######## haar_database_server ########
**haar_database_server: placed cells, one color a class**

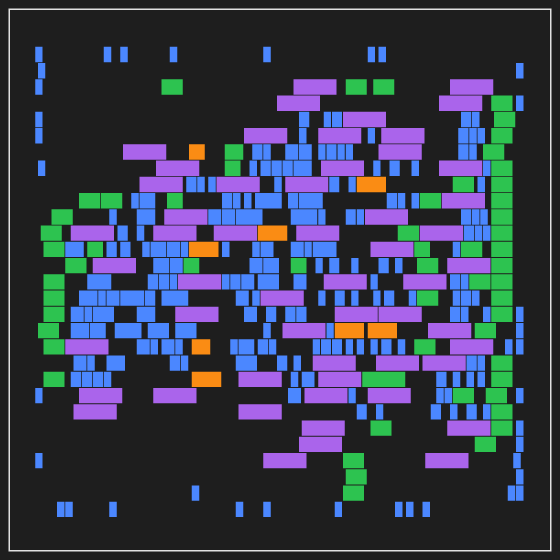

==> config.mk <==
export PLATFORM = sky130hd
export DESIGN_NAME = haar_database_server
export DESIGN_NICKNAME = d
export VERILOG_FILES = /design/src/rtl/haar_database_server.sv
export SDC_FILE = /design/constraint.sdc
export NUM_CORES = 1
export LEC_CHECK = 0
export CORE_MARGIN = 4
export CORE_UTILIZATION = 35
export CTS_CLUSTER_SIZE = 12
export DETAILED_ROUTE_END_ITERATION = 16
export PLACE_DENSITY = 0.75
export SYNTH_ARGS = -nofsm -noshare
export SYNTH_HDL_FRONTEND = slang
export SYNTH_SLANG_ARGS = --single-unit
==> constraint.sdc <==
create_clock -name clk_fpga -period 2.2 [get_ports clk_fpga]
set_clock_uncertainty 0.15 [all_clocks]
set_input_delay 0.33 -clock clk_fpga [delete_from_list [all_inputs] [get_ports clk_fpga]]
set_output_delay 0.33 -clock clk_fpga [all_outputs]
set_load 0.01 [all_outputs]
==> src/rtl/haar_database_server.sv <==
// Streams one stage's Haar classifier parameters from a synchronous ROM on request,
// tagging each word with tree/classifier/parameter indices and boundary flags.
module haar_database_server #(
  parameter int DATA_WIDTH_12            = 12,
  parameter int DATA_WIDTH_16            = 16,
  parameter int NUM_PARAM_PER_CLASSIFIER = 18,
  parameter int NUM_CLASSIFIER_PER_TREE  = 2,
  parameter int NUM_TREE                 = 3,
  parameter int STAGE_BASE_ADDR          = 0
) (
  input  logic                     clk_fpga,
  input  logic                     reset_fpga,
  input  logic                     i_database_request,
  input  logic                     i_restart,
  output logic                     o_mem_rd,
  output logic [DATA_WIDTH_16-1:0] o_mem_addr,
  input  logic [DATA_WIDTH_12-1:0] i_mem_data,
  output logic                     o_data_valid,
  output logic [DATA_WIDTH_12-1:0] o_data,
  output logic [DATA_WIDTH_12-1:0] o_index_database,
  output logic [DATA_WIDTH_12-1:0] o_index_classifier,
  output logic [DATA_WIDTH_12-1:0] o_index_tree,
  output logic                     o_end_single_classifier,
  output logic                     o_end_tree,
  output logic                     o_end_all_classifier,
  output logic                     o_end_database,
  output logic [1:0]               dbg_state
);

  localparam int TOTAL = NUM_TREE * NUM_CLASSIFIER_PER_TREE * NUM_PARAM_PER_CLASSIFIER;
  localparam int PW = (NUM_PARAM_PER_CLASSIFIER > 1) ? $clog2(NUM_PARAM_PER_CLASSIFIER) : 1;
  localparam int CW = (NUM_CLASSIFIER_PER_TREE > 1) ? $clog2(NUM_CLASSIFIER_PER_TREE) : 1;
  localparam int TW = (NUM_TREE > 1) ? $clog2(NUM_TREE) : 1;
  localparam int WW = (TOTAL > 1) ? $clog2(TOTAL) : 1;

  localparam logic [PW-1:0] P_LAST = PW'(NUM_PARAM_PER_CLASSIFIER - 1);
  localparam logic [CW-1:0] C_LAST = CW'(NUM_CLASSIFIER_PER_TREE - 1);
  localparam logic [TW-1:0] T_LAST = TW'(NUM_TREE - 1);
  localparam logic [WW-1:0] W_LAST = WW'(TOTAL - 1);
  localparam logic [DATA_WIDTH_16-1:0] BASE = DATA_WIDTH_16'(STAGE_BASE_ADDR);

  localparam logic [1:0] S_IDLE  = 2'd0;
  localparam logic [1:0] S_FETCH = 2'd1;
  localparam logic [1:0] S_DRAIN = 2'd2;
  localparam logic [1:0] S_DONE  = 2'd3;

  logic [1:0]    state;
  logic [PW-1:0] p;
  logic [CW-1:0] c;
  logic [TW-1:0] t;
  logic [WW-1:0] w;

  logic          s1_valid;
  logic [PW-1:0] s1_p;
  logic [CW-1:0] s1_c;
  logic [TW-1:0] s1_t;
  logic          s1_esc;
  logic          s1_et;
  logic          s1_eall;

  logic p_last;
  logic c_last;
  logic t_last;

  // Handshake: a word is fetched in every cycle where the request is high and the
  // stage is not yet exhausted; there is no backpressure, the word appears exactly
  // two cycles later with o_data_valid high for one cycle.
  assign o_mem_rd   = i_database_request & ((state == S_IDLE) | (state == S_FETCH)) & ~i_restart;
  assign o_mem_addr = BASE + DATA_WIDTH_16'(w);
  assign dbg_state  = state;

  assign p_last = (p == P_LAST);
  assign c_last = (c == C_LAST);
  assign t_last = (t == T_LAST);

  always_ff @(posedge clk_fpga) begin
    if (reset_fpga) begin
      state                   <= S_IDLE;
      p                       <= '0;
      c                       <= '0;
      t                       <= '0;
      w                       <= '0;
      s1_valid                <= 1'b0;
      s1_p                    <= '0;
      s1_c                    <= '0;
      s1_t                    <= '0;
      s1_esc                  <= 1'b0;
      s1_et                   <= 1'b0;
      s1_eall                 <= 1'b0;
      o_data_valid            <= 1'b0;
      o_data                  <= '0;
      o_index_database        <= '0;
      o_index_classifier      <= '0;
      o_index_tree            <= '0;
      o_end_single_classifier <= 1'b0;
      o_end_tree              <= 1'b0;
      o_end_all_classifier    <= 1'b0;
      o_end_database          <= 1'b0;
    end else if (i_restart) begin
      // Squash in-flight tags; data/index outputs keep their last values.
      state                   <= S_IDLE;
      p                       <= '0;
      c                       <= '0;
      t                       <= '0;
      w                       <= '0;
      s1_valid                <= 1'b0;
      o_data_valid            <= 1'b0;
      o_end_single_classifier <= 1'b0;
      o_end_tree              <= 1'b0;
      o_end_all_classifier    <= 1'b0;
      o_end_database          <= 1'b0;
    end else begin
      s1_valid <= o_mem_rd;
      if (o_mem_rd) begin
        s1_p    <= p;
        s1_c    <= c;
        s1_t    <= t;
        s1_esc  <= p_last;
        s1_et   <= p_last & c_last;
        s1_eall <= p_last & c_last & t_last;
        // Nested odometer: parameter, then classifier, then tree.
        if (p_last) begin
          p <= '0;
          if (c_last) begin
            c <= '0;
            t <= t_last ? '0 : t + 1'b1;
          end else begin
            c <= c + 1'b1;
          end
        end else begin
          p <= p + 1'b1;
        end
        w     <= (w == W_LAST) ? '0 : w + 1'b1;
        state <= (w == W_LAST) ? S_DRAIN : S_FETCH;
      end

      o_data_valid            <= s1_valid;
      o_end_single_classifier <= s1_valid & s1_esc;
      o_end_tree              <= s1_valid & s1_et;
      o_end_all_classifier    <= s1_valid & s1_eall;
      if (s1_valid) begin
        o_data             <= i_mem_data;
        o_index_database   <= DATA_WIDTH_12'(s1_p);
        o_index_classifier <= DATA_WIDTH_12'(s1_c);
        o_index_tree       <= DATA_WIDTH_12'(s1_t);
      end
      if (s1_valid & s1_eall) begin
        state          <= S_DONE;
        o_end_database <= 1'b1;
      end
    end
  end

endmodule
######## hs32_decode_q ########
File: src/rtl/hs32_decode_q.sv
// hs32_decode_q: HS32 instruction decoder feeding a DEPTH-entry queue of decoded entries.
// Optional feature macro HS32_DECODE_FAULT_EN: drop undefined opcodes and pulse fault.
module hs32_decode_q #(
  parameter int DEPTH = 2
) (
  input  logic        clk,
  input  logic        reset,
  input  logic [31:0] instd,
  input  logic        ackd,
  output logic        reqd,
  input  logic        flush,
  output logic        valid,
  input  logic        ready,
  output logic [2:0]  aluop,
  output logic [4:0]  shift,
  output logic [15:0] imm,
  output logic [3:0]  rd,
  output logic [3:0]  rm,
  output logic [3:0]  rn,
  output logic [1:0]  bank,
  output logic [15:0] ctlsig,
  output logic        fault
);

  localparam int PW = (DEPTH > 1) ? $clog2(DEPTH) : 1;
  localparam int CW = $clog2(DEPTH + 1);

  typedef enum logic [1:0] {
    CLS_NONE  = 2'b00,
    CLS_REG   = 2'b01,
    CLS_LOAD  = 2'b10,
    CLS_STORE = 2'b11
  } cls_e;

  typedef enum logic [2:0] {
    SRC_NONE   = 3'b000,
    SRC_IMM    = 3'b001,
    SRC_RM     = 3'b010,
    SRC_RM_SH  = 3'b011,
    SRC_SH     = 3'b100,
    SRC_RM_IMM = 3'b101
  } src_e;

  typedef struct packed {
    logic [2:0]  aluop;
    logic [4:0]  shift;
    logic [15:0] imm;
    logic [3:0]  rd;
    logic [3:0]  rm;
    logic [3:0]  rn;
    logic [1:0]  bank;
    logic [15:0] ctlsig;
  } entry_t;

  logic [7:0] opcode;
  cls_e       dec_cls;
  src_e       dec_src;
  logic [2:0] dec_alu;
  logic       dec_defined;
  logic       sel_imm;
  logic       sel_sh;
  logic       sel_rm;
  entry_t     dec_entry;

  assign opcode = instd[31:24];

  // NOTE: every variable written in always_comb gets a default first so no path can infer a latch.
  always_comb begin
    dec_cls     = CLS_NONE;
    dec_src     = SRC_NONE;
    dec_alu     = 3'b000;
    dec_defined = 1'b1;
    case (opcode) inside
      8'h10: begin dec_cls = CLS_LOAD;  dec_src = SRC_RM_IMM; end
      8'h14: begin dec_cls = CLS_LOAD;  dec_src = SRC_RM_SH;  end
      8'h30: begin dec_cls = CLS_STORE; dec_src = SRC_RM_IMM; end
      8'h34: begin dec_cls = CLS_STORE; dec_src = SRC_RM_SH;  end
      8'h24: begin dec_cls = CLS_REG;   dec_src = SRC_IMM;    end
      8'h20: begin dec_cls = CLS_REG;   dec_src = SRC_SH;     end
      8'h21: begin dec_cls = CLS_REG;   dec_src = SRC_RM;     end
      [8'h40:8'h46]: begin
        dec_cls = CLS_REG;
        dec_src = SRC_RM_SH;
        dec_alu = instd[26:24];
      end
      [8'h48:8'h4E]: begin
        dec_cls = CLS_REG;
        dec_src = SRC_RM_IMM;
        dec_alu = instd[26:24];
      end
      default: dec_defined = 1'b0;
    endcase
  end

  // Fields a source does not consume are forced to zero so execute never sees stale bits.
  always_comb begin
    dec_entry = '0;
    sel_imm   = (dec_src == SRC_IMM) || (dec_src == SRC_RM_IMM);
    sel_sh    = (dec_src == SRC_RM_SH) || (dec_src == SRC_SH);
    sel_rm    = (dec_src == SRC_RM) || (dec_src == SRC_RM_SH) || (dec_src == SRC_RM_IMM);
    if (dec_defined) begin
      dec_entry.aluop          = dec_alu;
      dec_entry.rd             = instd[23:20];
      dec_entry.bank           = instd[8:7];
      dec_entry.ctlsig[15:14]  = dec_cls;
      dec_entry.ctlsig[13:11]  = dec_src;
      dec_entry.ctlsig[0]      = (dec_alu == 3'b001) || (dec_alu == 3'b011);
      if (sel_rm) begin
        dec_entry.rm = instd[19:16];
      end
      if (sel_imm) begin
        dec_entry.imm = instd[15:0];
      end
      if (sel_sh) begin
        dec_entry.shift       = instd[15:11];
        dec_entry.rn          = instd[15:12];
        dec_entry.ctlsig[2:1] = instd[10:9];
      end
    end
  end

  logic          drop_undef;
  logic          push;
  logic          wr_en;
  logic          pop;
  logic [PW-1:0] wr_ptr;
  logic [PW-1:0] rd_ptr;
  logic [CW-1:0] count;
  entry_t        mem [DEPTH];
  entry_t        head;

`ifdef HS32_DECODE_FAULT_EN
  assign drop_undef = !dec_defined;
`else
  assign drop_undef = 1'b0;
`endif

  assign push  = ackd && reqd;
  assign wr_en = push && !drop_undef;
  assign pop   = valid && ready;

  // NOTE: sequential state uses non-blocking assignments so every register samples pre-edge values.
  always_ff @(posedge clk) begin
    if (reset || flush) begin
      wr_ptr <= '0;
      rd_ptr <= '0;
      count  <= '0;
    end else begin
      if (wr_en) begin
        wr_ptr <= wr_ptr + PW'(1);
      end
      if (pop) begin
        rd_ptr <= rd_ptr + PW'(1);
      end
      case ({wr_en, pop})
        2'b10:   count <= count + CW'(1);
        2'b01:   count <= count - CW'(1);
        default: count <= count;
      endcase
    end
  end

  // NOTE: the entry array has no reset; count gates every read, so stale contents are never visible.
  always_ff @(posedge clk) begin
    if (wr_en && !flush) begin
      mem[wr_ptr] <= dec_entry;
    end
  end

`ifdef HS32_DECODE_FAULT_EN
  always_ff @(posedge clk) begin
    if (reset || flush) begin
      fault <= 1'b0;
    end else begin
      fault <= push && !dec_defined;
    end
  end
`else
  assign fault = 1'b0;
`endif

  assign head  = mem[rd_ptr];
  assign valid = (count != '0);
  assign reqd  = !reset && (count != CW'(DEPTH));

  assign {aluop, shift, imm, rd, rm, rn, bank, ctlsig} = valid ? head : '0;

endmodule

File: config.mk
export PLATFORM = sky130hd
export DESIGN_NAME = hs32_decode_q
export DESIGN_NICKNAME = d
export VERILOG_FILES = /design/src/rtl/hs32_decode_q.sv
export SDC_FILE = /design/constraint.sdc
export NUM_CORES = 1
export LEC_CHECK = 0
export CAP_MARGIN = 20
export CORE_ASPECT_RATIO = 0.5
export CORE_MARGIN = 2
export CORE_UTILIZATION = 39
export DETAILED_ROUTE_END_ITERATION = 8
export GPL_TIMING_DRIVEN = 1
export PLACE_DENSITY = 0.66
export SLEW_MARGIN = 10
export SYNTH_ARGS = -nofsm -noshare
export SYNTH_HDL_FRONTEND = slang
export SYNTH_SLANG_ARGS = --single-unit
File: constraint.sdc
create_clock -name clk -period 5.3 [get_ports clk]
set_clock_uncertainty 0.2 [all_clocks]
set_input_delay 1.325 -clock clk [delete_from_list [all_inputs] [get_ports clk]]
set_output_delay 1.325 -clock clk [all_outputs]
set_load 0.02 [all_outputs]
######## bw_mul ########
File: config.mk
export PLATFORM = sky130hd
export DESIGN_NAME = bw_mul
export DESIGN_NICKNAME = d
export VERILOG_FILES = /design/src/rtl/bw_mul_pkg.sv /design/src/rtl/bw_pp_array.sv /design/src/rtl/bw_mul.sv
export SDC_FILE = /design/constraint.sdc
export NUM_CORES = 1
export LEC_CHECK = 0
export ABC_AREA = 1
export CAP_MARGIN = 20
export CORE_AREA = 5 5 148 150
export CTS_CLUSTER_DIAMETER = 50
export DETAILED_ROUTE_END_ITERATION = 16
export DIE_AREA = 0 0 153 155
export SKIP_LAST_GASP = 1
export SLEW_MARGIN = 40
export SYNTH_ARGS = -nofsm -noshare
export SYNTH_HDL_FRONTEND = slang
export SYNTH_HIERARCHICAL = 1
export SYNTH_SLANG_ARGS = --single-unit
export TNS_END_PERCENT = 30
File: constraint.sdc
create_clock -name clk -period 1.55 [get_ports clk]
set_clock_uncertainty 0.1 [all_clocks]
set_input_delay 0.31 -clock clk [delete_from_list [all_inputs] [get_ports clk]]
set_output_delay 0.31 -clock clk [all_outputs]
set_load 0.005 [all_outputs]
File: src/rtl/bw_mul_pkg.sv
// Shared constants and the Q4.12 saturation helper for the Baugh-Wooley multiplier.
package bw_mul_pkg;

    localparam int WIDTH = 16;
    localparam int FRAC  = 12;
    localparam int PW    = 2 * WIDTH;

    localparam logic [WIDTH-1:0] Q_MAX = 16'h7FFF;
    localparam logic [WIDTH-1:0] Q_MIN = 16'h8000;

    // The value fits in WIDTH bits only when every bit from WIDTH-1 upward matches the sign.
    function automatic logic [WIDTH-1:0] saturate(input logic [PW-1:0] s);
        logic [PW-WIDTH:0] top;
        top = s[PW-1:WIDTH-1];
        if ((&top) || !(|top)) begin
            return s[WIDTH-1:0];
        end
        return s[PW-1] ? Q_MIN : Q_MAX;
    endfunction

endpackage

File: src/rtl/bw_pp_array.sv
// Combinational WIDTH x WIDTH Baugh-Wooley array producing the full 2*WIDTH-bit signed product.
module bw_pp_array
    import bw_mul_pkg::*;
(
    input  logic [WIDTH-1:0] a_i,
    input  logic [WIDTH-1:0] b_i,
    output logic [PW-1:0]    p_o
);

    logic [PW-1:0] rows [WIDTH+1];
    logic [PW-1:0] acc  [WIDTH+1];

    // Row WIDTH carries the two Baugh-Wooley correction constants.
    always_comb begin
        for (int i = 0; i <= WIDTH; i++) begin
            rows[i] = '0;
        end
        for (int i = 0; i < WIDTH; i++) begin
            for (int j = 0; j < WIDTH; j++) begin
                if ((i == WIDTH-1) != (j == WIDTH-1)) begin
                    rows[i][i+j] = ~(a_i[j] & b_i[i]);
                end else begin
                    rows[i][i+j] = a_i[j] & b_i[i];
                end
            end
        end
        rows[WIDTH][WIDTH]  = 1'b1;
        rows[WIDTH][PW-1]   = 1'b1;
    end

    assign acc[0] = rows[0];

    // Each row is folded in by a ripple-carry chain of full adders; carry out of the MSB is
    // dropped because the Baugh-Wooley sum is exact modulo 2^PW.
    for (genvar r = 1; r <= WIDTH; r++) begin : g_add
        logic [PW-1:0] c;
        assign c[0] = 1'b0;
        for (genvar k = 0; k < PW; k++) begin : g_fa
            assign acc[r][k] = acc[r-1][k] ^ rows[r][k] ^ c[k];
            if (k < PW-1) begin : g_carry
                assign c[k+1] = (acc[r-1][k] & rows[r][k]) | (c[k] & (acc[r-1][k] ^ rows[r][k]));
            end
        end
    end

    assign p_o = acc[WIDTH];

endmodule

File: src/rtl/bw_mul.sv
// Two-stage pipelined Q4.12 signed multiplier: register full product, then shift and saturate.
module bw_mul
    import bw_mul_pkg::*;
(
    input  logic             clk,
    input  logic             rst_n,
    input  logic             in_valid,
    input  logic [WIDTH-1:0] a,
    input  logic [WIDTH-1:0] b,
    output logic             out_valid,
    output logic [WIDTH-1:0] p
);

    logic [PW-1:0]    prod_d, prod_q;
    logic             v1_q;
    logic [PW-1:0]    shifted;
    logic [WIDTH-1:0] p_d, p_q;
    logic             out_valid_q;

    bw_pp_array u_array (
        .a_i (a),
        .b_i (b),
        .p_o (prod_d)
    );

    assign shifted = $signed(prod_q) >>> FRAC;
    assign p_d     = saturate(shifted);

    // NOTE: pipeline state uses non-blocking assignments so every stage samples pre-edge values.
    always_ff @(posedge clk or negedge rst_n) begin
        if (!rst_n) begin
            prod_q      <= '0;
            v1_q        <= 1'b0;
            p_q         <= '0;
            out_valid_q <= 1'b0;
        end else begin
            prod_q      <= prod_d;
            v1_q        <= in_valid;
            p_q         <= p_d;
            out_valid_q <= v1_q;
        end
    end

    assign p         = p_q;
    assign out_valid = out_valid_q;

endmodule

######## objective ########
**config.mk**
```make
export PLATFORM = sky130hd
export DESIGN_NAME = objective
export DESIGN_NICKNAME = d
export VERILOG_FILES = /design/src/rtl/objective_pkg.sv /design/src/rtl/objective_stream_hold.sv /design/src/rtl/objective.sv
export SDC_FILE = /design/constraint.sdc
export NUM_CORES = 1
export LEC_CHECK = 0
export ABC_AREA = 1
export CORE_MARGIN = 2
export CORE_UTILIZATION = 48
export CTS_BUF_LIST = sky130_fd_sc_hd__clkbuf_4
export DETAILED_ROUTE_END_ITERATION = 16
export GPL_TIMING_DRIVEN = 0
export PLACE_DENSITY = 0.79
export SETUP_SLACK_MARGIN = 0.15
export SLEW_MARGIN = 5
export SYNTH_ARGS = -nofsm -noshare
export SYNTH_HDL_FRONTEND = slang
export SYNTH_SLANG_ARGS = --single-unit
```
**constraint.sdc**
```tcl
create_clock -name clock -period 1.7 [get_ports clock]
set_input_delay 0.255 -clock clock [delete_from_list [all_inputs] [get_ports clock]]
set_output_delay 0.255 -clock clock [all_outputs]
set_load 0.03 [all_outputs]
```
**src/rtl/objective_pkg.sv**
```systemverilog
// objective_pkg: widths and error type shared by the activation stage and its objective.
package objective_pkg;
    localparam int ACT_W = 8;
    localparam int ERR_W = 16;
    typedef logic signed [ERR_W-1:0] err_t;
endpackage

```
**src/rtl/objective_stream_hold.sv**
```systemverilog
// stream_hold: one-entry holding register; ready is the inverse of the full flag, cleared on join.
module stream_hold #(
    parameter int W = 8
) (
    input  logic         clock,
    input  logic         reset,
    input  logic         in_valid,
    input  logic [W-1:0] in_data,
    output logic         in_ready,
    input  logic         clear,
    output logic         full,
    output logic [W-1:0] data
);
    logic         full_q, full_d;
    logic [W-1:0] data_q, data_d;
    logic         acc;

    always_comb begin
        acc    = in_valid && !full_q;
        full_d = clear ? 1'b0 : (acc ? 1'b1 : full_q);
        data_d = acc ? in_data : data_q;
    end

    always_ff @(posedge clock or posedge reset) begin
        if (reset) begin
            full_q <= 1'b0;
            data_q <= '0;
        end else begin
            full_q <= full_d;
            data_q <= data_d;
        end
    end

    assign in_ready = !full_q;
    assign full     = full_q;
    assign data     = data_q;
endmodule

```
**src/rtl/objective.sv**
```systemverilog
// objective: joins result and target streams, emits signed error target-result, counts samples/mismatches.
module objective
    import objective_pkg::*;
#(
    parameter int COUNT_WIDTH = 16
) (
    input  logic                   clock,
    input  logic                   reset,
    input  logic                   train,
    input  logic                   result_valid,
    input  logic [ACT_W-1:0]       result_data,
    output logic                   result_ready,
    input  logic                   target_valid,
    input  logic [ACT_W-1:0]       target_data,
    output logic                   target_ready,
    output logic                   error_valid,
    output logic [ERR_W-1:0]       error_data,
    input  logic                   error_ready,
    output logic [COUNT_WIDTH-1:0] sample_count,
    output logic [COUNT_WIDTH-1:0] mismatch_count
);
    logic                   r_full, t_full, join_now;
    logic [ACT_W-1:0]       r_data, t_data;
    logic                   ev_q, ev_d;
    err_t                   ed_q, ed_d;
    logic [COUNT_WIDTH-1:0] sc_q, sc_d, mc_q, mc_d;

    stream_hold #(.W(ACT_W)) u_result (
        .clock(clock), .reset(reset), .in_valid(result_valid), .in_data(result_data),
        .in_ready(result_ready), .clear(join_now), .full(r_full), .data(r_data)
    );

    stream_hold #(.W(ACT_W)) u_target (
        .clock(clock), .reset(reset), .in_valid(target_valid), .in_data(target_data),
        .in_ready(target_ready), .clear(join_now), .full(t_full), .data(t_data)
    );

    always_comb begin
        join_now = r_full && t_full && (!ev_q || error_ready);
        ev_d     = join_now ? train : (error_ready ? 1'b0 : ev_q);
        ed_d     = join_now ? err_t'({8'h00, t_data} - {8'h00, r_data}) : ed_q;
        // counters stick at all-ones instead of wrapping
        sc_d     = (join_now && !(&sc_q)) ? sc_q + 1'b1 : sc_q;
        mc_d     = (join_now && (t_data != r_data) && !(&mc_q)) ? mc_q + 1'b1 : mc_q;
    end

    always_ff @(posedge clock or posedge reset) begin
        if (reset) begin
            ev_q <= 1'b0;
            ed_q <= '0;
            sc_q <= '0;
            mc_q <= '0;
        end else begin
            ev_q <= ev_d;
            ed_q <= ed_d;
            sc_q <= sc_d;
            mc_q <= mc_d;
        end
    end

    assign error_valid    = ev_q;
    assign error_data     = ed_q;
    assign sample_count   = sc_q;
    assign mismatch_count = mc_q;
endmodule

```
**objective: placed cells, one color a class**

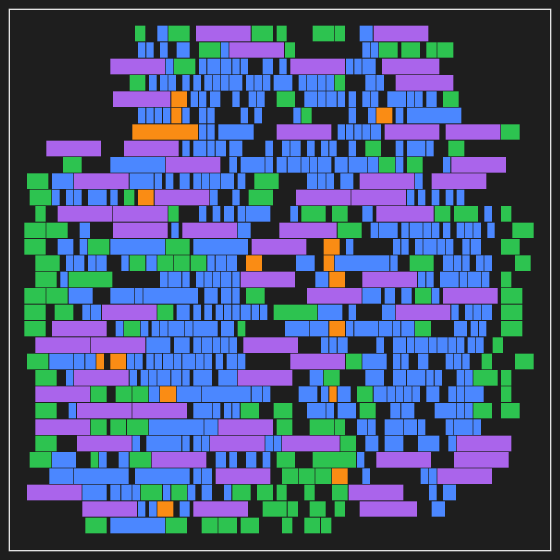
Key: remaining buffers and delay cells = green [cells 124, share of their area 22%]; combinational and other logic = blue [cells 390, share of their area 45%]; sequential cells = purple [cells 60, share of their area 31%]; clock drivers and dummy loads = orange [cells 16, share of their area 2.7%]
Final Cell Area: 4960 µm²
FP Rows: 31
Core ar.: 7180 µm²
sequential share of cell area: 30.5%
final core occ: 69.1%

==> results_slide.txt, objective <==
Run Summary

Final layout
  – Combinational gates: 333
  – Clock-cell share of area: 2.63%
  – Non-clock buffer count: 124
  – # clk buffers: 10
  – Most frequent logic cell in the layout: nand2_1

Min path
  – Hold Path Class: in -> async

Routing
  – Post-Route WL: 9460 µm
  – Vias/cell: 5.12

Status
  – Status: complete, no violations

Clock network
  – CTS Buffer Depth: 2

Place
  – Cell area after placement: 4390 µm²

Setup path
  – WP data arrival: 1.90 ns

Yosys
  – Avg Cell Area, Syn: 7.55 µm²
  – Synth warnings: 0
  – Biggest area cells: dfrtp_1 43%, nand2_1 18%, inv_1 5.9%

Floorplan
  – # Taps: 99

Global route
  – First-pass GRT wire length: 14600 µm
[objective: what timing repair did]
action	CTS	global route
setup endpoints to repair	76	60
gates cloned	2	1
resized	132	58
buffers inserted	25	7
endpoints found under the hold margin	0	0
pin swaps	21	16
[objective: worst max-delay path, cell delays in order (launching register included)]
cell     delay [ns]
dfrtp_1        0.44
ha_4           0.31
nand2_4        0.06
nor2_4         0.11
nand2_2        0.06
nand2_2        0.08
nor2_4         0.05
buf_12         0.13
buf_6          0.11
xor2_1         0.13
[objective: cell families (layout without fill, tap and decap cells)]
family,count (synthesis),after routing,share of synthesized area (%)
buffers and inverters,73,197,9.82
muxes,7,7,2.24
and+or+nand+nor,262,262,30.9
AOI/OAI and AO/OA,41,41,7.19
adders and majority gates,11,11,4.13
xor gates and xnor gates,12,12,2.99
DFF,60,60,42.7
[objective: stage by stage]
stage,TNS (ns),setup slack [ns]
2_1_floorplan,0,0.151
3_3_place_gp,-3.15,-0.111
3_5_place_dp,-2.63,-0.112
4_1_cts,0,0.132
5_1_grt,0,0.0498
6_report,0,0.0986
[objective: metal layers]
layer | track usage (%) | wire length, µm
met5 | 0 | 0
met4 | 12.8 | 327
met3 | 3.93 | 481
met2 | 37.8 | 4820
met1 | 30.4 | 3820
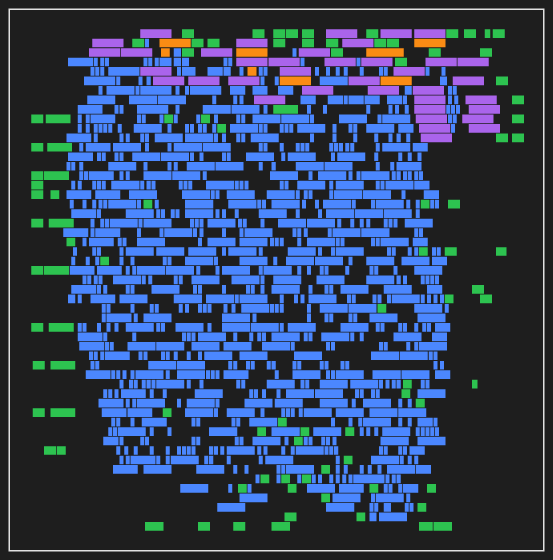
**Above:** bw_mul (placed cells, one color a class).
Key: sequential cells = purple [cells 38, share of their area 9.7%]; combinational and other logic = blue [cells 855, share of their area 79%]; remaining buffers and delay cells = green [cells 94, share of their area 9.7%]; clock drivers and dummy loads = orange [cells 8, share of their area 1.7%]
Final Cell Area: 10100 µm²
Core ar.: 20600 µm²

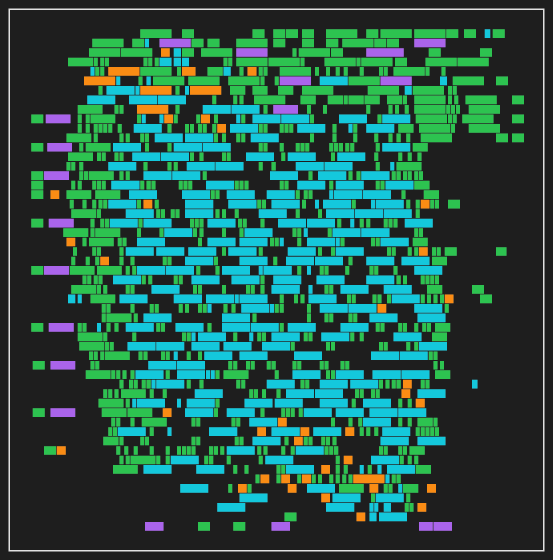
**Above:** bw_mul (sizing map).
Key: _0 and _1 cells = green [cells 689]; _2 cells = cyan [cells 245]; _6 and larger = purple [cells 19]; _3 and _4 cells = orange [cells 42]
non-clock buffer count: 94
PnR worst setup slack: -17.48 ns

==> results_slide.txt, bw_mul <==
Run Summary

Routing
  – ANT nets after route: 0
  – Vias/cell: 4.17
  – DRC: 0

Final layout
  – Area growth syn-to-layout: 13.0%
  – Fraction of area in multi-input gates: 64.8%
  – Clock-cell share of area: 1.68%

Global route
  – Initial antenna violation count: 0
  – Largest net degree at the start of global routing: 22
  – First-pass GRT wire length: 26400 µm

Setup path
  – Most used cell, CP: fa_2

Clock network
  – H-tree depth: 2

Status
  – Failing checks: setup timing
  – Status: finished with violations

Place
  – Gp weighted congestion: 0.755

STA
  – Setup violators final: 20
  – PnR worst setup slack: -17.48 ns
bw_mul: layout by cell type, fill, tap and decap left out:
cell,n
nor2_1,2
ha_1,24
fa_2,192
buf_4,33
clkbuf_16,5
dlygate4sd2_1,1
buf_8,3
ha_4,6
buf_12,9
nand3_2,1
nand2_4,1
clkdlybuf4s50_1,44
bufinv_16,1
nand2_1,284
clkinvlp_4,2
fa_1,32
dlygate4sd3_1,1
buf_2,2
inv_1,263
nor2_2,1
inv_2,41
buf_6,1
dfrtp_1,38
nand2_2,8
bw_mul: routing by layer:
layer	GRT usage [%]	vias up	part of all wire [%]	routed length, µm
li1	-	2597	-	-
met1	15.1	2649	39	5390
met2	26.8	41	59	8140
met3	1.61	6	1.7	240
met4	1.53	0	0.97	135
met5	0	-	0	0
bw_mul: sequential cells by signal, indices dropped and copies added, names as in the netlist:
signal	flops
v1_q	1
p	16
out_valid	1
prod_q	20
bw_mul: critical path: cells and delay by family:
kind	cells	cell delay, ns
adders and majority gates	45	18.26
buffers and inverters	8	0.39
and+or+nand+nor	3	0.13
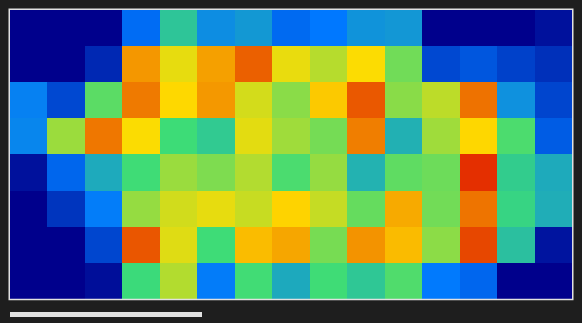
**Above:** hs32_decode_q (cell area per tile).
The bar under the picture is 50 µm long. 15 x 8 tiles, from dark blue (low) to red (high), 0 to 100% covered.
The fullest tile reaches 95%. The mean over all tiles is 46%. The emptiest ninth of the die: north-east. 13% of the tiles are nearly empty. 18% of the tiles are over 75% full.
final core occ: 53.6%
core utilization at floorplan: 40.9%
Core ar.: 9630 µm²

==> results_slide.txt, hs32_decode_q <==
Run Summary

Final layout
  – Largest cell class: flip-flops and latches
  – Non-clk invs: 4
  – Post-Layout Cell Count: 507
  – # diodes: 0

Yosys
  – Top area contributor share: 64.0%
  – Yosys synthesis chip area: 3940 µm²
  – Post-synth regs: 89

Routing
  – DRT iter0 DRCs: 140
  – DR vias: 2421
  – Met2 Wirelength: 4010 µm
  – Vias/cell: 4.78
  – Post-Route WL: 7630 µm

STA
  – Setup violators final: 0
  – RSZ-0062 raised after global routing: no

Setup path
  – Largest stage delay, worst path: 0.62 ns
  – Worst Path Required: 3.77 ns
  – Most used cell, CP: clkdlybuf4s50_1
  – Critical path type: in -> out
  – Crit path depth: 3

Clock network
  – CTS Buffer Depth: 2
  – Post-CTS Setup Inserts: 0
  – CTS Root Cell: clkbuf_16
  – Number of buffers created by CTS: 9

Status
  – Status: complete, no violations

Floorplan
  – Die area: 11000 µm²

Global route
  – Global-route met2 utilization: 27.3%
  – Largest net degree at the start of global routing: 44
## hs32_decode_q: flip-flops by register name, summed over array words and instances (netlist names), named ones only
| signal | flops |
|---|---|
| wr_ptr | 1 |
| count | 2 |
| mem | 84 |
| rd_ptr | 1 |
## hs32_decode_q: per-stage QoR
step           worst slack [ns]  hold WS [ns]
5_1_grt                    1.08         0.403
4_1_cts                    1.14         0.362
3_3_place_gp               1.18         0.336
2_1_floorplan            0.0679         0.318
3_5_place_dp               1.15         0.353
6_report                   1.12         0.364
## hs32_decode_q: cell families (layout without fill, tap and decap cells)
family,after synthesis,in the layout,share of synthesized area (%)
other,1,9,0.0951
xor gates and xnor gates,5,5,1.11
buffers and inverters,31,107,4.60
DFF,89,89,66.5
adders and majority gates,1,1,0.317
muxes,42,42,10.7
AOI/OAI and AO/OA,11,11,2.00
and+or+nand+nor,108,108,14.7
## hs32_decode_q: tightest hold or removal path, delay by kind of cell, from the launching register on
| kind | cells | cell delay (ns) |
|---|---|---|
| AND/OR/NAND/NOR | 1 | 0.06 |
| flip-flops | 1 | 0.32 |
| XOR/XNOR | 1 | 0.15 |
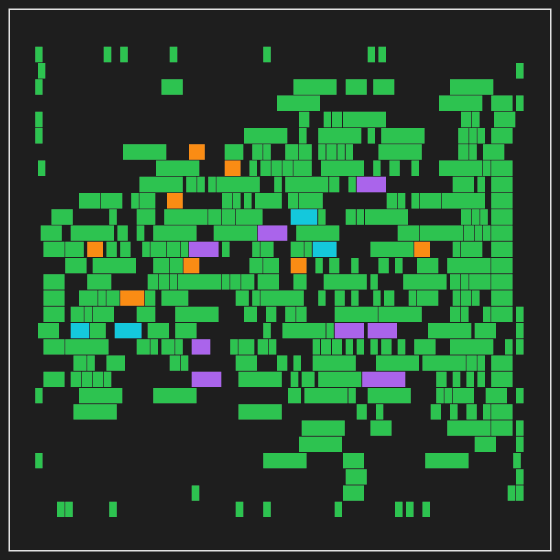
**Above:** haar_database_server (sizing map).
Key: _3 and _4 cells = orange [cells 8]; _0 and _1 cells = green [cells 316]; _6 and larger = purple [cells 8]; _2 cells = cyan [cells 4]
Area growth syn-to-layout: 23.3%
PnR worst setup slack: 0.167 ns
Final Cell Area: 2930 µm²
non-clock buffer count: 57

Notes on 'placed cells, one color a class' of haar_database_server above:
Key: remaining buffers and delay cells = green [cells 57, share of their area 20%]; combinational and other logic = blue [cells 217, share of their area 38%]; clock drivers and dummy loads = orange [cells 8, share of their area 3.5%]; sequential cells = purple [cells 54, share of their area 38%]
FP Rows: 29
sequential share of cell area: 36.9%

==> results_slide.txt, haar_database_server <==
Run Summary

Setup path
  – CP max-delay cell: clkdlybuf4s50_1
  – Crit-path max FO: 2
  – Largest stage delay, worst path: 0.47 ns

Min path
  – Min-Delay Endpoint: o_index_tree[0]
  – Hold path depth: 2

Place
  – Port Buffer Count: 50

STA
  – Fin. Hold Viols: 0
  – Sum Neg Setup Slack: 0 ns

Final layout
  – NonClk Buf Share: 19.3%
  – MI comb area: 1070 µm²
  – Clock-cell share of area: 3.37%

Yosys
  – Avg Cell Area, Syn: 8.28 µm²

Status
  – Status: complete, no violations

Clock network
  – CTS tree: yes
## haar_database_server: state kept, by name, indices dropped and copies added (netlist names), 2 cells and up
| register | cells |
|---|---|
| o_data | 12 |
| s1_p | 5 |
| o_index_database | 5 |
| w | 7 |
| s1_t | 2 |
| t | 2 |
| o_index_tree | 2 |
| p | 5 |
| dbg_state | 2 |
## haar_database_server: critical path: cells and delay by family
family,cells,cell delay [ns]
buffers and inverters,3,0.82
AND/OR/NAND/NOR,1,0.40
## haar_database_server: cells in the mapped netlist, drive strengths merged, types with 2 or more instances
| master | count |
|---|---|
| a21oi | 42 |
| a311oi | 2 |
| a31oi | 3 |
| and2 | 3 |
| and2b | 2 |
| and4bb | 2 |
| buf | 39 |
| clkbuf | 13 |
| dfxtp | 54 |
| ha | 3 |
| inv | 3 |
| mux2i | 2 |
| nand2 | 72 |
| nand2b | 2 |
| nand3 | 5 |
| nand4 | 2 |
| nand4bb | 2 |
| nor2 | 7 |
| o211ai | 2 |
| o21ai | 3 |
| or3 | 8 |
| or3b | 2 |

######## shift_reg_50 ########
**shift_reg_50: wire density map**

The bar under the picture is 20 µm long. 13 x 13 tiles, from dark blue (low) to red (high), scaled to the fullest tile. Values are wire area over tile area, all layers added.
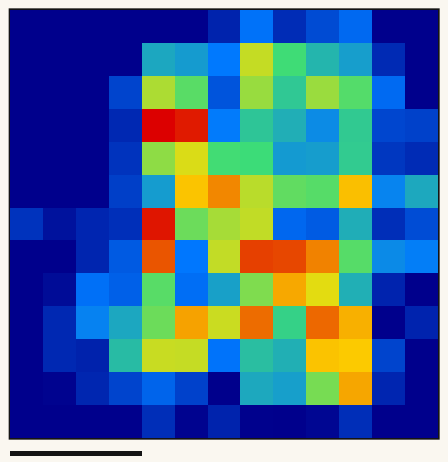

### config.mk
export PLATFORM = sky130hd
export DESIGN_NAME = shift_reg_50
export DESIGN_NICKNAME = d
export VERILOG_FILES = /design/src/rtl/rx50_pkg.sv /design/src/rtl/shift_reg_50.sv
export SDC_FILE = /design/constraint.sdc
export NUM_CORES = 1
export LEC_CHECK = 0
export CORE_MARGIN = 2
export CORE_UTILIZATION = 35
export CTS_CLUSTER_SIZE = 10
export DETAILED_ROUTE_END_ITERATION = 8
export PLACE_DENSITY = 0.55
export SYNTH_ARGS = -nofsm -noshare
export SYNTH_HDL_FRONTEND = slang
export SYNTH_SLANG_ARGS = --single-unit
### constraint.sdc
create_clock -name clk_50 -period 2.2 [get_ports clk_50]
set_input_delay 0.44 -clock clk_50 [delete_from_list [all_inputs] [get_ports clk_50]]
set_output_delay 0.44 -clock clk_50 [all_outputs]
set_load 0.005 [all_outputs]
### src/rtl/rx50_pkg.sv
// Shared definitions for the 50 MHz serial receive front end and its
// downstream FIFO write controller.
package rx50_pkg;

    // Receive framing FSM states.
    typedef enum logic [1:0] {
        ST_IDLE    = 2'd0,
        ST_SHIFT   = 2'd1,
        ST_OVERRUN = 2'd2
    } rx_state_t;

    // Default packet header values.
    localparam logic [7:0] HDR_A = 8'hA5;
    localparam logic [7:0] HDR_B = 8'hC3;

    // Data bytes following a header; also used by the FIFO write controller.
    localparam int PAYLOAD_BYTES = 4;

    // True when a byte matches either header value.
    function automatic logic is_header(input logic [7:0] b,
                                       input logic [7:0] hdr_a,
                                       input logic [7:0] hdr_b);
        return (b == hdr_a) || (b == hdr_b);
    endfunction

endpackage

### src/rtl/shift_reg_50.sv
// Serial receive front end: assembles MSB-first bytes framed by data_ena,
// flags packet headers outside a payload, and reports framing errors.
//
//   state      | meaning
//   -----------+-----------------------------------------------------
//   ST_IDLE    | between frames, waiting for data_ena
//   ST_SHIFT   | collecting bits of a frame
//   ST_OVERRUN | 9th bit seen; ignoring bits until data_ena drops
module shift_reg_50 #(
    parameter logic [7:0] HDR_A         = rx50_pkg::HDR_A,
    parameter logic [7:0] HDR_B         = rx50_pkg::HDR_B,
    parameter int         PAYLOAD_BYTES = rx50_pkg::PAYLOAD_BYTES
) (
    input  logic       clk_50,
    input  logic       reset_n,
    input  logic       serial_data,
    input  logic       data_ena,
    output logic [7:0] parallel_data,
    output logic       a5_or_c3,
    output logic       byte_done,
    output logic       frame_err,
    output logic       in_packet
);
    import rx50_pkg::*;

    localparam int PW = $clog2(PAYLOAD_BYTES + 1);
    localparam logic [PW-1:0] PAY_LAST = PW'(PAYLOAD_BYTES);

    rx_state_t     r_state;
    rx_state_t     w_state_nxt;
    // The 3-bit bit counter wraps 7 -> 0 on the 8th bit, so a value of 0
    // while in ST_SHIFT means a full byte has been collected.
    logic [2:0]    r_bit_cnt;
    logic [7:0]    r_shift;
    logic [7:0]    r_par;
    logic [PW-1:0] r_pay_cnt;
    logic          r_hdr;
    logic          r_byte_done;
    logic          r_frame_err;
    logic          r_in_pkt;

    logic          w_shift_en;
    logic          w_first_bit;
    logic          w_byte_ok;
    logic          w_frame_err;
    logic          w_full;

    assign w_full = (r_bit_cnt == 3'd0);

    // FSM state register.
    always_ff @(posedge clk_50) begin
        if (!reset_n) begin
            r_state <= ST_IDLE;
        end else begin
            r_state <= w_state_nxt;
        end
    end

    // Next-state and per-cycle strobes for the datapath.
    always_comb begin
        w_state_nxt = r_state;
        w_shift_en  = 1'b0;
        w_first_bit = 1'b0;
        w_byte_ok   = 1'b0;
        w_frame_err = 1'b0;
        case (r_state)
            ST_IDLE: begin
                if (data_ena) begin
                    w_shift_en  = 1'b1;
                    w_first_bit = 1'b1;
                    w_state_nxt = ST_SHIFT;
                end
            end
            ST_SHIFT: begin
                if (data_ena) begin
                    if (w_full) begin
                        w_frame_err = 1'b1;
                        w_state_nxt = ST_OVERRUN;
                    end else begin
                        w_shift_en = 1'b1;
                    end
                end else begin
                    if (w_full) begin
                        w_byte_ok = 1'b1;
                    end else begin
                        w_frame_err = 1'b1;
                    end
                    w_state_nxt = ST_IDLE;
                end
            end
            ST_OVERRUN: begin
                if (!data_ena) begin
                    w_state_nxt = ST_IDLE;
                end
            end
            default: begin
                w_state_nxt = ST_IDLE;
            end
        endcase
    end

    // Shift register and bit counter; a reset discards any partial byte.
    always_ff @(posedge clk_50) begin
        if (!reset_n) begin
            r_shift   <= 8'h00;
            r_bit_cnt <= 3'd0;
        end else if (w_shift_en) begin
            r_shift   <= {r_shift[6:0], serial_data};
            r_bit_cnt <= w_first_bit ? 3'd1 : r_bit_cnt + 3'd1;
        end
    end

    // Registered byte output and one-cycle framing pulses.
    always_ff @(posedge clk_50) begin
        if (!reset_n) begin
            r_par       <= 8'h00;
            r_byte_done <= 1'b0;
            r_frame_err <= 1'b0;
        end else begin
            r_byte_done <= w_byte_ok;
            r_frame_err <= w_frame_err;
            if (w_byte_ok) begin
                r_par <= r_shift;
            end
        end
    end

    // Header detection and payload tracking; a framing error abandons the packet.
    always_ff @(posedge clk_50) begin
        if (!reset_n) begin
            r_hdr     <= 1'b0;
            r_in_pkt  <= 1'b0;
            r_pay_cnt <= '0;
        end else begin
            r_hdr <= 1'b0;
            if (w_frame_err) begin
                r_in_pkt <= 1'b0;
            end else if (w_byte_ok) begin
                if (!r_in_pkt) begin
                    if (is_header(r_shift, HDR_A, HDR_B)) begin
                        r_hdr     <= 1'b1;
                        r_in_pkt  <= 1'b1;
                        r_pay_cnt <= '0;
                    end
                end else begin
                    r_pay_cnt <= r_pay_cnt + PW'(1);
                    if (r_pay_cnt + PW'(1) == PAY_LAST) begin
                        r_in_pkt <= 1'b0;
                    end
                end
            end
        end
    end

    assign parallel_data = r_par;
    assign a5_or_c3      = r_hdr;
    assign byte_done     = r_byte_done;
    assign frame_err     = r_frame_err;
    assign in_packet     = r_in_pkt;

endmodule

######## mem_stage ########
[config.mk]
export PLATFORM = sky130hd
export DESIGN_NAME = mem_stage
export DESIGN_NICKNAME = d
export VERILOG_FILES = /design/src/rtl/mem_stage.sv
export SDC_FILE = /design/constraint.sdc
export NUM_CORES = 1
export LEC_CHECK = 0
export CAP_MARGIN = 25
export CELL_PAD_IN_SITES_DETAIL_PLACEMENT = 1
export CELL_PAD_IN_SITES_GLOBAL_PLACEMENT = 2
export CORE_ASPECT_RATIO = 0.7
export CORE_MARGIN = 3
export CORE_UTILIZATION = 26
export CTS_CLUSTER_DIAMETER = 80
export DETAILED_ROUTE_END_ITERATION = 16
export PLACE_DENSITY_LB_ADDON = 0.1
export SLEW_MARGIN = 10
export SYNTH_ARGS = -nofsm -noshare
export SYNTH_HDL_FRONTEND = slang
export SYNTH_SLANG_ARGS = --single-unit
export TNS_END_PERCENT = 50
[constraint.sdc]
create_clock -name clock -period 2.4 [get_ports clock]
set_clock_uncertainty 0.05 [all_clocks]
set_input_delay 0.24 -clock clock [delete_from_list [all_inputs] [get_ports clock]]
set_output_delay 0.24 -clock clock [all_outputs]
set_load 0.02 [all_outputs]
[src/rtl/mem_stage.sv]
// Y86-64 memory stage: M pipeline register, data-memory req/ack sequencer
// with timeout, and W pipeline register. Drives m_/M_ forwarding signals.
module mem_stage #(
    parameter logic [63:0] ADDR_LIMIT = 64'h0000_0000_0001_0000,
    parameter int          MAX_WAIT   = 16
) (
    input  logic        clock,
    input  logic        reset,
    input  logic        M_stall,
    input  logic        M_bubble,
    input  logic        W_stall,
    input  logic [2:0]  E_stat,
    input  logic [3:0]  E_icode,
    input  logic        e_Cnd,
    input  logic [63:0] e_valE,
    input  logic [63:0] E_valA,
    input  logic [3:0]  e_dstE,
    input  logic [3:0]  E_dstM,
    output logic [63:0] dmem_addr,
    output logic [63:0] dmem_wdata,
    output logic        dmem_req,
    output logic        dmem_we,
    input  logic [63:0] dmem_rdata,
    input  logic        dmem_ack,
    input  logic        dmem_err,
    output logic        mem_busy,
    output logic [2:0]  m_stat,
    output logic [63:0] m_valM,
    output logic [63:0] M_valE,
    output logic [3:0]  M_dstE,
    output logic [3:0]  M_dstM,
    output logic        M_Cnd,
    output logic [2:0]  W_stat,
    output logic [3:0]  W_icode,
    output logic [63:0] W_valE,
    output logic [63:0] W_valM,
    output logic [3:0]  W_dstE,
    output logic [3:0]  W_dstM
);

    localparam logic [2:0] STAT_BUB = 3'd0;
    localparam logic [2:0] STAT_AOK = 3'd1;
    localparam logic [2:0] STAT_ADR = 3'd3;

    localparam logic [3:0] I_NOP    = 4'h1;
    localparam logic [3:0] I_CMOV   = 4'h2;
    localparam logic [3:0] I_RMMOVQ = 4'h4;
    localparam logic [3:0] I_MRMOVQ = 4'h5;
    localparam logic [3:0] I_CALL   = 4'h8;
    localparam logic [3:0] I_RET    = 4'h9;
    localparam logic [3:0] I_PUSHQ  = 4'hA;
    localparam logic [3:0] I_POPQ   = 4'hB;
    localparam logic [3:0] RNONE    = 4'hF;

    localparam int CW = $clog2(MAX_WAIT + 1);

    typedef enum logic [1:0] {S_IDLE, S_ACCESS, S_DONE} state_t;

    state_t         state;
    state_t         state_next;

    logic [2:0]     mreg_stat;
    logic [3:0]     mreg_icode;
    logic [63:0]    mreg_vala;

    logic [CW-1:0]  wait_cnt;
    logic [63:0]    rdata_q;
    logic           err_q;
    logic           served;

    logic           is_read;
    logic           is_write;
    logic [63:0]    mem_addr;
    logic           addr_ok;
    logic           access_req;
    logic           start;
    logic           addr_fault;
    logic           timeout;
    logic           m_hold;

    // ---------------------------------------------------------------
    // M pipeline register
    // ---------------------------------------------------------------
    assign m_hold = M_stall || mem_busy;

    // NOTE: sequential state uses non-blocking (<=) so every register samples
    // pre-edge values; blocking here would create ordering-dependent races.
    always_ff @(posedge clock or negedge reset) begin
        if (!reset) begin
            mreg_stat  <= STAT_BUB;
            mreg_icode <= I_NOP;
            M_Cnd      <= 1'b0;
            M_valE     <= '0;
            mreg_vala  <= '0;
            M_dstE     <= RNONE;
            M_dstM     <= RNONE;
        end else if (!m_hold) begin
            if (M_bubble) begin
                mreg_stat  <= STAT_BUB;
                mreg_icode <= I_NOP;
                M_Cnd      <= 1'b0;
                M_valE     <= '0;
                mreg_vala  <= '0;
                M_dstE     <= RNONE;
                M_dstM     <= RNONE;
            end else begin
                mreg_stat  <= E_stat;
                mreg_icode <= E_icode;
                M_Cnd      <= e_Cnd;
                M_valE     <= e_valE;
                mreg_vala  <= E_valA;
                M_dstE     <= (E_icode == I_CMOV && !e_Cnd) ? RNONE : e_dstE;
                M_dstM     <= E_dstM;
            end
        end
    end

    // ---------------------------------------------------------------
    // Access classification
    // ---------------------------------------------------------------
    assign is_read    = (mreg_icode == I_MRMOVQ) || (mreg_icode == I_POPQ) ||
                        (mreg_icode == I_RET);
    assign is_write   = (mreg_icode == I_RMMOVQ) || (mreg_icode == I_PUSHQ) ||
                        (mreg_icode == I_CALL);
    assign mem_addr   = (mreg_icode == I_POPQ || mreg_icode == I_RET) ? mreg_vala : M_valE;
    assign addr_ok    = mem_addr < ADDR_LIMIT;
    assign access_req = (is_read || is_write) && (mreg_stat == STAT_AOK);

    // The arrival cycle in IDLE already issues the request, so a same-cycle
    // ack gives exactly one busy cycle. served blocks a repeat access when W
    // has taken the result but M is still stalled on the same instruction.
    assign start      = (state == S_IDLE) && access_req && addr_ok && !served;
    assign addr_fault = (state == S_IDLE) && access_req && !addr_ok;
    assign timeout    = wait_cnt >= CW'(MAX_WAIT - 1);

    // ---------------------------------------------------------------
    // Access FSM
    // ---------------------------------------------------------------
    always_ff @(posedge clock or negedge reset) begin
        if (!reset) state <= S_IDLE;
        else        state <= state_next;
    end

    // NOTE: every output of this block gets a default first, so no path can
    // leave a signal unassigned and infer a latch.
    always_comb begin
        state_next = state;
        dmem_req   = 1'b0;
        mem_busy   = 1'b0;
        case (state)
            S_IDLE: begin
                if (start) begin
                    dmem_req   = 1'b1;
                    mem_busy   = 1'b1;
                    state_next = dmem_ack ? S_DONE : S_ACCESS;
                end
            end
            S_ACCESS: begin
                dmem_req = 1'b1;
                mem_busy = 1'b1;
                if (dmem_ack || timeout) state_next = S_DONE;
            end
            S_DONE: begin
                if (!W_stall) state_next = S_IDLE;
            end
            default: state_next = S_IDLE;
        endcase
    end

    assign dmem_addr  = mem_addr;
    assign dmem_wdata = mreg_vala;
    assign dmem_we    = dmem_req && is_write;

    always_ff @(posedge clock or negedge reset) begin
        if (!reset) begin
            wait_cnt <= '0;
            rdata_q  <= '0;
            err_q    <= 1'b0;
        end else begin
            if (start) wait_cnt <= CW'(1);
            else if (state == S_ACCESS) wait_cnt <= wait_cnt + CW'(1);

            if (dmem_req && dmem_ack) begin
                rdata_q <= is_read ? dmem_rdata : '0;
                err_q   <= dmem_err;
            end else if (state == S_ACCESS && timeout) begin
                rdata_q <= '0;
                err_q   <= 1'b1;
            end
        end
    end

    always_ff @(posedge clock or negedge reset) begin
        if (!reset)                             served <= 1'b0;
        else if (!m_hold)                       served <= 1'b0;
        else if (state == S_DONE && !W_stall)   served <= 1'b1;
    end

    always_comb begin
        m_stat = mreg_stat;
        if (state == S_DONE && err_q) m_stat = STAT_ADR;
        else if (addr_fault)          m_stat = STAT_ADR;
    end

    assign m_valM = (state == S_DONE && is_read) ? rdata_q : '0;

    // ---------------------------------------------------------------
    // W pipeline register
    // ---------------------------------------------------------------
    always_ff @(posedge clock or negedge reset) begin
        if (!reset) begin
            W_stat  <= STAT_BUB;
            W_icode <= I_NOP;
            W_valE  <= '0;
            W_valM  <= '0;
            W_dstE  <= RNONE;
            W_dstM  <= RNONE;
        end else if (!W_stall) begin
            if (mem_busy) begin
                W_stat  <= STAT_BUB;
                W_icode <= I_NOP;
                W_valE  <= '0;
                W_valM  <= '0;
                W_dstE  <= RNONE;
                W_dstM  <= RNONE;
            end else begin
                W_stat  <= m_stat;
                W_icode <= mreg_icode;
                W_valE  <= M_valE;
                W_valM  <= m_valM;
                W_dstE  <= M_dstE;
                W_dstM  <= M_dstM;
            end
        end
    end

endmodule

######## pipe_reg_skid ########
### config.mk
export PLATFORM = sky130hd
export DESIGN_NAME = pipe_reg_skid
export DESIGN_NICKNAME = d
export VERILOG_FILES = /design/src/rtl/pipe_reg_skid_pkg.sv /design/src/rtl/pipe_reg_skid.sv
export SDC_FILE = /design/constraint.sdc
export NUM_CORES = 1
export LEC_CHECK = 0
export CORE_ASPECT_RATIO = 1.4
export CORE_MARGIN = 5
export CORE_UTILIZATION = 40
export DETAILED_ROUTE_END_ITERATION = 10
export PLACE_DENSITY = 0.64
export SLEW_MARGIN = 20
export SYNTH_ARGS = -nofsm -noshare
export SYNTH_HDL_FRONTEND = slang
export SYNTH_SLANG_ARGS = --single-unit
### constraint.sdc
create_clock -name CLK -period 3.7 [get_ports CLK]
set_input_delay 0.925 -clock CLK [delete_from_list [all_inputs] [get_ports CLK]]
set_output_delay 0.925 -clock CLK [all_outputs]
set_load 0.02 [all_outputs]
### src/rtl/pipe_reg_skid_pkg.sv
// Shared data-path types for the two-entry skid pipeline register.
package pipe_reg_skid_pkg;

    typedef enum logic [1:0] {
        EMPTY = 2'd0,
        ONE   = 2'd1,
        TWO   = 2'd2
    } skid_state_t;

endpackage

### src/rtl/pipe_reg_skid.sv
// Two-entry pipeline register with skid slot; handshake outputs come from state only.
//
//   state | meaning
//   EMPTY | no entries held, out_valid=0
//   ONE   | head entry in main, skid unused
//   TWO   | main and skid both full, in_ready=0
module pipe_reg_skid
    import pipe_reg_skid_pkg::*;
#(
    parameter int WIDTH = 32,
    parameter int CNTW  = 16
) (
    input  logic             CLK,
    input  logic             RST,
    input  logic             in_valid,
    output logic             in_ready,
    input  logic [WIDTH-1:0] in_data,
    input  logic             flush,
    output logic             out_valid,
    input  logic             out_ready,
    output logic [WIDTH-1:0] out_data,
    output logic [CNTW-1:0]  stall_cnt
);

    skid_state_t      state;
    logic [WIDTH-1:0] main_q;
    logic [WIDTH-1:0] skid_q;
    logic [CNTW-1:0]  stall_q;
    logic             accept;
    logic             emit;

    assign in_ready  = (state != TWO);
    assign out_valid = (state != EMPTY);
    assign out_data  = main_q;
    assign stall_cnt = stall_q;

    assign accept = in_valid & in_ready;
    assign emit   = out_valid & out_ready;

    always_ff @(posedge CLK) begin
        if (RST) begin
            state   <= EMPTY;
            main_q  <= '0;
            skid_q  <= '0;
            stall_q <= '0;
        end else begin
            // Saturating stall counter; flush deliberately leaves it alone.
            if (out_valid && !out_ready && (stall_q != {CNTW{1'b1}}))
                stall_q <= stall_q + 1'b1;

            if (flush) begin
                state <= EMPTY;
            end else begin
                case (state)
                    EMPTY: begin
                        if (accept) begin
                            main_q <= in_data;
                            state  <= ONE;
                        end
                    end
                    ONE: begin
                        if (accept && emit) begin
                            main_q <= in_data;
                        end else if (accept) begin
                            skid_q <= in_data;
                            state  <= TWO;
                        end else if (emit) begin
                            state  <= EMPTY;
                        end
                    end
                    TWO: begin
                        if (emit) begin
                            main_q <= skid_q;
                            state  <= ONE;
                        end
                    end
                    default: state <= EMPTY;
                endcase
            end
        end
    end

endmodule

**pipe_reg_skid: sizing map**

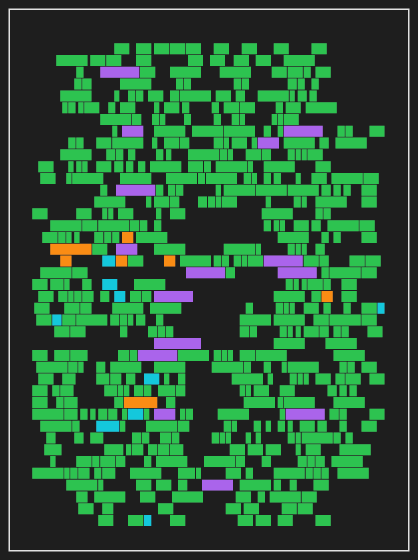
Key: _3 and _4 cells = orange [cells 7]; _0 and _1 cells = green [cells 483]; _2 cells = cyan [cells 9]; _6 and larger = purple [cells 15]
Area growth syn-to-layout: 31.9%
non-clock buffer count: 92

==> results_slide.txt, pipe_reg_skid <==
Run Summary

Status
  – Status: complete, no violations

Floorplan
  – FP Rows: 41
  – Die width: 91.8 µm
  – IO Pins: 87

Yosys
  – Adder Area Share: 0.334%
  – Aoi share: 18.2%
  – Async SR Flop Fraction: 0%
  – Mapped Nets: 480
  – Synthesized instance count: 442
  – Count leader, synth: dfxtp_1
  – Biggest area consumer among synthesized cells: dfxtp_1

Final layout
  – Dominant logic cell types in the final layout: 84 x clkdlybuf4s50_1, 82 x dfxtp_1, 73 x a21oi_1
  – Nets: 547
  – Final Cell Area: 4940 µm²

Clock network
  – CTS Root Cell: clkbuf_16
  – CTS Buffer Depth: 2
  – CTS tree: yes

Setup path
  – Crit-path max FO: 8
  – Largest stage delay, worst path: 0.54 ns
  – CP Capture Type: flop
  – Reg2Reg Setup Slack: 1.78 ns

Global route
  – Via count of the first global-routing pass: 3164

Place
  – Cell area after placement: 4620 µm²

Power and ir drop
  – Pwr Density: 421 nW/µm²
  – Total sequential power: 921 µW
  – Pleak: 0.00189 µW
  – P_clk: 937 µW

Routing
  – Per-cell routed wire length: 15.1 µm
  – DR vias: 3357
pipe_reg_skid: final timing paths:
| path | cells past startpoint | start | to |
|---|---|---|---|
| worst max-delay path | 5 | out_ready | stall_cnt[9] |
| worst min-delay path | 2 | skid_q[12] | skid_q[12] |
| worst max register to register | 5 | state[0] | out_data[6] |
| worst min register to register | 2 | skid_q[12] | skid_q[12] |
pipe_reg_skid: worst reg2reg max path, delay by kind of cell (launching register included):
family / cells / cell delay [ns]
flops: 1 / 0.49
compound gates: 1 / 0.14
mux: 1 / 0.19
simple gates: 2 / 0.54
buf+inv: 1 / 0.49
pipe_reg_skid: per-layer routing:
layer / vias to the layer above / global-route usage, % / routed length [µm]
met1: 1574 / 21.1 / 4200
li1: 1703 / - / -
met3: 13 / 4.17 / 403
met4: 0 / 6.39 / 183
met5: - / 0 / 0
met2: 67 / 27.2 / 4570
pipe_reg_skid: layout make-up:
cell class | instances | area (µm²)
fillers | 836 | 4140
well taps | 107 | 134
clock inverters | 1 | 30.0
repair buffers | 92 | 908
flip-flops and latches | 82 | 1640
clock buffers | 15 | 288
multi-input cells | 323 | 1940
inverters | 1 | 3.75
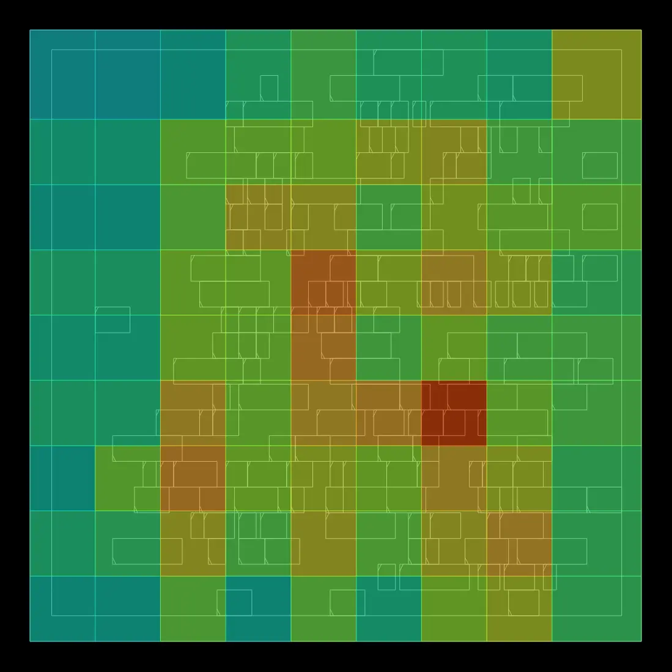
**Above:** shift_reg_50 (track usage over the die).
final core occ: 42.9%
met3 GRT Util: 1.74%
met1 global-route usage: 17.3%
global-route met2 utilization: 23.3%
Global Route Usage Sum: 13.8%

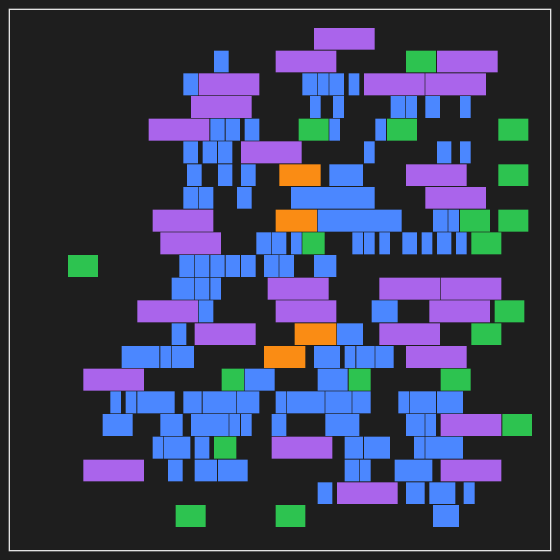
**Above:** shift_reg_50 (placed cells, one color a class).
Key: combinational and other logic = blue [cells 108, share of their area 47%]; remaining buffers and delay cells = green [cells 19, share of their area 12%]; clock drivers and dummy loads = orange [cells 4, share of their area 3.7%]; sequential cells = purple [cells 28, share of their area 38%]
Final Cell Area: 1550 µm²
FP Rows: 22
sequential share of cell area: 36.2%
Core ar.: 3610 µm²

About 'wire density map' of shift_reg_50:
The fullest tile reaches 0.34. The densest ninth of the die: center. The mean over all tiles is 0.098. 26% of the tiles are over half the peak. 28% of the tiles are nearly empty.
per-cell routed wire length: 12.8 µm
Post-Route WL: 2640 µm
DR vias: 1064

==> results_slide.txt, shift_reg_50 <==
Run Summary

Clock network
  – Hold-fix buffers, CTS: 0
  – Clock latency on the worst-skew pair: 0.27 ns

Yosys
  – Biggest area consumer among synthesized cells: dfxtp_1
  – Top_reg_cell synth: dfxtp_1
  – Adder Area Share: 5.83%
  – Post-synth regs: 28
  – Mapped Nets: 154
  – Top comb family, area: simple AND/OR/NAND/NOR gates
  – Synth cell types: 32
  – Synth warnings: 0

Setup path
  – Largest stage delay, worst path: 0.54 ns
  – Start point of the critical path: data_ena
  – Reg2Reg Setup Slack: 0.33 ns
  – R2R cell count: 8
  – Critical path type: in -> reg

Power and ir drop
  – Internal Power: 724 µW
  – Total sequential power: 538 µW
  – Switching Fraction: 23.7%

Status
  – Status: complete, no violations

Routing
  – Vias/cell: 5.14
  – DR pass1 iterations: 4
  – Top routing layer used: met4

STA
  – Final Cycle Share: 86.9%
  – Fin Hold WS: 0.459 ns

Global route
  – Via count of the first global-routing pass: 972
  – Initial antenna violation count: 0

Final layout
  – Filler cell count: 360

Job
  – Number of max-cap violations: 0
  – Tool warnings: 28

Min path
  – Hold path startpoint: parallel_data[7]
## shift_reg_50: placed cells by master (no fill, tap or decap), drive strengths merged, types with 2 or more instances in the layout
cell           synthesis  routed
buf                    4       4
and2                   4       4
o21ai                 11      11
a21oi                 17      17
nand3                  9       9
and3b                  2       2
nand3b                 3       3
a2111oi                2       2
o41ai                  2       2
a32oi                  3       3
clkdlybuf4s50          0      15
nor2                   3       3
nand2                 17      17
nand4bb                3       3
clkbuf                 4       4
mux2i                  3       3
o31ai                  2       2
nor3                   2       2
ha                     6       6
inv                   10      10
dfxtp                 28      28
## shift_reg_50: state kept, by name, indices dropped and copies added (netlist names)
| register | flops |
|---|---|
| r_bit_cnt | 3 |
| r_shift | 8 |
| r_state | 2 |
| in_packet | 1 |
| frame_err | 1 |
| a5_or_c3 | 1 |
| parallel_data | 8 |
| byte_done | 1 |
| r_pay_cnt | 3 |
## shift_reg_50: layout make-up
| cell class | count | area share [%] |
|---|---|---|
| sequential | 28 | 36.2 |
| inverter | 11 | 2.67 |
| tap | 48 | 3.88 |
| clock buffer | 4 | 3.56 |
| timing repair buffer | 19 | 11.6 |
| multi-input combinational | 97 | 42.0 |
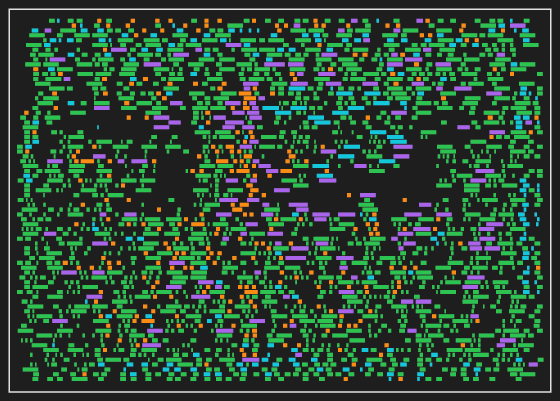
**Above:** mem_stage (sizing map).
Key: _3 and _4 cells = orange [cells 279]; _6 and larger = purple [cells 143]; _2 cells = cyan [cells 198]; _0 and _1 cells = green [cells 1700]
PnR worst setup slack: -0.639 ns
Area growth syn-to-layout: 67.5%
non-clock buffer count: 872

==> results_slide.txt, mem_stage <==
Run Summary

Place
  – Cell area after placement: 24600 µm²
  – Cell count after placement: 3002
  – Half-perimeter wire length after placement: 57400 µm

Yosys
  – Top area contributor share: 53.2%
  – Mapped Nets: 1720

Global route
  – Global Route Usage Sum: 24.4%

Status
  – Failing checks: setup timing
  – Status: finished with violations

Final layout
  – FF/Latch Area: 9030 µm²
  – Registers: 360

Clock network
  – Hold-fix buffers, CTS: 1

STA
  – Setup violators final: 361
  – PnR worst setup slack: -0.639 ns
  – Fmax: 0.329 GHz

Setup path
  – CP max-delay cell: dfrtp_1
==> mem_stage: logic make-up after synthesis <==
| family | Yosys count |
|---|---|
| DFF | 360 |
| AOI/OAI and AO/OA | 449 |
| xor gates and xnor gates | 3 |
| muxes | 128 |
| and+or+nand+nor | 422 |
| buffers and inverters | 139 |
| adders and majority gates | 2 |
==> mem_stage: per-layer routing <==
layer	GRT usage, %	wire length [µm]	part of all wire [%]	vias up
li1	-	-	-	6874
met1	32.5	36000	44	7853
met2	39.0	38600	47	412
met3	5.96	4920	6.0	103
met4	8.02	1950	2.4	10
met5	0	67	0.082	-
==> mem_stage: report_power, final <==
group	total (µW)	internal (µW)	leakage [µW]	switching, µW
Sequential	6680	6410	0.00478	264
Combinational	3420	1650	0.00649	1770
Clock	7000	4210	0.000717	2790
Total	17100	12300	0.0120	4820
==> mem_stage: registers in the layout, summed over array words and instances, names as in the netlist, 4 cells and up <==
signal,count
rdata_q,64
mreg_icode,4
M_valE,64
dmem_wdata,64
W_valM,64
W_icode,4
W_valE,64
W_dstM,4
M_dstE,4
W_dstE,4
wait_cnt,5
M_dstM,4

######## matrixops_gen ########
**matrixops_gen: cell area per tile**

The bar under the picture is 20 µm long. 6 x 6 tiles, from dark blue (low) to red (high), 0 to 100% covered.
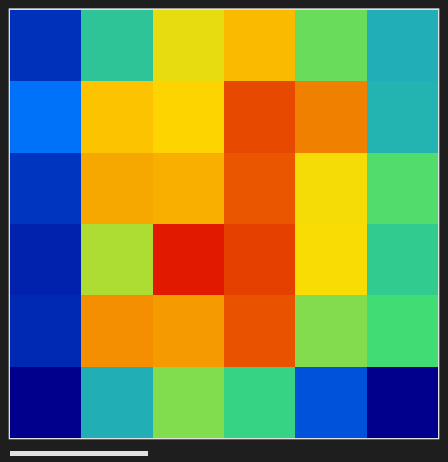

**config.mk**
```make
export PLATFORM = sky130hd
export DESIGN_NAME = matrixops_gen
export DESIGN_NICKNAME = d
export VERILOG_FILES = /design/src/rtl/matrixops_gen.sv
export SDC_FILE = /design/constraint.sdc
export NUM_CORES = 1
export LEC_CHECK = 0
export CORE_MARGIN = 2
export CORE_UTILIZATION = 60
export DETAILED_ROUTE_END_ITERATION = 12
export PLACE_DENSITY = 0.86
export SLEW_MARGIN = 15
export SYNTH_ARGS = -nofsm -noshare
export SYNTH_HDL_FRONTEND = slang
export SYNTH_SLANG_ARGS = --single-unit
```
**constraint.sdc**
```tcl
create_clock -name clk -period 5.2 [get_ports clk]
set_clock_uncertainty 0.2 [all_clocks]
set_input_delay 1.04 -clock clk [delete_from_list [all_inputs] [get_ports clk]]
set_output_delay 1.04 -clock clk [all_outputs]
set_load 0.02 [all_outputs]
```
**src/rtl/matrixops_gen.sv**
```systemverilog
// Serial-entry N x N matrix relation checker: loads A/B one element pair per enter, then reports a verdict on Z.
// Optional MATRIXOPS_EARLY_EXIT_EN ends element-compare modes at the first mismatch.
module matrixops_gen #(
  parameter int N = 2,
  parameter int W = 2
) (
  input  logic         clk,
  input  logic         rst,
  input  logic         enter,
  input  logic [1:0]   mode,
  input  logic [W-1:0] X,
  input  logic [W-1:0] Y,
  output logic         Z,
  output logic         done,
  output logic         busy
);
  localparam int NN = N * N;
  localparam int AW = $clog2(NN);
  localparam int IW = $clog2(N);
  localparam int TW = W + $clog2(N);

  typedef enum logic [1:0] {IDLE, LOAD, EVAL} state_t;
  state_t state, state_nx;

  logic [NN-1:0][W-1:0] ma, mb;
  logic [AW-1:0]        k, e, et;
  logic [IW-1:0]        li, lj, ei, ej;
  logic [TW-1:0]        tra, trb;
  logic [1:0]           md;
  logic                 r, elem_ok, last_k, last_e, eval_end;

  // et is the linear index of the transposed position of element e
  assign et     = AW'(ej * N + ei);
  assign last_k = (k == AW'(NN - 1));
  assign last_e = (e == AW'(NN - 1));
  assign busy   = (state != IDLE);

  always_comb begin
    elem_ok = 1'b1;
    case (md)
      2'd1:    elem_ok = (ma[e] == mb[et]);
      2'd3:    elem_ok = (ma[e] == ma[et]);
      default: elem_ok = (ma[e] == mb[e]);
    endcase
  end

`ifdef MATRIXOPS_EARLY_EXIT_EN
  assign eval_end = (md == 2'd2) || last_e || !elem_ok;
`else
  assign eval_end = (md == 2'd2) || last_e;
`endif

  always_comb begin
    state_nx = state;
    case (state)
      IDLE:    if (enter) state_nx = LOAD;
      LOAD:    if (enter && last_k) state_nx = EVAL;
      EVAL:    if (eval_end) state_nx = IDLE;
      default: state_nx = IDLE;
    endcase
  end

  always_ff @(posedge clk) begin
    if (rst) state <= IDLE;
    else     state <= state_nx;
  end

  always_ff @(posedge clk) begin
    if (rst) begin
      k    <= '0;
      e    <= '0;
      ei   <= '0;
      ej   <= '0;
      li   <= '0;
      lj   <= '0;
      tra  <= '0;
      trb  <= '0;
      md   <= '0;
      r    <= 1'b1;
      Z    <= 1'b0;
      done <= 1'b0;
    end else begin
      done <= 1'b0;
      case (state)
        IDLE: if (enter) begin
          ma[0] <= X;
          mb[0] <= Y;
          md    <= mode;
          Z     <= 1'b0;
          k     <= AW'(1);
          li    <= '0;
          lj    <= IW'(1);
          tra   <= TW'(X);
          trb   <= TW'(Y);
        end
        LOAD: if (enter) begin
          ma[k] <= X;
          mb[k] <= Y;
          k     <= k + 1'b1;
          // li/lj track the row/column of k so the diagonal needs no divider
          if (li == lj) begin
            tra <= tra + TW'(X);
            trb <= trb + TW'(Y);
          end
          if (lj == IW'(N - 1)) begin
            lj <= '0;
            li <= li + 1'b1;
          end else begin
            lj <= lj + 1'b1;
          end
          if (last_k) begin
            e  <= '0;
            ei <= '0;
            ej <= '0;
            r  <= 1'b1;
          end
        end
        EVAL: begin
          r <= r & elem_ok;
          if (eval_end) begin
            Z    <= (md == 2'd2) ? (tra > trb) : (r & elem_ok);
            done <= 1'b1;
          end else begin
            e <= e + 1'b1;
            if (ej == IW'(N - 1)) begin
              ej <= '0;
              ei <= ei + 1'b1;
            end else begin
              ej <= ej + 1'b1;
            end
          end
        end
        default: ;
      endcase
    end
  end
endmodule
```
######## lap_controller_flat ########
===== config.mk =====
export PLATFORM = sky130hd
export DESIGN_NAME = lap_controller_flat
export DESIGN_NICKNAME = d
export VERILOG_FILES = /design/src/rtl/lap_controller_if.sv /design/src/rtl/lap_controller.sv /design/src/flat_wrapper.sv
export SDC_FILE = /design/constraint.sdc
export NUM_CORES = 1
export LEC_CHECK = 0
export CAP_MARGIN = 20
export CORE_MARGIN = 8
export CORE_UTILIZATION = 42
export CTS_CLUSTER_SIZE = 30
export DETAILED_ROUTE_END_ITERATION = 8
export PLACE_DENSITY = 0.75
export SLEW_MARGIN = 20
export SYNTH_ARGS = -nofsm -noshare
export SYNTH_HDL_FRONTEND = slang
export SYNTH_SLANG_ARGS = --single-unit

===== constraint.sdc =====
create_clock -name clk -period 1.8 [get_ports clk]
set_input_delay 0.36 -clock clk [delete_from_list [all_inputs] [get_ports clk]]
set_output_delay 0.36 -clock clk [all_outputs]
set_load 0.02 [all_outputs]

===== src/rtl/lap_controller_if.sv =====
// Handshake bundle between the stopwatch lap controller and its surroundings:
// button pulses, tick and live time in; counter enable, clear and display out.
interface lap_controller_if;
    logic        start_stop;
    logic        lap_reset;
    logic        tick;
    logic [15:0] time_in;
    logic        count;
    logic        clr;
    logic [15:0] disp;
    logic        frozen;
    logic [3:0]  lap_cnt;
    logic        ovf;

    modport master (
        output start_stop, lap_reset, tick, time_in,
        input  count, clr, disp, frozen, lap_cnt, ovf
    );

    modport slave (
        input  start_stop, lap_reset, tick, time_in,
        output count, clr, disp, frozen, lap_cnt, ovf
    );
endinterface


===== src/rtl/lap_controller.sv =====
// Stopwatch lap controller: run/stop/split FSM with a timed split freeze,
// BCD lap counter and overflow halt at MAX_TIME.
module lap_controller #(
    parameter int          HOLD_TICKS = 30,
    parameter logic [15:0] MAX_TIME   = 16'h9599
) (
    input logic             clk,
    input logic             reset,
    lap_controller_if.slave bus
);
    localparam int HW = $clog2(HOLD_TICKS + 1);
    localparam logic [HW-1:0] HOLD_LAST = HW'(HOLD_TICKS - 1);

    typedef enum logic [1:0] {
        IDLE  = 2'd0,
        RUN   = 2'd1,
        SPLIT = 2'd2,
        STOP  = 2'd3
    } state_t;

    state_t         state_r;
    state_t         state_next_s;
    logic [15:0]    lap_reg_r;
    logic [3:0]     lap_cnt_r;
    logic           ovf_r;
    logic           clr_r;
    logic [HW-1:0]  hold_cnt_r;
    logic           at_max_s;
    logic           capture_s;
    logic           clr_event_s;
    logic           set_ovf_s;
    logic           clear_stop_s;

    assign at_max_s = (bus.time_in == MAX_TIME);

    // Next-state and event decode; start_stop always outranks lap_reset.
    always_comb begin
        state_next_s = state_r;
        capture_s    = 1'b0;
        clr_event_s  = 1'b0;
        set_ovf_s    = 1'b0;
        clear_stop_s = 1'b0;
        case (state_r)
            IDLE: begin
                if (bus.start_stop) begin
                    state_next_s = RUN;
                end else if (bus.lap_reset) begin
                    clr_event_s = 1'b1;
                end else begin
                    state_next_s = IDLE;
                end
            end
            RUN, SPLIT: begin
                if (at_max_s) begin
                    state_next_s = STOP;
                    set_ovf_s    = 1'b1;
                end else if (bus.start_stop) begin
                    state_next_s = STOP;
                end else if (bus.lap_reset) begin
                    state_next_s = SPLIT;
                    capture_s    = 1'b1;
                end else if (state_r == SPLIT && bus.tick && hold_cnt_r == HOLD_LAST) begin
                    state_next_s = RUN;
                end else begin
                    state_next_s = state_r;
                end
            end
            STOP: begin
                if (bus.start_stop) begin
                    // An overflowed run cannot be resumed, only cleared.
                    if (!ovf_r) begin
                        state_next_s = RUN;
                    end else begin
                        state_next_s = STOP;
                    end
                end else if (bus.lap_reset) begin
                    state_next_s = IDLE;
                    clr_event_s  = 1'b1;
                    clear_stop_s = 1'b1;
                end else begin
                    state_next_s = STOP;
                end
            end
            default: begin
                state_next_s = IDLE;
            end
        endcase
    end

    // State, lap capture, lap counter, overflow flag and registered clear.
    always_ff @(posedge clk) begin
        if (reset) begin
            state_r   <= IDLE;
            lap_reg_r <= 16'h0000;
            lap_cnt_r <= 4'd0;
            ovf_r     <= 1'b0;
            clr_r     <= 1'b1;
        end else begin
            state_r <= state_next_s;
            clr_r   <= clr_event_s;
            if (capture_s) begin
                lap_reg_r <= bus.time_in;
            end else begin
                lap_reg_r <= lap_reg_r;
            end
            // Saturating at 9 keeps the binary increment a valid BCD digit.
            if (clear_stop_s) begin
                lap_cnt_r <= 4'd0;
            end else if (capture_s && lap_cnt_r != 4'd9) begin
                lap_cnt_r <= lap_cnt_r + 4'd1;
            end else begin
                lap_cnt_r <= lap_cnt_r;
            end
            if (clear_stop_s) begin
                ovf_r <= 1'b0;
            end else if (set_ovf_s) begin
                ovf_r <= 1'b1;
            end else begin
                ovf_r <= ovf_r;
            end
        end
    end

    // Hold counter restarts on every capture so a same-cycle tick is not counted.
    always_ff @(posedge clk) begin
        if (reset) begin
            hold_cnt_r <= '0;
        end else if (capture_s || state_next_s != SPLIT) begin
            hold_cnt_r <= '0;
        end else if (bus.tick) begin
            hold_cnt_r <= hold_cnt_r + HW'(1);
        end else begin
            hold_cnt_r <= hold_cnt_r;
        end
    end

    assign bus.count   = (state_r == RUN || state_r == SPLIT) && !at_max_s;
    assign bus.frozen  = (state_r == SPLIT);
    assign bus.disp    = (state_r == SPLIT) ? lap_reg_r : bus.time_in;
    assign bus.clr     = clr_r;
    assign bus.lap_cnt = lap_cnt_r;
    assign bus.ovf     = ovf_r;
endmodule


===== src/flat_wrapper.sv =====
// flat-port wrapper written by rule: the top's interface ports become plain ports
module lap_controller_flat 
#(
    parameter int          HOLD_TICKS = 30,
    parameter logic [15:0] MAX_TIME   = 16'h9599
)
  (clk, reset, bus_start_stop, bus_lap_reset, bus_tick, bus_time_in, bus_count, bus_clr, bus_disp, bus_frozen, bus_lap_cnt, bus_ovf);
  lap_controller_if bus_i ();
  input logic clk;
  input logic reset;
  input wire logic [$bits(bus_i.start_stop)-1:0] bus_start_stop;
  input wire logic [$bits(bus_i.lap_reset)-1:0] bus_lap_reset;
  input wire logic [$bits(bus_i.tick)-1:0] bus_tick;
  input wire logic [$bits(bus_i.time_in)-1:0] bus_time_in;
  output wire logic [$bits(bus_i.count)-1:0] bus_count;
  output wire logic [$bits(bus_i.clr)-1:0] bus_clr;
  output wire logic [$bits(bus_i.disp)-1:0] bus_disp;
  output wire logic [$bits(bus_i.frozen)-1:0] bus_frozen;
  output wire logic [$bits(bus_i.lap_cnt)-1:0] bus_lap_cnt;
  output wire logic [$bits(bus_i.ovf)-1:0] bus_ovf;
  assign bus_i.start_stop = bus_start_stop;
  assign bus_i.lap_reset = bus_lap_reset;
  assign bus_i.tick = bus_tick;
  assign bus_i.time_in = bus_time_in;
  assign bus_count = bus_i.count;
  assign bus_clr = bus_i.clr;
  assign bus_disp = bus_i.disp;
  assign bus_frozen = bus_i.frozen;
  assign bus_lap_cnt = bus_i.lap_cnt;
  assign bus_ovf = bus_i.ovf;
  lap_controller #(.HOLD_TICKS(HOLD_TICKS), .MAX_TIME(MAX_TIME)) u_core (.clk(clk), .reset(reset), .bus(bus_i));
endmodule

######## d5m_pattern_tx ########
## config.mk

```make
export PLATFORM = sky130hd
export DESIGN_NAME = d5m_pattern_tx
export DESIGN_NICKNAME = d
export VERILOG_FILES = /design/src/rtl/d5m_pkg.sv /design/src/rtl/d5m_bayer_pixel.sv /design/src/rtl/d5m_pattern_tx.sv
export SDC_FILE = /design/constraint.sdc
export NUM_CORES = 1
export LEC_CHECK = 0
export ABC_AREA = 1
export CAP_MARGIN = 20
export CORE_MARGIN = 1.5
export CORE_UTILIZATION = 40
export DETAILED_ROUTE_END_ITERATION = 8
export DONT_BUFFER_PORTS = 1
export PLACE_DENSITY = 0.54
export SYNTH_ARGS = -nofsm -noshare
export SYNTH_HDL_FRONTEND = slang
export SYNTH_SLANG_ARGS = --single-unit
export TNS_END_PERCENT = 50
```

## constraint.sdc

```tcl
create_clock -name clk -period 2.82 [get_ports clk]
set_input_delay 0.282 -clock clk [delete_from_list [all_inputs] [get_ports clk]]
set_output_delay 0.282 -clock clk [all_outputs]
set_load 0.03 [all_outputs]
```

## src/rtl/d5m_pkg.sv

```systemverilog
// Shared types and constants for the D5M test-pattern transmitter.
package d5m_pkg;

    // Frame/line sequencing states
    typedef enum logic [2:0] {
        ST_IDLE,
        ST_FV_LEAD,
        ST_LINE,
        ST_HBLANK,
        ST_FV_TRAIL,
        ST_VBLANK
    } state_e;

    // Pattern codes presented on pattern_sel
    localparam logic [1:0] PAT_BARS  = 2'd0;
    localparam logic [1:0] PAT_RAMP  = 2'd1;
    localparam logic [1:0] PAT_CHECK = 2'd2;
    localparam logic [1:0] PAT_SOLID = 2'd3;

    // Bayer site encoding, indexed by {y[0], x[0]}
    localparam logic [1:0] SITE_G0 = 2'b00;
    localparam logic [1:0] SITE_R  = 2'b01;
    localparam logic [1:0] SITE_B  = 2'b10;
    localparam logic [1:0] SITE_G1 = 2'b11;

    // Largest of the timed phase lengths; sizes the shared phase counter
    function automatic int max4(input int a, input int b, input int c, input int d);
        int m;
        m = a;
        if (b > m) m = b;
        if (c > m) m = c;
        if (d > m) m = d;
        return m;
    endfunction

endpackage

```

## src/rtl/d5m_bayer_pixel.sv

```systemverilog
// Combinational Bayer test-pattern generator: (x, y, pattern, solid) -> pixel value.
module d5m_bayer_pixel
    import d5m_pkg::*;
#(
    parameter int DATA_W    = 12,
    parameter int XW        = 10,
    parameter int YW        = 9,
    parameter int BAR_SHIFT = 6
) (
    input  logic [XW-1:0]     x_i,
    input  logic [YW-1:0]     y_i,
    input  logic [1:0]        pat_i,
    input  logic [DATA_W-1:0] solid_i,
    output logic [DATA_W-1:0] pix_o
);

    logic [31:0] xe, ye;
    logic [2:0]  bar;
    logic [1:0]  site;
    logic        chan;

    // Widen coordinates so bit picks (checker uses bit 3) stay legal for narrow counters
    always_comb begin
        xe   = 32'(x_i);
        ye   = 32'(y_i);
        bar  = 3'(xe >> BAR_SHIFT);
        site = {ye[0], xe[0]};
        chan = 1'b0;
        case (site)
            SITE_R:           chan = bar[2];
            SITE_B:           chan = bar[0];
            SITE_G0, SITE_G1: chan = bar[1];
            default:          chan = 1'b0;
        endcase
        pix_o = '0;
        case (pat_i)
            PAT_BARS:  pix_o = chan ? '1 : '0;
            PAT_RAMP:  pix_o = DATA_W'(xe + ye);
            PAT_CHECK: pix_o = (xe[3] ^ ye[3]) ? '1 : '0;
            PAT_SOLID: pix_o = solid_i;
            default:   pix_o = '0;
        endcase
    end

endmodule

```

## src/rtl/d5m_pattern_tx.sv

```systemverilog
// D5M camera-sensor emulator: drives PIXEL_DATA/LINE_VALID/FRAME_VALID with Bayer test patterns.
module d5m_pattern_tx
    import d5m_pkg::*;
#(
    parameter int DATA_W    = 12,
    parameter int ACTIVE_W  = 640,
    parameter int ACTIVE_H  = 480,
    parameter int H_BLANK   = 16,
    parameter int FV_LEAD   = 4,
    parameter int FV_TRAIL  = 4,
    parameter int V_BLANK   = 32,
    parameter int BAR_SHIFT = 6
) (
    input  logic              clk,
    input  logic              reset_n,
    input  logic              enable,
    input  logic [1:0]        pattern_sel,
    input  logic [DATA_W-1:0] solid_value,
    output logic [DATA_W-1:0] PIXEL_DATA,
    output logic              LINE_VALID,
    output logic              FRAME_VALID,
    output logic [15:0]       frame_count,
    output logic              frame_done
);

    localparam int XW      = (ACTIVE_W > 1) ? $clog2(ACTIVE_W) : 1;
    localparam int YW      = (ACTIVE_H > 1) ? $clog2(ACTIVE_H) : 1;
    localparam int CNT_MAX = max4(FV_LEAD, H_BLANK, FV_TRAIL, V_BLANK);
    localparam int CW      = $clog2(CNT_MAX + 1);

    localparam logic [CW-1:0] LEAD_LAST  = CW'(FV_LEAD - 1);
    localparam logic [CW-1:0] HBL_LAST   = CW'(H_BLANK - 1);
    localparam logic [CW-1:0] TRAIL_LAST = CW'(FV_TRAIL - 1);
    localparam logic [CW-1:0] VBL_LAST   = CW'(V_BLANK - 1);
    localparam logic [XW-1:0] X_LAST     = XW'(ACTIVE_W - 1);
    localparam logic [YW-1:0] Y_LAST     = YW'(ACTIVE_H - 1);

    state_e            state_q, state_d;
    logic [CW-1:0]     cnt_q, cnt_d;
    logic [XW-1:0]     x_q, x_d;
    logic [YW-1:0]     y_q, y_d;
    logic [1:0]        pat_q;
    logic [DATA_W-1:0] solid_q;
    logic [DATA_W-1:0] pix_q, pix_gen;
    logic              lv_q, fv_q, done_q;
    logic [15:0]       fc_q;
    logic              start_d, done_d;

    // Next-state: phase counter times the blanking phases, x times the active line
    always_comb begin
        state_d = state_q;
        cnt_d   = cnt_q;
        x_d     = x_q;
        y_d     = y_q;
        start_d = 1'b0;
        done_d  = 1'b0;
        case (state_q)
            ST_IDLE: begin
                if (enable) begin
                    state_d = ST_FV_LEAD;
                    cnt_d   = '0;
                    y_d     = '0;
                    start_d = 1'b1;
                end
            end
            ST_FV_LEAD: begin
                if (cnt_q == LEAD_LAST) begin
                    state_d = ST_LINE;
                    x_d     = '0;
                end else begin
                    cnt_d = cnt_q + CW'(1);
                end
            end
            ST_LINE: begin
                if (x_q == X_LAST) begin
                    cnt_d = '0;
                    if (y_q == Y_LAST) begin
                        state_d = ST_FV_TRAIL;
                    end else begin
                        state_d = ST_HBLANK;
                        y_d     = y_q + YW'(1);
                    end
                end else begin
                    x_d = x_q + XW'(1);
                end
            end
            ST_HBLANK: begin
                if (cnt_q == HBL_LAST) begin
                    state_d = ST_LINE;
                    x_d     = '0;
                end else begin
                    cnt_d = cnt_q + CW'(1);
                end
            end
            ST_FV_TRAIL: begin
                if (cnt_q == TRAIL_LAST) begin
                    state_d = ST_VBLANK;
                    cnt_d   = '0;
                    done_d  = 1'b1;
                end else begin
                    cnt_d = cnt_q + CW'(1);
                end
            end
            ST_VBLANK: begin
                if (cnt_q == VBL_LAST) begin
                    cnt_d = '0;
                    if (enable) begin
                        state_d = ST_FV_LEAD;
                        y_d     = '0;
                        start_d = 1'b1;
                    end else begin
                        state_d = ST_IDLE;
                    end
                end else begin
                    cnt_d = cnt_q + CW'(1);
                end
            end
            default: state_d = ST_IDLE;
        endcase
    end

    // Pixel for the coordinates the next cycle will present; pattern regs are stable
    // across the frame because LINE is never entered on the latching cycle.
    d5m_bayer_pixel #(
        .DATA_W    (DATA_W),
        .XW        (XW),
        .YW        (YW),
        .BAR_SHIFT (BAR_SHIFT)
    ) u_pix (
        .x_i     (x_d),
        .y_i     (y_d),
        .pat_i   (pat_q),
        .solid_i (solid_q),
        .pix_o   (pix_gen)
    );

    // State, counters, per-frame pattern latch and registered outputs
    always_ff @(posedge clk) begin
        if (!reset_n) begin
            state_q <= ST_IDLE;
            cnt_q   <= '0;
            x_q     <= '0;
            y_q     <= '0;
            pat_q   <= '0;
            solid_q <= '0;
            pix_q   <= '0;
            lv_q    <= 1'b0;
            fv_q    <= 1'b0;
            fc_q    <= '0;
            done_q  <= 1'b0;
        end else begin
            state_q <= state_d;
            cnt_q   <= cnt_d;
            x_q     <= x_d;
            y_q     <= y_d;
            if (start_d) begin
                pat_q   <= pattern_sel;
                solid_q <= solid_value;
                fc_q    <= fc_q + 16'd1;
            end
            fv_q   <= (state_d != ST_IDLE) && (state_d != ST_VBLANK);
            lv_q   <= (state_d == ST_LINE);
            pix_q  <= (state_d == ST_LINE) ? pix_gen : '0;
            done_q <= done_d;
        end
    end

    assign PIXEL_DATA  = pix_q;
    assign LINE_VALID  = lv_q;
    assign FRAME_VALID = fv_q;
    assign frame_count = fc_q;
    assign frame_done  = done_q;

endmodule

```

######## ps2_host_transmitter ########
==> src/rtl/ps2_host_transmitter.sv <==
// PS/2 host-to-device transmitter: inhibits the bus, requests to send, then shifts
// one command byte (LSB first, odd parity, stop) on device clock edges and checks the ACK.
module ps2_host_transmitter #(
  parameter int unsigned INHIBIT_CYCLES = 5000,
  parameter int unsigned TIMEOUT_CYCLES = 750000
) (
  input  logic       FCLK,
  input  logic       RST,
  input  logic [7:0] TX_DATA,
  input  logic       TX_START,
  input  logic       PS2_CLK_IN,
  input  logic       PS2_DATA_IN,
  output logic       PS2_CLK_DRV_LOW,
  output logic       PS2_DATA_DRV_LOW,
  output logic       BUSY,
  output logic       TX_DONE,
  output logic       TX_ERROR
);

  localparam int unsigned IW = $clog2(INHIBIT_CYCLES + 1);
  localparam int unsigned TW = $clog2(TIMEOUT_CYCLES + 1);
  localparam logic [IW-1:0] INH_LAST = IW'(INHIBIT_CYCLES - 1);
  localparam logic [TW-1:0] TO_LAST  = TW'(TIMEOUT_CYCLES - 1);

  typedef enum logic [2:0] {
    S_IDLE      = 3'd0,
    S_INHIBIT   = 3'd1,
    S_REQUEST   = 3'd2,
    S_SEND      = 3'd3,
    S_STOP      = 3'd4,
    S_ACK       = 3'd5,
    S_WAIT_IDLE = 3'd6
  } state_t;

  function automatic logic odd_parity(input logic [7:0] d);
    return ~^d;
  endfunction

  state_t        state_q, state_d;
  logic [8:0]    frame_q, frame_d;
  logic [3:0]    bit_cnt_q, bit_cnt_d;
  logic [IW-1:0] inh_cnt_q, inh_cnt_d;
  logic [TW-1:0] to_cnt_q, to_cnt_d;
  logic          ack_q, ack_d;
  logic          clk_s1_q, clk_s2_q, clk_s3_q;
  logic          data_s1_q, data_s2_q;
  logic          clk_drv_q, clk_drv_d;
  logic          data_drv_q, data_drv_d;
  logic          busy_q, busy_d;
  logic          done_q, done_d;
  logic          err_q, err_d;
  logic          fall_s, wait_s, timeout_s, complete_s;

  assign fall_s = clk_s3_q & ~clk_s2_q;
  assign wait_s = (state_q == S_REQUEST) || (state_q == S_SEND) || (state_q == S_STOP) ||
                  (state_q == S_ACK) || (state_q == S_WAIT_IDLE);
  assign timeout_s  = wait_s && (to_cnt_q == TO_LAST) && !fall_s;
  assign complete_s = (state_q == S_WAIT_IDLE) && clk_s2_q && data_s2_q;

  // Synchronizers idle high so reset never manufactures a falling edge.
  always_ff @(posedge FCLK) begin
    if (RST) begin
      state_q    <= S_IDLE;
      frame_q    <= 9'd0;
      bit_cnt_q  <= 4'd0;
      inh_cnt_q  <= '0;
      to_cnt_q   <= '0;
      ack_q      <= 1'b0;
      clk_s1_q   <= 1'b1;
      clk_s2_q   <= 1'b1;
      clk_s3_q   <= 1'b1;
      data_s1_q  <= 1'b1;
      data_s2_q  <= 1'b1;
      clk_drv_q  <= 1'b0;
      data_drv_q <= 1'b0;
      busy_q     <= 1'b0;
      done_q     <= 1'b0;
      err_q      <= 1'b0;
    end else begin
      state_q    <= state_d;
      frame_q    <= frame_d;
      bit_cnt_q  <= bit_cnt_d;
      inh_cnt_q  <= inh_cnt_d;
      to_cnt_q   <= to_cnt_d;
      ack_q      <= ack_d;
      clk_s1_q   <= PS2_CLK_IN;
      clk_s2_q   <= clk_s1_q;
      clk_s3_q   <= clk_s2_q;
      data_s1_q  <= PS2_DATA_IN;
      data_s2_q  <= data_s1_q;
      clk_drv_q  <= clk_drv_d;
      data_drv_q <= data_drv_d;
      busy_q     <= busy_d;
      done_q     <= done_d;
      err_q      <= err_d;
    end
  end

  always_comb begin
    state_d   = state_q;
    frame_d   = frame_q;
    bit_cnt_d = bit_cnt_q;
    inh_cnt_d = inh_cnt_q;
    ack_d     = ack_q;
    if (wait_s) begin
      to_cnt_d = fall_s ? '0 : to_cnt_q + TW'(1);
    end else begin
      to_cnt_d = to_cnt_q;
    end
    case (state_q)
      S_IDLE: begin
        if (TX_START) begin
          frame_d   = {odd_parity(TX_DATA), TX_DATA};
          bit_cnt_d = 4'd0;
          inh_cnt_d = '0;
          to_cnt_d  = '0;
          ack_d     = 1'b0;
          state_d   = S_INHIBIT;
        end else begin
          state_d = S_IDLE;
        end
      end
      S_INHIBIT: begin
        if (inh_cnt_q == INH_LAST) begin
          to_cnt_d = '0;
          state_d  = S_REQUEST;
        end else begin
          inh_cnt_d = inh_cnt_q + IW'(1);
        end
      end
      S_REQUEST: begin
        if (fall_s) begin
          bit_cnt_d = 4'd0;
          state_d   = S_SEND;
        end else if (timeout_s) begin
          state_d = S_IDLE;
        end else begin
          state_d = S_REQUEST;
        end
      end
      S_SEND: begin
        if (fall_s) begin
          if (bit_cnt_q == 4'd8) begin
            state_d = S_STOP;
          end else begin
            bit_cnt_d = bit_cnt_q + 4'd1;
          end
        end else if (timeout_s) begin
          state_d = S_IDLE;
        end else begin
          state_d = S_SEND;
        end
      end
      S_STOP: begin
        if (fall_s) begin
          ack_d   = ~data_s2_q;
          state_d = S_ACK;
        end else if (timeout_s) begin
          state_d = S_IDLE;
        end else begin
          state_d = S_STOP;
        end
      end
      S_ACK: begin
        if (timeout_s) begin
          state_d = S_IDLE;
        end else begin
          state_d = S_WAIT_IDLE;
        end
      end
      S_WAIT_IDLE: begin
        if (complete_s || timeout_s) begin
          state_d = S_IDLE;
        end else begin
          state_d = S_WAIT_IDLE;
        end
      end
      default: state_d = S_IDLE;
    endcase
  end

  // Outputs are decoded from the next state so every pad drive comes straight off a flop.
  always_comb begin
    clk_drv_d = (state_d == S_INHIBIT);
    busy_d    = (state_d != S_IDLE);
    case (state_d)
      S_REQUEST: data_drv_d = 1'b1;
      S_SEND:    data_drv_d = ~frame_d[bit_cnt_d];
      default:   data_drv_d = 1'b0;
    endcase
    if (complete_s) begin
      done_d = ack_q;
      err_d  = ~ack_q;
    end else begin
      done_d = 1'b0;
      err_d  = timeout_s;
    end
  end

  assign PS2_CLK_DRV_LOW  = clk_drv_q;
  assign PS2_DATA_DRV_LOW = data_drv_q;
  assign BUSY             = busy_q;
  assign TX_DONE          = done_q;
  assign TX_ERROR         = err_q;

endmodule

==> config.mk <==
export PLATFORM = sky130hd
export DESIGN_NAME = ps2_host_transmitter
export DESIGN_NICKNAME = d
export VERILOG_FILES = /design/src/rtl/ps2_host_transmitter.sv
export SDC_FILE = /design/constraint.sdc
export NUM_CORES = 1
export LEC_CHECK = 0
export ABC_AREA = 1
export CORE_MARGIN = 2
export CORE_UTILIZATION = 50
export DETAILED_ROUTE_END_ITERATION = 8
export GPL_ROUTABILITY_DRIVEN = 1
export HOLD_SLACK_MARGIN = 0.15
export PLACE_DENSITY = 0.67
export SKIP_LAST_GASP = 1
export SYNTH_ARGS = -nofsm -noshare
export SYNTH_HDL_FRONTEND = slang
export SYNTH_SLANG_ARGS = --single-unit
==> constraint.sdc <==
create_clock -name FCLK -period 2.7 [get_ports FCLK]
set_input_delay 0.54 -clock FCLK [delete_from_list [all_inputs] [get_ports FCLK]]
set_output_delay 0.54 -clock FCLK [all_outputs]
set_load 0.02 [all_outputs]

## Gallery

Cell area per tile.
panel A
The bar under the picture is 20 µm long. 11 x 11 tiles, from dark blue (low) to red (high), 0 to 100% covered.
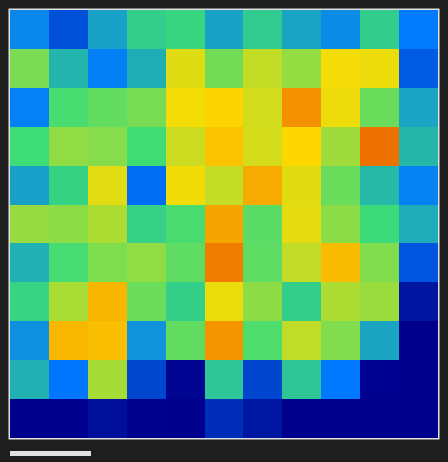
panel B
The bar under the picture is 20 µm long. 8 x 8 tiles, from dark blue (low) to red (high), 0 to 100% covered.
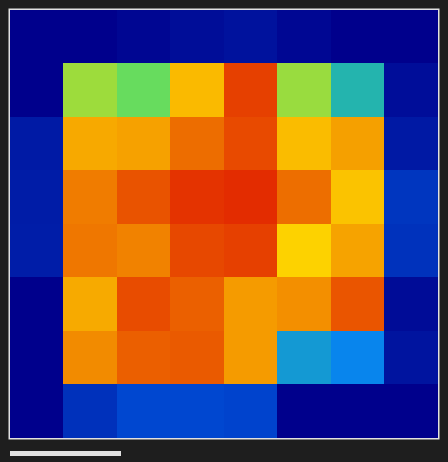
panel C
The bar under the picture is 20 µm long. 8 x 8 tiles, from dark blue (low) to red (high), 0 to 100% covered.
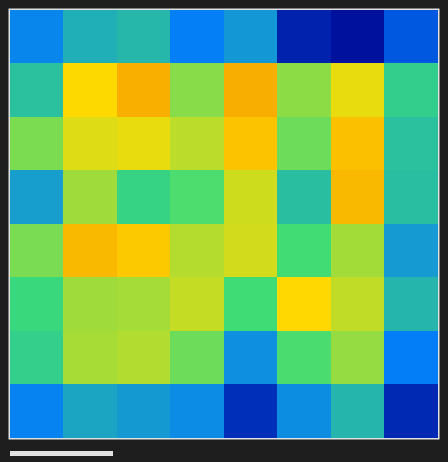
For ps2_host_transmitter, see panel C.
For d5m_pattern_tx, see panel A.
For lap_controller_flat, see panel B.
- highest utilization: panel B
- largest die: panel A

**lap_controller_flat: placed cells, one color a class**

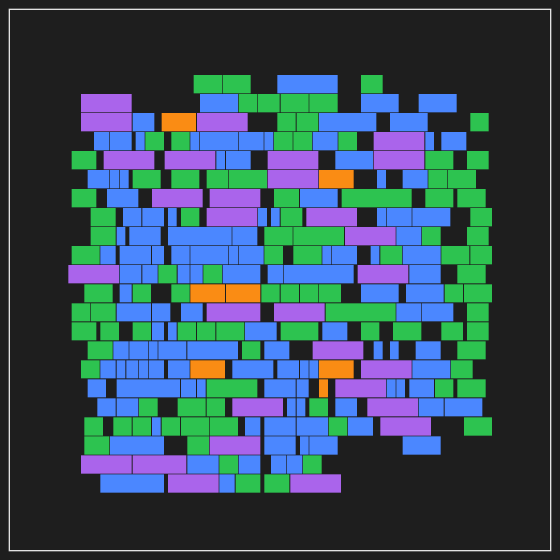
Key: sequential cells = purple [cells 29, share of their area 21%]; remaining buffers and delay cells = green [cells 97, share of their area 34%]; clock drivers and dummy loads = orange [cells 7, share of their area 3.1%]; combinational and other logic = blue [cells 123, share of their area 42%]
Core ar.: 3630 µm²
sequential share of cell area: 20.5%

==> results_slide.txt, lap_controller_flat <==
Run Summary

Floorplan
  – Die width: 77.2 µm
  – Core utilization at floorplan: 43.4%

Routing
  – Vias/cell: 5.30
  – Per-cell routed wire length: 17.8 µm

Clock network
  – CTS Root Cell: clkbuf_8
  – Clock Pin Slew Worst Setup and Hold Paths: 0.06 ns

Setup path
  – R2r endpoint: u_core.bus.lap_cnt[3]

STA
  – PnR worst setup slack: -0.172 ns
  – Setup violators final: 43
  – Fmax: 0.507 GHz

Final layout
  – Largest cell class: combinational gates
  – MI comb area: 1140 µm²
  – Share of cells above drive strength 1: 47.7%

Place
  – Cell area after placement: 2320 µm²
  – Port Buffer Count: 44

Status
  – Failing checks: setup timing
  – Status: finished with violations

Yosys
  – Async SR Flop Fraction: 0%

Job
  – Tool warnings: 32

Min path
  – Hold path depth: 2
lap_controller_flat: registers in the layout (all words and copies together), names as in the netlist:
signal / count
u_core.lap_reg_r: 16
u_core.hold_cnt_r: 5
u_core.bus.lap_cnt: 4
u_core.state_r: 2
u_core.bus.clr: 1
u_core.bus.ovf: 1
lap_controller_flat: cell families (layout without fill, tap and decap cells):
| logic type | Yosys count | after routing | share of synthesized area, % |
|---|---|---|---|
| simple gates | 59 | 59 | 22.6 |
| flops | 29 | 29 | 36.9 |
| buf+inv | 12 | 109 | 3.65 |
| xor+xnor | 6 | 6 | 3.34 |
| fa+ha+maj | 7 | 7 | 5.56 |
| compound gates | 14 | 14 | 6.44 |
| mux | 32 | 32 | 21.6 |
lap_controller_flat: stage by stage:
step	hold WS, ns	setup slack (ns)
after floorplan	0.447	0.0103
after global placement	0.467	-0.610
after detailed placement	0.480	-0.622
after CTS	0.495	-0.0985
after global routing	0.545	-0.262
final	0.499	-0.172
lap_controller_flat: where the power goes:
group	switching (µW)	total [µW]	internal, µW
registers	28.2	708	679
clock network	230	532	302
logic	396	907	511
lap_controller_flat: per-layer routing:
metal,wire (µm),share of wire [%]
met4,166,3.1
met3,417,7.7
met2,2690,50
met5,0,0
met1,2120,39
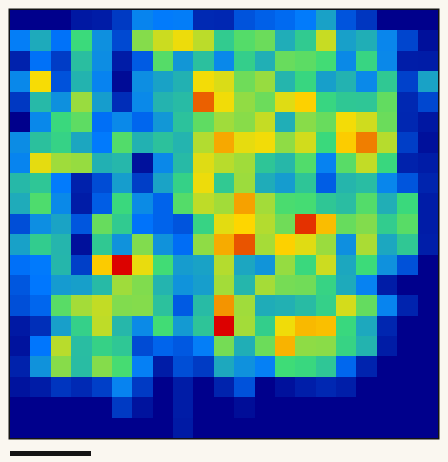
**Above:** d5m_pattern_tx (wire density map).
The bar under the picture is 20 µm long. 21 x 21 tiles, from dark blue (low) to red (high), scaled to the fullest tile. Values are wire area over tile area, all layers added.
The fullest tile reaches 0.48. 14% of the tiles are nearly empty. The mean over all tiles is 0.16. The emptiest ninth of the die: south-east. 28% of the tiles are over half the peak.
DR vias: 4120
Post-Route WL: 11800 µm
Global Route Usage Sum: 20.8%
per-cell routed wire length: 14.4 µm

==> results_slide.txt, d5m_pattern_tx <==
Run Summary

Status
  – Status: finished with violations
  – Failing checks: setup timing

Global route
  – Most used routing layer: met2
  – Met1 global-route usage: 26.5%

Final layout
  – FF/Latch Area: 1470 µm²
  – # clk buffers: 10
  – Registers: 73
  – Non-clk invs: 100

STA
  – PnR worst setup slack: -0.00643 ns
  – Setup violators final: 1

Routing
  – Met1 WL: 5510 µm
  – ANT nets after route: 0
  – DRC: 0

Setup path
  – Largest stage delay, worst path: 0.36 ns
  – WP data arrival: 3.06 ns
  – Start point of the critical path: x_q[0]

Floorplan
  – # Taps: 136
  – IO Pins: 48

Yosys
  – Synth cell count leaders: 118 x nand2_1, 94 x inv_1, 73 x dfxtp_1
  – Count leader, synth: nand2_1

Clock network
  – H-tree depth: 3

Power and ir drop
  – P_clk: 909 µW

Place
  – Half-perimeter wire length after placement: 8190 µm
  – Port Buffer Count: 0
-- d5m_pattern_tx: kinds of logic (layout without fill, tap and decap cells) --
family / after synthesis / count (layout) / share of synthesized area [%]
buffers and inverters: 111 / 177 / 10.1
AOI/OAI and AO/OA: 130 / 130 / 17.8
and+or+nand+nor: 283 / 284 / 32.0
adders and majority gates: 16 / 16 / 4.93
DFF: 73 / 73 / 34.7
xor gates and xnor gates: 3 / 3 / 0.623
-- d5m_pattern_tx: state kept, by name, indices dropped and copies added, names as in the netlist --
register and flops:
FRAME_VALID 1, y_q 9, PIXEL_DATA 12, frame_count 16
pat_q 2, cnt_q 6, LINE_VALID 1, frame_done 1
x_q 10, state_q 3, solid_q 12
-- d5m_pattern_tx: layout by cell type, fill, tap and decap left out, types with 10 or more instances in the layout --
cell / count
nor2_1: 57
buf_4: 62
nand3_1: 28
nor2_2: 15
nand2_2: 15
nand2_4: 12
nand3_2: 16
a21oi_2: 14
a21oi_1: 40
nand2_1: 106
o21ai_0: 35
dfxtp_1: 65
o21ai_1: 10
inv_1: 90
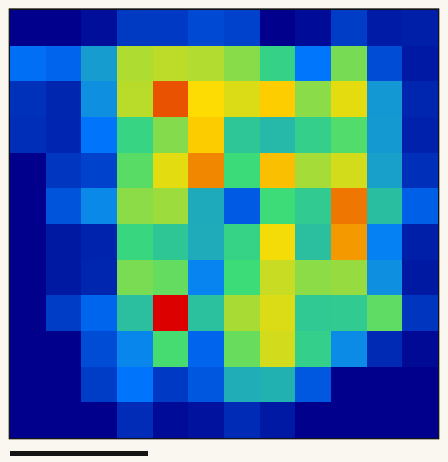
**Above:** matrixops_gen (wire density map).
The bar under the picture is 20 µm long. 12 x 12 tiles, from dark blue (low) to red (high), scaled to the fullest tile. Values are wire area over tile area, all layers added.
27% of the tiles are over half the peak. 15% of the tiles are nearly empty. The mean over all tiles is 0.17.
per-cell routed wire length: 15.8 µm
Post-Route WL: 3970 µm
DR vias: 1470
Global Route Usage Sum: 22.9%

Notes on 'cell area per tile' of matrixops_gen above:
5.6% of the tiles are nearly empty. 36% of the tiles are over 75% full. The fullest tile reaches 97%.
Core ar.: 3280 µm²
final core occ: 66.7%

==> results_slide.txt, matrixops_gen <==
Run Summary

Job
  – Tool warnings: 29

Power and ir drop
  – Pwr Density: 248 nW/µm²
  – P_clk: 151 µW

STA
  – Slew Limit Headroom: 34.7%
  – Final Cycle Share: 56.6%
  – Fin. Hold Viols: 0

Setup path
  – Start point of the critical path: state[0]
  – Critical-path cell list: or2_2, clkdlybuf4s50_1
  – CP Capture Type: output pin
  – Crit path depth: 2
  – R2R cell count: 5

Routing
  – DRC: 0

Yosys
  – Synth cell types: 34
  – Mux share: 12.7%
  – Adder Area Share: 8.20%
  – Yosys Instances: 195
  – Biggest area cells: edfxtp_1 24%, dfxtp_1 21%, mux4_2 6.7%

Clock network
  – Clock Pin Slew Worst Setup and Hold Paths: 0.12 ns

Final layout
  – Filler cell count: 246
  – # diodes: 0
  – Dominant logic cell types in the final layout: 25 x nor2_1, 21 x dfxtp_1, 16 x edfxtp_1
  – Share of cells above drive strength 1: 6.83%

Place
  – Cell count after placement: 243

Floorplan
  – Core utilization at floorplan: 61.3%

Status
  – Status: complete, no violations

Global route
  – Largest net degree at the start of global routing: 28
matrixops_gen: synthesized netlist by cell type, types with 3 or more instances:
cell type	number
nor3_1	8
nor3b_1	4
nand2_1	11
nand2b_1	4
buf_2	3
nor2_1	25
nand3_1	5
nor2b_1	7
mux2i_1	12
o21ai_0	8
dfxtp_1	21
inv_1	11
mux4_2	6
edfxtp_1	16
ha_1	10
clkbuf_1	3
xor2_1	9
a21oi_1	10
matrixops_gen: routing by layer:
| layer | part of all wire (%) | vias up | global-route usage (%) |
|---|---|---|---|
| li1 | - | 709 | - |
| met1 | 40 | 699 | 27.3 |
| met2 | 52 | 54 | 38.2 |
| met3 | 5.7 | 8 | 6.63 |
| met4 | 2.0 | 0 | 10.3 |
| met5 | 0 | - | 0 |
matrixops_gen: cell type report:
class | instances | area share [%]
clock buffers | 7 | 2.06
clock inverters | 1 | 0.400
inverters | 11 | 1.88
multi-input cells | 138 | 46.9
flip-flops and latches | 37 | 41.1
well taps | 46 | 2.63
repair buffers | 11 | 5.03
matrixops_gen: state kept, by name, indices dropped and copies added, names as in the netlist:
register,cells
ma,8
mb,8
tra,3
trb,3
e,2
k,2
md,2
state,2
Z,1
done,1
ei,1
ej,1
li,1
lj,1
r,1
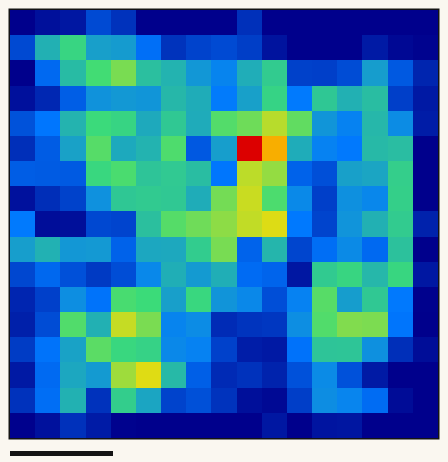
**Above:** ps2_host_transmitter (wire density map).
The bar under the picture is 20 µm long. 17 x 17 tiles, from dark blue (low) to red (high), scaled to the fullest tile. Values are wire area over tile area, all layers added.
11% of the tiles are over half the peak. 14% of the tiles are nearly empty. The mean over all tiles is 0.15. The fullest tile reaches 0.56.
Post-Route WL: 6470 µm
DR vias: 2807
per-cell routed wire length: 11.5 µm

==> results_slide.txt, ps2_host_transmitter <==
Run Summary

Min path
  – Min-Delay Endpoint: data_s2_q

Global route
  – Largest net degree at the start of global routing: 26
  – Global Route Usage Sum: 19.9%

Place
  – Port Buffer Count: 17

Floorplan
  – Core utilization at floorplan: 52.4%
  – Die area: 6920 µm²

Yosys
  – Biggest area cells: dfxtp_1 38%, nand2_1 11%, nand3_1 6.7%
  – Synthesized instance count: 456
  – Post-synth regs: 60

Setup path
  – CP Capture Type: flop
  – Crit-path max FO: 11

Final layout
  – Sequential share of cell area: 33.2%
  – Most frequent logic cell in the layout: nand2_1
  – Largest cell class: combinational gates

Power and ir drop
  – Total sequential power: 913 µW
  – Flop pwr share: 46.3%

STA
  – RSZ-0062 raised after global routing: no

Status
  – Status: complete, no violations
ps2_host_transmitter: flip-flops by register name, indices dropped and copies added, names as in the netlist, 3 cells and up:
| register | count |
|---|---|
| frame_q | 9 |
| bit_cnt_q | 4 |
| state_q | 3 |
| inh_cnt_q | 13 |
| to_cnt_q | 20 |
ps2_host_transmitter: worst reg2reg max path, stage by stage, from the launching register on:
cell and delay, ns:
dfxtp_1 0.35, inv_1 0.06, nor4_1 0.43, nand3_1 0.13, nand2_1 0.13, inv_2 0.06, o21ai_1 0.32, inv_2 0.04
o21ai_1 0.07, buf_4 0.19, nor2_1 0.05, o21a_1 0.10
ps2_host_transmitter: routing by layer:
metal	vias to the layer above	share of wire (%)	GRT usage (%)
li1	1513	-	-
met1	1240	49	25.3
met2	46	46	32.2
met3	8	3.2	6.26
met4	0	1.3	6.41
met5	-	0	0
ps2_host_transmitter: metrics by stage:
step	area (µm²)	utilization (%)	total power [µW]	std cells
after CTS	3620	60.4	1990	561
final	3620	60.4	1970	561
after floorplan	3140	-	1050	456
after detailed placement	3400	56.7	1110	545
after global routing	3620	60.4	2060	561
after global placement	3400	56.7	1110	545

######## pe_seq_controller_flat ########
**pe_seq_controller_flat: cell area per tile**

The bar under the picture is 10 µm long. 8 x 9 tiles, from dark blue (low) to red (high), 0 to 100% covered.
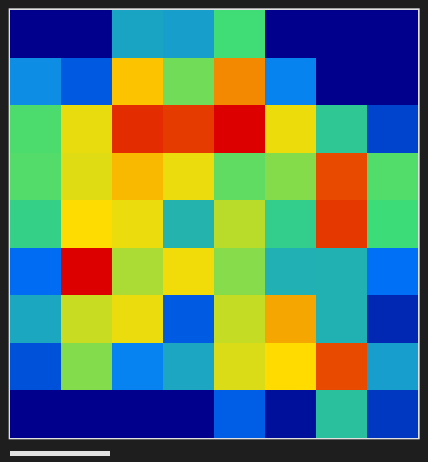

===== config.mk =====
export PLATFORM = sky130hd
export DESIGN_NAME = pe_seq_controller_flat
export DESIGN_NICKNAME = d
export VERILOG_FILES = /design/src/rtl/pe_seq_controller_if.sv /design/src/rtl/pe_seq_controller.sv /design/src/flat_wrapper.sv
export SDC_FILE = /design/constraint.sdc
export NUM_CORES = 1
export LEC_CHECK = 0
export CORE_AREA = 2 2 39 41
export CTS_CLUSTER_SIZE = 10
export DETAILED_ROUTE_END_ITERATION = 7
export DIE_AREA = 0 0 41 43
export DONT_BUFFER_PORTS = 1
export HOLD_SLACK_MARGIN = 0.02
export PLACE_DENSITY = 0.63
export SLEW_MARGIN = 10
export SYNTH_ARGS = -nofsm -noshare
export SYNTH_HDL_FRONTEND = slang
export SYNTH_SLANG_ARGS = --single-unit

===== constraint.sdc =====
create_clock -name Clk -period 1.7 [get_ports Clk]
set_input_delay 0.255 -clock Clk [delete_from_list [all_inputs] [get_ports Clk]]
set_output_delay 0.255 -clock Clk [all_outputs]
set_load 0.1 [all_outputs]

===== src/rtl/pe_seq_controller_if.sv =====
// rtl/pe_seq_controller_if.sv - control, counter and PE handshake bundle for pe_seq_controller
interface pe_seq_controller_if #(
  parameter int CNT_W = 8
);
  // Top-level control
  logic             Start;
  logic [CNT_W-1:0] Limit;
  logic             Abort;
  logic             Busy;
  logic             Done;
  logic             Aborted;
  // Counter side
  logic [CNT_W-1:0] Cnt1_Out;
  logic             CO1;
  logic             Start_Pe;
  logic             En_Cnt1;
  // PE datapath handshake
  logic             Pe_Req;
  logic             Pe_Ack;

  // The sequencer drives the counter controls, the PE request and the status flags.
  modport master (
    input  Start, Limit, Abort, Cnt1_Out, CO1, Pe_Ack,
    output Start_Pe, En_Cnt1, Pe_Req, Busy, Done, Aborted
  );

  // The surrounding control, counter and datapath.
  modport slave (
    output Start, Limit, Abort, Cnt1_Out, CO1, Pe_Ack,
    input  Start_Pe, En_Cnt1, Pe_Req, Busy, Done, Aborted
  );
endinterface


===== src/rtl/pe_seq_controller.sv =====
// rtl/pe_seq_controller.sv - run sequencer for the PE counter: clear, request per count, step
module pe_seq_controller #(
  parameter int CNT_W = 8
) (
  input logic              Clk,
  input logic              Rst,
  pe_seq_controller_if.master bus
);

  localparam logic [2:0] S_IDLE = 3'd0;
  localparam logic [2:0] S_INIT = 3'd1;
  localparam logic [2:0] S_REQ  = 3'd2;
  localparam logic [2:0] S_GAP  = 3'd3;
  localparam logic [2:0] S_DONE = 3'd4;
  localparam logic [2:0] S_ABRT = 3'd5;

  logic [2:0]       state_q;
  logic [2:0]       state_d;
  logic [CNT_W-1:0] limit_q;
  logic             last;

  // The terminal-count term stops the run at the counter's top value even if
  // limit_q disagrees, so the counter is never asked to wrap.
  assign last = (bus.Cnt1_Out == limit_q) | bus.CO1;

  // Next-state decode; Abort has priority over Pe_Ack in every active state.
  always_comb begin
    state_d = state_q;
    case (state_q)
      S_IDLE: if (bus.Start) state_d = S_INIT;
      S_INIT: state_d = bus.Abort ? S_ABRT : S_REQ;
      S_REQ: begin
        if (bus.Abort)       state_d = S_ABRT;
        else if (bus.Pe_Ack) state_d = last ? S_DONE : S_GAP;
      end
      S_GAP:  state_d = bus.Abort ? S_ABRT : S_REQ;
      S_DONE: state_d = S_IDLE;
      S_ABRT: state_d = S_IDLE;
      default: state_d = S_IDLE;
    endcase
  end

  // State register; reset drops straight to IDLE so every output clears at once.
  always_ff @(posedge Clk or posedge Rst) begin
    if (Rst) state_q <= S_IDLE;
    else     state_q <= state_d;
  end

  // Limit is latched only when a run is accepted, so later Limit changes are ignored.
  always_ff @(posedge Clk or posedge Rst) begin
    if (Rst)                               limit_q <= '0;
    else if (state_q == S_IDLE && bus.Start) limit_q <= bus.Limit;
  end

  // Moore outputs, decoded from the state register only.
  assign bus.Start_Pe = (state_q == S_INIT);
  assign bus.Pe_Req   = (state_q == S_REQ);
  assign bus.En_Cnt1  = (state_q == S_GAP);
  assign bus.Busy     = (state_q == S_INIT) | (state_q == S_REQ) | (state_q == S_GAP);
  assign bus.Done     = (state_q == S_DONE);
  assign bus.Aborted  = (state_q == S_ABRT);

endmodule


===== src/flat_wrapper.sv =====
// flat-port wrapper written by rule: the top's interface ports become plain ports
module pe_seq_controller_flat 
#(
  parameter int CNT_W = 8
)
  (Clk, Rst, bus_Start, bus_Limit, bus_Abort, bus_Cnt1_Out, bus_CO1, bus_Pe_Ack, bus_Start_Pe, bus_En_Cnt1, bus_Pe_Req, bus_Busy, bus_Done, bus_Aborted);
  pe_seq_controller_if #(.CNT_W(CNT_W)) bus_i ();
  input logic Clk;
  input logic Rst;
  input wire logic [$bits(bus_i.Start)-1:0] bus_Start;
  input wire logic [$bits(bus_i.Limit)-1:0] bus_Limit;
  input wire logic [$bits(bus_i.Abort)-1:0] bus_Abort;
  input wire logic [$bits(bus_i.Cnt1_Out)-1:0] bus_Cnt1_Out;
  input wire logic [$bits(bus_i.CO1)-1:0] bus_CO1;
  input wire logic [$bits(bus_i.Pe_Ack)-1:0] bus_Pe_Ack;
  output wire logic [$bits(bus_i.Start_Pe)-1:0] bus_Start_Pe;
  output wire logic [$bits(bus_i.En_Cnt1)-1:0] bus_En_Cnt1;
  output wire logic [$bits(bus_i.Pe_Req)-1:0] bus_Pe_Req;
  output wire logic [$bits(bus_i.Busy)-1:0] bus_Busy;
  output wire logic [$bits(bus_i.Done)-1:0] bus_Done;
  output wire logic [$bits(bus_i.Aborted)-1:0] bus_Aborted;
  assign bus_i.Start = bus_Start;
  assign bus_i.Limit = bus_Limit;
  assign bus_i.Abort = bus_Abort;
  assign bus_i.Cnt1_Out = bus_Cnt1_Out;
  assign bus_i.CO1 = bus_CO1;
  assign bus_i.Pe_Ack = bus_Pe_Ack;
  assign bus_Start_Pe = bus_i.Start_Pe;
  assign bus_En_Cnt1 = bus_i.En_Cnt1;
  assign bus_Pe_Req = bus_i.Pe_Req;
  assign bus_Busy = bus_i.Busy;
  assign bus_Done = bus_i.Done;
  assign bus_Aborted = bus_i.Aborted;
  pe_seq_controller #(.CNT_W(CNT_W)) u_core (.Clk(Clk), .Rst(Rst), .bus(bus_i));
endmodule

######## mac_rx_monitor_flat ########
==> config.mk <==
export PLATFORM = sky130hd
export DESIGN_NAME = mac_rx_monitor_flat
export DESIGN_NICKNAME = d
export VERILOG_FILES = /design/src/rtl/mac_rx_monitor_if.sv /design/src/rtl/mac_rx_monitor.sv /design/src/flat_wrapper.sv
export SDC_FILE = /design/constraint.sdc
export NUM_CORES = 1
export LEC_CHECK = 0
export ABC_AREA = 1
export CAP_MARGIN = 20
export CORE_UTILIZATION = 50
export DETAILED_ROUTE_END_ITERATION = 6
export PLACE_DENSITY = 0.69
export SYNTH_ARGS = -nofsm -noshare
export SYNTH_HDL_FRONTEND = slang
export SYNTH_SLANG_ARGS = --single-unit
==> constraint.sdc <==
create_clock -name mac_clk -period 3.8 [get_ports mac_clk]
set_input_delay 0.76 -clock mac_clk [delete_from_list [all_inputs] [get_ports mac_clk]]
set_output_delay 0.76 -clock mac_clk [all_outputs]
set_load 0.02 [all_outputs]
==> src/rtl/mac_rx_monitor_if.sv <==
// MAC RX byte-stream bundle between the rgmii receiver and its consumers.
// The receiver side drives every signal; there is no ready/backpressure path.
// Framing is marked by startofpacket/endofpacket, qualified by valid.
interface mac_rx_monitor_if;
    logic       startofpacket;
    logic       endofpacket;
    logic       valid;
    logic [7:0] data;
    logic       error;

    modport master (
        output startofpacket,
        output endofpacket,
        output valid,
        output data,
        output error
    );

    modport slave (
        input startofpacket,
        input endofpacket,
        input valid,
        input data,
        input error
    );
endinterface

==> src/rtl/mac_rx_monitor.sv <==
// Purpose: RX frame monitor - CRC32 residue check, length classing, saturating stats, hex 7-seg display.
// Latency: frame_done / frame_* registered 1 cycle after the eop beat; display shows a snapshot per digit rotation.
// Backpressure: none, every valid beat is consumed. Optional MAC_RX_MON_BYTES_EN adds byte and orphan counters.
module mac_rx_monitor #(
    parameter logic [31:0] P_RESIDUE      = 32'hC704DD7B,
    parameter int          CNT_W          = 32,
    parameter int          MIN_LEN        = 64,
    parameter int          MAX_LEN        = 1522,
    parameter int          REFRESH_DIV    = 50000,
    parameter bit          SEG_ACTIVE_LOW = 1'b1
) (
    input  logic                mac_clk,
    input  logic                mac_rst_n,
    mac_rx_monitor_if.slave     rx,
    input  logic [2:0]          sel,
    input  logic                clear,
    output logic                frame_done,
    output logic                frame_good,
    output logic                frame_crc_err,
    output logic [15:0]         frame_len,
    output logic [3:0]          seven_seg_en,
    output logic [7:0]          seven_seg_led
);

    localparam logic [31:0] CRC_POLY  = 32'hEDB88320;
    localparam logic [15:0] MIN_LEN_W = 16'(MIN_LEN);
    localparam logic [15:0] MAX_LEN_W = 16'(MAX_LEN);
    localparam int          RW        = (REFRESH_DIV > 1) ? $clog2(REFRESH_DIV) : 1;
    localparam logic [RW-1:0] REF_LAST = RW'(REFRESH_DIV - 1);

    typedef enum logic [1:0] {ST_IDLE, ST_IN_FRAME, ST_DROP} state_t;

    // Reflected CRC32, LSB of the byte first.
    function automatic logic [31:0] crc_byte(input logic [31:0] c, input logic [7:0] d);
        logic [31:0] r;
        r = c;
        for (int i = 0; i < 8; i++) begin
            r = (r[0] ^ d[i]) ? ((r >> 1) ^ CRC_POLY) : (r >> 1);
        end
        return r;
    endfunction

    function automatic logic [31:0] bitrev32(input logic [31:0] x);
        logic [31:0] r;
        for (int i = 0; i < 32; i++) r[i] = x[31-i];
        return r;
    endfunction

    // Saturating add; inc is at most 2 (old frame closed by sop plus a same-beat sop&eop frame).
    function automatic logic [CNT_W-1:0] sat_add(input logic [CNT_W-1:0] c, input logic [1:0] inc);
        logic [CNT_W:0] s;
        s = {1'b0, c} + {{(CNT_W - 1){1'b0}}, inc};
        return s[CNT_W] ? {CNT_W{1'b1}} : s[CNT_W-1:0];
    endfunction

    function automatic logic [6:0] hex7(input logic [3:0] n);
        logic [6:0] s;
        case (n)
            4'h0: s = 7'h3F; 4'h1: s = 7'h06; 4'h2: s = 7'h5B; 4'h3: s = 7'h4F;
            4'h4: s = 7'h66; 4'h5: s = 7'h6D; 4'h6: s = 7'h7D; 4'h7: s = 7'h07;
            4'h8: s = 7'h7F; 4'h9: s = 7'h6F; 4'hA: s = 7'h77; 4'hB: s = 7'h7C;
            4'hC: s = 7'h39; 4'hD: s = 7'h5E; 4'hE: s = 7'h79; default: s = 7'h71;
        endcase
        return s;
    endfunction

    state_t        state, nxt_state;
    logic [31:0]   crc, nxt_crc;
    logic [15:0]   len, nxt_len, len_inc;
    logic          err_flag, nxt_err;
    logic          over_flag, nxt_over;
    logic          close_old, close_new;
    logic          byte_inc, orphan_inc;
    logic          new_err, new_over, new_runt, new_crcbad, new_good;

    logic [CNT_W-1:0] cnt_good, cnt_crc, cnt_err, cnt_runt, cnt_over;
    logic             any_sat;
    logic [15:0]      disp_val;

    // Per-beat frame tracking and classification of whichever frame closes on this beat.
    always_comb begin
        nxt_state  = state;
        nxt_crc    = crc;
        nxt_len    = len;
        nxt_err    = err_flag;
        nxt_over   = over_flag;
        close_old  = 1'b0;
        close_new  = 1'b0;
        byte_inc   = 1'b0;
        orphan_inc = 1'b0;
        len_inc    = (len == 16'hFFFF) ? len : len + 16'd1;
        if (rx.valid) begin
            if (rx.startofpacket) begin
                // A sop inside a frame closes the old one as errored; the new frame starts here.
                close_old = (state != ST_IDLE);
                byte_inc  = 1'b1;
                nxt_crc   = crc_byte(32'hFFFF_FFFF, rx.data);
                nxt_len   = 16'd1;
                nxt_err   = rx.error;
                nxt_over  = 1'b0;
                if (rx.endofpacket) begin
                    close_new = 1'b1;
                    nxt_state = ST_IDLE;
                end else begin
                    nxt_state = ST_IN_FRAME;
                end
            end else begin
                case (state)
                    ST_IDLE: orphan_inc = 1'b1;
                    ST_IN_FRAME: begin
                        byte_inc = 1'b1;
                        nxt_len  = len_inc;
                        nxt_err  = err_flag | rx.error;
                        if (len >= MAX_LEN_W) begin
                            nxt_over  = 1'b1;
                            nxt_state = ST_DROP;
                        end else begin
                            nxt_crc = crc_byte(crc, rx.data);
                        end
                        if (rx.endofpacket) begin
                            close_new = 1'b1;
                            nxt_state = ST_IDLE;
                        end
                    end
                    default: begin
                        byte_inc = 1'b1;
                        nxt_len  = len_inc;
                        nxt_err  = err_flag | rx.error;
                        if (rx.endofpacket) begin
                            close_new = 1'b1;
                            nxt_state = ST_IDLE;
                        end
                    end
                endcase
            end
        end
        new_err    = nxt_err;
        new_over   = !nxt_err && nxt_over;
        new_runt   = !nxt_err && !nxt_over && (nxt_len < MIN_LEN_W);
        new_crcbad = !nxt_err && !nxt_over && !(nxt_len < MIN_LEN_W)
                     && (bitrev32(nxt_crc) != P_RESIDUE);
        new_good   = !nxt_err && !nxt_over && !(nxt_len < MIN_LEN_W)
                     && (bitrev32(nxt_crc) == P_RESIDUE);
    end

    // Frame FSM state and running CRC/length/flags.
    always_ff @(posedge mac_clk or negedge mac_rst_n) begin
        if (!mac_rst_n) begin
            state     <= ST_IDLE;
            crc       <= 32'hFFFF_FFFF;
            len       <= 16'd0;
            err_flag  <= 1'b0;
            over_flag <= 1'b0;
        end else begin
            state     <= nxt_state;
            crc       <= nxt_crc;
            len       <= nxt_len;
            err_flag  <= nxt_err;
            over_flag <= nxt_over;
        end
    end

    // Registered per-frame result; a same-beat new frame takes precedence over the closed old one.
    always_ff @(posedge mac_clk or negedge mac_rst_n) begin
        if (!mac_rst_n) begin
            frame_done    <= 1'b0;
            frame_good    <= 1'b0;
            frame_crc_err <= 1'b0;
            frame_len     <= 16'd0;
        end else begin
            frame_done <= close_old | close_new;
            if (close_new) begin
                frame_good    <= new_good;
                frame_crc_err <= new_crcbad;
            end else if (close_old) begin
                frame_good    <= 1'b0;
                frame_crc_err <= 1'b0;
            end
            if (clear)          frame_len <= 16'd0;
            else if (close_new) frame_len <= nxt_len;
            else if (close_old) frame_len <= len;
        end
    end

    // Class counters; clear beats any same-cycle increment.
    always_ff @(posedge mac_clk or negedge mac_rst_n) begin
        if (!mac_rst_n) begin
            cnt_good <= '0;
            cnt_crc  <= '0;
            cnt_err  <= '0;
            cnt_runt <= '0;
            cnt_over <= '0;
        end else if (clear) begin
            cnt_good <= '0;
            cnt_crc  <= '0;
            cnt_err  <= '0;
            cnt_runt <= '0;
            cnt_over <= '0;
        end else begin
            cnt_good <= sat_add(cnt_good, {1'b0, close_new & new_good});
            cnt_crc  <= sat_add(cnt_crc,  {1'b0, close_new & new_crcbad});
            cnt_err  <= sat_add(cnt_err,  {1'b0, close_old} + {1'b0, close_new & new_err});
            cnt_runt <= sat_add(cnt_runt, {1'b0, close_new & new_runt});
            cnt_over <= sat_add(cnt_over, {1'b0, close_new & new_over});
        end
    end

`ifdef MAC_RX_MON_BYTES_EN
    logic [CNT_W-1:0] cnt_bytes, cnt_orphan;

    // Byte and orphan counters.
    always_ff @(posedge mac_clk or negedge mac_rst_n) begin
        if (!mac_rst_n) begin
            cnt_bytes  <= '0;
            cnt_orphan <= '0;
        end else if (clear) begin
            cnt_bytes  <= '0;
            cnt_orphan <= '0;
        end else begin
            cnt_bytes  <= sat_add(cnt_bytes,  {1'b0, byte_inc});
            cnt_orphan <= sat_add(cnt_orphan, {1'b0, orphan_inc});
        end
    end

    // Saturation flag and display source select.
    always_comb begin
        any_sat = (&cnt_good) | (&cnt_crc) | (&cnt_err) | (&cnt_runt) | (&cnt_over)
                  | (&cnt_bytes) | (&cnt_orphan);
        case (sel)
            3'd0:    disp_val = cnt_good[15:0];
            3'd1:    disp_val = cnt_crc[15:0];
            3'd2:    disp_val = cnt_err[15:0];
            3'd3:    disp_val = cnt_runt[15:0];
            3'd4:    disp_val = cnt_over[15:0];
            3'd5:    disp_val = cnt_orphan[15:0];
            3'd6:    disp_val = cnt_bytes[15:0];
            default: disp_val = frame_len;
        endcase
    end
`else
    logic unused_inc;
    assign unused_inc = byte_inc ^ orphan_inc;

    // Saturation flag and display source select; byte/orphan slots read as zero.
    always_comb begin
        any_sat = (&cnt_good) | (&cnt_crc) | (&cnt_err) | (&cnt_runt) | (&cnt_over);
        case (sel)
            3'd0:    disp_val = cnt_good[15:0];
            3'd1:    disp_val = cnt_crc[15:0];
            3'd2:    disp_val = cnt_err[15:0];
            3'd3:    disp_val = cnt_runt[15:0];
            3'd4:    disp_val = cnt_over[15:0];
            3'd7:    disp_val = frame_len;
            default: disp_val = 16'd0;
        endcase
    end
`endif

    logic [RW-1:0] refresh;
    logic [1:0]    digit;
    logic [15:0]   snap;
    logic          ref_tc;
    logic [3:0]    cur_nib;

    assign ref_tc  = (refresh == REF_LAST);
    assign cur_nib = snap[{digit, 2'b00} +: 4];

    // Digit multiplexing; value is captured only as the index wraps so all 4 digits agree.
    always_ff @(posedge mac_clk or negedge mac_rst_n) begin
        if (!mac_rst_n) begin
            refresh       <= '0;
            digit         <= 2'd0;
            snap          <= 16'd0;
            seven_seg_en  <= SEG_ACTIVE_LOW ? 4'hF  : 4'h0;
            seven_seg_led <= SEG_ACTIVE_LOW ? 8'hFF : 8'h00;
        end else begin
            if (ref_tc) begin
                refresh <= '0;
                digit   <= digit + 2'd1;
                if (digit == 2'd3) snap <= disp_val;
            end else begin
                refresh <= refresh + 1'b1;
            end
            seven_seg_en  <= (4'b0001 << digit) ^ {4{SEG_ACTIVE_LOW}};
            seven_seg_led <= {(digit == 2'd0) && any_sat, hex7(cur_nib)} ^ {8{SEG_ACTIVE_LOW}};
        end
    end

endmodule

==> src/flat_wrapper.sv <==
// flat-port wrapper written by rule: the top's interface ports become plain ports
module mac_rx_monitor_flat 
#(
    parameter logic [31:0] P_RESIDUE      = 32'hC704DD7B,
    parameter int          CNT_W          = 32,
    parameter int          MIN_LEN        = 64,
    parameter int          MAX_LEN        = 1522,
    parameter int          REFRESH_DIV    = 50000,
    parameter bit          SEG_ACTIVE_LOW = 1'b1
)
  (mac_clk, mac_rst_n, sel, clear, frame_done, frame_good, frame_crc_err, frame_len, seven_seg_en, seven_seg_led, rx_startofpacket, rx_endofpacket, rx_valid, rx_data, rx_error);
  mac_rx_monitor_if rx_i ();
  input  logic mac_clk;
  input  logic mac_rst_n;
  input  logic [2:0] sel;
  input  logic clear;
  output logic frame_done;
  output logic frame_good;
  output logic frame_crc_err;
  output logic [15:0] frame_len;
  output logic [3:0] seven_seg_en;
  output logic [7:0] seven_seg_led;
  input wire logic [$bits(rx_i.startofpacket)-1:0] rx_startofpacket;
  input wire logic [$bits(rx_i.endofpacket)-1:0] rx_endofpacket;
  input wire logic [$bits(rx_i.valid)-1:0] rx_valid;
  input wire logic [$bits(rx_i.data)-1:0] rx_data;
  input wire logic [$bits(rx_i.error)-1:0] rx_error;
  assign rx_i.startofpacket = rx_startofpacket;
  assign rx_i.endofpacket = rx_endofpacket;
  assign rx_i.valid = rx_valid;
  assign rx_i.data = rx_data;
  assign rx_i.error = rx_error;
  mac_rx_monitor #(.P_RESIDUE(P_RESIDUE), .CNT_W(CNT_W), .MIN_LEN(MIN_LEN), .MAX_LEN(MAX_LEN), .REFRESH_DIV(REFRESH_DIV), .SEG_ACTIVE_LOW(SEG_ACTIVE_LOW)) u_core (.mac_clk(mac_clk), .mac_rst_n(mac_rst_n), .rx(rx_i), .sel(sel), .clear(clear), .frame_done(frame_done), .frame_good(frame_good), .frame_crc_err(frame_crc_err), .frame_len(frame_len), .seven_seg_en(seven_seg_en), .seven_seg_led(seven_seg_led));
endmodule
######## fnd_scan_controller ########
--- config.mk ---
export PLATFORM = sky130hd
export DESIGN_NAME = fnd_scan_controller
export DESIGN_NICKNAME = d
export VERILOG_FILES = /design/src/rtl/fnd_pkg.sv /design/src/rtl/binary_to_bcd_seq.sv /design/src/rtl/fnd_scan_controller.sv
export SDC_FILE = /design/constraint.sdc
export NUM_CORES = 1
export LEC_CHECK = 0
export CAP_MARGIN = 10
export CORE_MARGIN = 10
export CORE_UTILIZATION = 55
export CTS_BUF_LIST = sky130_fd_sc_hd__clkbuf_2
export DETAILED_ROUTE_END_ITERATION = 16
export GPL_TIMING_DRIVEN = 1
export PLACE_DENSITY = 0.76
export SLEW_MARGIN = 30
export SYNTH_ARGS = -nofsm -noshare
export SYNTH_HDL_FRONTEND = slang
export SYNTH_SLANG_ARGS = --single-unit
--- constraint.sdc ---
create_clock -name i_clk -period 1.7 [get_ports i_clk]
set_input_delay 0.51 -clock i_clk [delete_from_list [all_inputs] [get_ports i_clk]]
set_output_delay 0.51 -clock i_clk [all_outputs]
set_load 0.02 [all_outputs]
--- src/rtl/fnd_pkg.sv ---
// Shared constants, FSM state type and BCD adjust helper for the FND scan path.
package fnd_pkg;

    localparam int unsigned FND_DIGITS = 4;
    localparam int unsigned BCD_W      = 4;
    localparam int unsigned BIN_W      = 14;
    localparam int unsigned MAX_VALUE  = 9999;

    typedef enum logic [1:0] {
        IDLE,
        SHIFT,
        COMMIT
    } state_t;

    // Double-dabble correction: add 3 to every nibble that is 5 or more.
    function automatic logic [FND_DIGITS*BCD_W-1:0] add3(input logic [FND_DIGITS*BCD_W-1:0] s);
        logic [FND_DIGITS*BCD_W-1:0] r;
        r = s;
        for (int unsigned i = 0; i < FND_DIGITS; i++) begin
            if (s[i*BCD_W +: BCD_W] >= 4'd5) begin
                r[i*BCD_W +: BCD_W] = s[i*BCD_W +: BCD_W] + 4'd3;
            end
        end
        return r;
    endfunction

endpackage

--- src/rtl/binary_to_bcd_seq.sv ---
// Handshaked 14-bit binary to 4-digit BCD converter using a sequential
// shift-and-add-3 engine; values above 9999 are clamped and flagged.
module binary_to_bcd_seq
    import fnd_pkg::*;
(
    input  logic                         clk,
    input  logic                         reset_n,
    input  logic                         valid,
    input  logic [BIN_W-1:0]             bin,
    output logic                         ready,
    output logic                         done,
    output logic                         overflow,
    output logic                         commit,
    output logic [FND_DIGITS*BCD_W-1:0]  bcd
);

    state_t                        state;
    state_t                        state_next;
    logic [3:0]                    cnt;
    logic [BIN_W-1:0]              sh;
    logic [FND_DIGITS*BCD_W-1:0]   scratch;
    logic [FND_DIGITS*BCD_W-1:0]   adj;
    logic                          xfer;
    logic                          too_big;

    assign xfer    = valid && ready;
    assign too_big = bin > BIN_W'(MAX_VALUE);
    assign adj     = add3(scratch);
    assign commit  = (state == COMMIT);
    assign bcd     = scratch;

    always_comb begin
        state_next = state;
        case (state)
            IDLE:    if (xfer) state_next = SHIFT;
            SHIFT:   if (cnt == 4'(BIN_W - 1)) state_next = COMMIT;
            COMMIT:  state_next = IDLE;
            default: state_next = IDLE;
        endcase
    end

    always_ff @(posedge clk) begin
        if (!reset_n) begin
            state    <= IDLE;
            cnt      <= '0;
            sh       <= '0;
            scratch  <= '0;
            ready    <= 1'b1;
            done     <= 1'b0;
            overflow <= 1'b0;
        end else begin
            state <= state_next;
            ready <= (state_next == IDLE);
            done  <= (state == COMMIT);
            case (state)
                IDLE: begin
                    if (xfer) begin
                        sh      <= too_big ? BIN_W'(MAX_VALUE) : bin;
                        cnt     <= '0;
                        scratch <= '0;
                        if (too_big) overflow <= 1'b1;
                    end
                end
                SHIFT: begin
                    scratch <= {adj[FND_DIGITS*BCD_W-2:0], sh[BIN_W-1]};
                    sh      <= {sh[BIN_W-2:0], 1'b0};
                    cnt     <= cnt + 4'd1;
                end
                default: ;
            endcase
        end
    end

endmodule

--- src/rtl/fnd_scan_controller.sv ---
// FND source: converts accepted binary values to BCD, holds them in a display
// register and time-multiplexes the four digits with optional zero blanking.
module fnd_scan_controller
    import fnd_pkg::*;
#(
    parameter int unsigned SCAN_DIV = 100000,
    parameter int unsigned BLANK_LZ = 1
) (
    input  logic              i_clk,
    input  logic              i_reset_n,
    input  logic              i_valid,
    input  logic [BIN_W-1:0]  i_bin,
    output logic              o_ready,
    output logic              o_done,
    output logic              o_overflow,
    output logic [1:0]        o_digitSelect,
    output logic [BCD_W-1:0]  o_bcd,
    output logic              o_en
);

    localparam int unsigned PW = (SCAN_DIV > 2) ? $clog2(SCAN_DIV) : 1;

    logic                          commit;
    logic [FND_DIGITS*BCD_W-1:0]   bcd;
    logic [FND_DIGITS*BCD_W-1:0]   display;
    logic [PW-1:0]                 prescaler;
    logic [FND_DIGITS-1:0]         nz;

    binary_to_bcd_seq u_conv (
        .clk      (i_clk),
        .reset_n  (i_reset_n),
        .valid    (i_valid),
        .bin      (i_bin),
        .ready    (o_ready),
        .done     (o_done),
        .overflow (o_overflow),
        .commit   (commit),
        .bcd      (bcd)
    );

    // Scan timing free-runs; commits only touch the display register.
    always_ff @(posedge i_clk) begin
        if (!i_reset_n) begin
            display       <= '0;
            prescaler     <= '0;
            o_digitSelect <= '0;
        end else begin
            if (commit) display <= bcd;
            if (prescaler == PW'(SCAN_DIV - 1)) begin
                prescaler     <= '0;
                o_digitSelect <= o_digitSelect + 2'd1;
            end else begin
                prescaler <= prescaler + PW'(1);
            end
        end
    end

    assign o_bcd = display[{o_digitSelect, 2'b00} +: BCD_W];

    // nz[n]: digit n or any higher digit is non-zero; digit 0 always lit.
    always_comb begin
        nz    = '0;
        nz[3] = |display[15:12];
        nz[2] = nz[3] | (|display[11:8]);
        nz[1] = nz[2] | (|display[7:4]);
        nz[0] = 1'b1;
    end

    always_comb begin
        o_en = 1'b1;
        if (BLANK_LZ != 0) o_en = nz[o_digitSelect];
    end

endmodule


==> screenshots <==
Sizing map.
Plate I
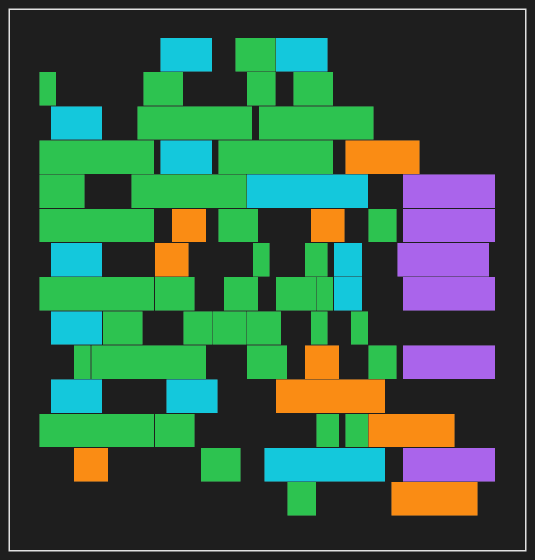
Plate II
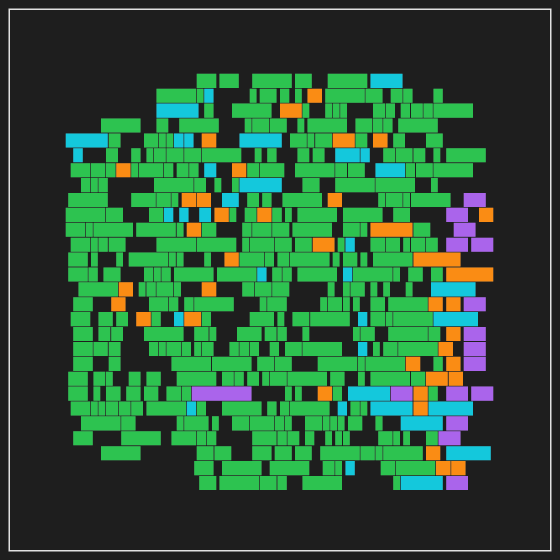
Plate III
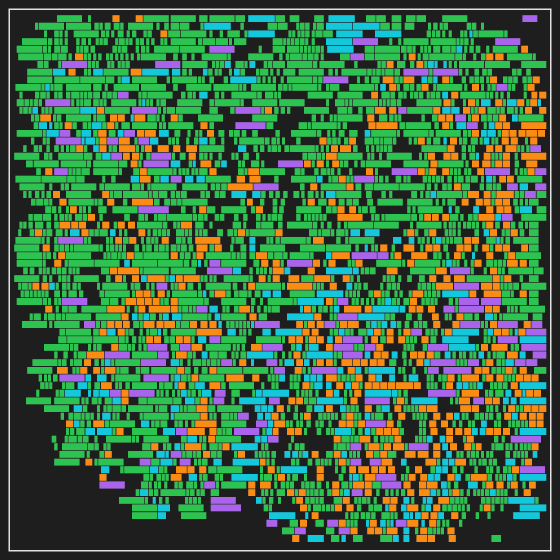
fnd_scan_controller is Plate II.
mac_rx_monitor_flat is Plate III.
pe_seq_controller_flat is Plate I.
The one with the fewest cells is Plate I.
The one with the most cells is Plate III.

Key to Plate III:
Key: _6 and larger = purple [cells 128]; _3 and _4 cells = orange [cells 571]; _2 cells = cyan [cells 307]; _0 and _1 cells = green [cells 2158]

**pe_seq_controller_flat: wire density map**

The bar under the picture is 10 µm long. 8 x 9 tiles, from dark blue (low) to red (high), scaled to the fullest tile. Values are wire area over tile area, all layers added.
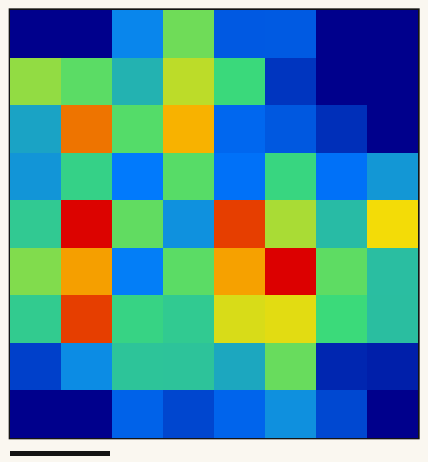
The fullest tile reaches 0.26. 32% of the tiles are over half the peak. 14% of the tiles are nearly empty. The mean over all tiles is 0.10. The emptiest ninth of the die: north-east.
DR vias: 413
Post-Route WL: 1090 µm
Global Route Usage Sum: 15.6%
per-cell routed wire length: 13.6 µm

## Picture notes: 'cell area per tile' of pe_seq_controller_flat
The fullest tile reaches 100%. The emptiest ninth of the die: north-east. 17% of the tiles are over 75% full. 15% of the tiles are nearly empty.
final core occ: 59.6%
core utilization at floorplan: 44.4%
Core ar.: 1380 µm²

==> results_slide.txt, pe_seq_controller_flat <==
Run Summary

Clock network
  – Cts repair resizes: 0
  – Sink Count: 11
  – CTS Root Cell: clkbuf_4
  – CTS Buffer Depth: 2

Min path
  – Hold path depth: 1

Status
  – Status: complete, no violations

STA
  – RSZ-0062 raised after global routing: no

Setup path
  – CP delay by family, top: flip-flops
  – Crit-path max FO: 5

Place
  – Gp weighted congestion: 0.719

Yosys
  – Post-synthesis sequential area ratio: 44.8%
  – Mapped Nets: 75
  – Post-synth regs: 11
  – Biggest area cells: dfrtp_1 45%, mux2_2 15%, xor2_1 11%

Power and ir drop
  – Total sequential power: 530 µW
  – Power Total: 1880 µW

Floorplan
  – Die width: 41 µm

Final layout
  – Biggest regs: u_core.limit_q (8), u_core.state_q (3)
==> pe_seq_controller_flat: synth_stat cells, drive strengths merged <==
library cell / number
a2111oi: 1
nor3b: 2
a211oi: 2
dfrtp: 11
mux2: 8
and3: 1
xor2: 8
nor3: 3
o31a: 1
inv: 3
o21ai: 1
and2: 1
buf: 2
nor4b: 1
a21o: 1
nor2b: 1
nor2: 4
nor4: 2
==> pe_seq_controller_flat: cell type report <==
cell class	count	share of cell area (%)
multi-input cells	37	41.7
flip-flops and latches	11	33.7
repair buffers	9	17.6
clock buffers	4	3.19
well taps	16	2.43
inverters	3	1.37
==> pe_seq_controller_flat: cells by family (layout without fill, tap and decap cells) <==
| group | count (synthesis) | count (layout) | synth area share (%) |
|---|---|---|---|
| and+or+nand+nor | 15 | 15 | 16.3 |
| DFF | 11 | 11 | 44.8 |
| xor gates and xnor gates | 8 | 8 | 11.4 |
| muxes | 8 | 8 | 14.7 |
| AOI/OAI and AO/OA | 6 | 6 | 7.33 |
| buffers and inverters | 5 | 16 | 5.50 |
==> pe_seq_controller_flat: metal layers <==
layer	GRT usage [%]	share of wire (%)
met1	16.8	40
met3	3.66	8.4
met5	0	0
met2	26.3	49
met4	8.00	2.1
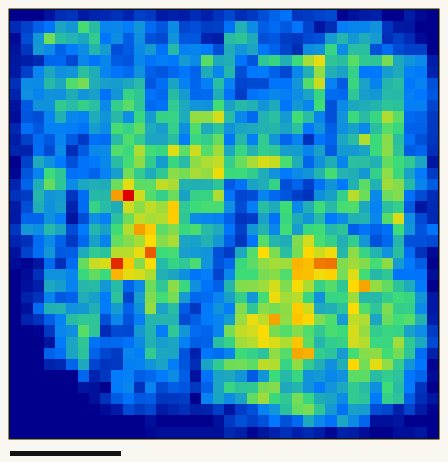
**Above:** mac_rx_monitor_flat (wire density map).
The bar under the picture is 50 µm long. 38 x 38 tiles, from dark blue (low) to red (high), scaled to the fullest tile. Values are wire area over tile area, all layers added.
The densest ninth of the die: center. The emptiest ninth of the die: south-west. 7.3% of the tiles are nearly empty. 18% of the tiles are over half the peak.
per-cell routed wire length: 17.5 µm
DR vias: 20000
Post-Route WL: 63400 µm

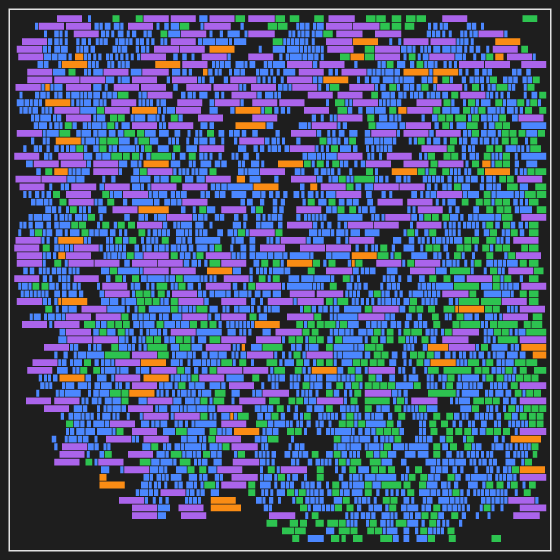
**Above:** mac_rx_monitor_flat (placed cells, one color a class).
Key: combinational and other logic = blue [cells 2262, share of their area 49%]; clock drivers and dummy loads = orange [cells 59, share of their area 4.6%]; sequential cells = purple [cells 277, share of their area 28%]; remaining buffers and delay cells = green [cells 566, share of their area 19%]
FP Rows: 69
sequential share of cell area: 27.0%

==> results_slide.txt, mac_rx_monitor_flat <==
Run Summary

Status
  – Status: finished with violations
  – Failing checks: setup timing

Final layout
  – Combinational gates: 1802
  – Nets: 3182
  – Largest cell class: combinational gates
  – FF/Latch Area: 6990 µm²
  – Post-Layout Cell Count: 3625
  – Share of cells above drive strength 1: 31.8%

Clock network
  – CTS tree: yes
  – CTS Buffer Depth: 3
  – Clock latency on the worst-skew pair: 0.56 ns
  – Sink Count: 277

Global route
  – Met3 GRT Util: 4.66%

Yosys
  – Top_reg_cell synth: dfrtp_1
  – Post-synth regs: 277
  – Biggest area cells: dfrtp_1 32%, nand2_1 14%, inv_1 9.2%
  – Biggest area consumer among synthesized cells: dfrtp_1
  – Async SR Flop Fraction: 100%

Setup path
  – Worst setup path end: u_core.cnt_good[23]
  – WP data arrival: 4.77 ns
  – CP Capture Type: flop

Power and ir drop
  – Pwr Density: 362 nW/µm²
  – Comb power: 2710 µW

Floorplan
  – Core ar.: 35600 µm²
  – IO Pins: 49

STA
  – PnR worst setup slack: -0.470 ns
  – Clock skew: 0.0153 ns
  – Setup violators final: 85

Place
  – Place WS: -1.54 ns
==> mac_rx_monitor_flat: cells by family after synthesis <==
kind of cell / count (synthesis) / synth area share, %
AND/OR/NAND/NOR: 1240 / 30.1
AND-OR/OR-AND: 429 / 13.0
adder cells (fa/ha/maj): 22 / 1.56
XOR/XNOR: 110 / 5.33
flip-flops: 277 / 38.7
buffers and inverters: 525 / 11.4
==> mac_rx_monitor_flat: what timing repair did <==
action	CTS	global route
gates resized	259	278
pin swaps	96	130
setup buffers	168	58
gates cloned	4	5
hold endpoints to repair	0	0
endpoints found under the setup margin	99	132
==> mac_rx_monitor_flat: cells in the final DEF, fill, tap and decap left out, drive strengths merged, types with 4 or more instances in the layout <==
cell and instances:
nand2 700, buf 517, inv 457, dfrtp 233
nor2 214, o21ai 189, nand3 160, a21oi 134
xor2 87, nor3 83, o22ai 54, clkbuf 48
dfstp 44, nand4 41, clkdlybuf4s50 36, xnor2 23
nor4 23, ha 21, a31oi 16, o31ai 10
clkinv 9, clkinvlp 6, or2 6, a22oi 4
a21boi 4, nand3b 4, o21bai 4, bufinv 4
and2 4
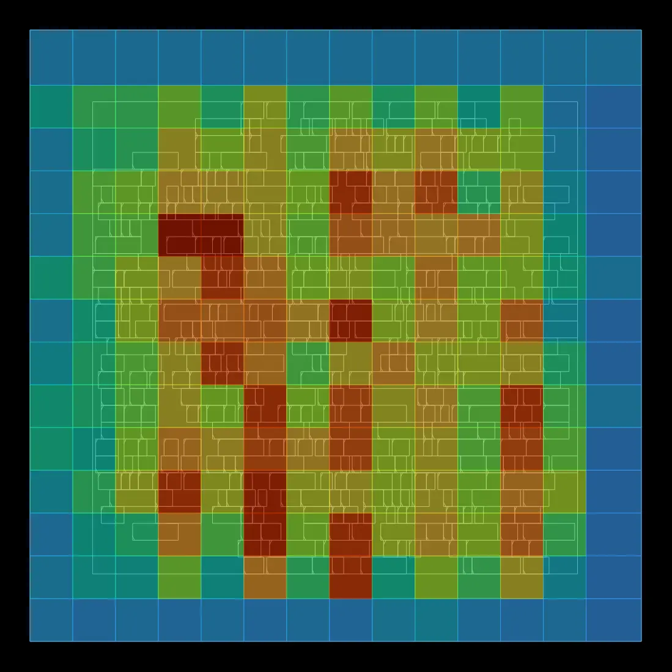
**Above:** fnd_scan_controller (track usage over the die).
most used routing layer: met2
global-route met2 utilization: 26.0%

==> results_slide.txt, fnd_scan_controller <==
Run Summary

Status
  – Status: finished with violations
  – Failing checks: setup timing

STA
  – Fin. Hold Viols: 0
  – PnR worst setup slack: -0.616 ns
  – Setup violators final: 5
  – Fin. max-slew vios: 0

Floorplan
  – Core ar.: 5960 µm²
  – Die Ht: 98.6 µm

Final layout
  – Non-clock buffer count: 64
  – Share of cells above drive strength 1: 20.1%
  – Post-Layout Cell Count: 512
  – Most frequent logic cell in the layout: dfxtp_1
  – Area growth syn-to-layout: 21.2%

Power and ir drop
  – Clock network fraction of design power: 30.7%

Setup path
  – Start point of the critical path: display[15]
  – Worst setup path end: o_en

Yosys
  – Post-synth regs: 74
  – Biggest area cells: dfxtp_1 44%, nand2_1 5.0%, ha_1 4.0%
  – Synth cell count leaders: 74 x dfxtp_1, 45 x nand2_1, 24 x a21oi_1, 24 x nor2_1, 16 x a21boi_0

Global route
  – Largest net degree at the start of global routing: 30

Min path
  – Hold path depth: 1
==> fnd_scan_controller: flip-flops by register name (all words and copies together) (netlist names) <==
signal	count
u_conv.ready	1
u_conv.overflow	1
u_conv.sh	14
u_conv.state	2
prescaler	17
u_conv.cnt	4
display	16
o_digitSelect	2
u_conv.done	1
u_conv.bcd	16
==> fnd_scan_controller: power by group through the flow <==
stage	Combinational, µW	Sequential, µW	Clock (µW)
4_1_cts	275	1810	941
2_1_floorplan	168	1850	0
3_5_place_dp	274	1850	0
3_3_place_gp	269	1850	0
5_1_grt	306	1830	1020
6_report	276	1820	925
==> fnd_scan_controller: logic make-up after synthesis <==
logic type | after synthesis | share of synthesized area (%)
fa+ha+maj | 11 | 4.05
compound gates | 87 | 17.1
mux | 8 | 3.83
simple gates | 140 | 21.0
buf+inv | 36 | 5.04
xor+xnor | 21 | 5.41
flops | 74 | 43.6
==> fnd_scan_controller: metal layers <==
layer	up-vias	track usage, %	routed length (µm)
met5	-	0	0
met4	0	7.17	137
met3	14	3.42	240
met2	55	26.0	3640
met1	1307	18.3	3480
li1	1453	-	-

######## port_serial_tx ########
$ cat src/rtl/port_serial_tx.sv
// port_serial_tx: CPU-port driven async serial transmitter with one-entry holding buffer and status byte
module port_serial_tx #(
  parameter int CLKS_PER_BIT = 16,
  parameter int DATA_W = 8
) (
  input  logic        clk,
  input  logic        reset,
  input  logic [7:0]  data_in,
  input  logic [7:0]  ctrl_in,
  output logic [7:0]  status_out,
  output logic        tx
);
  localparam int BW = $clog2(CLKS_PER_BIT);
  typedef enum logic [2:0] {IDLE, START, DATA, PARITY, STOP} state_t;
  state_t state_q, state_d;
  logic [BW-1:0] baud_q, baud_d;
  logic [2:0] idx_q, idx_d;
  logic [DATA_W-1:0] shift_q, shift_d, hold_q, hold_d;
  logic par_q, par_d, hold_par_q, hold_par_d, hold_full_q, hold_full_d;
  logic ack_q, ack_d, ovr_q, ovr_d, req_q, tx_q, tx_d;
  logic [4:0] cnt_q, cnt_d;
  logic last, load, req, accept, unused;
  assign unused = ^ctrl_in[6:2];
  assign req = ctrl_in[0] != req_q;
  assign last = baud_q == BW'(CLKS_PER_BIT - 1);
  // a request landing on the same edge the FSM drains the buffer is still accepted
  assign accept = req && (!hold_full_q || load);
  always_comb begin
    state_d = state_q;
    baud_d = (state_q == IDLE || last) ? '0 : baud_q + 1'b1;
    idx_d = idx_q;
    cnt_d = cnt_q;
    load = 1'b0;
    case (state_q)
      IDLE: load = hold_full_q;
      START: if (last) begin
        state_d = DATA;
        idx_d = '0;
      end
      DATA: if (last) begin
        idx_d = idx_q + 1'b1;
        if (idx_q == 3'(DATA_W - 1)) state_d = par_q ? PARITY : STOP;
      end
      PARITY: if (last) state_d = STOP;
      STOP: if (last) begin
        cnt_d = cnt_q + 1'b1;
        load = hold_full_q;
        state_d = IDLE;
      end
      default: state_d = IDLE;
    endcase
    if (load) state_d = START;
    shift_d = load ? hold_q : shift_q;
    par_d = load ? hold_par_q : par_q;
    hold_d = accept ? data_in : hold_q;
    hold_par_d = accept ? ctrl_in[1] : hold_par_q;
    hold_full_d = accept || (hold_full_q && !load);
    ack_d = ack_q ^ accept;
    ovr_d = !ctrl_in[7] && (ovr_q || (req && !accept));
    tx_d = state_d == START ? 1'b0 : state_d == DATA ? shift_d[idx_d] : state_d == PARITY ? ^shift_d : 1'b1;
  end
  always_ff @(posedge clk) begin
    req_q <= ctrl_in[0];
    if (reset) begin
      state_q <= IDLE;
      baud_q <= '0;
      idx_q <= '0;
      shift_q <= '0;
      par_q <= 1'b0;
      hold_q <= '0;
      hold_par_q <= 1'b0;
      hold_full_q <= 1'b0;
      ack_q <= 1'b0;
      ovr_q <= 1'b0;
      cnt_q <= '0;
      tx_q <= 1'b1;
    end else begin
      state_q <= state_d;
      baud_q <= baud_d;
      idx_q <= idx_d;
      shift_q <= shift_d;
      par_q <= par_d;
      hold_q <= hold_d;
      hold_par_q <= hold_par_d;
      hold_full_q <= hold_full_d;
      ack_q <= ack_d;
      ovr_q <= ovr_d;
      cnt_q <= cnt_d;
      tx_q <= tx_d;
    end
  end
  assign tx = tx_q;
  assign status_out = {cnt_q, ovr_q, ack_q, state_q != IDLE || hold_full_q};
endmodule

$ cat config.mk
export PLATFORM = sky130hd
export DESIGN_NAME = port_serial_tx
export DESIGN_NICKNAME = d
export VERILOG_FILES = /design/src/rtl/port_serial_tx.sv
export SDC_FILE = /design/constraint.sdc
export NUM_CORES = 1
export LEC_CHECK = 0
export ABC_AREA = 1
export CAP_MARGIN = 10
export CORE_AREA = 10 10 127 71
export CTS_BUF_LIST = sky130_fd_sc_hd__clkbuf_16
export DETAILED_ROUTE_END_ITERATION = 10
export DIE_AREA = 0 0 137 81
export SLEW_MARGIN = 40
export SYNTH_ARGS = -nofsm -noshare
export SYNTH_HDL_FRONTEND = slang
export SYNTH_SLANG_ARGS = --single-unit
$ cat constraint.sdc
create_clock -name clk -period 5.3 [get_ports clk]
set_clock_uncertainty 0.2 [all_clocks]
set_input_delay 0.795 -clock clk [delete_from_list [all_inputs] [get_ports clk]]
set_output_delay 0.795 -clock clk [all_outputs]
set_load 0.02 [all_outputs]
######## user_word_tx ########
## config.mk

```make
export PLATFORM = sky130hd
export DESIGN_NAME = user_word_tx
export DESIGN_NICKNAME = d
export VERILOG_FILES = /design/src/rtl/user_word_tx.sv
export SDC_FILE = /design/constraint.sdc
export NUM_CORES = 1
export LEC_CHECK = 0
export CELL_PAD_IN_SITES_DETAIL_PLACEMENT = 1
export CELL_PAD_IN_SITES_GLOBAL_PLACEMENT = 2
export CORE_MARGIN = 2
export CORE_UTILIZATION = 14
export CTS_CLUSTER_SIZE = 12
export DETAILED_ROUTE_END_ITERATION = 8
export HOLD_SLACK_MARGIN = 0.08
export PLACE_DENSITY_LB_ADDON = 0.1
export SLEW_MARGIN = 20
export SYNTH_ARGS = -nofsm -noshare
export SYNTH_HDL_FRONTEND = slang
export SYNTH_SLANG_ARGS = --single-unit
```

## constraint.sdc

```tcl
create_clock -name i_clk -period 1.3 [get_ports i_clk]
set_input_delay 0.26 -clock i_clk [delete_from_list [all_inputs] [get_ports i_clk]]
set_output_delay 0.26 -clock i_clk [all_outputs]
set_load 0.01 [all_outputs]
```

## src/rtl/user_word_tx.sv

```systemverilog
// user_word_tx: frames a run of upstream user words behind a header word
// that carries the word count, so the remote receiver can size its capture.
// Sits between the mode/cfg decode logic and the link framer.
//
// Optional feature: define USER_WORD_TX_CSUM_EN to append a trailer word
// holding the XOR of all user words sent in the frame. Without it the frame
// ends on the last user word (or on the header when the count is zero).
//
// State table:
//   state   | meaning
//   IDLE    | waiting for i_start; counts above MAX_WORDS raise o_err
//   HDR     | presenting the header word {8'hA5, 0..., count}
//   WORDS   | pass-through of upstream user words, remaining counts down
//   TRL     | presenting the checksum trailer (USER_WORD_TX_CSUM_EN only)
//   DONE    | one-cycle o_done pulse, then back to IDLE
module user_word_tx #(
    parameter int DATA_W    = 32,
    parameter int MAX_WORDS = 8
) (
    input  logic              i_clk,
    input  logic              i_rst,
    input  logic              i_start,
    input  logic [3:0]        i_user_word_count,
    input  logic              i_word_valid,
    input  logic [DATA_W-1:0] i_word_data,
    output logic              o_word_ready,
    output logic              o_tx_valid,
    output logic [DATA_W-1:0] o_tx_data,
    output logic              o_tx_last,
    input  logic              i_tx_ready,
    output logic              o_busy,
    output logic              o_done,
    output logic              o_err
);

    localparam logic [2:0] S_IDLE  = 3'd0;
    localparam logic [2:0] S_HDR   = 3'd1;
    localparam logic [2:0] S_WORDS = 3'd2;
`ifdef USER_WORD_TX_CSUM_EN
    localparam logic [2:0] S_TRL   = 3'd3;
`endif
    localparam logic [2:0] S_DONE  = 3'd4;

    // Count input is 4 bits wide, so the legal limit is compared at that width.
    localparam logic [3:0] MAX_CNT = 4'(MAX_WORDS);

    // State after the final user word (or after the header when count is 0).
`ifdef USER_WORD_TX_CSUM_EN
    localparam logic [2:0] S_AFTER_WORDS = S_TRL;
`else
    localparam logic [2:0] S_AFTER_WORDS = S_DONE;
`endif

    logic [2:0]        state_q, state_d;
    logic [3:0]        count_q, count_d;
    logic [3:0]        remaining_q, remaining_d;
    logic              err_q, err_d;
`ifdef USER_WORD_TX_CSUM_EN
    logic [DATA_W-1:0] csum_q, csum_d;
`endif
    logic [DATA_W-1:0] hdr_word;
    logic              word_hs;

    // Upstream word moves to the link only when both sides agree in WORDS.
    assign word_hs = (state_q == S_WORDS) && i_word_valid && i_tx_ready;

    // Header layout: marker byte on top, count in the low nibble, zeros between.
    always_comb begin
        hdr_word                  = '0;
        hdr_word[DATA_W-1 -: 8]   = 8'hA5;
        hdr_word[3:0]             = count_q;
    end

    // Next-state, count/remaining bookkeeping and error pulse generation.
    always_comb begin
        state_d     = state_q;
        count_d     = count_q;
        remaining_d = remaining_q;
        err_d       = 1'b0;
`ifdef USER_WORD_TX_CSUM_EN
        csum_d      = csum_q;
`endif
        case (state_q)
            S_IDLE: begin
                if (i_start) begin
                    if (i_user_word_count > MAX_CNT) begin
                        // Rejected requests leave every register untouched.
                        err_d = 1'b1;
                    end else begin
                        count_d     = i_user_word_count;
                        remaining_d = i_user_word_count;
`ifdef USER_WORD_TX_CSUM_EN
                        csum_d      = '0;
`endif
                        state_d     = S_HDR;
                    end
                end
            end
            S_HDR: begin
                if (i_tx_ready) begin
                    state_d = (count_q != 4'd0) ? S_WORDS : S_AFTER_WORDS;
                end
            end
            S_WORDS: begin
                if (word_hs) begin
                    remaining_d = remaining_q - 4'd1;
`ifdef USER_WORD_TX_CSUM_EN
                    csum_d      = csum_q ^ i_word_data;
`endif
                    if (remaining_q == 4'd1) begin
                        state_d = S_AFTER_WORDS;
                    end
                end
            end
`ifdef USER_WORD_TX_CSUM_EN
            S_TRL: begin
                if (i_tx_ready) begin
                    state_d = S_DONE;
                end
            end
`endif
            S_DONE: begin
                state_d = S_IDLE;
            end
            default: begin
                state_d = S_IDLE;
            end
        endcase
    end

    // State and datapath registers; reset abandons any frame in flight.
    always_ff @(posedge i_clk) begin
        if (i_rst) begin
            state_q     <= S_IDLE;
            count_q     <= 4'd0;
            remaining_q <= 4'd0;
            err_q       <= 1'b0;
`ifdef USER_WORD_TX_CSUM_EN
            csum_q      <= '0;
`endif
        end else begin
            state_q     <= state_d;
            count_q     <= count_d;
            remaining_q <= remaining_d;
            err_q       <= err_d;
`ifdef USER_WORD_TX_CSUM_EN
            csum_q      <= csum_d;
`endif
        end
    end

    // Output stream mux: header/trailer come from registers, so they hold
    // naturally under back-pressure; user words pass straight through.
    always_comb begin
        o_tx_valid   = 1'b0;
        o_tx_data    = '0;
        o_tx_last    = 1'b0;
        o_word_ready = 1'b0;
        case (state_q)
            S_HDR: begin
                o_tx_valid = 1'b1;
                o_tx_data  = hdr_word;
`ifdef USER_WORD_TX_CSUM_EN
                o_tx_last  = 1'b0;
`else
                o_tx_last  = (count_q == 4'd0);
`endif
            end
            S_WORDS: begin
                o_tx_valid   = i_word_valid;
                o_tx_data    = i_word_data;
                o_word_ready = i_tx_ready;
`ifdef USER_WORD_TX_CSUM_EN
                o_tx_last    = 1'b0;
`else
                o_tx_last    = (remaining_q == 4'd1);
`endif
            end
`ifdef USER_WORD_TX_CSUM_EN
            S_TRL: begin
                o_tx_valid = 1'b1;
                o_tx_data  = csum_q;
                o_tx_last  = 1'b1;
            end
`endif
            default: begin
                o_tx_valid   = 1'b0;
                o_tx_data    = '0;
                o_tx_last    = 1'b0;
                o_word_ready = 1'b0;
            end
        endcase
    end

    assign o_busy = (state_q != S_IDLE);
    assign o_done = (state_q == S_DONE);
    assign o_err  = err_q;

endmodule

```

**port_serial_tx: sizing map**

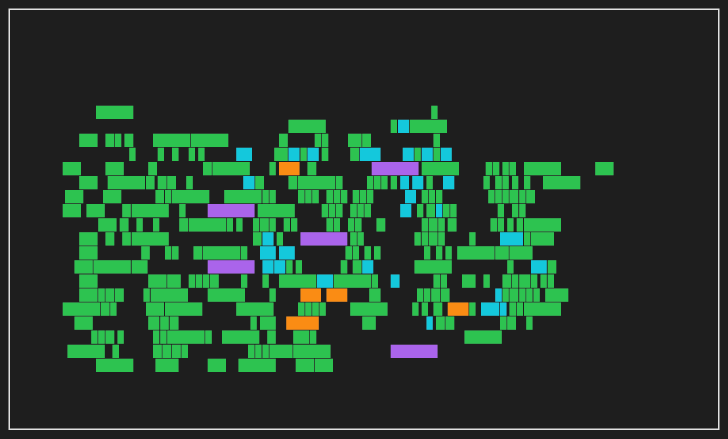
Key: _2 cells = cyan [cells 29]; _0 and _1 cells = green [cells 278]; _3 and _4 cells = orange [cells 5]; _6 and larger = purple [cells 5]
Area growth syn-to-layout: 18.9%
Final Cell Area: 2450 µm²

==> results_slide.txt, port_serial_tx <==
Run Summary

Floorplan
  – IO Pins: 27

Place
  – Gp weighted congestion: 0.770
  – Cell area after placement: 2310 µm²

Global route
  – Global Route Usage Sum: 9.52%
  – Via count of the first global-routing pass: 1755
  – Grt total ovfl: 0
  – First-pass GRT wire length: 8490 µm

Setup path
  – Worst setup path end: status_out[0]
  – Critical-path cell list: inv_2, nand2_4, nor2_1, nand2_1, clkdlybuf4s50_1
  – Critical path type: reg -> out

Status
  – Status: complete, no violations

Clock network
  – Cts repair resizes: 0
  – Clock Pin Slew Worst Setup and Hold Paths: 0.06 ns

STA
  – RSZ-0062 raised after global routing: no
  – Fmax: 0.391 GHz
  – PnR worst setup slack: 2.75 ns

Yosys
  – Synthesized instance count: 299
  – Cell Area, Synth: 2060 µm²
  – Post-synth regs: 38
  – Count leader, synth: nand2_1

Final layout
  – Dominant logic cell types in the final layout: 77 x nand2_1, 41 x nor2_1, 38 x dfxtp_1

Routing
  – Top routing layer used: met4
  – DR WL met3: 396 µm
  – DRT iter0 DRCs: 107
  – Met1 WL: 2680 µm

Job
  – Number of max-cap violations: 0

Power and ir drop
  – VDD IR-drop max: 111 µV
  – Comb power: 166 µW
## port_serial_tx: cell type report
cell class / count / area, µm²
Clock buffer: 5 / 125
Clock inverter: 2 / 10.0
Fill cell: 753 / 4540
Inverter: 37 / 139
Multi-Input combinational cell: 214 / 1080
Sequential cell: 38 / 761
Tap cell: 96 / 120
Timing Repair Buffer: 21 / 210
## port_serial_tx: cell families (layout without fill, tap and decap cells)
| kind of cell | after synthesis | count (layout) | share of synthesized area (%) |
|---|---|---|---|
| AND/OR/NAND/NOR | 166 | 166 | 36.9 |
| buffers and inverters | 47 | 65 | 10.4 |
| AND-OR/OR-AND | 40 | 40 | 11.5 |
| flip-flops | 38 | 38 | 36.9 |
| adder cells (fa/ha/maj) | 5 | 5 | 3.04 |
| XOR/XNOR | 3 | 3 | 1.28 |
## port_serial_tx: registers in the layout, summed over array words and instances, names as in the netlist
signal and count:
ack_q 1, baud_q 4, cnt_q 5, hold_full_q 1
hold_par_q 1, hold_q 8, idx_q 3, ovr_q 1
par_q 1, req_q 1, shift_q 8, state_q 3
tx 1
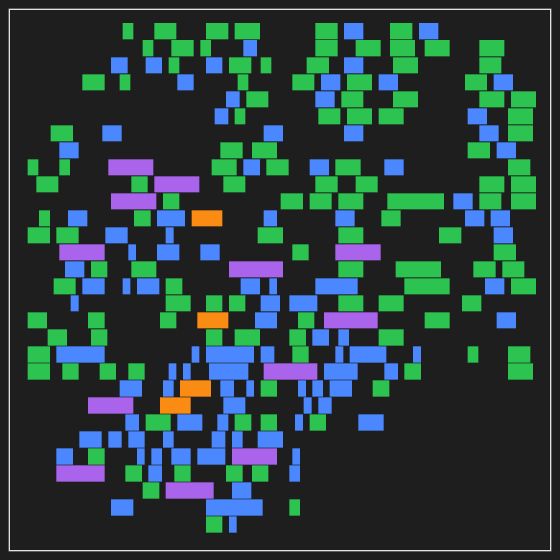
**Above:** user_word_tx (placed cells, one color a class).
Key: remaining buffers and delay cells = green [cells 122, share of their area 51%]; clock drivers and dummy loads = orange [cells 4, share of their area 2.4%]; sequential cells = purple [cells 12, share of their area 11%]; combinational and other logic = blue [cells 98, share of their area 36%]
sequential share of cell area: 10.7%
Core ar.: 6680 µm²
final core occ: 35.4%

==> results_slide.txt, user_word_tx <==
Run Summary

Status
  – Status: finished with violations
  – Failing checks: setup timing

STA
  – RSZ-0062 raised after global routing: yes
  – Tmin final: 1.64 ns
  – PnR worst setup slack: -0.336 ns
  – Setup violators final: 47
  – Final Cycle Share: 126%

Yosys
  – Biggest area cells: dfxtp_1 25%, and2_1 17%, mux2i_1 8.4%
  – Top area contributor share: 25.3%
  – Mux share: 8.43%

Setup path
  – Worst setup path end: o_tx_data[0]
  – Largest stage delay, worst path: 0.36 ns
  – R2R Path Start: state_q[0]
  – Critical-path cell list: nor3b_4, buf_6, buf_12, a22o_1, buf_2
  – R2r endpoint: remaining_q[2]
  – CP bufs+invs: 3

Floorplan
  – FP Rows: 30

Final layout
  – Area growth syn-to-layout: 149%
  – Most frequent logic cell in the layout: clkdlybuf4s50_1
  – Dominant logic cell types in the final layout: 36 x clkdlybuf4s50_1, 34 x buf_6, 31 x buf_4

Routing
  – DR pass1 iterations: 3
-- user_word_tx: power breakdown --
group	leakage [µW]	internal, µW	total [µW]	switching [µW]
registers	0.000101	385	401	16.5
logic	0.000979	312	508	196
clock network	0.0000288	268	430	162
-- user_word_tx: metrics by stage --
step	utilization [%]	total power, µW	instance area, µm²	worst slack, ns	instances
finish	35.4	1340	2370	-0.336	316
floorplan	-	572	1050	-0.0445	117
global route	35.4	1410	2370	-0.400	316
detailed placement	32.2	891	2150	-0.513	305
global placement	32.2	887	2150	-0.475	305
CTS	35.0	1350	2340	-0.416	316
-- user_word_tx: layer usage --
metal | vias up | part of all wire (%) | GRT usage (%)
met5 | - | 0 | 0
met4 | 0 | 0.47 | 2.98
met3 | 2 | 4.8 | 2.29
met2 | 37 | 53 | 23.6
met1 | 620 | 42 | 15.6
li1 | 655 | - | -
-- user_word_tx: sequential cells by signal, indices dropped and copies added, names as in the netlist --
register and count:
state_q 3, remaining_q 4, o_err 1, count_q 4
-- user_word_tx: layout make-up --
type,count,area (µm²)
flip-flops and latches,12,254
inverters,5,18.8
repair buffers,122,1150
multi-input cells,93,790
fillers,780,4310
clock buffers,4,55.1
well taps,80,100

==> screenshots <==
Wire density map.
shot_01.png
The bar under the picture is 50 µm long. 27 x 16 tiles, from dark blue (low) to red (high), scaled to the fullest tile. Values are wire area over tile area, all layers added.
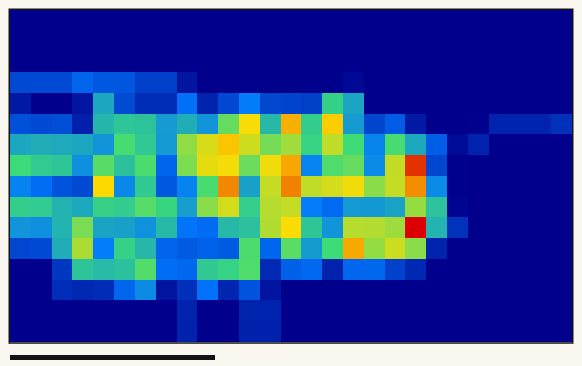
shot_02.png
The bar under the picture is 20 µm long. 17 x 17 tiles, from dark blue (low) to red (high), scaled to the fullest tile. Values are wire area over tile area, all layers added.
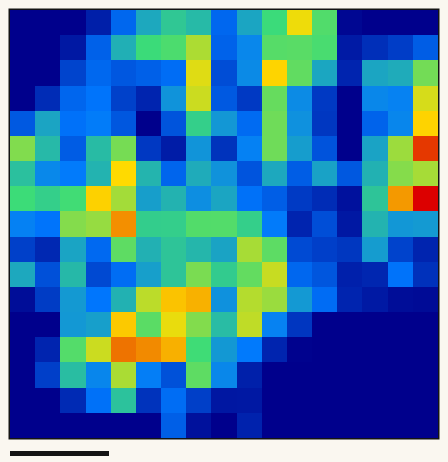
user_word_tx: shot_02.png
port_serial_tx: shot_01.png

Key to shot_02.png:
The mean over all tiles is 0.10. The emptiest ninth of the die: south-east. 21% of the tiles are nearly empty. The fullest tile reaches 0.36.


######## toggle_event_decoder ########
<file path="src/rtl/toggle_event_decoder.sv">
// toggle_event_decoder
//   Turns a toggle-encoded event line (one level change per event) into a queue of discrete
//   events. The consumer takes them one at a time through a valid/ready handshake.
//
//   Optional feature macro: TOGGLE_SYNC_EN
//     When defined, tog_in passes through a two-flop synchronizer before s0, so tog_in may be
//     asynchronous to clk. Event latency becomes 4 cycles instead of 2.
//
//   Parameters
//     CW        pending-counter width; the queue holds at most 2^CW-1 events
//     TW        total-event-counter width
//   Ports
//     clk       clock, rising edge
//     rst_n     asynchronous active-low reset
//     en        sampling enable; transitions detected while low are discarded
//     tog_in    toggle-encoded event line
//     ev_ready  consumer accepts one event this cycle
//     clr_ovf   clears the sticky overflow flag (a simultaneous drop wins)
//     ev_valid  at least one event is pending
//     pend_cnt  number of pending events
//     total_cnt detected transitions, modulo 2^TW
//     ovf       sticky: an event was dropped because the queue was full
module toggle_event_decoder #(
   parameter int unsigned CW = 4,
   parameter int unsigned TW = 16
) (
   input  logic          clk,
   input  logic          rst_n,
   input  logic          en,
   input  logic          tog_in,
   input  logic          ev_ready,
   input  logic          clr_ovf,
   output logic          ev_valid,
   output logic [CW-1:0] pend_cnt,
   output logic [TW-1:0] total_cnt,
   output logic          ovf
);

   // Encoding chosen so that ev_valid is a direct copy of state_q[0].
   localparam logic [1:0] StIdle = 2'b00;
   localparam logic [1:0] StPend = 2'b01;
   localparam logic [1:0] StFull = 2'b11;

   localparam logic [CW-1:0] CntMax = {CW{1'b1}};

   logic          s0_q, d0_q, armed_q;
   logic          s0_d, armed_d;
   logic [1:0]    state_q, state_d;
   logic [CW-1:0] pend_q, pend_d;
   logic [TW-1:0] total_q, total_d;
   logic          ovf_q, ovf_d;
   logic          edge_det, pop, drop;

`ifdef TOGGLE_SYNC_EN
   logic       sync1_q, sync2_q;
   logic [1:0] arm_cnt_q;

   always_ff @(posedge clk or negedge rst_n) begin
      if (!rst_n) begin
         sync1_q   <= 1'b0;
         sync2_q   <= 1'b0;
         arm_cnt_q <= 2'd0;
      end else begin
         sync1_q <= tog_in;
         sync2_q <= sync1_q;
         if (arm_cnt_q != 2'd2) begin
            arm_cnt_q <= arm_cnt_q + 2'd1;
         end
      end
   end

   assign s0_d    = sync2_q;
   // Arms on the third clock after release, once the synchronizer holds real input.
   assign armed_d = armed_q | (arm_cnt_q == 2'd2);
`else
   assign s0_d    = tog_in;
   assign armed_d = 1'b1;
`endif

   always_ff @(posedge clk or negedge rst_n) begin
      if (!rst_n) begin
         s0_q    <= 1'b0;
         d0_q    <= 1'b0;
         armed_q <= 1'b0;
      end else begin
         s0_q    <= s0_d;
         // Until armed, d0 tracks the value s0 is loading so the first armed compare sees
         // no difference: a level already high at reset release is not an event.
         d0_q    <= armed_q ? s0_q : s0_d;
         armed_q <= armed_d;
      end
   end

   assign edge_det = armed_q & en & (s0_q ^ d0_q);
   assign pop      = ev_valid & ev_ready;

   always_comb begin
      state_d = state_q;
      pend_d  = pend_q;
      drop    = 1'b0;
      unique case (state_q)
         StIdle: begin
            if (edge_det) begin
               pend_d  = pend_q + CW'(1);
               state_d = (pend_d == CntMax) ? StFull : StPend;
            end
         end
         StPend: begin
            if (edge_det && !pop) begin
               pend_d  = pend_q + CW'(1);
               state_d = (pend_d == CntMax) ? StFull : StPend;
            end else if (pop && !edge_det) begin
               pend_d  = pend_q - CW'(1);
               state_d = (pend_d == '0) ? StIdle : StPend;
            end
         end
         StFull: begin
            if (pop && !edge_det) begin
               pend_d  = pend_q - CW'(1);
               state_d = (pend_d == '0) ? StIdle : StPend;
            end else if (edge_det && !pop) begin
               drop = 1'b1;
            end
         end
         default: begin
            state_d = StIdle;
            pend_d  = '0;
         end
      endcase
   end

   always_comb begin
      total_d = edge_det ? total_q + TW'(1) : total_q;
      ovf_d   = ovf_q;
      if (drop) begin
         ovf_d = 1'b1;
      end else if (clr_ovf) begin
         ovf_d = 1'b0;
      end
   end

   always_ff @(posedge clk or negedge rst_n) begin
      if (!rst_n) begin
         state_q <= StIdle;
         pend_q  <= '0;
         total_q <= '0;
         ovf_q   <= 1'b0;
      end else begin
         state_q <= state_d;
         pend_q  <= pend_d;
         total_q <= total_d;
         ovf_q   <= ovf_d;
      end
   end

   assign ev_valid  = state_q[0];
   assign pend_cnt  = pend_q;
   assign total_cnt = total_q;
   assign ovf       = ovf_q;

endmodule

</file>
<file path="config.mk">
export PLATFORM = sky130hd
export DESIGN_NAME = toggle_event_decoder
export DESIGN_NICKNAME = d
export VERILOG_FILES = /design/src/rtl/toggle_event_decoder.sv
export SDC_FILE = /design/constraint.sdc
export NUM_CORES = 1
export LEC_CHECK = 0
export CORE_UTILIZATION = 55
export DETAILED_ROUTE_END_ITERATION = 12
export GPL_ROUTABILITY_DRIVEN = 0
export GPL_TIMING_DRIVEN = 0
export PLACE_DENSITY = 0.88
export SYNTH_ARGS = -nofsm -noshare
export SYNTH_HDL_FRONTEND = slang
export SYNTH_SLANG_ARGS = --single-unit
</file>
<file path="constraint.sdc">
create_clock -name clk -period 4.4 [get_ports clk]
set_clock_uncertainty 0.05 [all_clocks]
set_input_delay 0.66 -clock clk [delete_from_list [all_inputs] [get_ports clk]]
set_output_delay 0.66 -clock clk [all_outputs]
set_load 0.05 [all_outputs]
</file>
######## uart_tx_arbiter ########
**config.mk**
```make
export PLATFORM = sky130hd
export DESIGN_NAME = uart_tx_arbiter
export DESIGN_NICKNAME = d
export VERILOG_FILES = /design/src/rtl/uart_pkg.sv /design/src/rtl/rr_arbiter.sv /design/src/rtl/uart_tx_arbiter.sv
export SDC_FILE = /design/constraint.sdc
export NUM_CORES = 1
export LEC_CHECK = 0
export CAP_MARGIN = 25
export CORE_ASPECT_RATIO = 1.5
export CORE_MARGIN = 5
export CORE_UTILIZATION = 31
export CTS_CLUSTER_SIZE = 24
export DETAILED_ROUTE_END_ITERATION = 6
export GPL_ROUTABILITY_DRIVEN = 0
export PLACE_DENSITY = 0.77
export SYNTH_ARGS = -nofsm -noshare
export SYNTH_HDL_FRONTEND = slang
export SYNTH_SLANG_ARGS = --single-unit
export TNS_END_PERCENT = 5
```
**constraint.sdc**
```tcl
create_clock -name clk -period 2.1 [get_ports clk]
set_clock_uncertainty 0.15 [all_clocks]
set_input_delay 0.21 -clock clk [delete_from_list [all_inputs] [get_ports clk]]
set_output_delay 0.21 -clock clk [all_outputs]
set_load 0.05 [all_outputs]
```
**src/rtl/uart_pkg.sv**
```systemverilog
// Shared constants and types for the UART TX arbiter.
// Register offsets, CONF bit positions, AXI response codes, FSM states.
package uart_pkg;

  localparam logic [3:0] UART_DATA_OFS = 4'h0;
  localparam logic [3:0] UART_CONF_OFS = 4'h4;

  localparam int CONF_TX_EMPTY = 5;
  localparam int CONF_TX_FULL  = 4;
  localparam int CONF_RX_EMPTY = 3;
  localparam int CONF_RX_FULL  = 2;
  localparam int CONF_TX_BUSY  = 1;
  localparam int CONF_RX_BUSY  = 0;
  localparam int CONF_RX_ERR   = 31;

  localparam logic [1:0] RESP_OKAY   = 2'b00;
  localparam logic [1:0] RESP_SLVERR = 2'b10;

  typedef enum logic [2:0] {
    ST_IDLE,
    ST_RD_CONF,
    ST_R_WAIT,
    ST_GAP,
    ST_WR,
    ST_B_WAIT,
    ST_DONE
  } arb_state_e;

endpackage

```
**src/rtl/rr_arbiter.sv**
```systemverilog
// Rotating-priority picker: first active request at or after ptr_i.
// Purely combinational; lock and pointer state live in the caller.
module rr_arbiter #(
  parameter int N  = 4,
  parameter int IW = (N > 1) ? $clog2(N) : 1
) (
  input  logic [N-1:0]  req_i,
  input  logic [IW-1:0] ptr_i,
  output logic [N-1:0]  gnt_o,
  output logic [IW-1:0] idx_o,
  output logic          any_o
);

  always_comb begin
    int j;
    gnt_o = '0;
    idx_o = '0;
    any_o = 1'b0;
    j     = 0;
    for (int k = 0; k < N; k++) begin
      j = int'(ptr_i) + k;
      if (j >= N) j = j - N;
      if (!any_o && req_i[j]) begin
        any_o    = 1'b1;
        gnt_o[j] = 1'b1;
        idx_o    = IW'(j);
      end
    end
  end

endmodule

```
**src/rtl/uart_tx_arbiter.sv**
```systemverilog
// AXI4-Lite manager sharing one UART TX FIFO among N_REQ byte streams.
// Define UART_TXARB_TIMEOUT_EN to force-release a stalled message lock.
module uart_tx_arbiter
  import uart_pkg::*;
#(
  parameter int N_REQ      = 4,
  parameter int ADDR_WIDTH = 32,
  parameter logic [ADDR_WIDTH-1:0] UART_BASE = '0,
  parameter int POLL_GAP   = 16,
`ifdef UART_TXARB_TIMEOUT_EN
  parameter int LOCK_TIMEOUT = 1024,
`endif
  localparam int IW = (N_REQ > 1) ? $clog2(N_REQ) : 1
) (
  input  logic                  clk,
  input  logic                  rst,
  input  logic [N_REQ-1:0]      req_valid,
  input  logic [8*N_REQ-1:0]    req_data,
  input  logic [N_REQ-1:0]      req_last,
  output logic [N_REQ-1:0]      req_ready,
  output logic [IW-1:0]         grant_id,
  output logic                  busy,
  output logic                  err,
  input  logic                  err_clr,
`ifdef UART_TXARB_TIMEOUT_EN
  output logic                  timeout_flag,
`endif
  output logic [ADDR_WIDTH-1:0] m_awaddr,
  output logic                  m_awvalid,
  input  logic                  m_awready,
  output logic [31:0]           m_wdata,
  output logic [3:0]            m_wstrb,
  output logic                  m_wvalid,
  input  logic                  m_wready,
  input  logic [1:0]            m_bresp,
  input  logic                  m_bvalid,
  output logic                  m_bready,
  output logic [ADDR_WIDTH-1:0] m_araddr,
  output logic                  m_arvalid,
  input  logic                  m_arready,
  input  logic [31:0]           m_rdata,
  input  logic [1:0]            m_rresp,
  input  logic                  m_rvalid,
  output logic                  m_rready
);

  localparam int GW = $clog2(POLL_GAP + 1);
  localparam logic [GW-1:0] GAP_LAST = GW'(POLL_GAP - 1);
  localparam logic [IW-1:0] LAST_ID  = IW'(N_REQ - 1);

  arb_state_e      state_q;
  logic            lock_q;
  logic [IW-1:0]   grant_q;
  logic [IW-1:0]   rr_ptr_q;
  logic [7:0]      byte_q;
  logic            last_q;
  logic [GW-1:0]   gap_q;
  logic            arvalid_q;
  logic            rready_q;
  logic            awvalid_q;
  logic            wvalid_q;
  logic            bready_q;
  logic            err_q;

  logic [N_REQ-1:0] rr_gnt;
  logic [IW-1:0]    rr_idx;
  logic             rr_any;
  logic [IW-1:0]    next_ptr;
  logic             set_err;
  logic             aw_done;
  logic             w_done;
  logic             unused_ok;

  rr_arbiter #(
    .N  (N_REQ),
    .IW (IW)
  ) u_rr (
    .req_i (req_valid),
    .ptr_i (rr_ptr_q),
    .gnt_o (rr_gnt),
    .idx_o (rr_idx),
    .any_o (rr_any)
  );

  assign next_ptr = (grant_q == LAST_ID) ? '0 : grant_q + 1'b1;
  assign aw_done  = !awvalid_q || m_awready;
  assign w_done   = !wvalid_q || m_wready;

  assign set_err =
    (state_q == ST_R_WAIT && m_rvalid && m_rresp != RESP_OKAY) ||
    (state_q == ST_B_WAIT && m_bvalid && m_bresp != RESP_OKAY);

  // Accept is a plain valid/ready handshake on the locked stream.
  always_comb begin
    req_ready = '0;
    if (state_q == ST_IDLE && lock_q)
      req_ready[grant_q] = req_valid[grant_q];
  end

`ifdef UART_TXARB_TIMEOUT_EN
  localparam int TW = $clog2(LOCK_TIMEOUT + 1);
  localparam logic [TW-1:0] TO_LAST = TW'(LOCK_TIMEOUT - 1);
  logic [TW-1:0] to_q;
  logic          to_flag_q;
  logic          starved;

  assign starved = state_q == ST_IDLE && lock_q && !req_valid[grant_q];
  assign timeout_flag = to_flag_q;

  always_ff @(posedge clk or posedge rst) begin
    if (rst) begin
      to_q      <= '0;
      to_flag_q <= 1'b0;
    end else begin
      to_q <= (starved && to_q != TO_LAST) ? to_q + 1'b1 : '0;
      if (starved && to_q == TO_LAST) to_flag_q <= 1'b1;
      else if (err_clr)               to_flag_q <= 1'b0;
    end
  end
`endif

  always_ff @(posedge clk or posedge rst) begin
    if (rst) begin
      state_q   <= ST_IDLE;
      lock_q    <= 1'b0;
      grant_q   <= '0;
      rr_ptr_q  <= '0;
      byte_q    <= '0;
      last_q    <= 1'b0;
      gap_q     <= '0;
      arvalid_q <= 1'b0;
      rready_q  <= 1'b0;
      awvalid_q <= 1'b0;
      wvalid_q  <= 1'b0;
      bready_q  <= 1'b0;
      err_q     <= 1'b0;
    end else begin
      if (set_err)      err_q <= 1'b1;
      else if (err_clr) err_q <= 1'b0;
      unique case (state_q)
        ST_IDLE: begin
          if (!lock_q) begin
            if (rr_any) begin
              lock_q  <= 1'b1;
              grant_q <= rr_idx;
            end
          end else if (req_valid[grant_q]) begin
            byte_q    <= req_data[grant_q*8 +: 8];
            last_q    <= req_last[grant_q];
            arvalid_q <= 1'b1;
            state_q   <= ST_RD_CONF;
          end
`ifdef UART_TXARB_TIMEOUT_EN
          else if (to_q == TO_LAST) begin
            lock_q   <= 1'b0;
            rr_ptr_q <= next_ptr;
          end
`endif
        end
        ST_RD_CONF: begin
          if (m_arready) begin
            arvalid_q <= 1'b0;
            rready_q  <= 1'b1;
            state_q   <= ST_R_WAIT;
          end
        end
        ST_R_WAIT: begin
          if (m_rvalid) begin
            rready_q <= 1'b0;
            if (m_rresp != RESP_OKAY) begin
              state_q <= ST_DONE;
            end else if (m_rdata[CONF_TX_FULL]) begin
              gap_q   <= '0;
              state_q <= ST_GAP;
            end else begin
              awvalid_q <= 1'b1;
              wvalid_q  <= 1'b1;
              state_q   <= ST_WR;
            end
          end
        end
        ST_GAP: begin
          if (gap_q == GAP_LAST) begin
            arvalid_q <= 1'b1;
            state_q   <= ST_RD_CONF;
          end else begin
            gap_q <= gap_q + 1'b1;
          end
        end
        ST_WR: begin
          if (m_awready) awvalid_q <= 1'b0;
          if (m_wready)  wvalid_q  <= 1'b0;
          if (aw_done && w_done) begin
            bready_q <= 1'b1;
            state_q  <= ST_B_WAIT;
          end
        end
        ST_B_WAIT: begin
          if (m_bvalid) begin
            bready_q <= 1'b0;
            state_q  <= ST_DONE;
          end
        end
        ST_DONE: begin
          if (last_q) begin
            lock_q   <= 1'b0;
            rr_ptr_q <= next_ptr;
          end
          state_q <= ST_IDLE;
        end
        default: state_q <= ST_IDLE;
      endcase
    end
  end

  assign grant_id  = grant_q;
  assign busy      = lock_q || state_q != ST_IDLE;
  assign err       = err_q;
  assign m_araddr  = UART_BASE + ADDR_WIDTH'(UART_CONF_OFS);
  assign m_arvalid = arvalid_q;
  assign m_rready  = rready_q;
  assign m_awaddr  = UART_BASE + ADDR_WIDTH'(UART_DATA_OFS);
  assign m_awvalid = awvalid_q;
  assign m_wdata   = {24'h0, byte_q};
  assign m_wstrb   = 4'h1;
  assign m_wvalid  = wvalid_q;
  assign m_bready  = bready_q;

  assign unused_ok = ^{m_rdata[31:CONF_TX_FULL+1],
                       m_rdata[CONF_TX_FULL-1:0], rr_gnt};

endmodule

```
######## upower_fetch_decode ########
<file path="src/rtl/upower_fetch_decode.sv">
// Fetch and field-decode stage for the uPower control unit: one outstanding imem request,
// a single decode register, and branch redirect with flush of held and in-flight words.
module upower_fetch_decode #(
  parameter int unsigned     PC_W     = 32,
  parameter logic [PC_W-1:0] RESET_PC = '0
) (
  input  logic            clk,
  input  logic            rst_n,
  output logic            imem_req,
  output logic [PC_W-1:0] imem_addr,
  input  logic            imem_valid,
  input  logic [31:0]     imem_rdata,
  input  logic            branch_taken,
  input  logic [PC_W-1:0] branch_target,
  input  logic            id_ready,
  output logic            id_valid,
  output logic [PC_W-1:0] id_pc,
  output logic [31:0]     id_instr,
  output logic [5:0]      opcode,
  output logic [9:0]      xox,
  output logic [8:0]      xoxo,
  output logic [1:0]      xods,
  output logic [4:0]      rt,
  output logic [4:0]      ra,
  output logic [4:0]      rb,
  output logic [15:0]     imm16,
  output logic [23:0]     li,
  output logic [13:0]     bd,
  output logic            aa,
  output logic            lk
);

  typedef enum logic [1:0] {StFetch, StWait, StDiscard} state_e;

  state_e          state_q, state_d;
  logic [PC_W-1:0] pc_q, pc_d;
  logic [PC_W-1:0] id_pc_q, id_pc_d;
  logic [31:0]     id_instr_q, id_instr_d;
  logic            id_valid_q, id_valid_d;
  logic            slot_free;
  logic            capture;
  logic            unused_target_bits;

  assign unused_target_bits = ^branch_target[1:0];

  always_comb begin
    state_d    = state_q;
    pc_d       = pc_q;
    id_pc_d    = id_pc_q;
    id_instr_d = id_instr_q;
    id_valid_d = id_valid_q;
    capture    = 1'b0;
    imem_req   = 1'b0;
    // Only issue when the slot is guaranteed empty by the time the response lands.
    slot_free  = !id_valid_q || id_ready;

    unique case (state_q)
      StFetch: begin
        if (slot_free) begin
          imem_req = rst_n;
          state_d  = branch_taken ? StDiscard : StWait;
        end
      end
      StWait: begin
        if (imem_valid) begin
          capture = !branch_taken;
          state_d = StFetch;
        end else if (branch_taken) begin
          state_d = StDiscard;
        end
      end
      StDiscard: begin
        if (imem_valid) state_d = StFetch;
      end
      default: state_d = StFetch;
    endcase

    if (id_valid_q && id_ready) id_valid_d = 1'b0;

    if (capture) begin
      id_valid_d = 1'b1;
      id_instr_d = imem_rdata;
      id_pc_d    = pc_q;
      pc_d       = pc_q + PC_W'(4);
    end

    // Redirect overrides capture and consumption alike.
    if (branch_taken) begin
      id_valid_d = 1'b0;
      pc_d       = {branch_target[PC_W-1:2], 2'b00};
    end
  end

  always_ff @(posedge clk or negedge rst_n) begin
    if (!rst_n) begin
      state_q    <= StFetch;
      pc_q       <= RESET_PC;
      id_pc_q    <= '0;
      id_instr_q <= '0;
      id_valid_q <= 1'b0;
    end else begin
      state_q    <= state_d;
      pc_q       <= pc_d;
      id_pc_q    <= id_pc_d;
      id_instr_q <= id_instr_d;
      id_valid_q <= id_valid_d;
    end
  end

  assign imem_addr = pc_q;
  assign id_valid  = id_valid_q;
  assign id_pc     = id_pc_q;
  assign id_instr  = id_instr_q;

  assign opcode = id_instr_q[31:26];
  assign rt     = id_instr_q[25:21];
  assign ra     = id_instr_q[20:16];
  assign rb     = id_instr_q[15:11];
  assign xox    = id_instr_q[10:1];
  assign xoxo   = id_instr_q[9:1];
  assign xods   = id_instr_q[1:0];
  assign imm16  = id_instr_q[15:0];
  assign li     = id_instr_q[25:2];
  assign bd     = id_instr_q[15:2];
  assign aa     = id_instr_q[1];
  assign lk     = id_instr_q[0];

endmodule

</file>
<file path="config.mk">
export PLATFORM = sky130hd
export DESIGN_NAME = upower_fetch_decode
export DESIGN_NICKNAME = d
export VERILOG_FILES = /design/src/rtl/upower_fetch_decode.sv
export SDC_FILE = /design/constraint.sdc
export NUM_CORES = 1
export LEC_CHECK = 0
export CELL_PAD_IN_SITES_DETAIL_PLACEMENT = 0
export CELL_PAD_IN_SITES_GLOBAL_PLACEMENT = 1
export CORE_ASPECT_RATIO = 1.5
export CORE_MARGIN = 2
export CORE_UTILIZATION = 45
export CTS_CLUSTER_DIAMETER = 40
export CTS_CLUSTER_SIZE = 40
export DETAILED_ROUTE_END_ITERATION = 12
export DONT_BUFFER_PORTS = 1
export GPL_TIMING_DRIVEN = 0
export PLACE_DENSITY_LB_ADDON = 0.1
export SLEW_MARGIN = 20
export SYNTH_ARGS = -nofsm -noshare
export SYNTH_HDL_FRONTEND = slang
export SYNTH_SLANG_ARGS = --single-unit
export TNS_END_PERCENT = 50
</file>
<file path="constraint.sdc">
create_clock -name clk -period 3.6 [get_ports clk]
set_input_delay 0.54 -clock clk [delete_from_list [all_inputs] [get_ports clk]]
set_output_delay 0.54 -clock clk [all_outputs]
set_load 0.03 [all_outputs]
</file>
######## ex_mem_wb_pipe_flat ########
$ cat src/rtl/ex_mem_wb_pipe_if.sv
// Data-memory port bundle between the EX/MEM/WB pipeline block and the data memory.
//   mem_addr  : word address (EX/MEM ALU result)
//   mem_wdata : store data
//   mem_re    : load strobe
//   mem_we    : store strobe, held for the full length of a memory stall
//   mem_stall : memory not ready this cycle
//   mem_rdata : load data, sampled on the edge that ends the access
// master = pipeline side, slave = memory side.
interface ex_mem_wb_pipe_if;
  logic [31:0] mem_addr;
  logic [31:0] mem_wdata;
  logic        mem_re;
  logic        mem_we;
  logic        mem_stall;
  logic [31:0] mem_rdata;

  modport master (
    output mem_addr, mem_wdata, mem_re, mem_we,
    input  mem_stall, mem_rdata
  );

  modport slave (
    input  mem_addr, mem_wdata, mem_re, mem_we,
    output mem_stall, mem_rdata
  );
endinterface

$ cat src/rtl/ex_mem_wb_pipe.sv
// EX/MEM and MEM/WB pipeline registers feeding the EX forwarding unit.
// Inputs : clk, rst_n (async, active low), EX-stage instruction fields
//          (ex_valid, ex_answer, ex_register, ex_regwrite, ex_memread,
//          ex_memwrite, ex_fbout, ex_alink, ex_pc8), flush, ID sources
//          id_rs/id_rt, and the data-memory port dmem (master side).
// Outputs: EX/MEM and MEM/WB forward sources (register, write enable,
//          value), register-file write port wb_we/wb_addr/wb_data,
//          pipe_hold (memory stall) and load_use_stall toward IF/ID.
module ex_mem_wb_pipe #(
  parameter logic [4:0] LINK_REG = 5'd31
) (
  input  logic                    clk,
  input  logic                    rst_n,
  input  logic                    ex_valid,
  input  logic [31:0]             ex_answer,
  input  logic [4:0]              ex_register,
  input  logic                    ex_regwrite,
  input  logic                    ex_memread,
  input  logic                    ex_memwrite,
  input  logic [31:0]             ex_fbout,
  input  logic                    ex_alink,
  input  logic [31:0]             ex_pc8,
  input  logic                    flush,
  input  logic [4:0]              id_rs,
  input  logic [4:0]              id_rt,
  ex_mem_wb_pipe_if.master        dmem,
  output logic [4:0]              EX_MEM_RegisterRdRt,
  output logic                    EX_MEM_RegWrite,
  output logic [31:0]             ex_mem_value,
  output logic [4:0]              MEM_WB_RegisterRdRt,
  output logic                    MEM_WB_RegWrite,
  output logic [31:0]             mem_wb_value,
  output logic                    wb_we,
  output logic [4:0]              wb_addr,
  output logic [31:0]             wb_data,
  output logic                    pipe_hold,
  output logic                    load_use_stall
);

  // A link register configured as r0 must never produce a write.
  localparam logic LINK_OK = (LINK_REG != 5'd0);

  logic        em_valid, em_regwrite, em_memread, em_memwrite;
  logic [4:0]  em_reg;
  logic [31:0] em_value, em_fbout;

  logic        mw_valid, mw_regwrite;
  logic [4:0]  mw_reg;
  logic [31:0] mw_value;

  logic        ex_dest_ok;

  assign ex_dest_ok = (ex_register != '0) & (LINK_OK | ~ex_alink);

  always_ff @(posedge clk or negedge rst_n) begin
    if (!rst_n) begin
      em_valid    <= 1'b0;
      em_regwrite <= 1'b0;
      em_memread  <= 1'b0;
      em_memwrite <= 1'b0;
      em_reg      <= '0;
      em_value    <= '0;
      em_fbout    <= '0;
      mw_valid    <= 1'b0;
      mw_regwrite <= 1'b0;
      mw_reg      <= '0;
      mw_value    <= '0;
    end else begin
      // MEM/WB: a stalled memory access produces a bubble so each
      // instruction reaches writeback for exactly one cycle.
      if (dmem.mem_stall) begin
        mw_valid    <= 1'b0;
        mw_regwrite <= 1'b0;
        mw_reg      <= '0;
        mw_value    <= '0;
      end else begin
        mw_valid    <= em_valid;
        mw_regwrite <= em_regwrite;
        mw_reg      <= em_reg;
        mw_value    <= em_memread ? dmem.mem_rdata : em_value;
      end

      // EX/MEM: a memory stall freezes the stage and takes priority over flush.
      if (!dmem.mem_stall) begin
        if (flush || !ex_valid) begin
          em_valid    <= 1'b0;
          em_regwrite <= 1'b0;
          em_memread  <= 1'b0;
          em_memwrite <= 1'b0;
          em_reg      <= '0;
          em_value    <= '0;
          em_fbout    <= '0;
        end else begin
          em_valid    <= 1'b1;
          em_regwrite <= ex_regwrite & ex_dest_ok;
          em_memread  <= ex_memread;
          em_memwrite <= ex_memwrite;
          em_reg      <= ex_register;
          em_value    <= ex_alink ? ex_pc8 : ex_answer;
          em_fbout    <= ex_fbout;
        end
      end
    end
  end

  assign dmem.mem_addr  = em_value;
  assign dmem.mem_wdata = em_fbout;
  assign dmem.mem_re    = em_valid & em_memread;
  assign dmem.mem_we    = em_valid & em_memwrite;

  // A load's EX/MEM value is its address, so it is not a forward source.
  assign EX_MEM_RegisterRdRt = em_reg;
  assign EX_MEM_RegWrite     = em_valid & em_regwrite & ~em_memread;
  assign ex_mem_value        = em_value;

  assign MEM_WB_RegisterRdRt = mw_reg;
  assign MEM_WB_RegWrite     = mw_valid & mw_regwrite;
  assign mem_wb_value        = mw_value;

  assign wb_we   = MEM_WB_RegWrite;
  assign wb_addr = MEM_WB_RegisterRdRt;
  assign wb_data = mem_wb_value;

  // Combinational outputs are gated by rst_n so every output is 0 in reset.
  assign pipe_hold      = rst_n & dmem.mem_stall;
  assign load_use_stall = rst_n & ex_valid & ex_memread & ex_regwrite & ~flush &
                          (ex_register != '0) &
                          ((ex_register == id_rs) | (ex_register == id_rt));

endmodule

$ cat src/flat_wrapper.sv
// flat-port wrapper written by rule: the top's interface ports become plain ports
module ex_mem_wb_pipe_flat 
#(
  parameter logic [4:0] LINK_REG = 5'd31
)
  (clk, rst_n, ex_valid, ex_answer, ex_register, ex_regwrite, ex_memread, ex_memwrite, ex_fbout, ex_alink, ex_pc8, flush, id_rs, id_rt, EX_MEM_RegisterRdRt, EX_MEM_RegWrite, ex_mem_value, MEM_WB_RegisterRdRt, MEM_WB_RegWrite, mem_wb_value, wb_we, wb_addr, wb_data, pipe_hold, load_use_stall, dmem_mem_addr, dmem_mem_wdata, dmem_mem_re, dmem_mem_we, dmem_mem_stall, dmem_mem_rdata);
  ex_mem_wb_pipe_if dmem_i ();
  input  logic clk;
  input  logic rst_n;
  input  logic ex_valid;
  input  logic [31:0] ex_answer;
  input  logic [4:0] ex_register;
  input  logic ex_regwrite;
  input  logic ex_memread;
  input  logic ex_memwrite;
  input  logic [31:0] ex_fbout;
  input  logic ex_alink;
  input  logic [31:0] ex_pc8;
  input  logic flush;
  input  logic [4:0] id_rs;
  input  logic [4:0] id_rt;
  output logic [4:0] EX_MEM_RegisterRdRt;
  output logic EX_MEM_RegWrite;
  output logic [31:0] ex_mem_value;
  output logic [4:0] MEM_WB_RegisterRdRt;
  output logic MEM_WB_RegWrite;
  output logic [31:0] mem_wb_value;
  output logic wb_we;
  output logic [4:0] wb_addr;
  output logic [31:0] wb_data;
  output logic pipe_hold;
  output logic load_use_stall;
  output wire logic [$bits(dmem_i.mem_addr)-1:0] dmem_mem_addr;
  output wire logic [$bits(dmem_i.mem_wdata)-1:0] dmem_mem_wdata;
  output wire logic [$bits(dmem_i.mem_re)-1:0] dmem_mem_re;
  output wire logic [$bits(dmem_i.mem_we)-1:0] dmem_mem_we;
  input wire logic [$bits(dmem_i.mem_stall)-1:0] dmem_mem_stall;
  input wire logic [$bits(dmem_i.mem_rdata)-1:0] dmem_mem_rdata;
  assign dmem_mem_addr = dmem_i.mem_addr;
  assign dmem_mem_wdata = dmem_i.mem_wdata;
  assign dmem_mem_re = dmem_i.mem_re;
  assign dmem_mem_we = dmem_i.mem_we;
  assign dmem_i.mem_stall = dmem_mem_stall;
  assign dmem_i.mem_rdata = dmem_mem_rdata;
  ex_mem_wb_pipe #(.LINK_REG(LINK_REG)) u_core (.clk(clk), .rst_n(rst_n), .ex_valid(ex_valid), .ex_answer(ex_answer), .ex_register(ex_register), .ex_regwrite(ex_regwrite), .ex_memread(ex_memread), .ex_memwrite(ex_memwrite), .ex_fbout(ex_fbout), .ex_alink(ex_alink), .ex_pc8(ex_pc8), .flush(flush), .id_rs(id_rs), .id_rt(id_rt), .dmem(dmem_i), .EX_MEM_RegisterRdRt(EX_MEM_RegisterRdRt), .EX_MEM_RegWrite(EX_MEM_RegWrite), .ex_mem_value(ex_mem_value), .MEM_WB_RegisterRdRt(MEM_WB_RegisterRdRt), .MEM_WB_RegWrite(MEM_WB_RegWrite), .mem_wb_value(mem_wb_value), .wb_we(wb_we), .wb_addr(wb_addr), .wb_data(wb_data), .pipe_hold(pipe_hold), .load_use_stall(load_use_stall));
endmodule
$ cat config.mk
export PLATFORM = sky130hd
export DESIGN_NAME = ex_mem_wb_pipe_flat
export DESIGN_NICKNAME = d
export VERILOG_FILES = /design/src/rtl/ex_mem_wb_pipe_if.sv /design/src/rtl/ex_mem_wb_pipe.sv /design/src/flat_wrapper.sv
export SDC_FILE = /design/constraint.sdc
export NUM_CORES = 1
export LEC_CHECK = 0
export ABC_AREA = 1
export CORE_UTILIZATION = 33
export DETAILED_ROUTE_END_ITERATION = 10
export GPL_TIMING_DRIVEN = 0
export PLACE_DENSITY_LB_ADDON = 0.3
export SLEW_MARGIN = 20
export SYNTH_ARGS = -nofsm -noshare
export SYNTH_HDL_FRONTEND = slang
export SYNTH_SLANG_ARGS = --single-unit
export TNS_END_PERCENT = 5
$ cat constraint.sdc
create_clock -name clk -period 1.05 [get_ports clk]
set_clock_uncertainty 0.1 [all_clocks]
set_input_delay 0.105 -clock clk [delete_from_list [all_inputs] [get_ports clk]]
set_output_delay 0.105 -clock clk [all_outputs]
set_load 0.02 [all_outputs]
**upower_fetch_decode: sizing map**

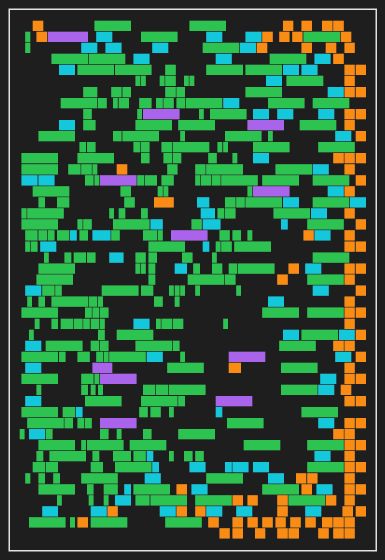
Key: _3 and _4 cells = orange [cells 105]; _0 and _1 cells = green [cells 277]; _2 cells = cyan [cells 78]; _6 and larger = purple [cells 11]
PnR worst setup slack: 1.13 ns
non-clock buffer count: 122
Final Cell Area: 5490 µm²

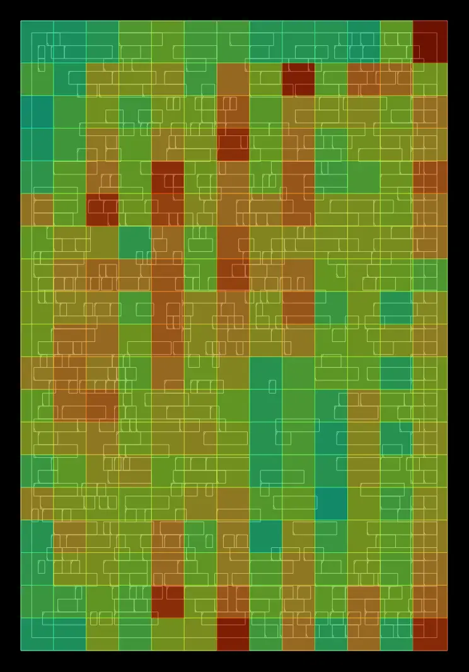
**Above:** upower_fetch_decode (track usage over the die).
met1 global-route usage: 23.2%
most used routing layer: met2
Global Route Usage Sum: 21.4%
final core occ: 50.2%

==> results_slide.txt, upower_fetch_decode <==
Run Summary

Yosys
  – Mux share: 14.2%
  – Post-synth regs: 95
  – Simple-Gate Fraction of Synth Area: 12.8%

Final layout
  – # diodes: 0
  – # clk buffers: 11
  – Largest cell class: flip-flops and latches

Routing
  – DR pass1 iterations: 4
  – ANT nets after route: 0

Global route
  – Met3 GRT Util: 8.65%
  – Initial antenna violation count: 0
  – Via count of the first global-routing pass: 3366

STA
  – Setup violators final: 0
  – Tmin final: 2.47 ns
  – Fin. max-slew vios: 0

Status
  – Status: complete, no violations

Clock network
  – H-tree depth: 3

Floorplan
  – Core ar.: 10900 µm²
  – IO Pins: 265

Setup path
  – CP Capture Type: flop
  – Critical-path cell list: nand3b_1, nor2_1, clkbuf_1, mux2_2
  – CP bufs+invs: 1

Power and ir drop
  – Clock network fraction of design power: 14.2%
  – Comb power: 2560 µW
  – Switching Fraction: 52.5%
## upower_fetch_decode: sequential cells by signal, indices dropped and copies added, names as in the netlist
name / flops
id_instr: 32
state_q: 2
id_valid: 1
imem_addr: 30
id_pc: 30
## upower_fetch_decode: stage by stage
step	util (%)	setup slack [ns]
finish	50.2	1.13
CTS	50.2	1.00
global placement	47.5	1.04
detailed placement	47.5	0.990
global route	50.2	0.893
floorplan	-	1.59
## upower_fetch_decode: worst max path at each step
stage	from	end	slack, ns	cells after the start
2_1_floorplan	imem_addr[17]	imem_addr[28]	1.59	4
3_3_place_gp	imem_valid	id_instr[31]	1.04	4
3_5_place_dp	state_q[1]	id_pc[16]	0.99	4
4_1_cts	state_q[1]	id_pc[20]	1.00	4
5_1_grt	state_q[1]	id_pc[18]	0.89	4
6_report	state_q[1]	id_pc[17]	1.13	4
## upower_fetch_decode: Yosys cell counts (6+ instances only)
cell and count:
mux2_2 62, xor2_1 8, o31ai_1 9, nand3_1 16
nand4_1 6, nor2_1 17, buf_2 8, nand2_1 25
dfrtp_1 95, clkbuf_1 10, and3_1 7, a31oi_1 12
buf_4 102, or4_1 10, o21ai_0 16
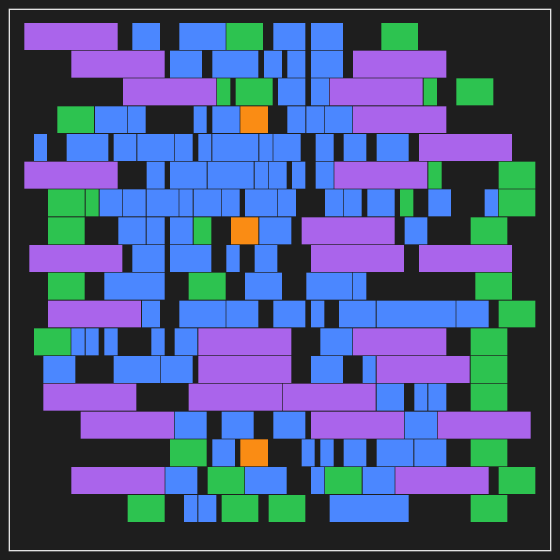
**Above:** toggle_event_decoder (placed cells, one color a class).
Key: sequential cells = purple [cells 26, share of their area 38%]; combinational and other logic = blue [cells 102, share of their area 44%]; clock drivers = orange [cells 3, share of their area 1.3%]; remaining buffers and delay cells = green [cells 33, share of their area 17%]
Core ar.: 2450 µm²
sequential share of cell area: 37.1%
Final Cell Area: 1760 µm²
FP Rows: 18

==> results_slide.txt, toggle_event_decoder <==
Run Summary

Status
  – Status: complete, no violations

Power and ir drop
  – Comb power: 454 µW
  – Switching Fraction: 46.2%
  – Logic pwr share: 51.3%
  – Power Total: 884 µW
  – Pleak: 0.000785 µW
  – Highest-power group: combinational logic

Routing
  – Vias/cell: 5.56
  – Post-Route WL: 2800 µm

Global route
  – Largest net degree at the start of global routing: 27

STA
  – Fin Hold WS: 0.438 ns
  – Final Cycle Share: 53.7%
  – Slew Limit Headroom: 26.7%
  – RSZ-0062 raised after global routing: no

Final layout
  – Combinational gates: 98
  – NonClk Buf Share: 16.7%
  – Post-Layout Cell Count: 194
  – MI comb area: 736 µm²
  – Non-clk invs: 4
  – Final core occ: 71.5%

Yosys
  – Biggest area consumer among synthesized cells: dfrtp_1
  – Post-synth EDFFs: 0
  – Biggest area cells: dfrtp_1 46%, xnor2_1 6.8%, xor2_1 6.1%
  – Cell Area, Synth: 1430 µm²

Clock network
  – CTS Root Cell: clkbuf_4

Setup path
  – R2R cell count: 7
  – Critical-path cell list: clkdlybuf4s50_1

Floorplan
  – Die width: 52.9 µm

Place
  – Cell area after placement: 1730 µm²
==> toggle_event_decoder: state kept, by name (all words and copies together) (netlist names) <==
| name | cells |
|---|---|
| total_cnt | 16 |
| pend_cnt | 4 |
| state_q | 2 |
| armed_q | 1 |
| d0_q | 1 |
| ovf | 1 |
| s0_q | 1 |
==> toggle_event_decoder: cell usage in the layout, fill, tap and decap left out, types with 2 or more instances in the layout <==
master	Yosys	final
a21oi_1	3	3
and3_1	2	2
clkbuf_1	4	4
clkbuf_4	0	3
clkdlybuf4s50_1	0	27
dfrtp_1	26	26
ha_1	5	5
inv_1	4	4
nand2_1	12	12
nand2b_1	2	2
nand3_1	9	9
nand3b_1	3	3
nand4_1	4	4
nor2_1	4	4
nor3_2	3	3
o211ai_1	4	4
o21ai_0	6	6
xnor2_1	11	11
xor2_1	10	10
==> toggle_event_decoder: cell families after synthesis <==
kind of cell,share of synthesized area [%]
compound gates,9.40
xor+xnor,14.0
mux,0.790
flops,45.7
other cells,0.263
simple gates,22.7
buf+inv,2.72
fa+ha+maj,4.39
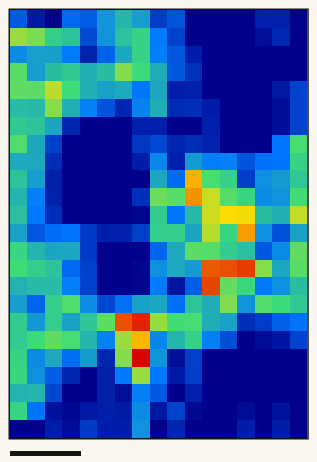
**Above:** uart_tx_arbiter (wire density map).
The bar under the picture is 20 µm long. 17 x 24 tiles, from dark blue (low) to red (high), scaled to the fullest tile. Values are wire area over tile area, all layers added.
27% of the tiles are nearly empty. The emptiest ninth of the die: north-east. 13% of the tiles are over half the peak. The densest ninth of the die: east. The fullest tile reaches 0.43. The mean over all tiles is 0.10.
Post-Route WL: 6010 µm
Global Route Usage Sum: 11.4%

==> results_slide.txt, uart_tx_arbiter <==
Run Summary

Yosys
  – Avg Cell Area, Syn: 9.55 µm²
  – Count leader, synth: buf_4
  – Yosys Instances: 263
  – Biggest area cells: dfrtp_1 28%, buf_4 27%, mux4_2 8.1%

Job
  – Tool warnings: 63

Final layout
  – Most frequent logic cell in the layout: conb_1
  – # clk buffers: 3
  – Clock-cell share of area: 3.19%
  – Combinational gates: 216
  – Non-clock buffer count: 92
  – Largest cell class: combinational gates
  – NonClk Buf Share: 27.9%

STA
  – Fin. max-slew vios: 0

Clock network
  – CTS Buffer Depth: 2

Status
  – Status: complete, no violations

Routing
  – Met1 WL: 2030 µm
  – DRT iter0 DRCs: 47

Floorplan
  – Core utilization at floorplan: 31.6%
  – Die width: 83.5 µm

Global route
  – Grt total ovfl: 0
  – First-pass GRT wire length: 9460 µm

Setup path
  – R2R Path Start: gap_q[0]
  – CP bufs+invs: 0
  – Critical path type: reg -> reg

Power and ir drop
  – VDD IR-drop max: 590 µV
-- uart_tx_arbiter: per-stage QoR --
stage	TNS, ns	area [µm²]	instances	total power [µW]
global placement	0	3150	447	3600
floorplan	-0.00864	2860	353	3010
detailed placement	-0.0356	3150	447	3670
CTS	-0.0177	3280	453	4290
finish	0	3290	455	4270
global route	-0.0540	3290	455	4530
-- uart_tx_arbiter: cell families (layout without fill, tap and decap cells) --
family	count (synthesis)	after routing	share of synthesized area [%]
other	2	92	0.299
AND/OR/NAND/NOR	58	58	13.0
flip-flops	28	28	27.9
multiplexers	22	22	15.2
AND-OR/OR-AND	38	38	9.86
buffers and inverters	109	106	30.7
adder cells (fa/ha/maj)	6	6	2.99
-- uart_tx_arbiter: power by group --
| group | total, µW | internal (µW) | switching (µW) |
|---|---|---|---|
| sequential | 949 | 782 | 166 |
| clock | 577 | 380 | 197 |
| combinational | 2740 | 1080 | 1670 |
-- uart_tx_arbiter: what timing repair did --
action                                  in CTS  in global routing
resized                                      2                  1
endpoints found under the setup margin       5                  6
setup buffers                                2                  2
pin swaps                                    1                  0
hold buffers                                 0                  0
hold endpoints to repair                     0                  0
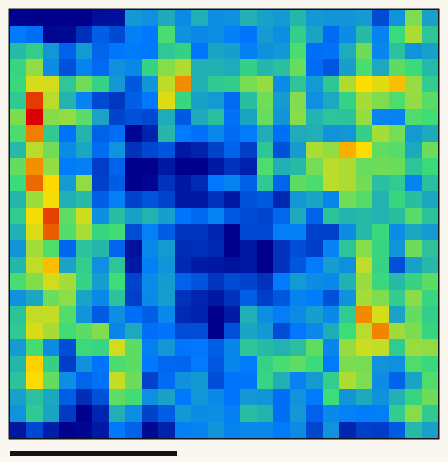
**Above:** ex_mem_wb_pipe_flat (wire density map).
The bar under the picture is 50 µm long. 26 x 26 tiles, from dark blue (low) to red (high), scaled to the fullest tile. Values are wire area over tile area, all layers added.
The fullest tile reaches 0.55. The emptiest ninth of the die: center. The mean over all tiles is 0.19. 3.6% of the tiles are nearly empty. 22% of the tiles are over half the peak.
DR vias: 5400
Global Route Usage Sum: 22.7%

==> results_slide.txt, ex_mem_wb_pipe_flat <==
Run Summary

Status
  – Status: finished with violations
  – Failing checks: hold timing, setup timing

Routing
  – Vias/cell: 4.60
  – ANT nets after route: 0

STA
  – Fin Hold WS: -0.399 ns
  – Fin. Hold Viols: 87
  – Setup violators final: 213
  – PnR worst setup slack: -0.251 ns
  – Fin. max-slew vios: 0

Yosys
  – Adder Area Share: 0%
  – Post-synth EDFFs: 0
  – Top_reg_cell synth: dfrtp_1

Power and ir drop
  – Total sequential power: 4780 µW
  – Pwr Density: 1190 nW/µm²
  – Power Total: 11100 µW

Final layout
  – Most frequent logic cell in the layout: clkdlybuf4s50_1

Setup path
  – CP bufs+invs: 1
-- ex_mem_wb_pipe_flat: cell type report --
cell class                 instances  share of cell area (%)
clock inverter                     3                   0.215
tap                              211                    2.83
inverter                          58                    2.39
timing repair inverter             1                  0.0537
multi-input combinational        319                    18.1
timing repair buffer             354                    34.7
buffer                           106                    8.99
sequential                       112                    30.1
clock buffer                      11                    2.61
-- ex_mem_wb_pipe_flat: logic make-up (layout without fill, tap and decap cells) --
kind of cell / after synthesis / in the layout
simple gates: 211 / 211
buf+inv: 164 / 533
flops: 112 / 112
compound gates: 104 / 104
xor+xnor: 3 / 3
mux: 1 / 1
-- ex_mem_wb_pipe_flat: routing by layer --
layer	track usage [%]	vias up
li1	-	2588
met1	26.3	2573
met2	41.1	226
met3	6.07	13
met4	6.30	0
met5	0	-
-- ex_mem_wb_pipe_flat: metrics by stage --
step / std cells / utilization, % / hold slack, ns
final: 1175 / 60.6 / -0.399
after global routing: 1175 / 60.6 / -0.401
after CTS: 1160 / 57.9 / -0.487
after detailed placement: 1138 / 57.8 / -0.0224
after global placement: 1137 / 57.6 / 0.309
after floorplan: 595 / - / -0.291

==> gallery <==
Cell area per tile.
(a)
The bar under the picture is 50 µm long. 13 x 13 tiles, from dark blue (low) to red (high), 0 to 100% covered.
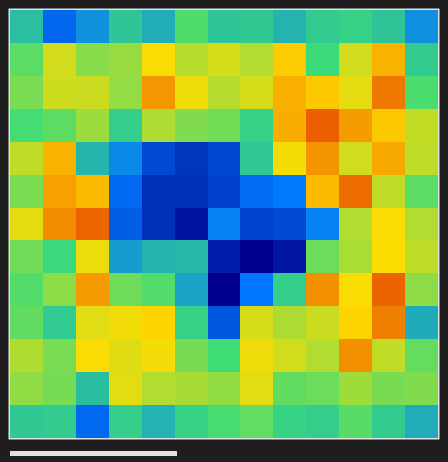
(b)
The bar under the picture is 20 µm long. 11 x 11 tiles, from dark blue (low) to red (high), 0 to 100% covered.
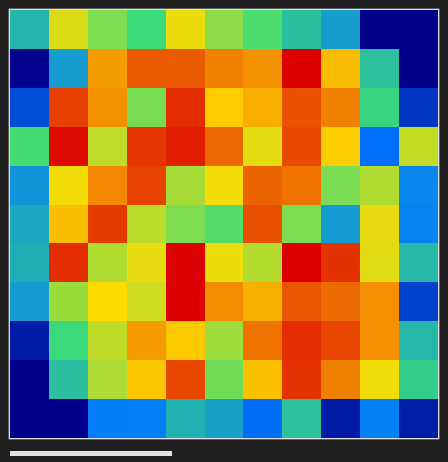
(c)
The bar under the picture is 20 µm long. 9 x 13 tiles, from dark blue (low) to red (high), 0 to 100% covered.
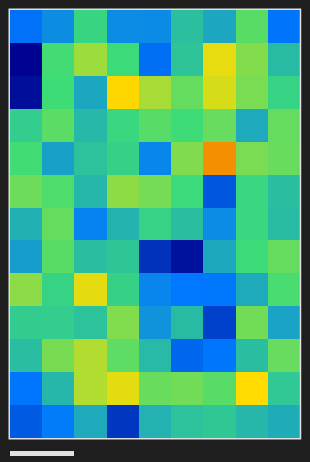
(d)
The bar under the picture is 20 µm long. 8 x 12 tiles, from dark blue (low) to red (high), 0 to 100% covered.
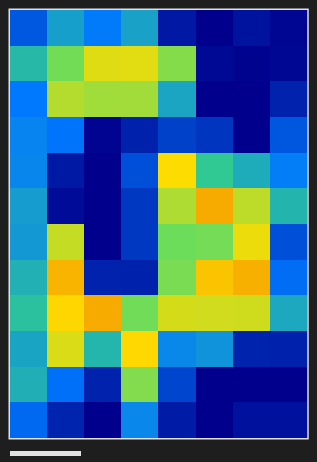
| picture | from |
|---|---|
| (a) | ex_mem_wb_pipe_flat |
| (c) | upower_fetch_decode |
| (b) | toggle_event_decoder |
| (d) | uart_tx_arbiter |
The one with the smallest die is (b).
The one with the lowest utilization is (d).



==> layout pictures side by side <==
Track usage over the die.
image #1
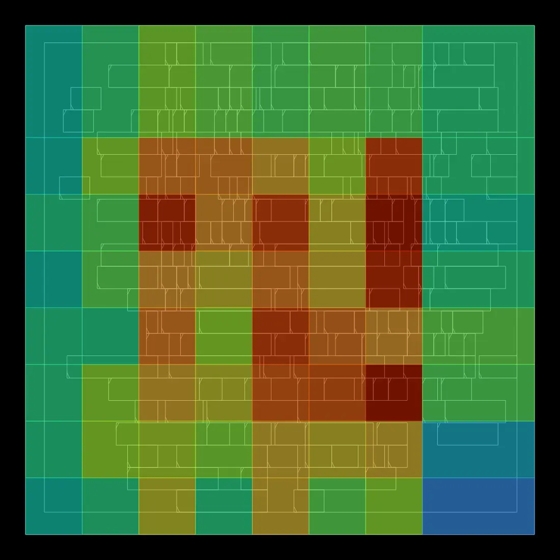
image #2
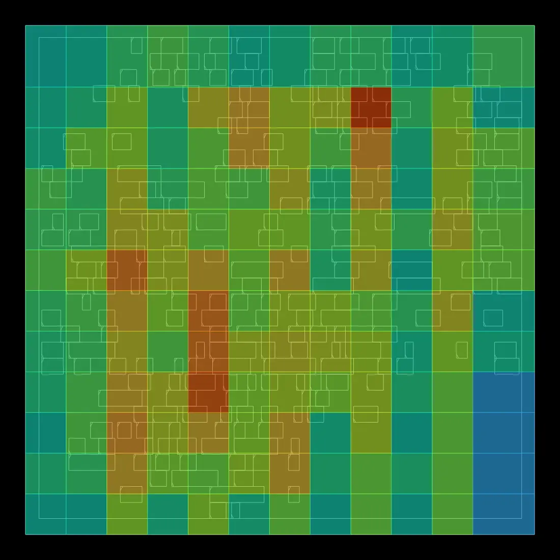
image #3
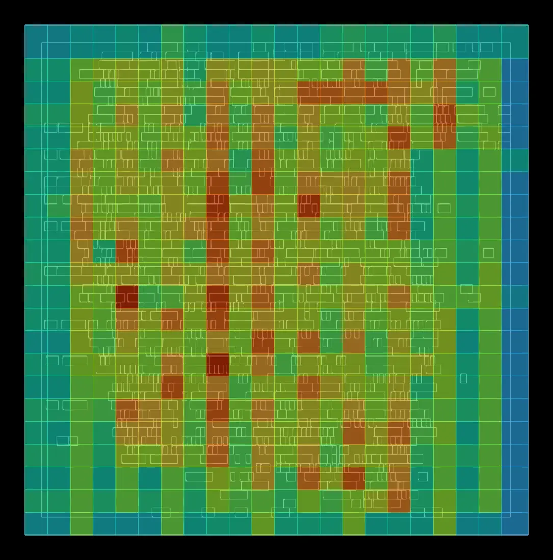
image #4
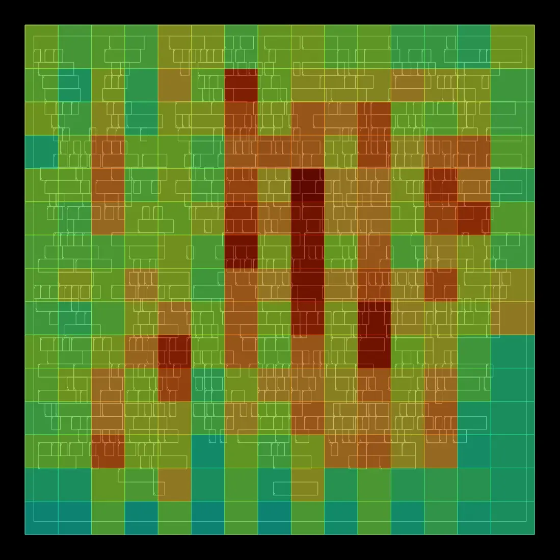
image #5
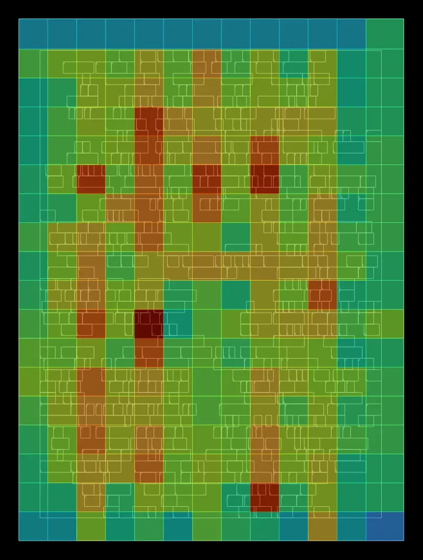
image #6
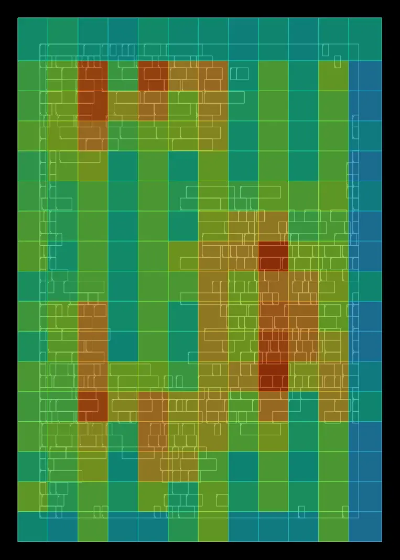
Image #2 is user_word_tx.
Image #5 is pipe_reg_skid.
Image #6 is uart_tx_arbiter.
Image #4 is d5m_pattern_tx.
Image #1 is matrixops_gen.
Image #3 is bw_mul.
Of these, lowest utilization: image #2
Of these, least wire per cell: image #3


==> screenshots <==
Track usage over the die.
picture 1
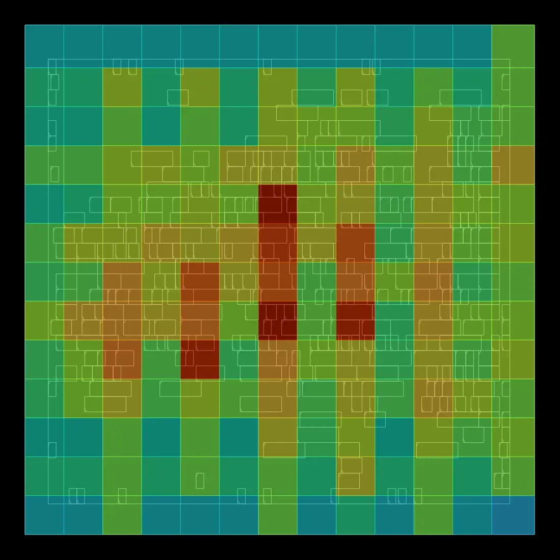
picture 2
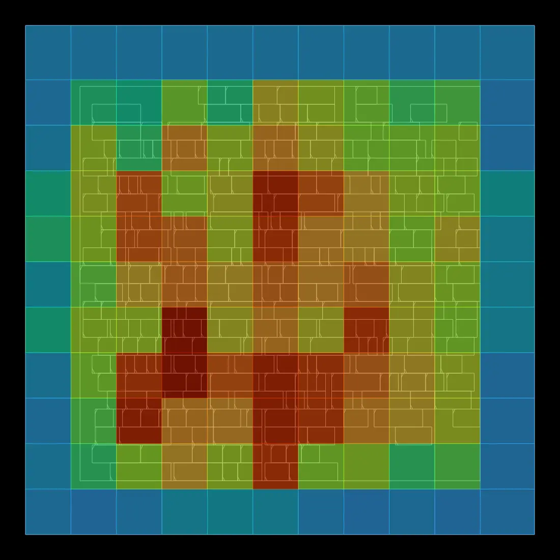
picture 3
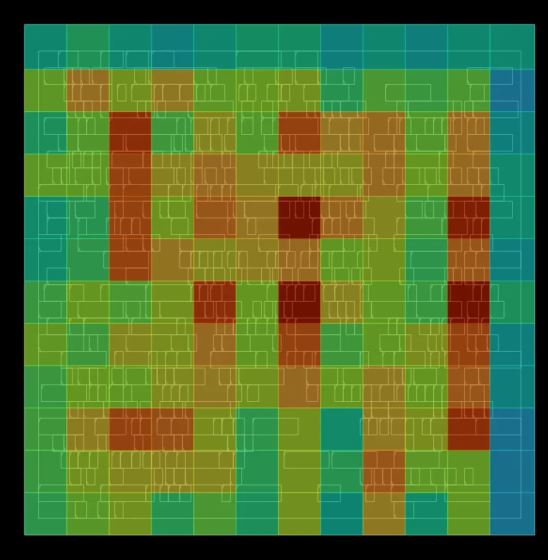
picture 4
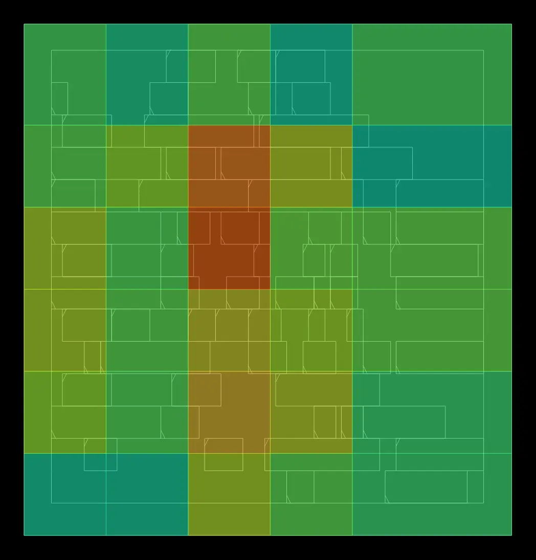
picture 5
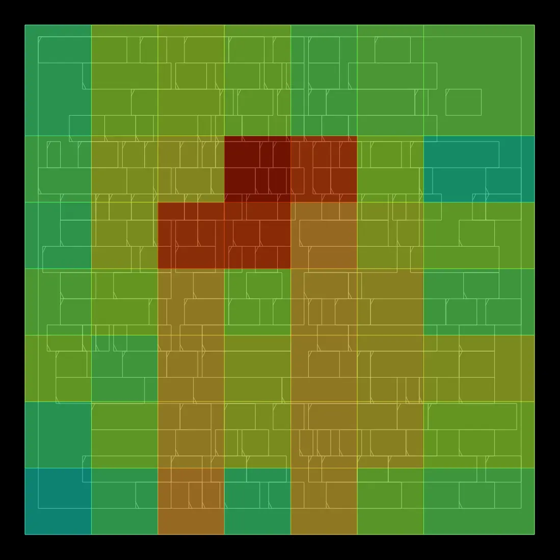
picture 6
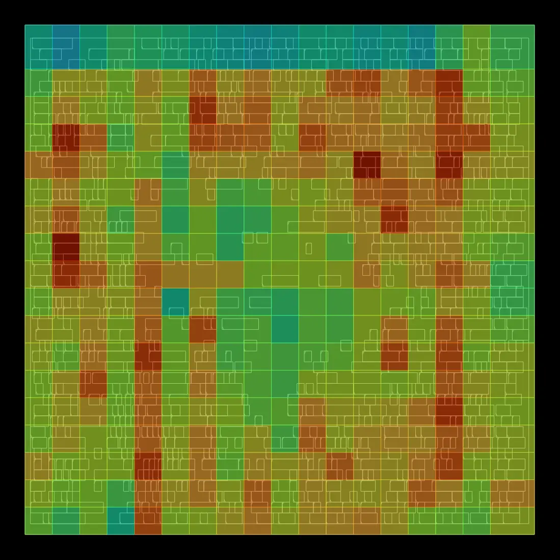
| picture | from |
|---|---|
| picture 2 | lap_controller_flat |
| picture 1 | haar_database_server |
| picture 3 | ps2_host_transmitter |
| picture 6 | ex_mem_wb_pipe_flat |
| picture 4 | pe_seq_controller_flat |
| picture 5 | toggle_event_decoder |
Of these, lowest track usage: picture 1
Of these, lowest utilization: picture 1

Power is estimated from default activity; no workload was simulated.
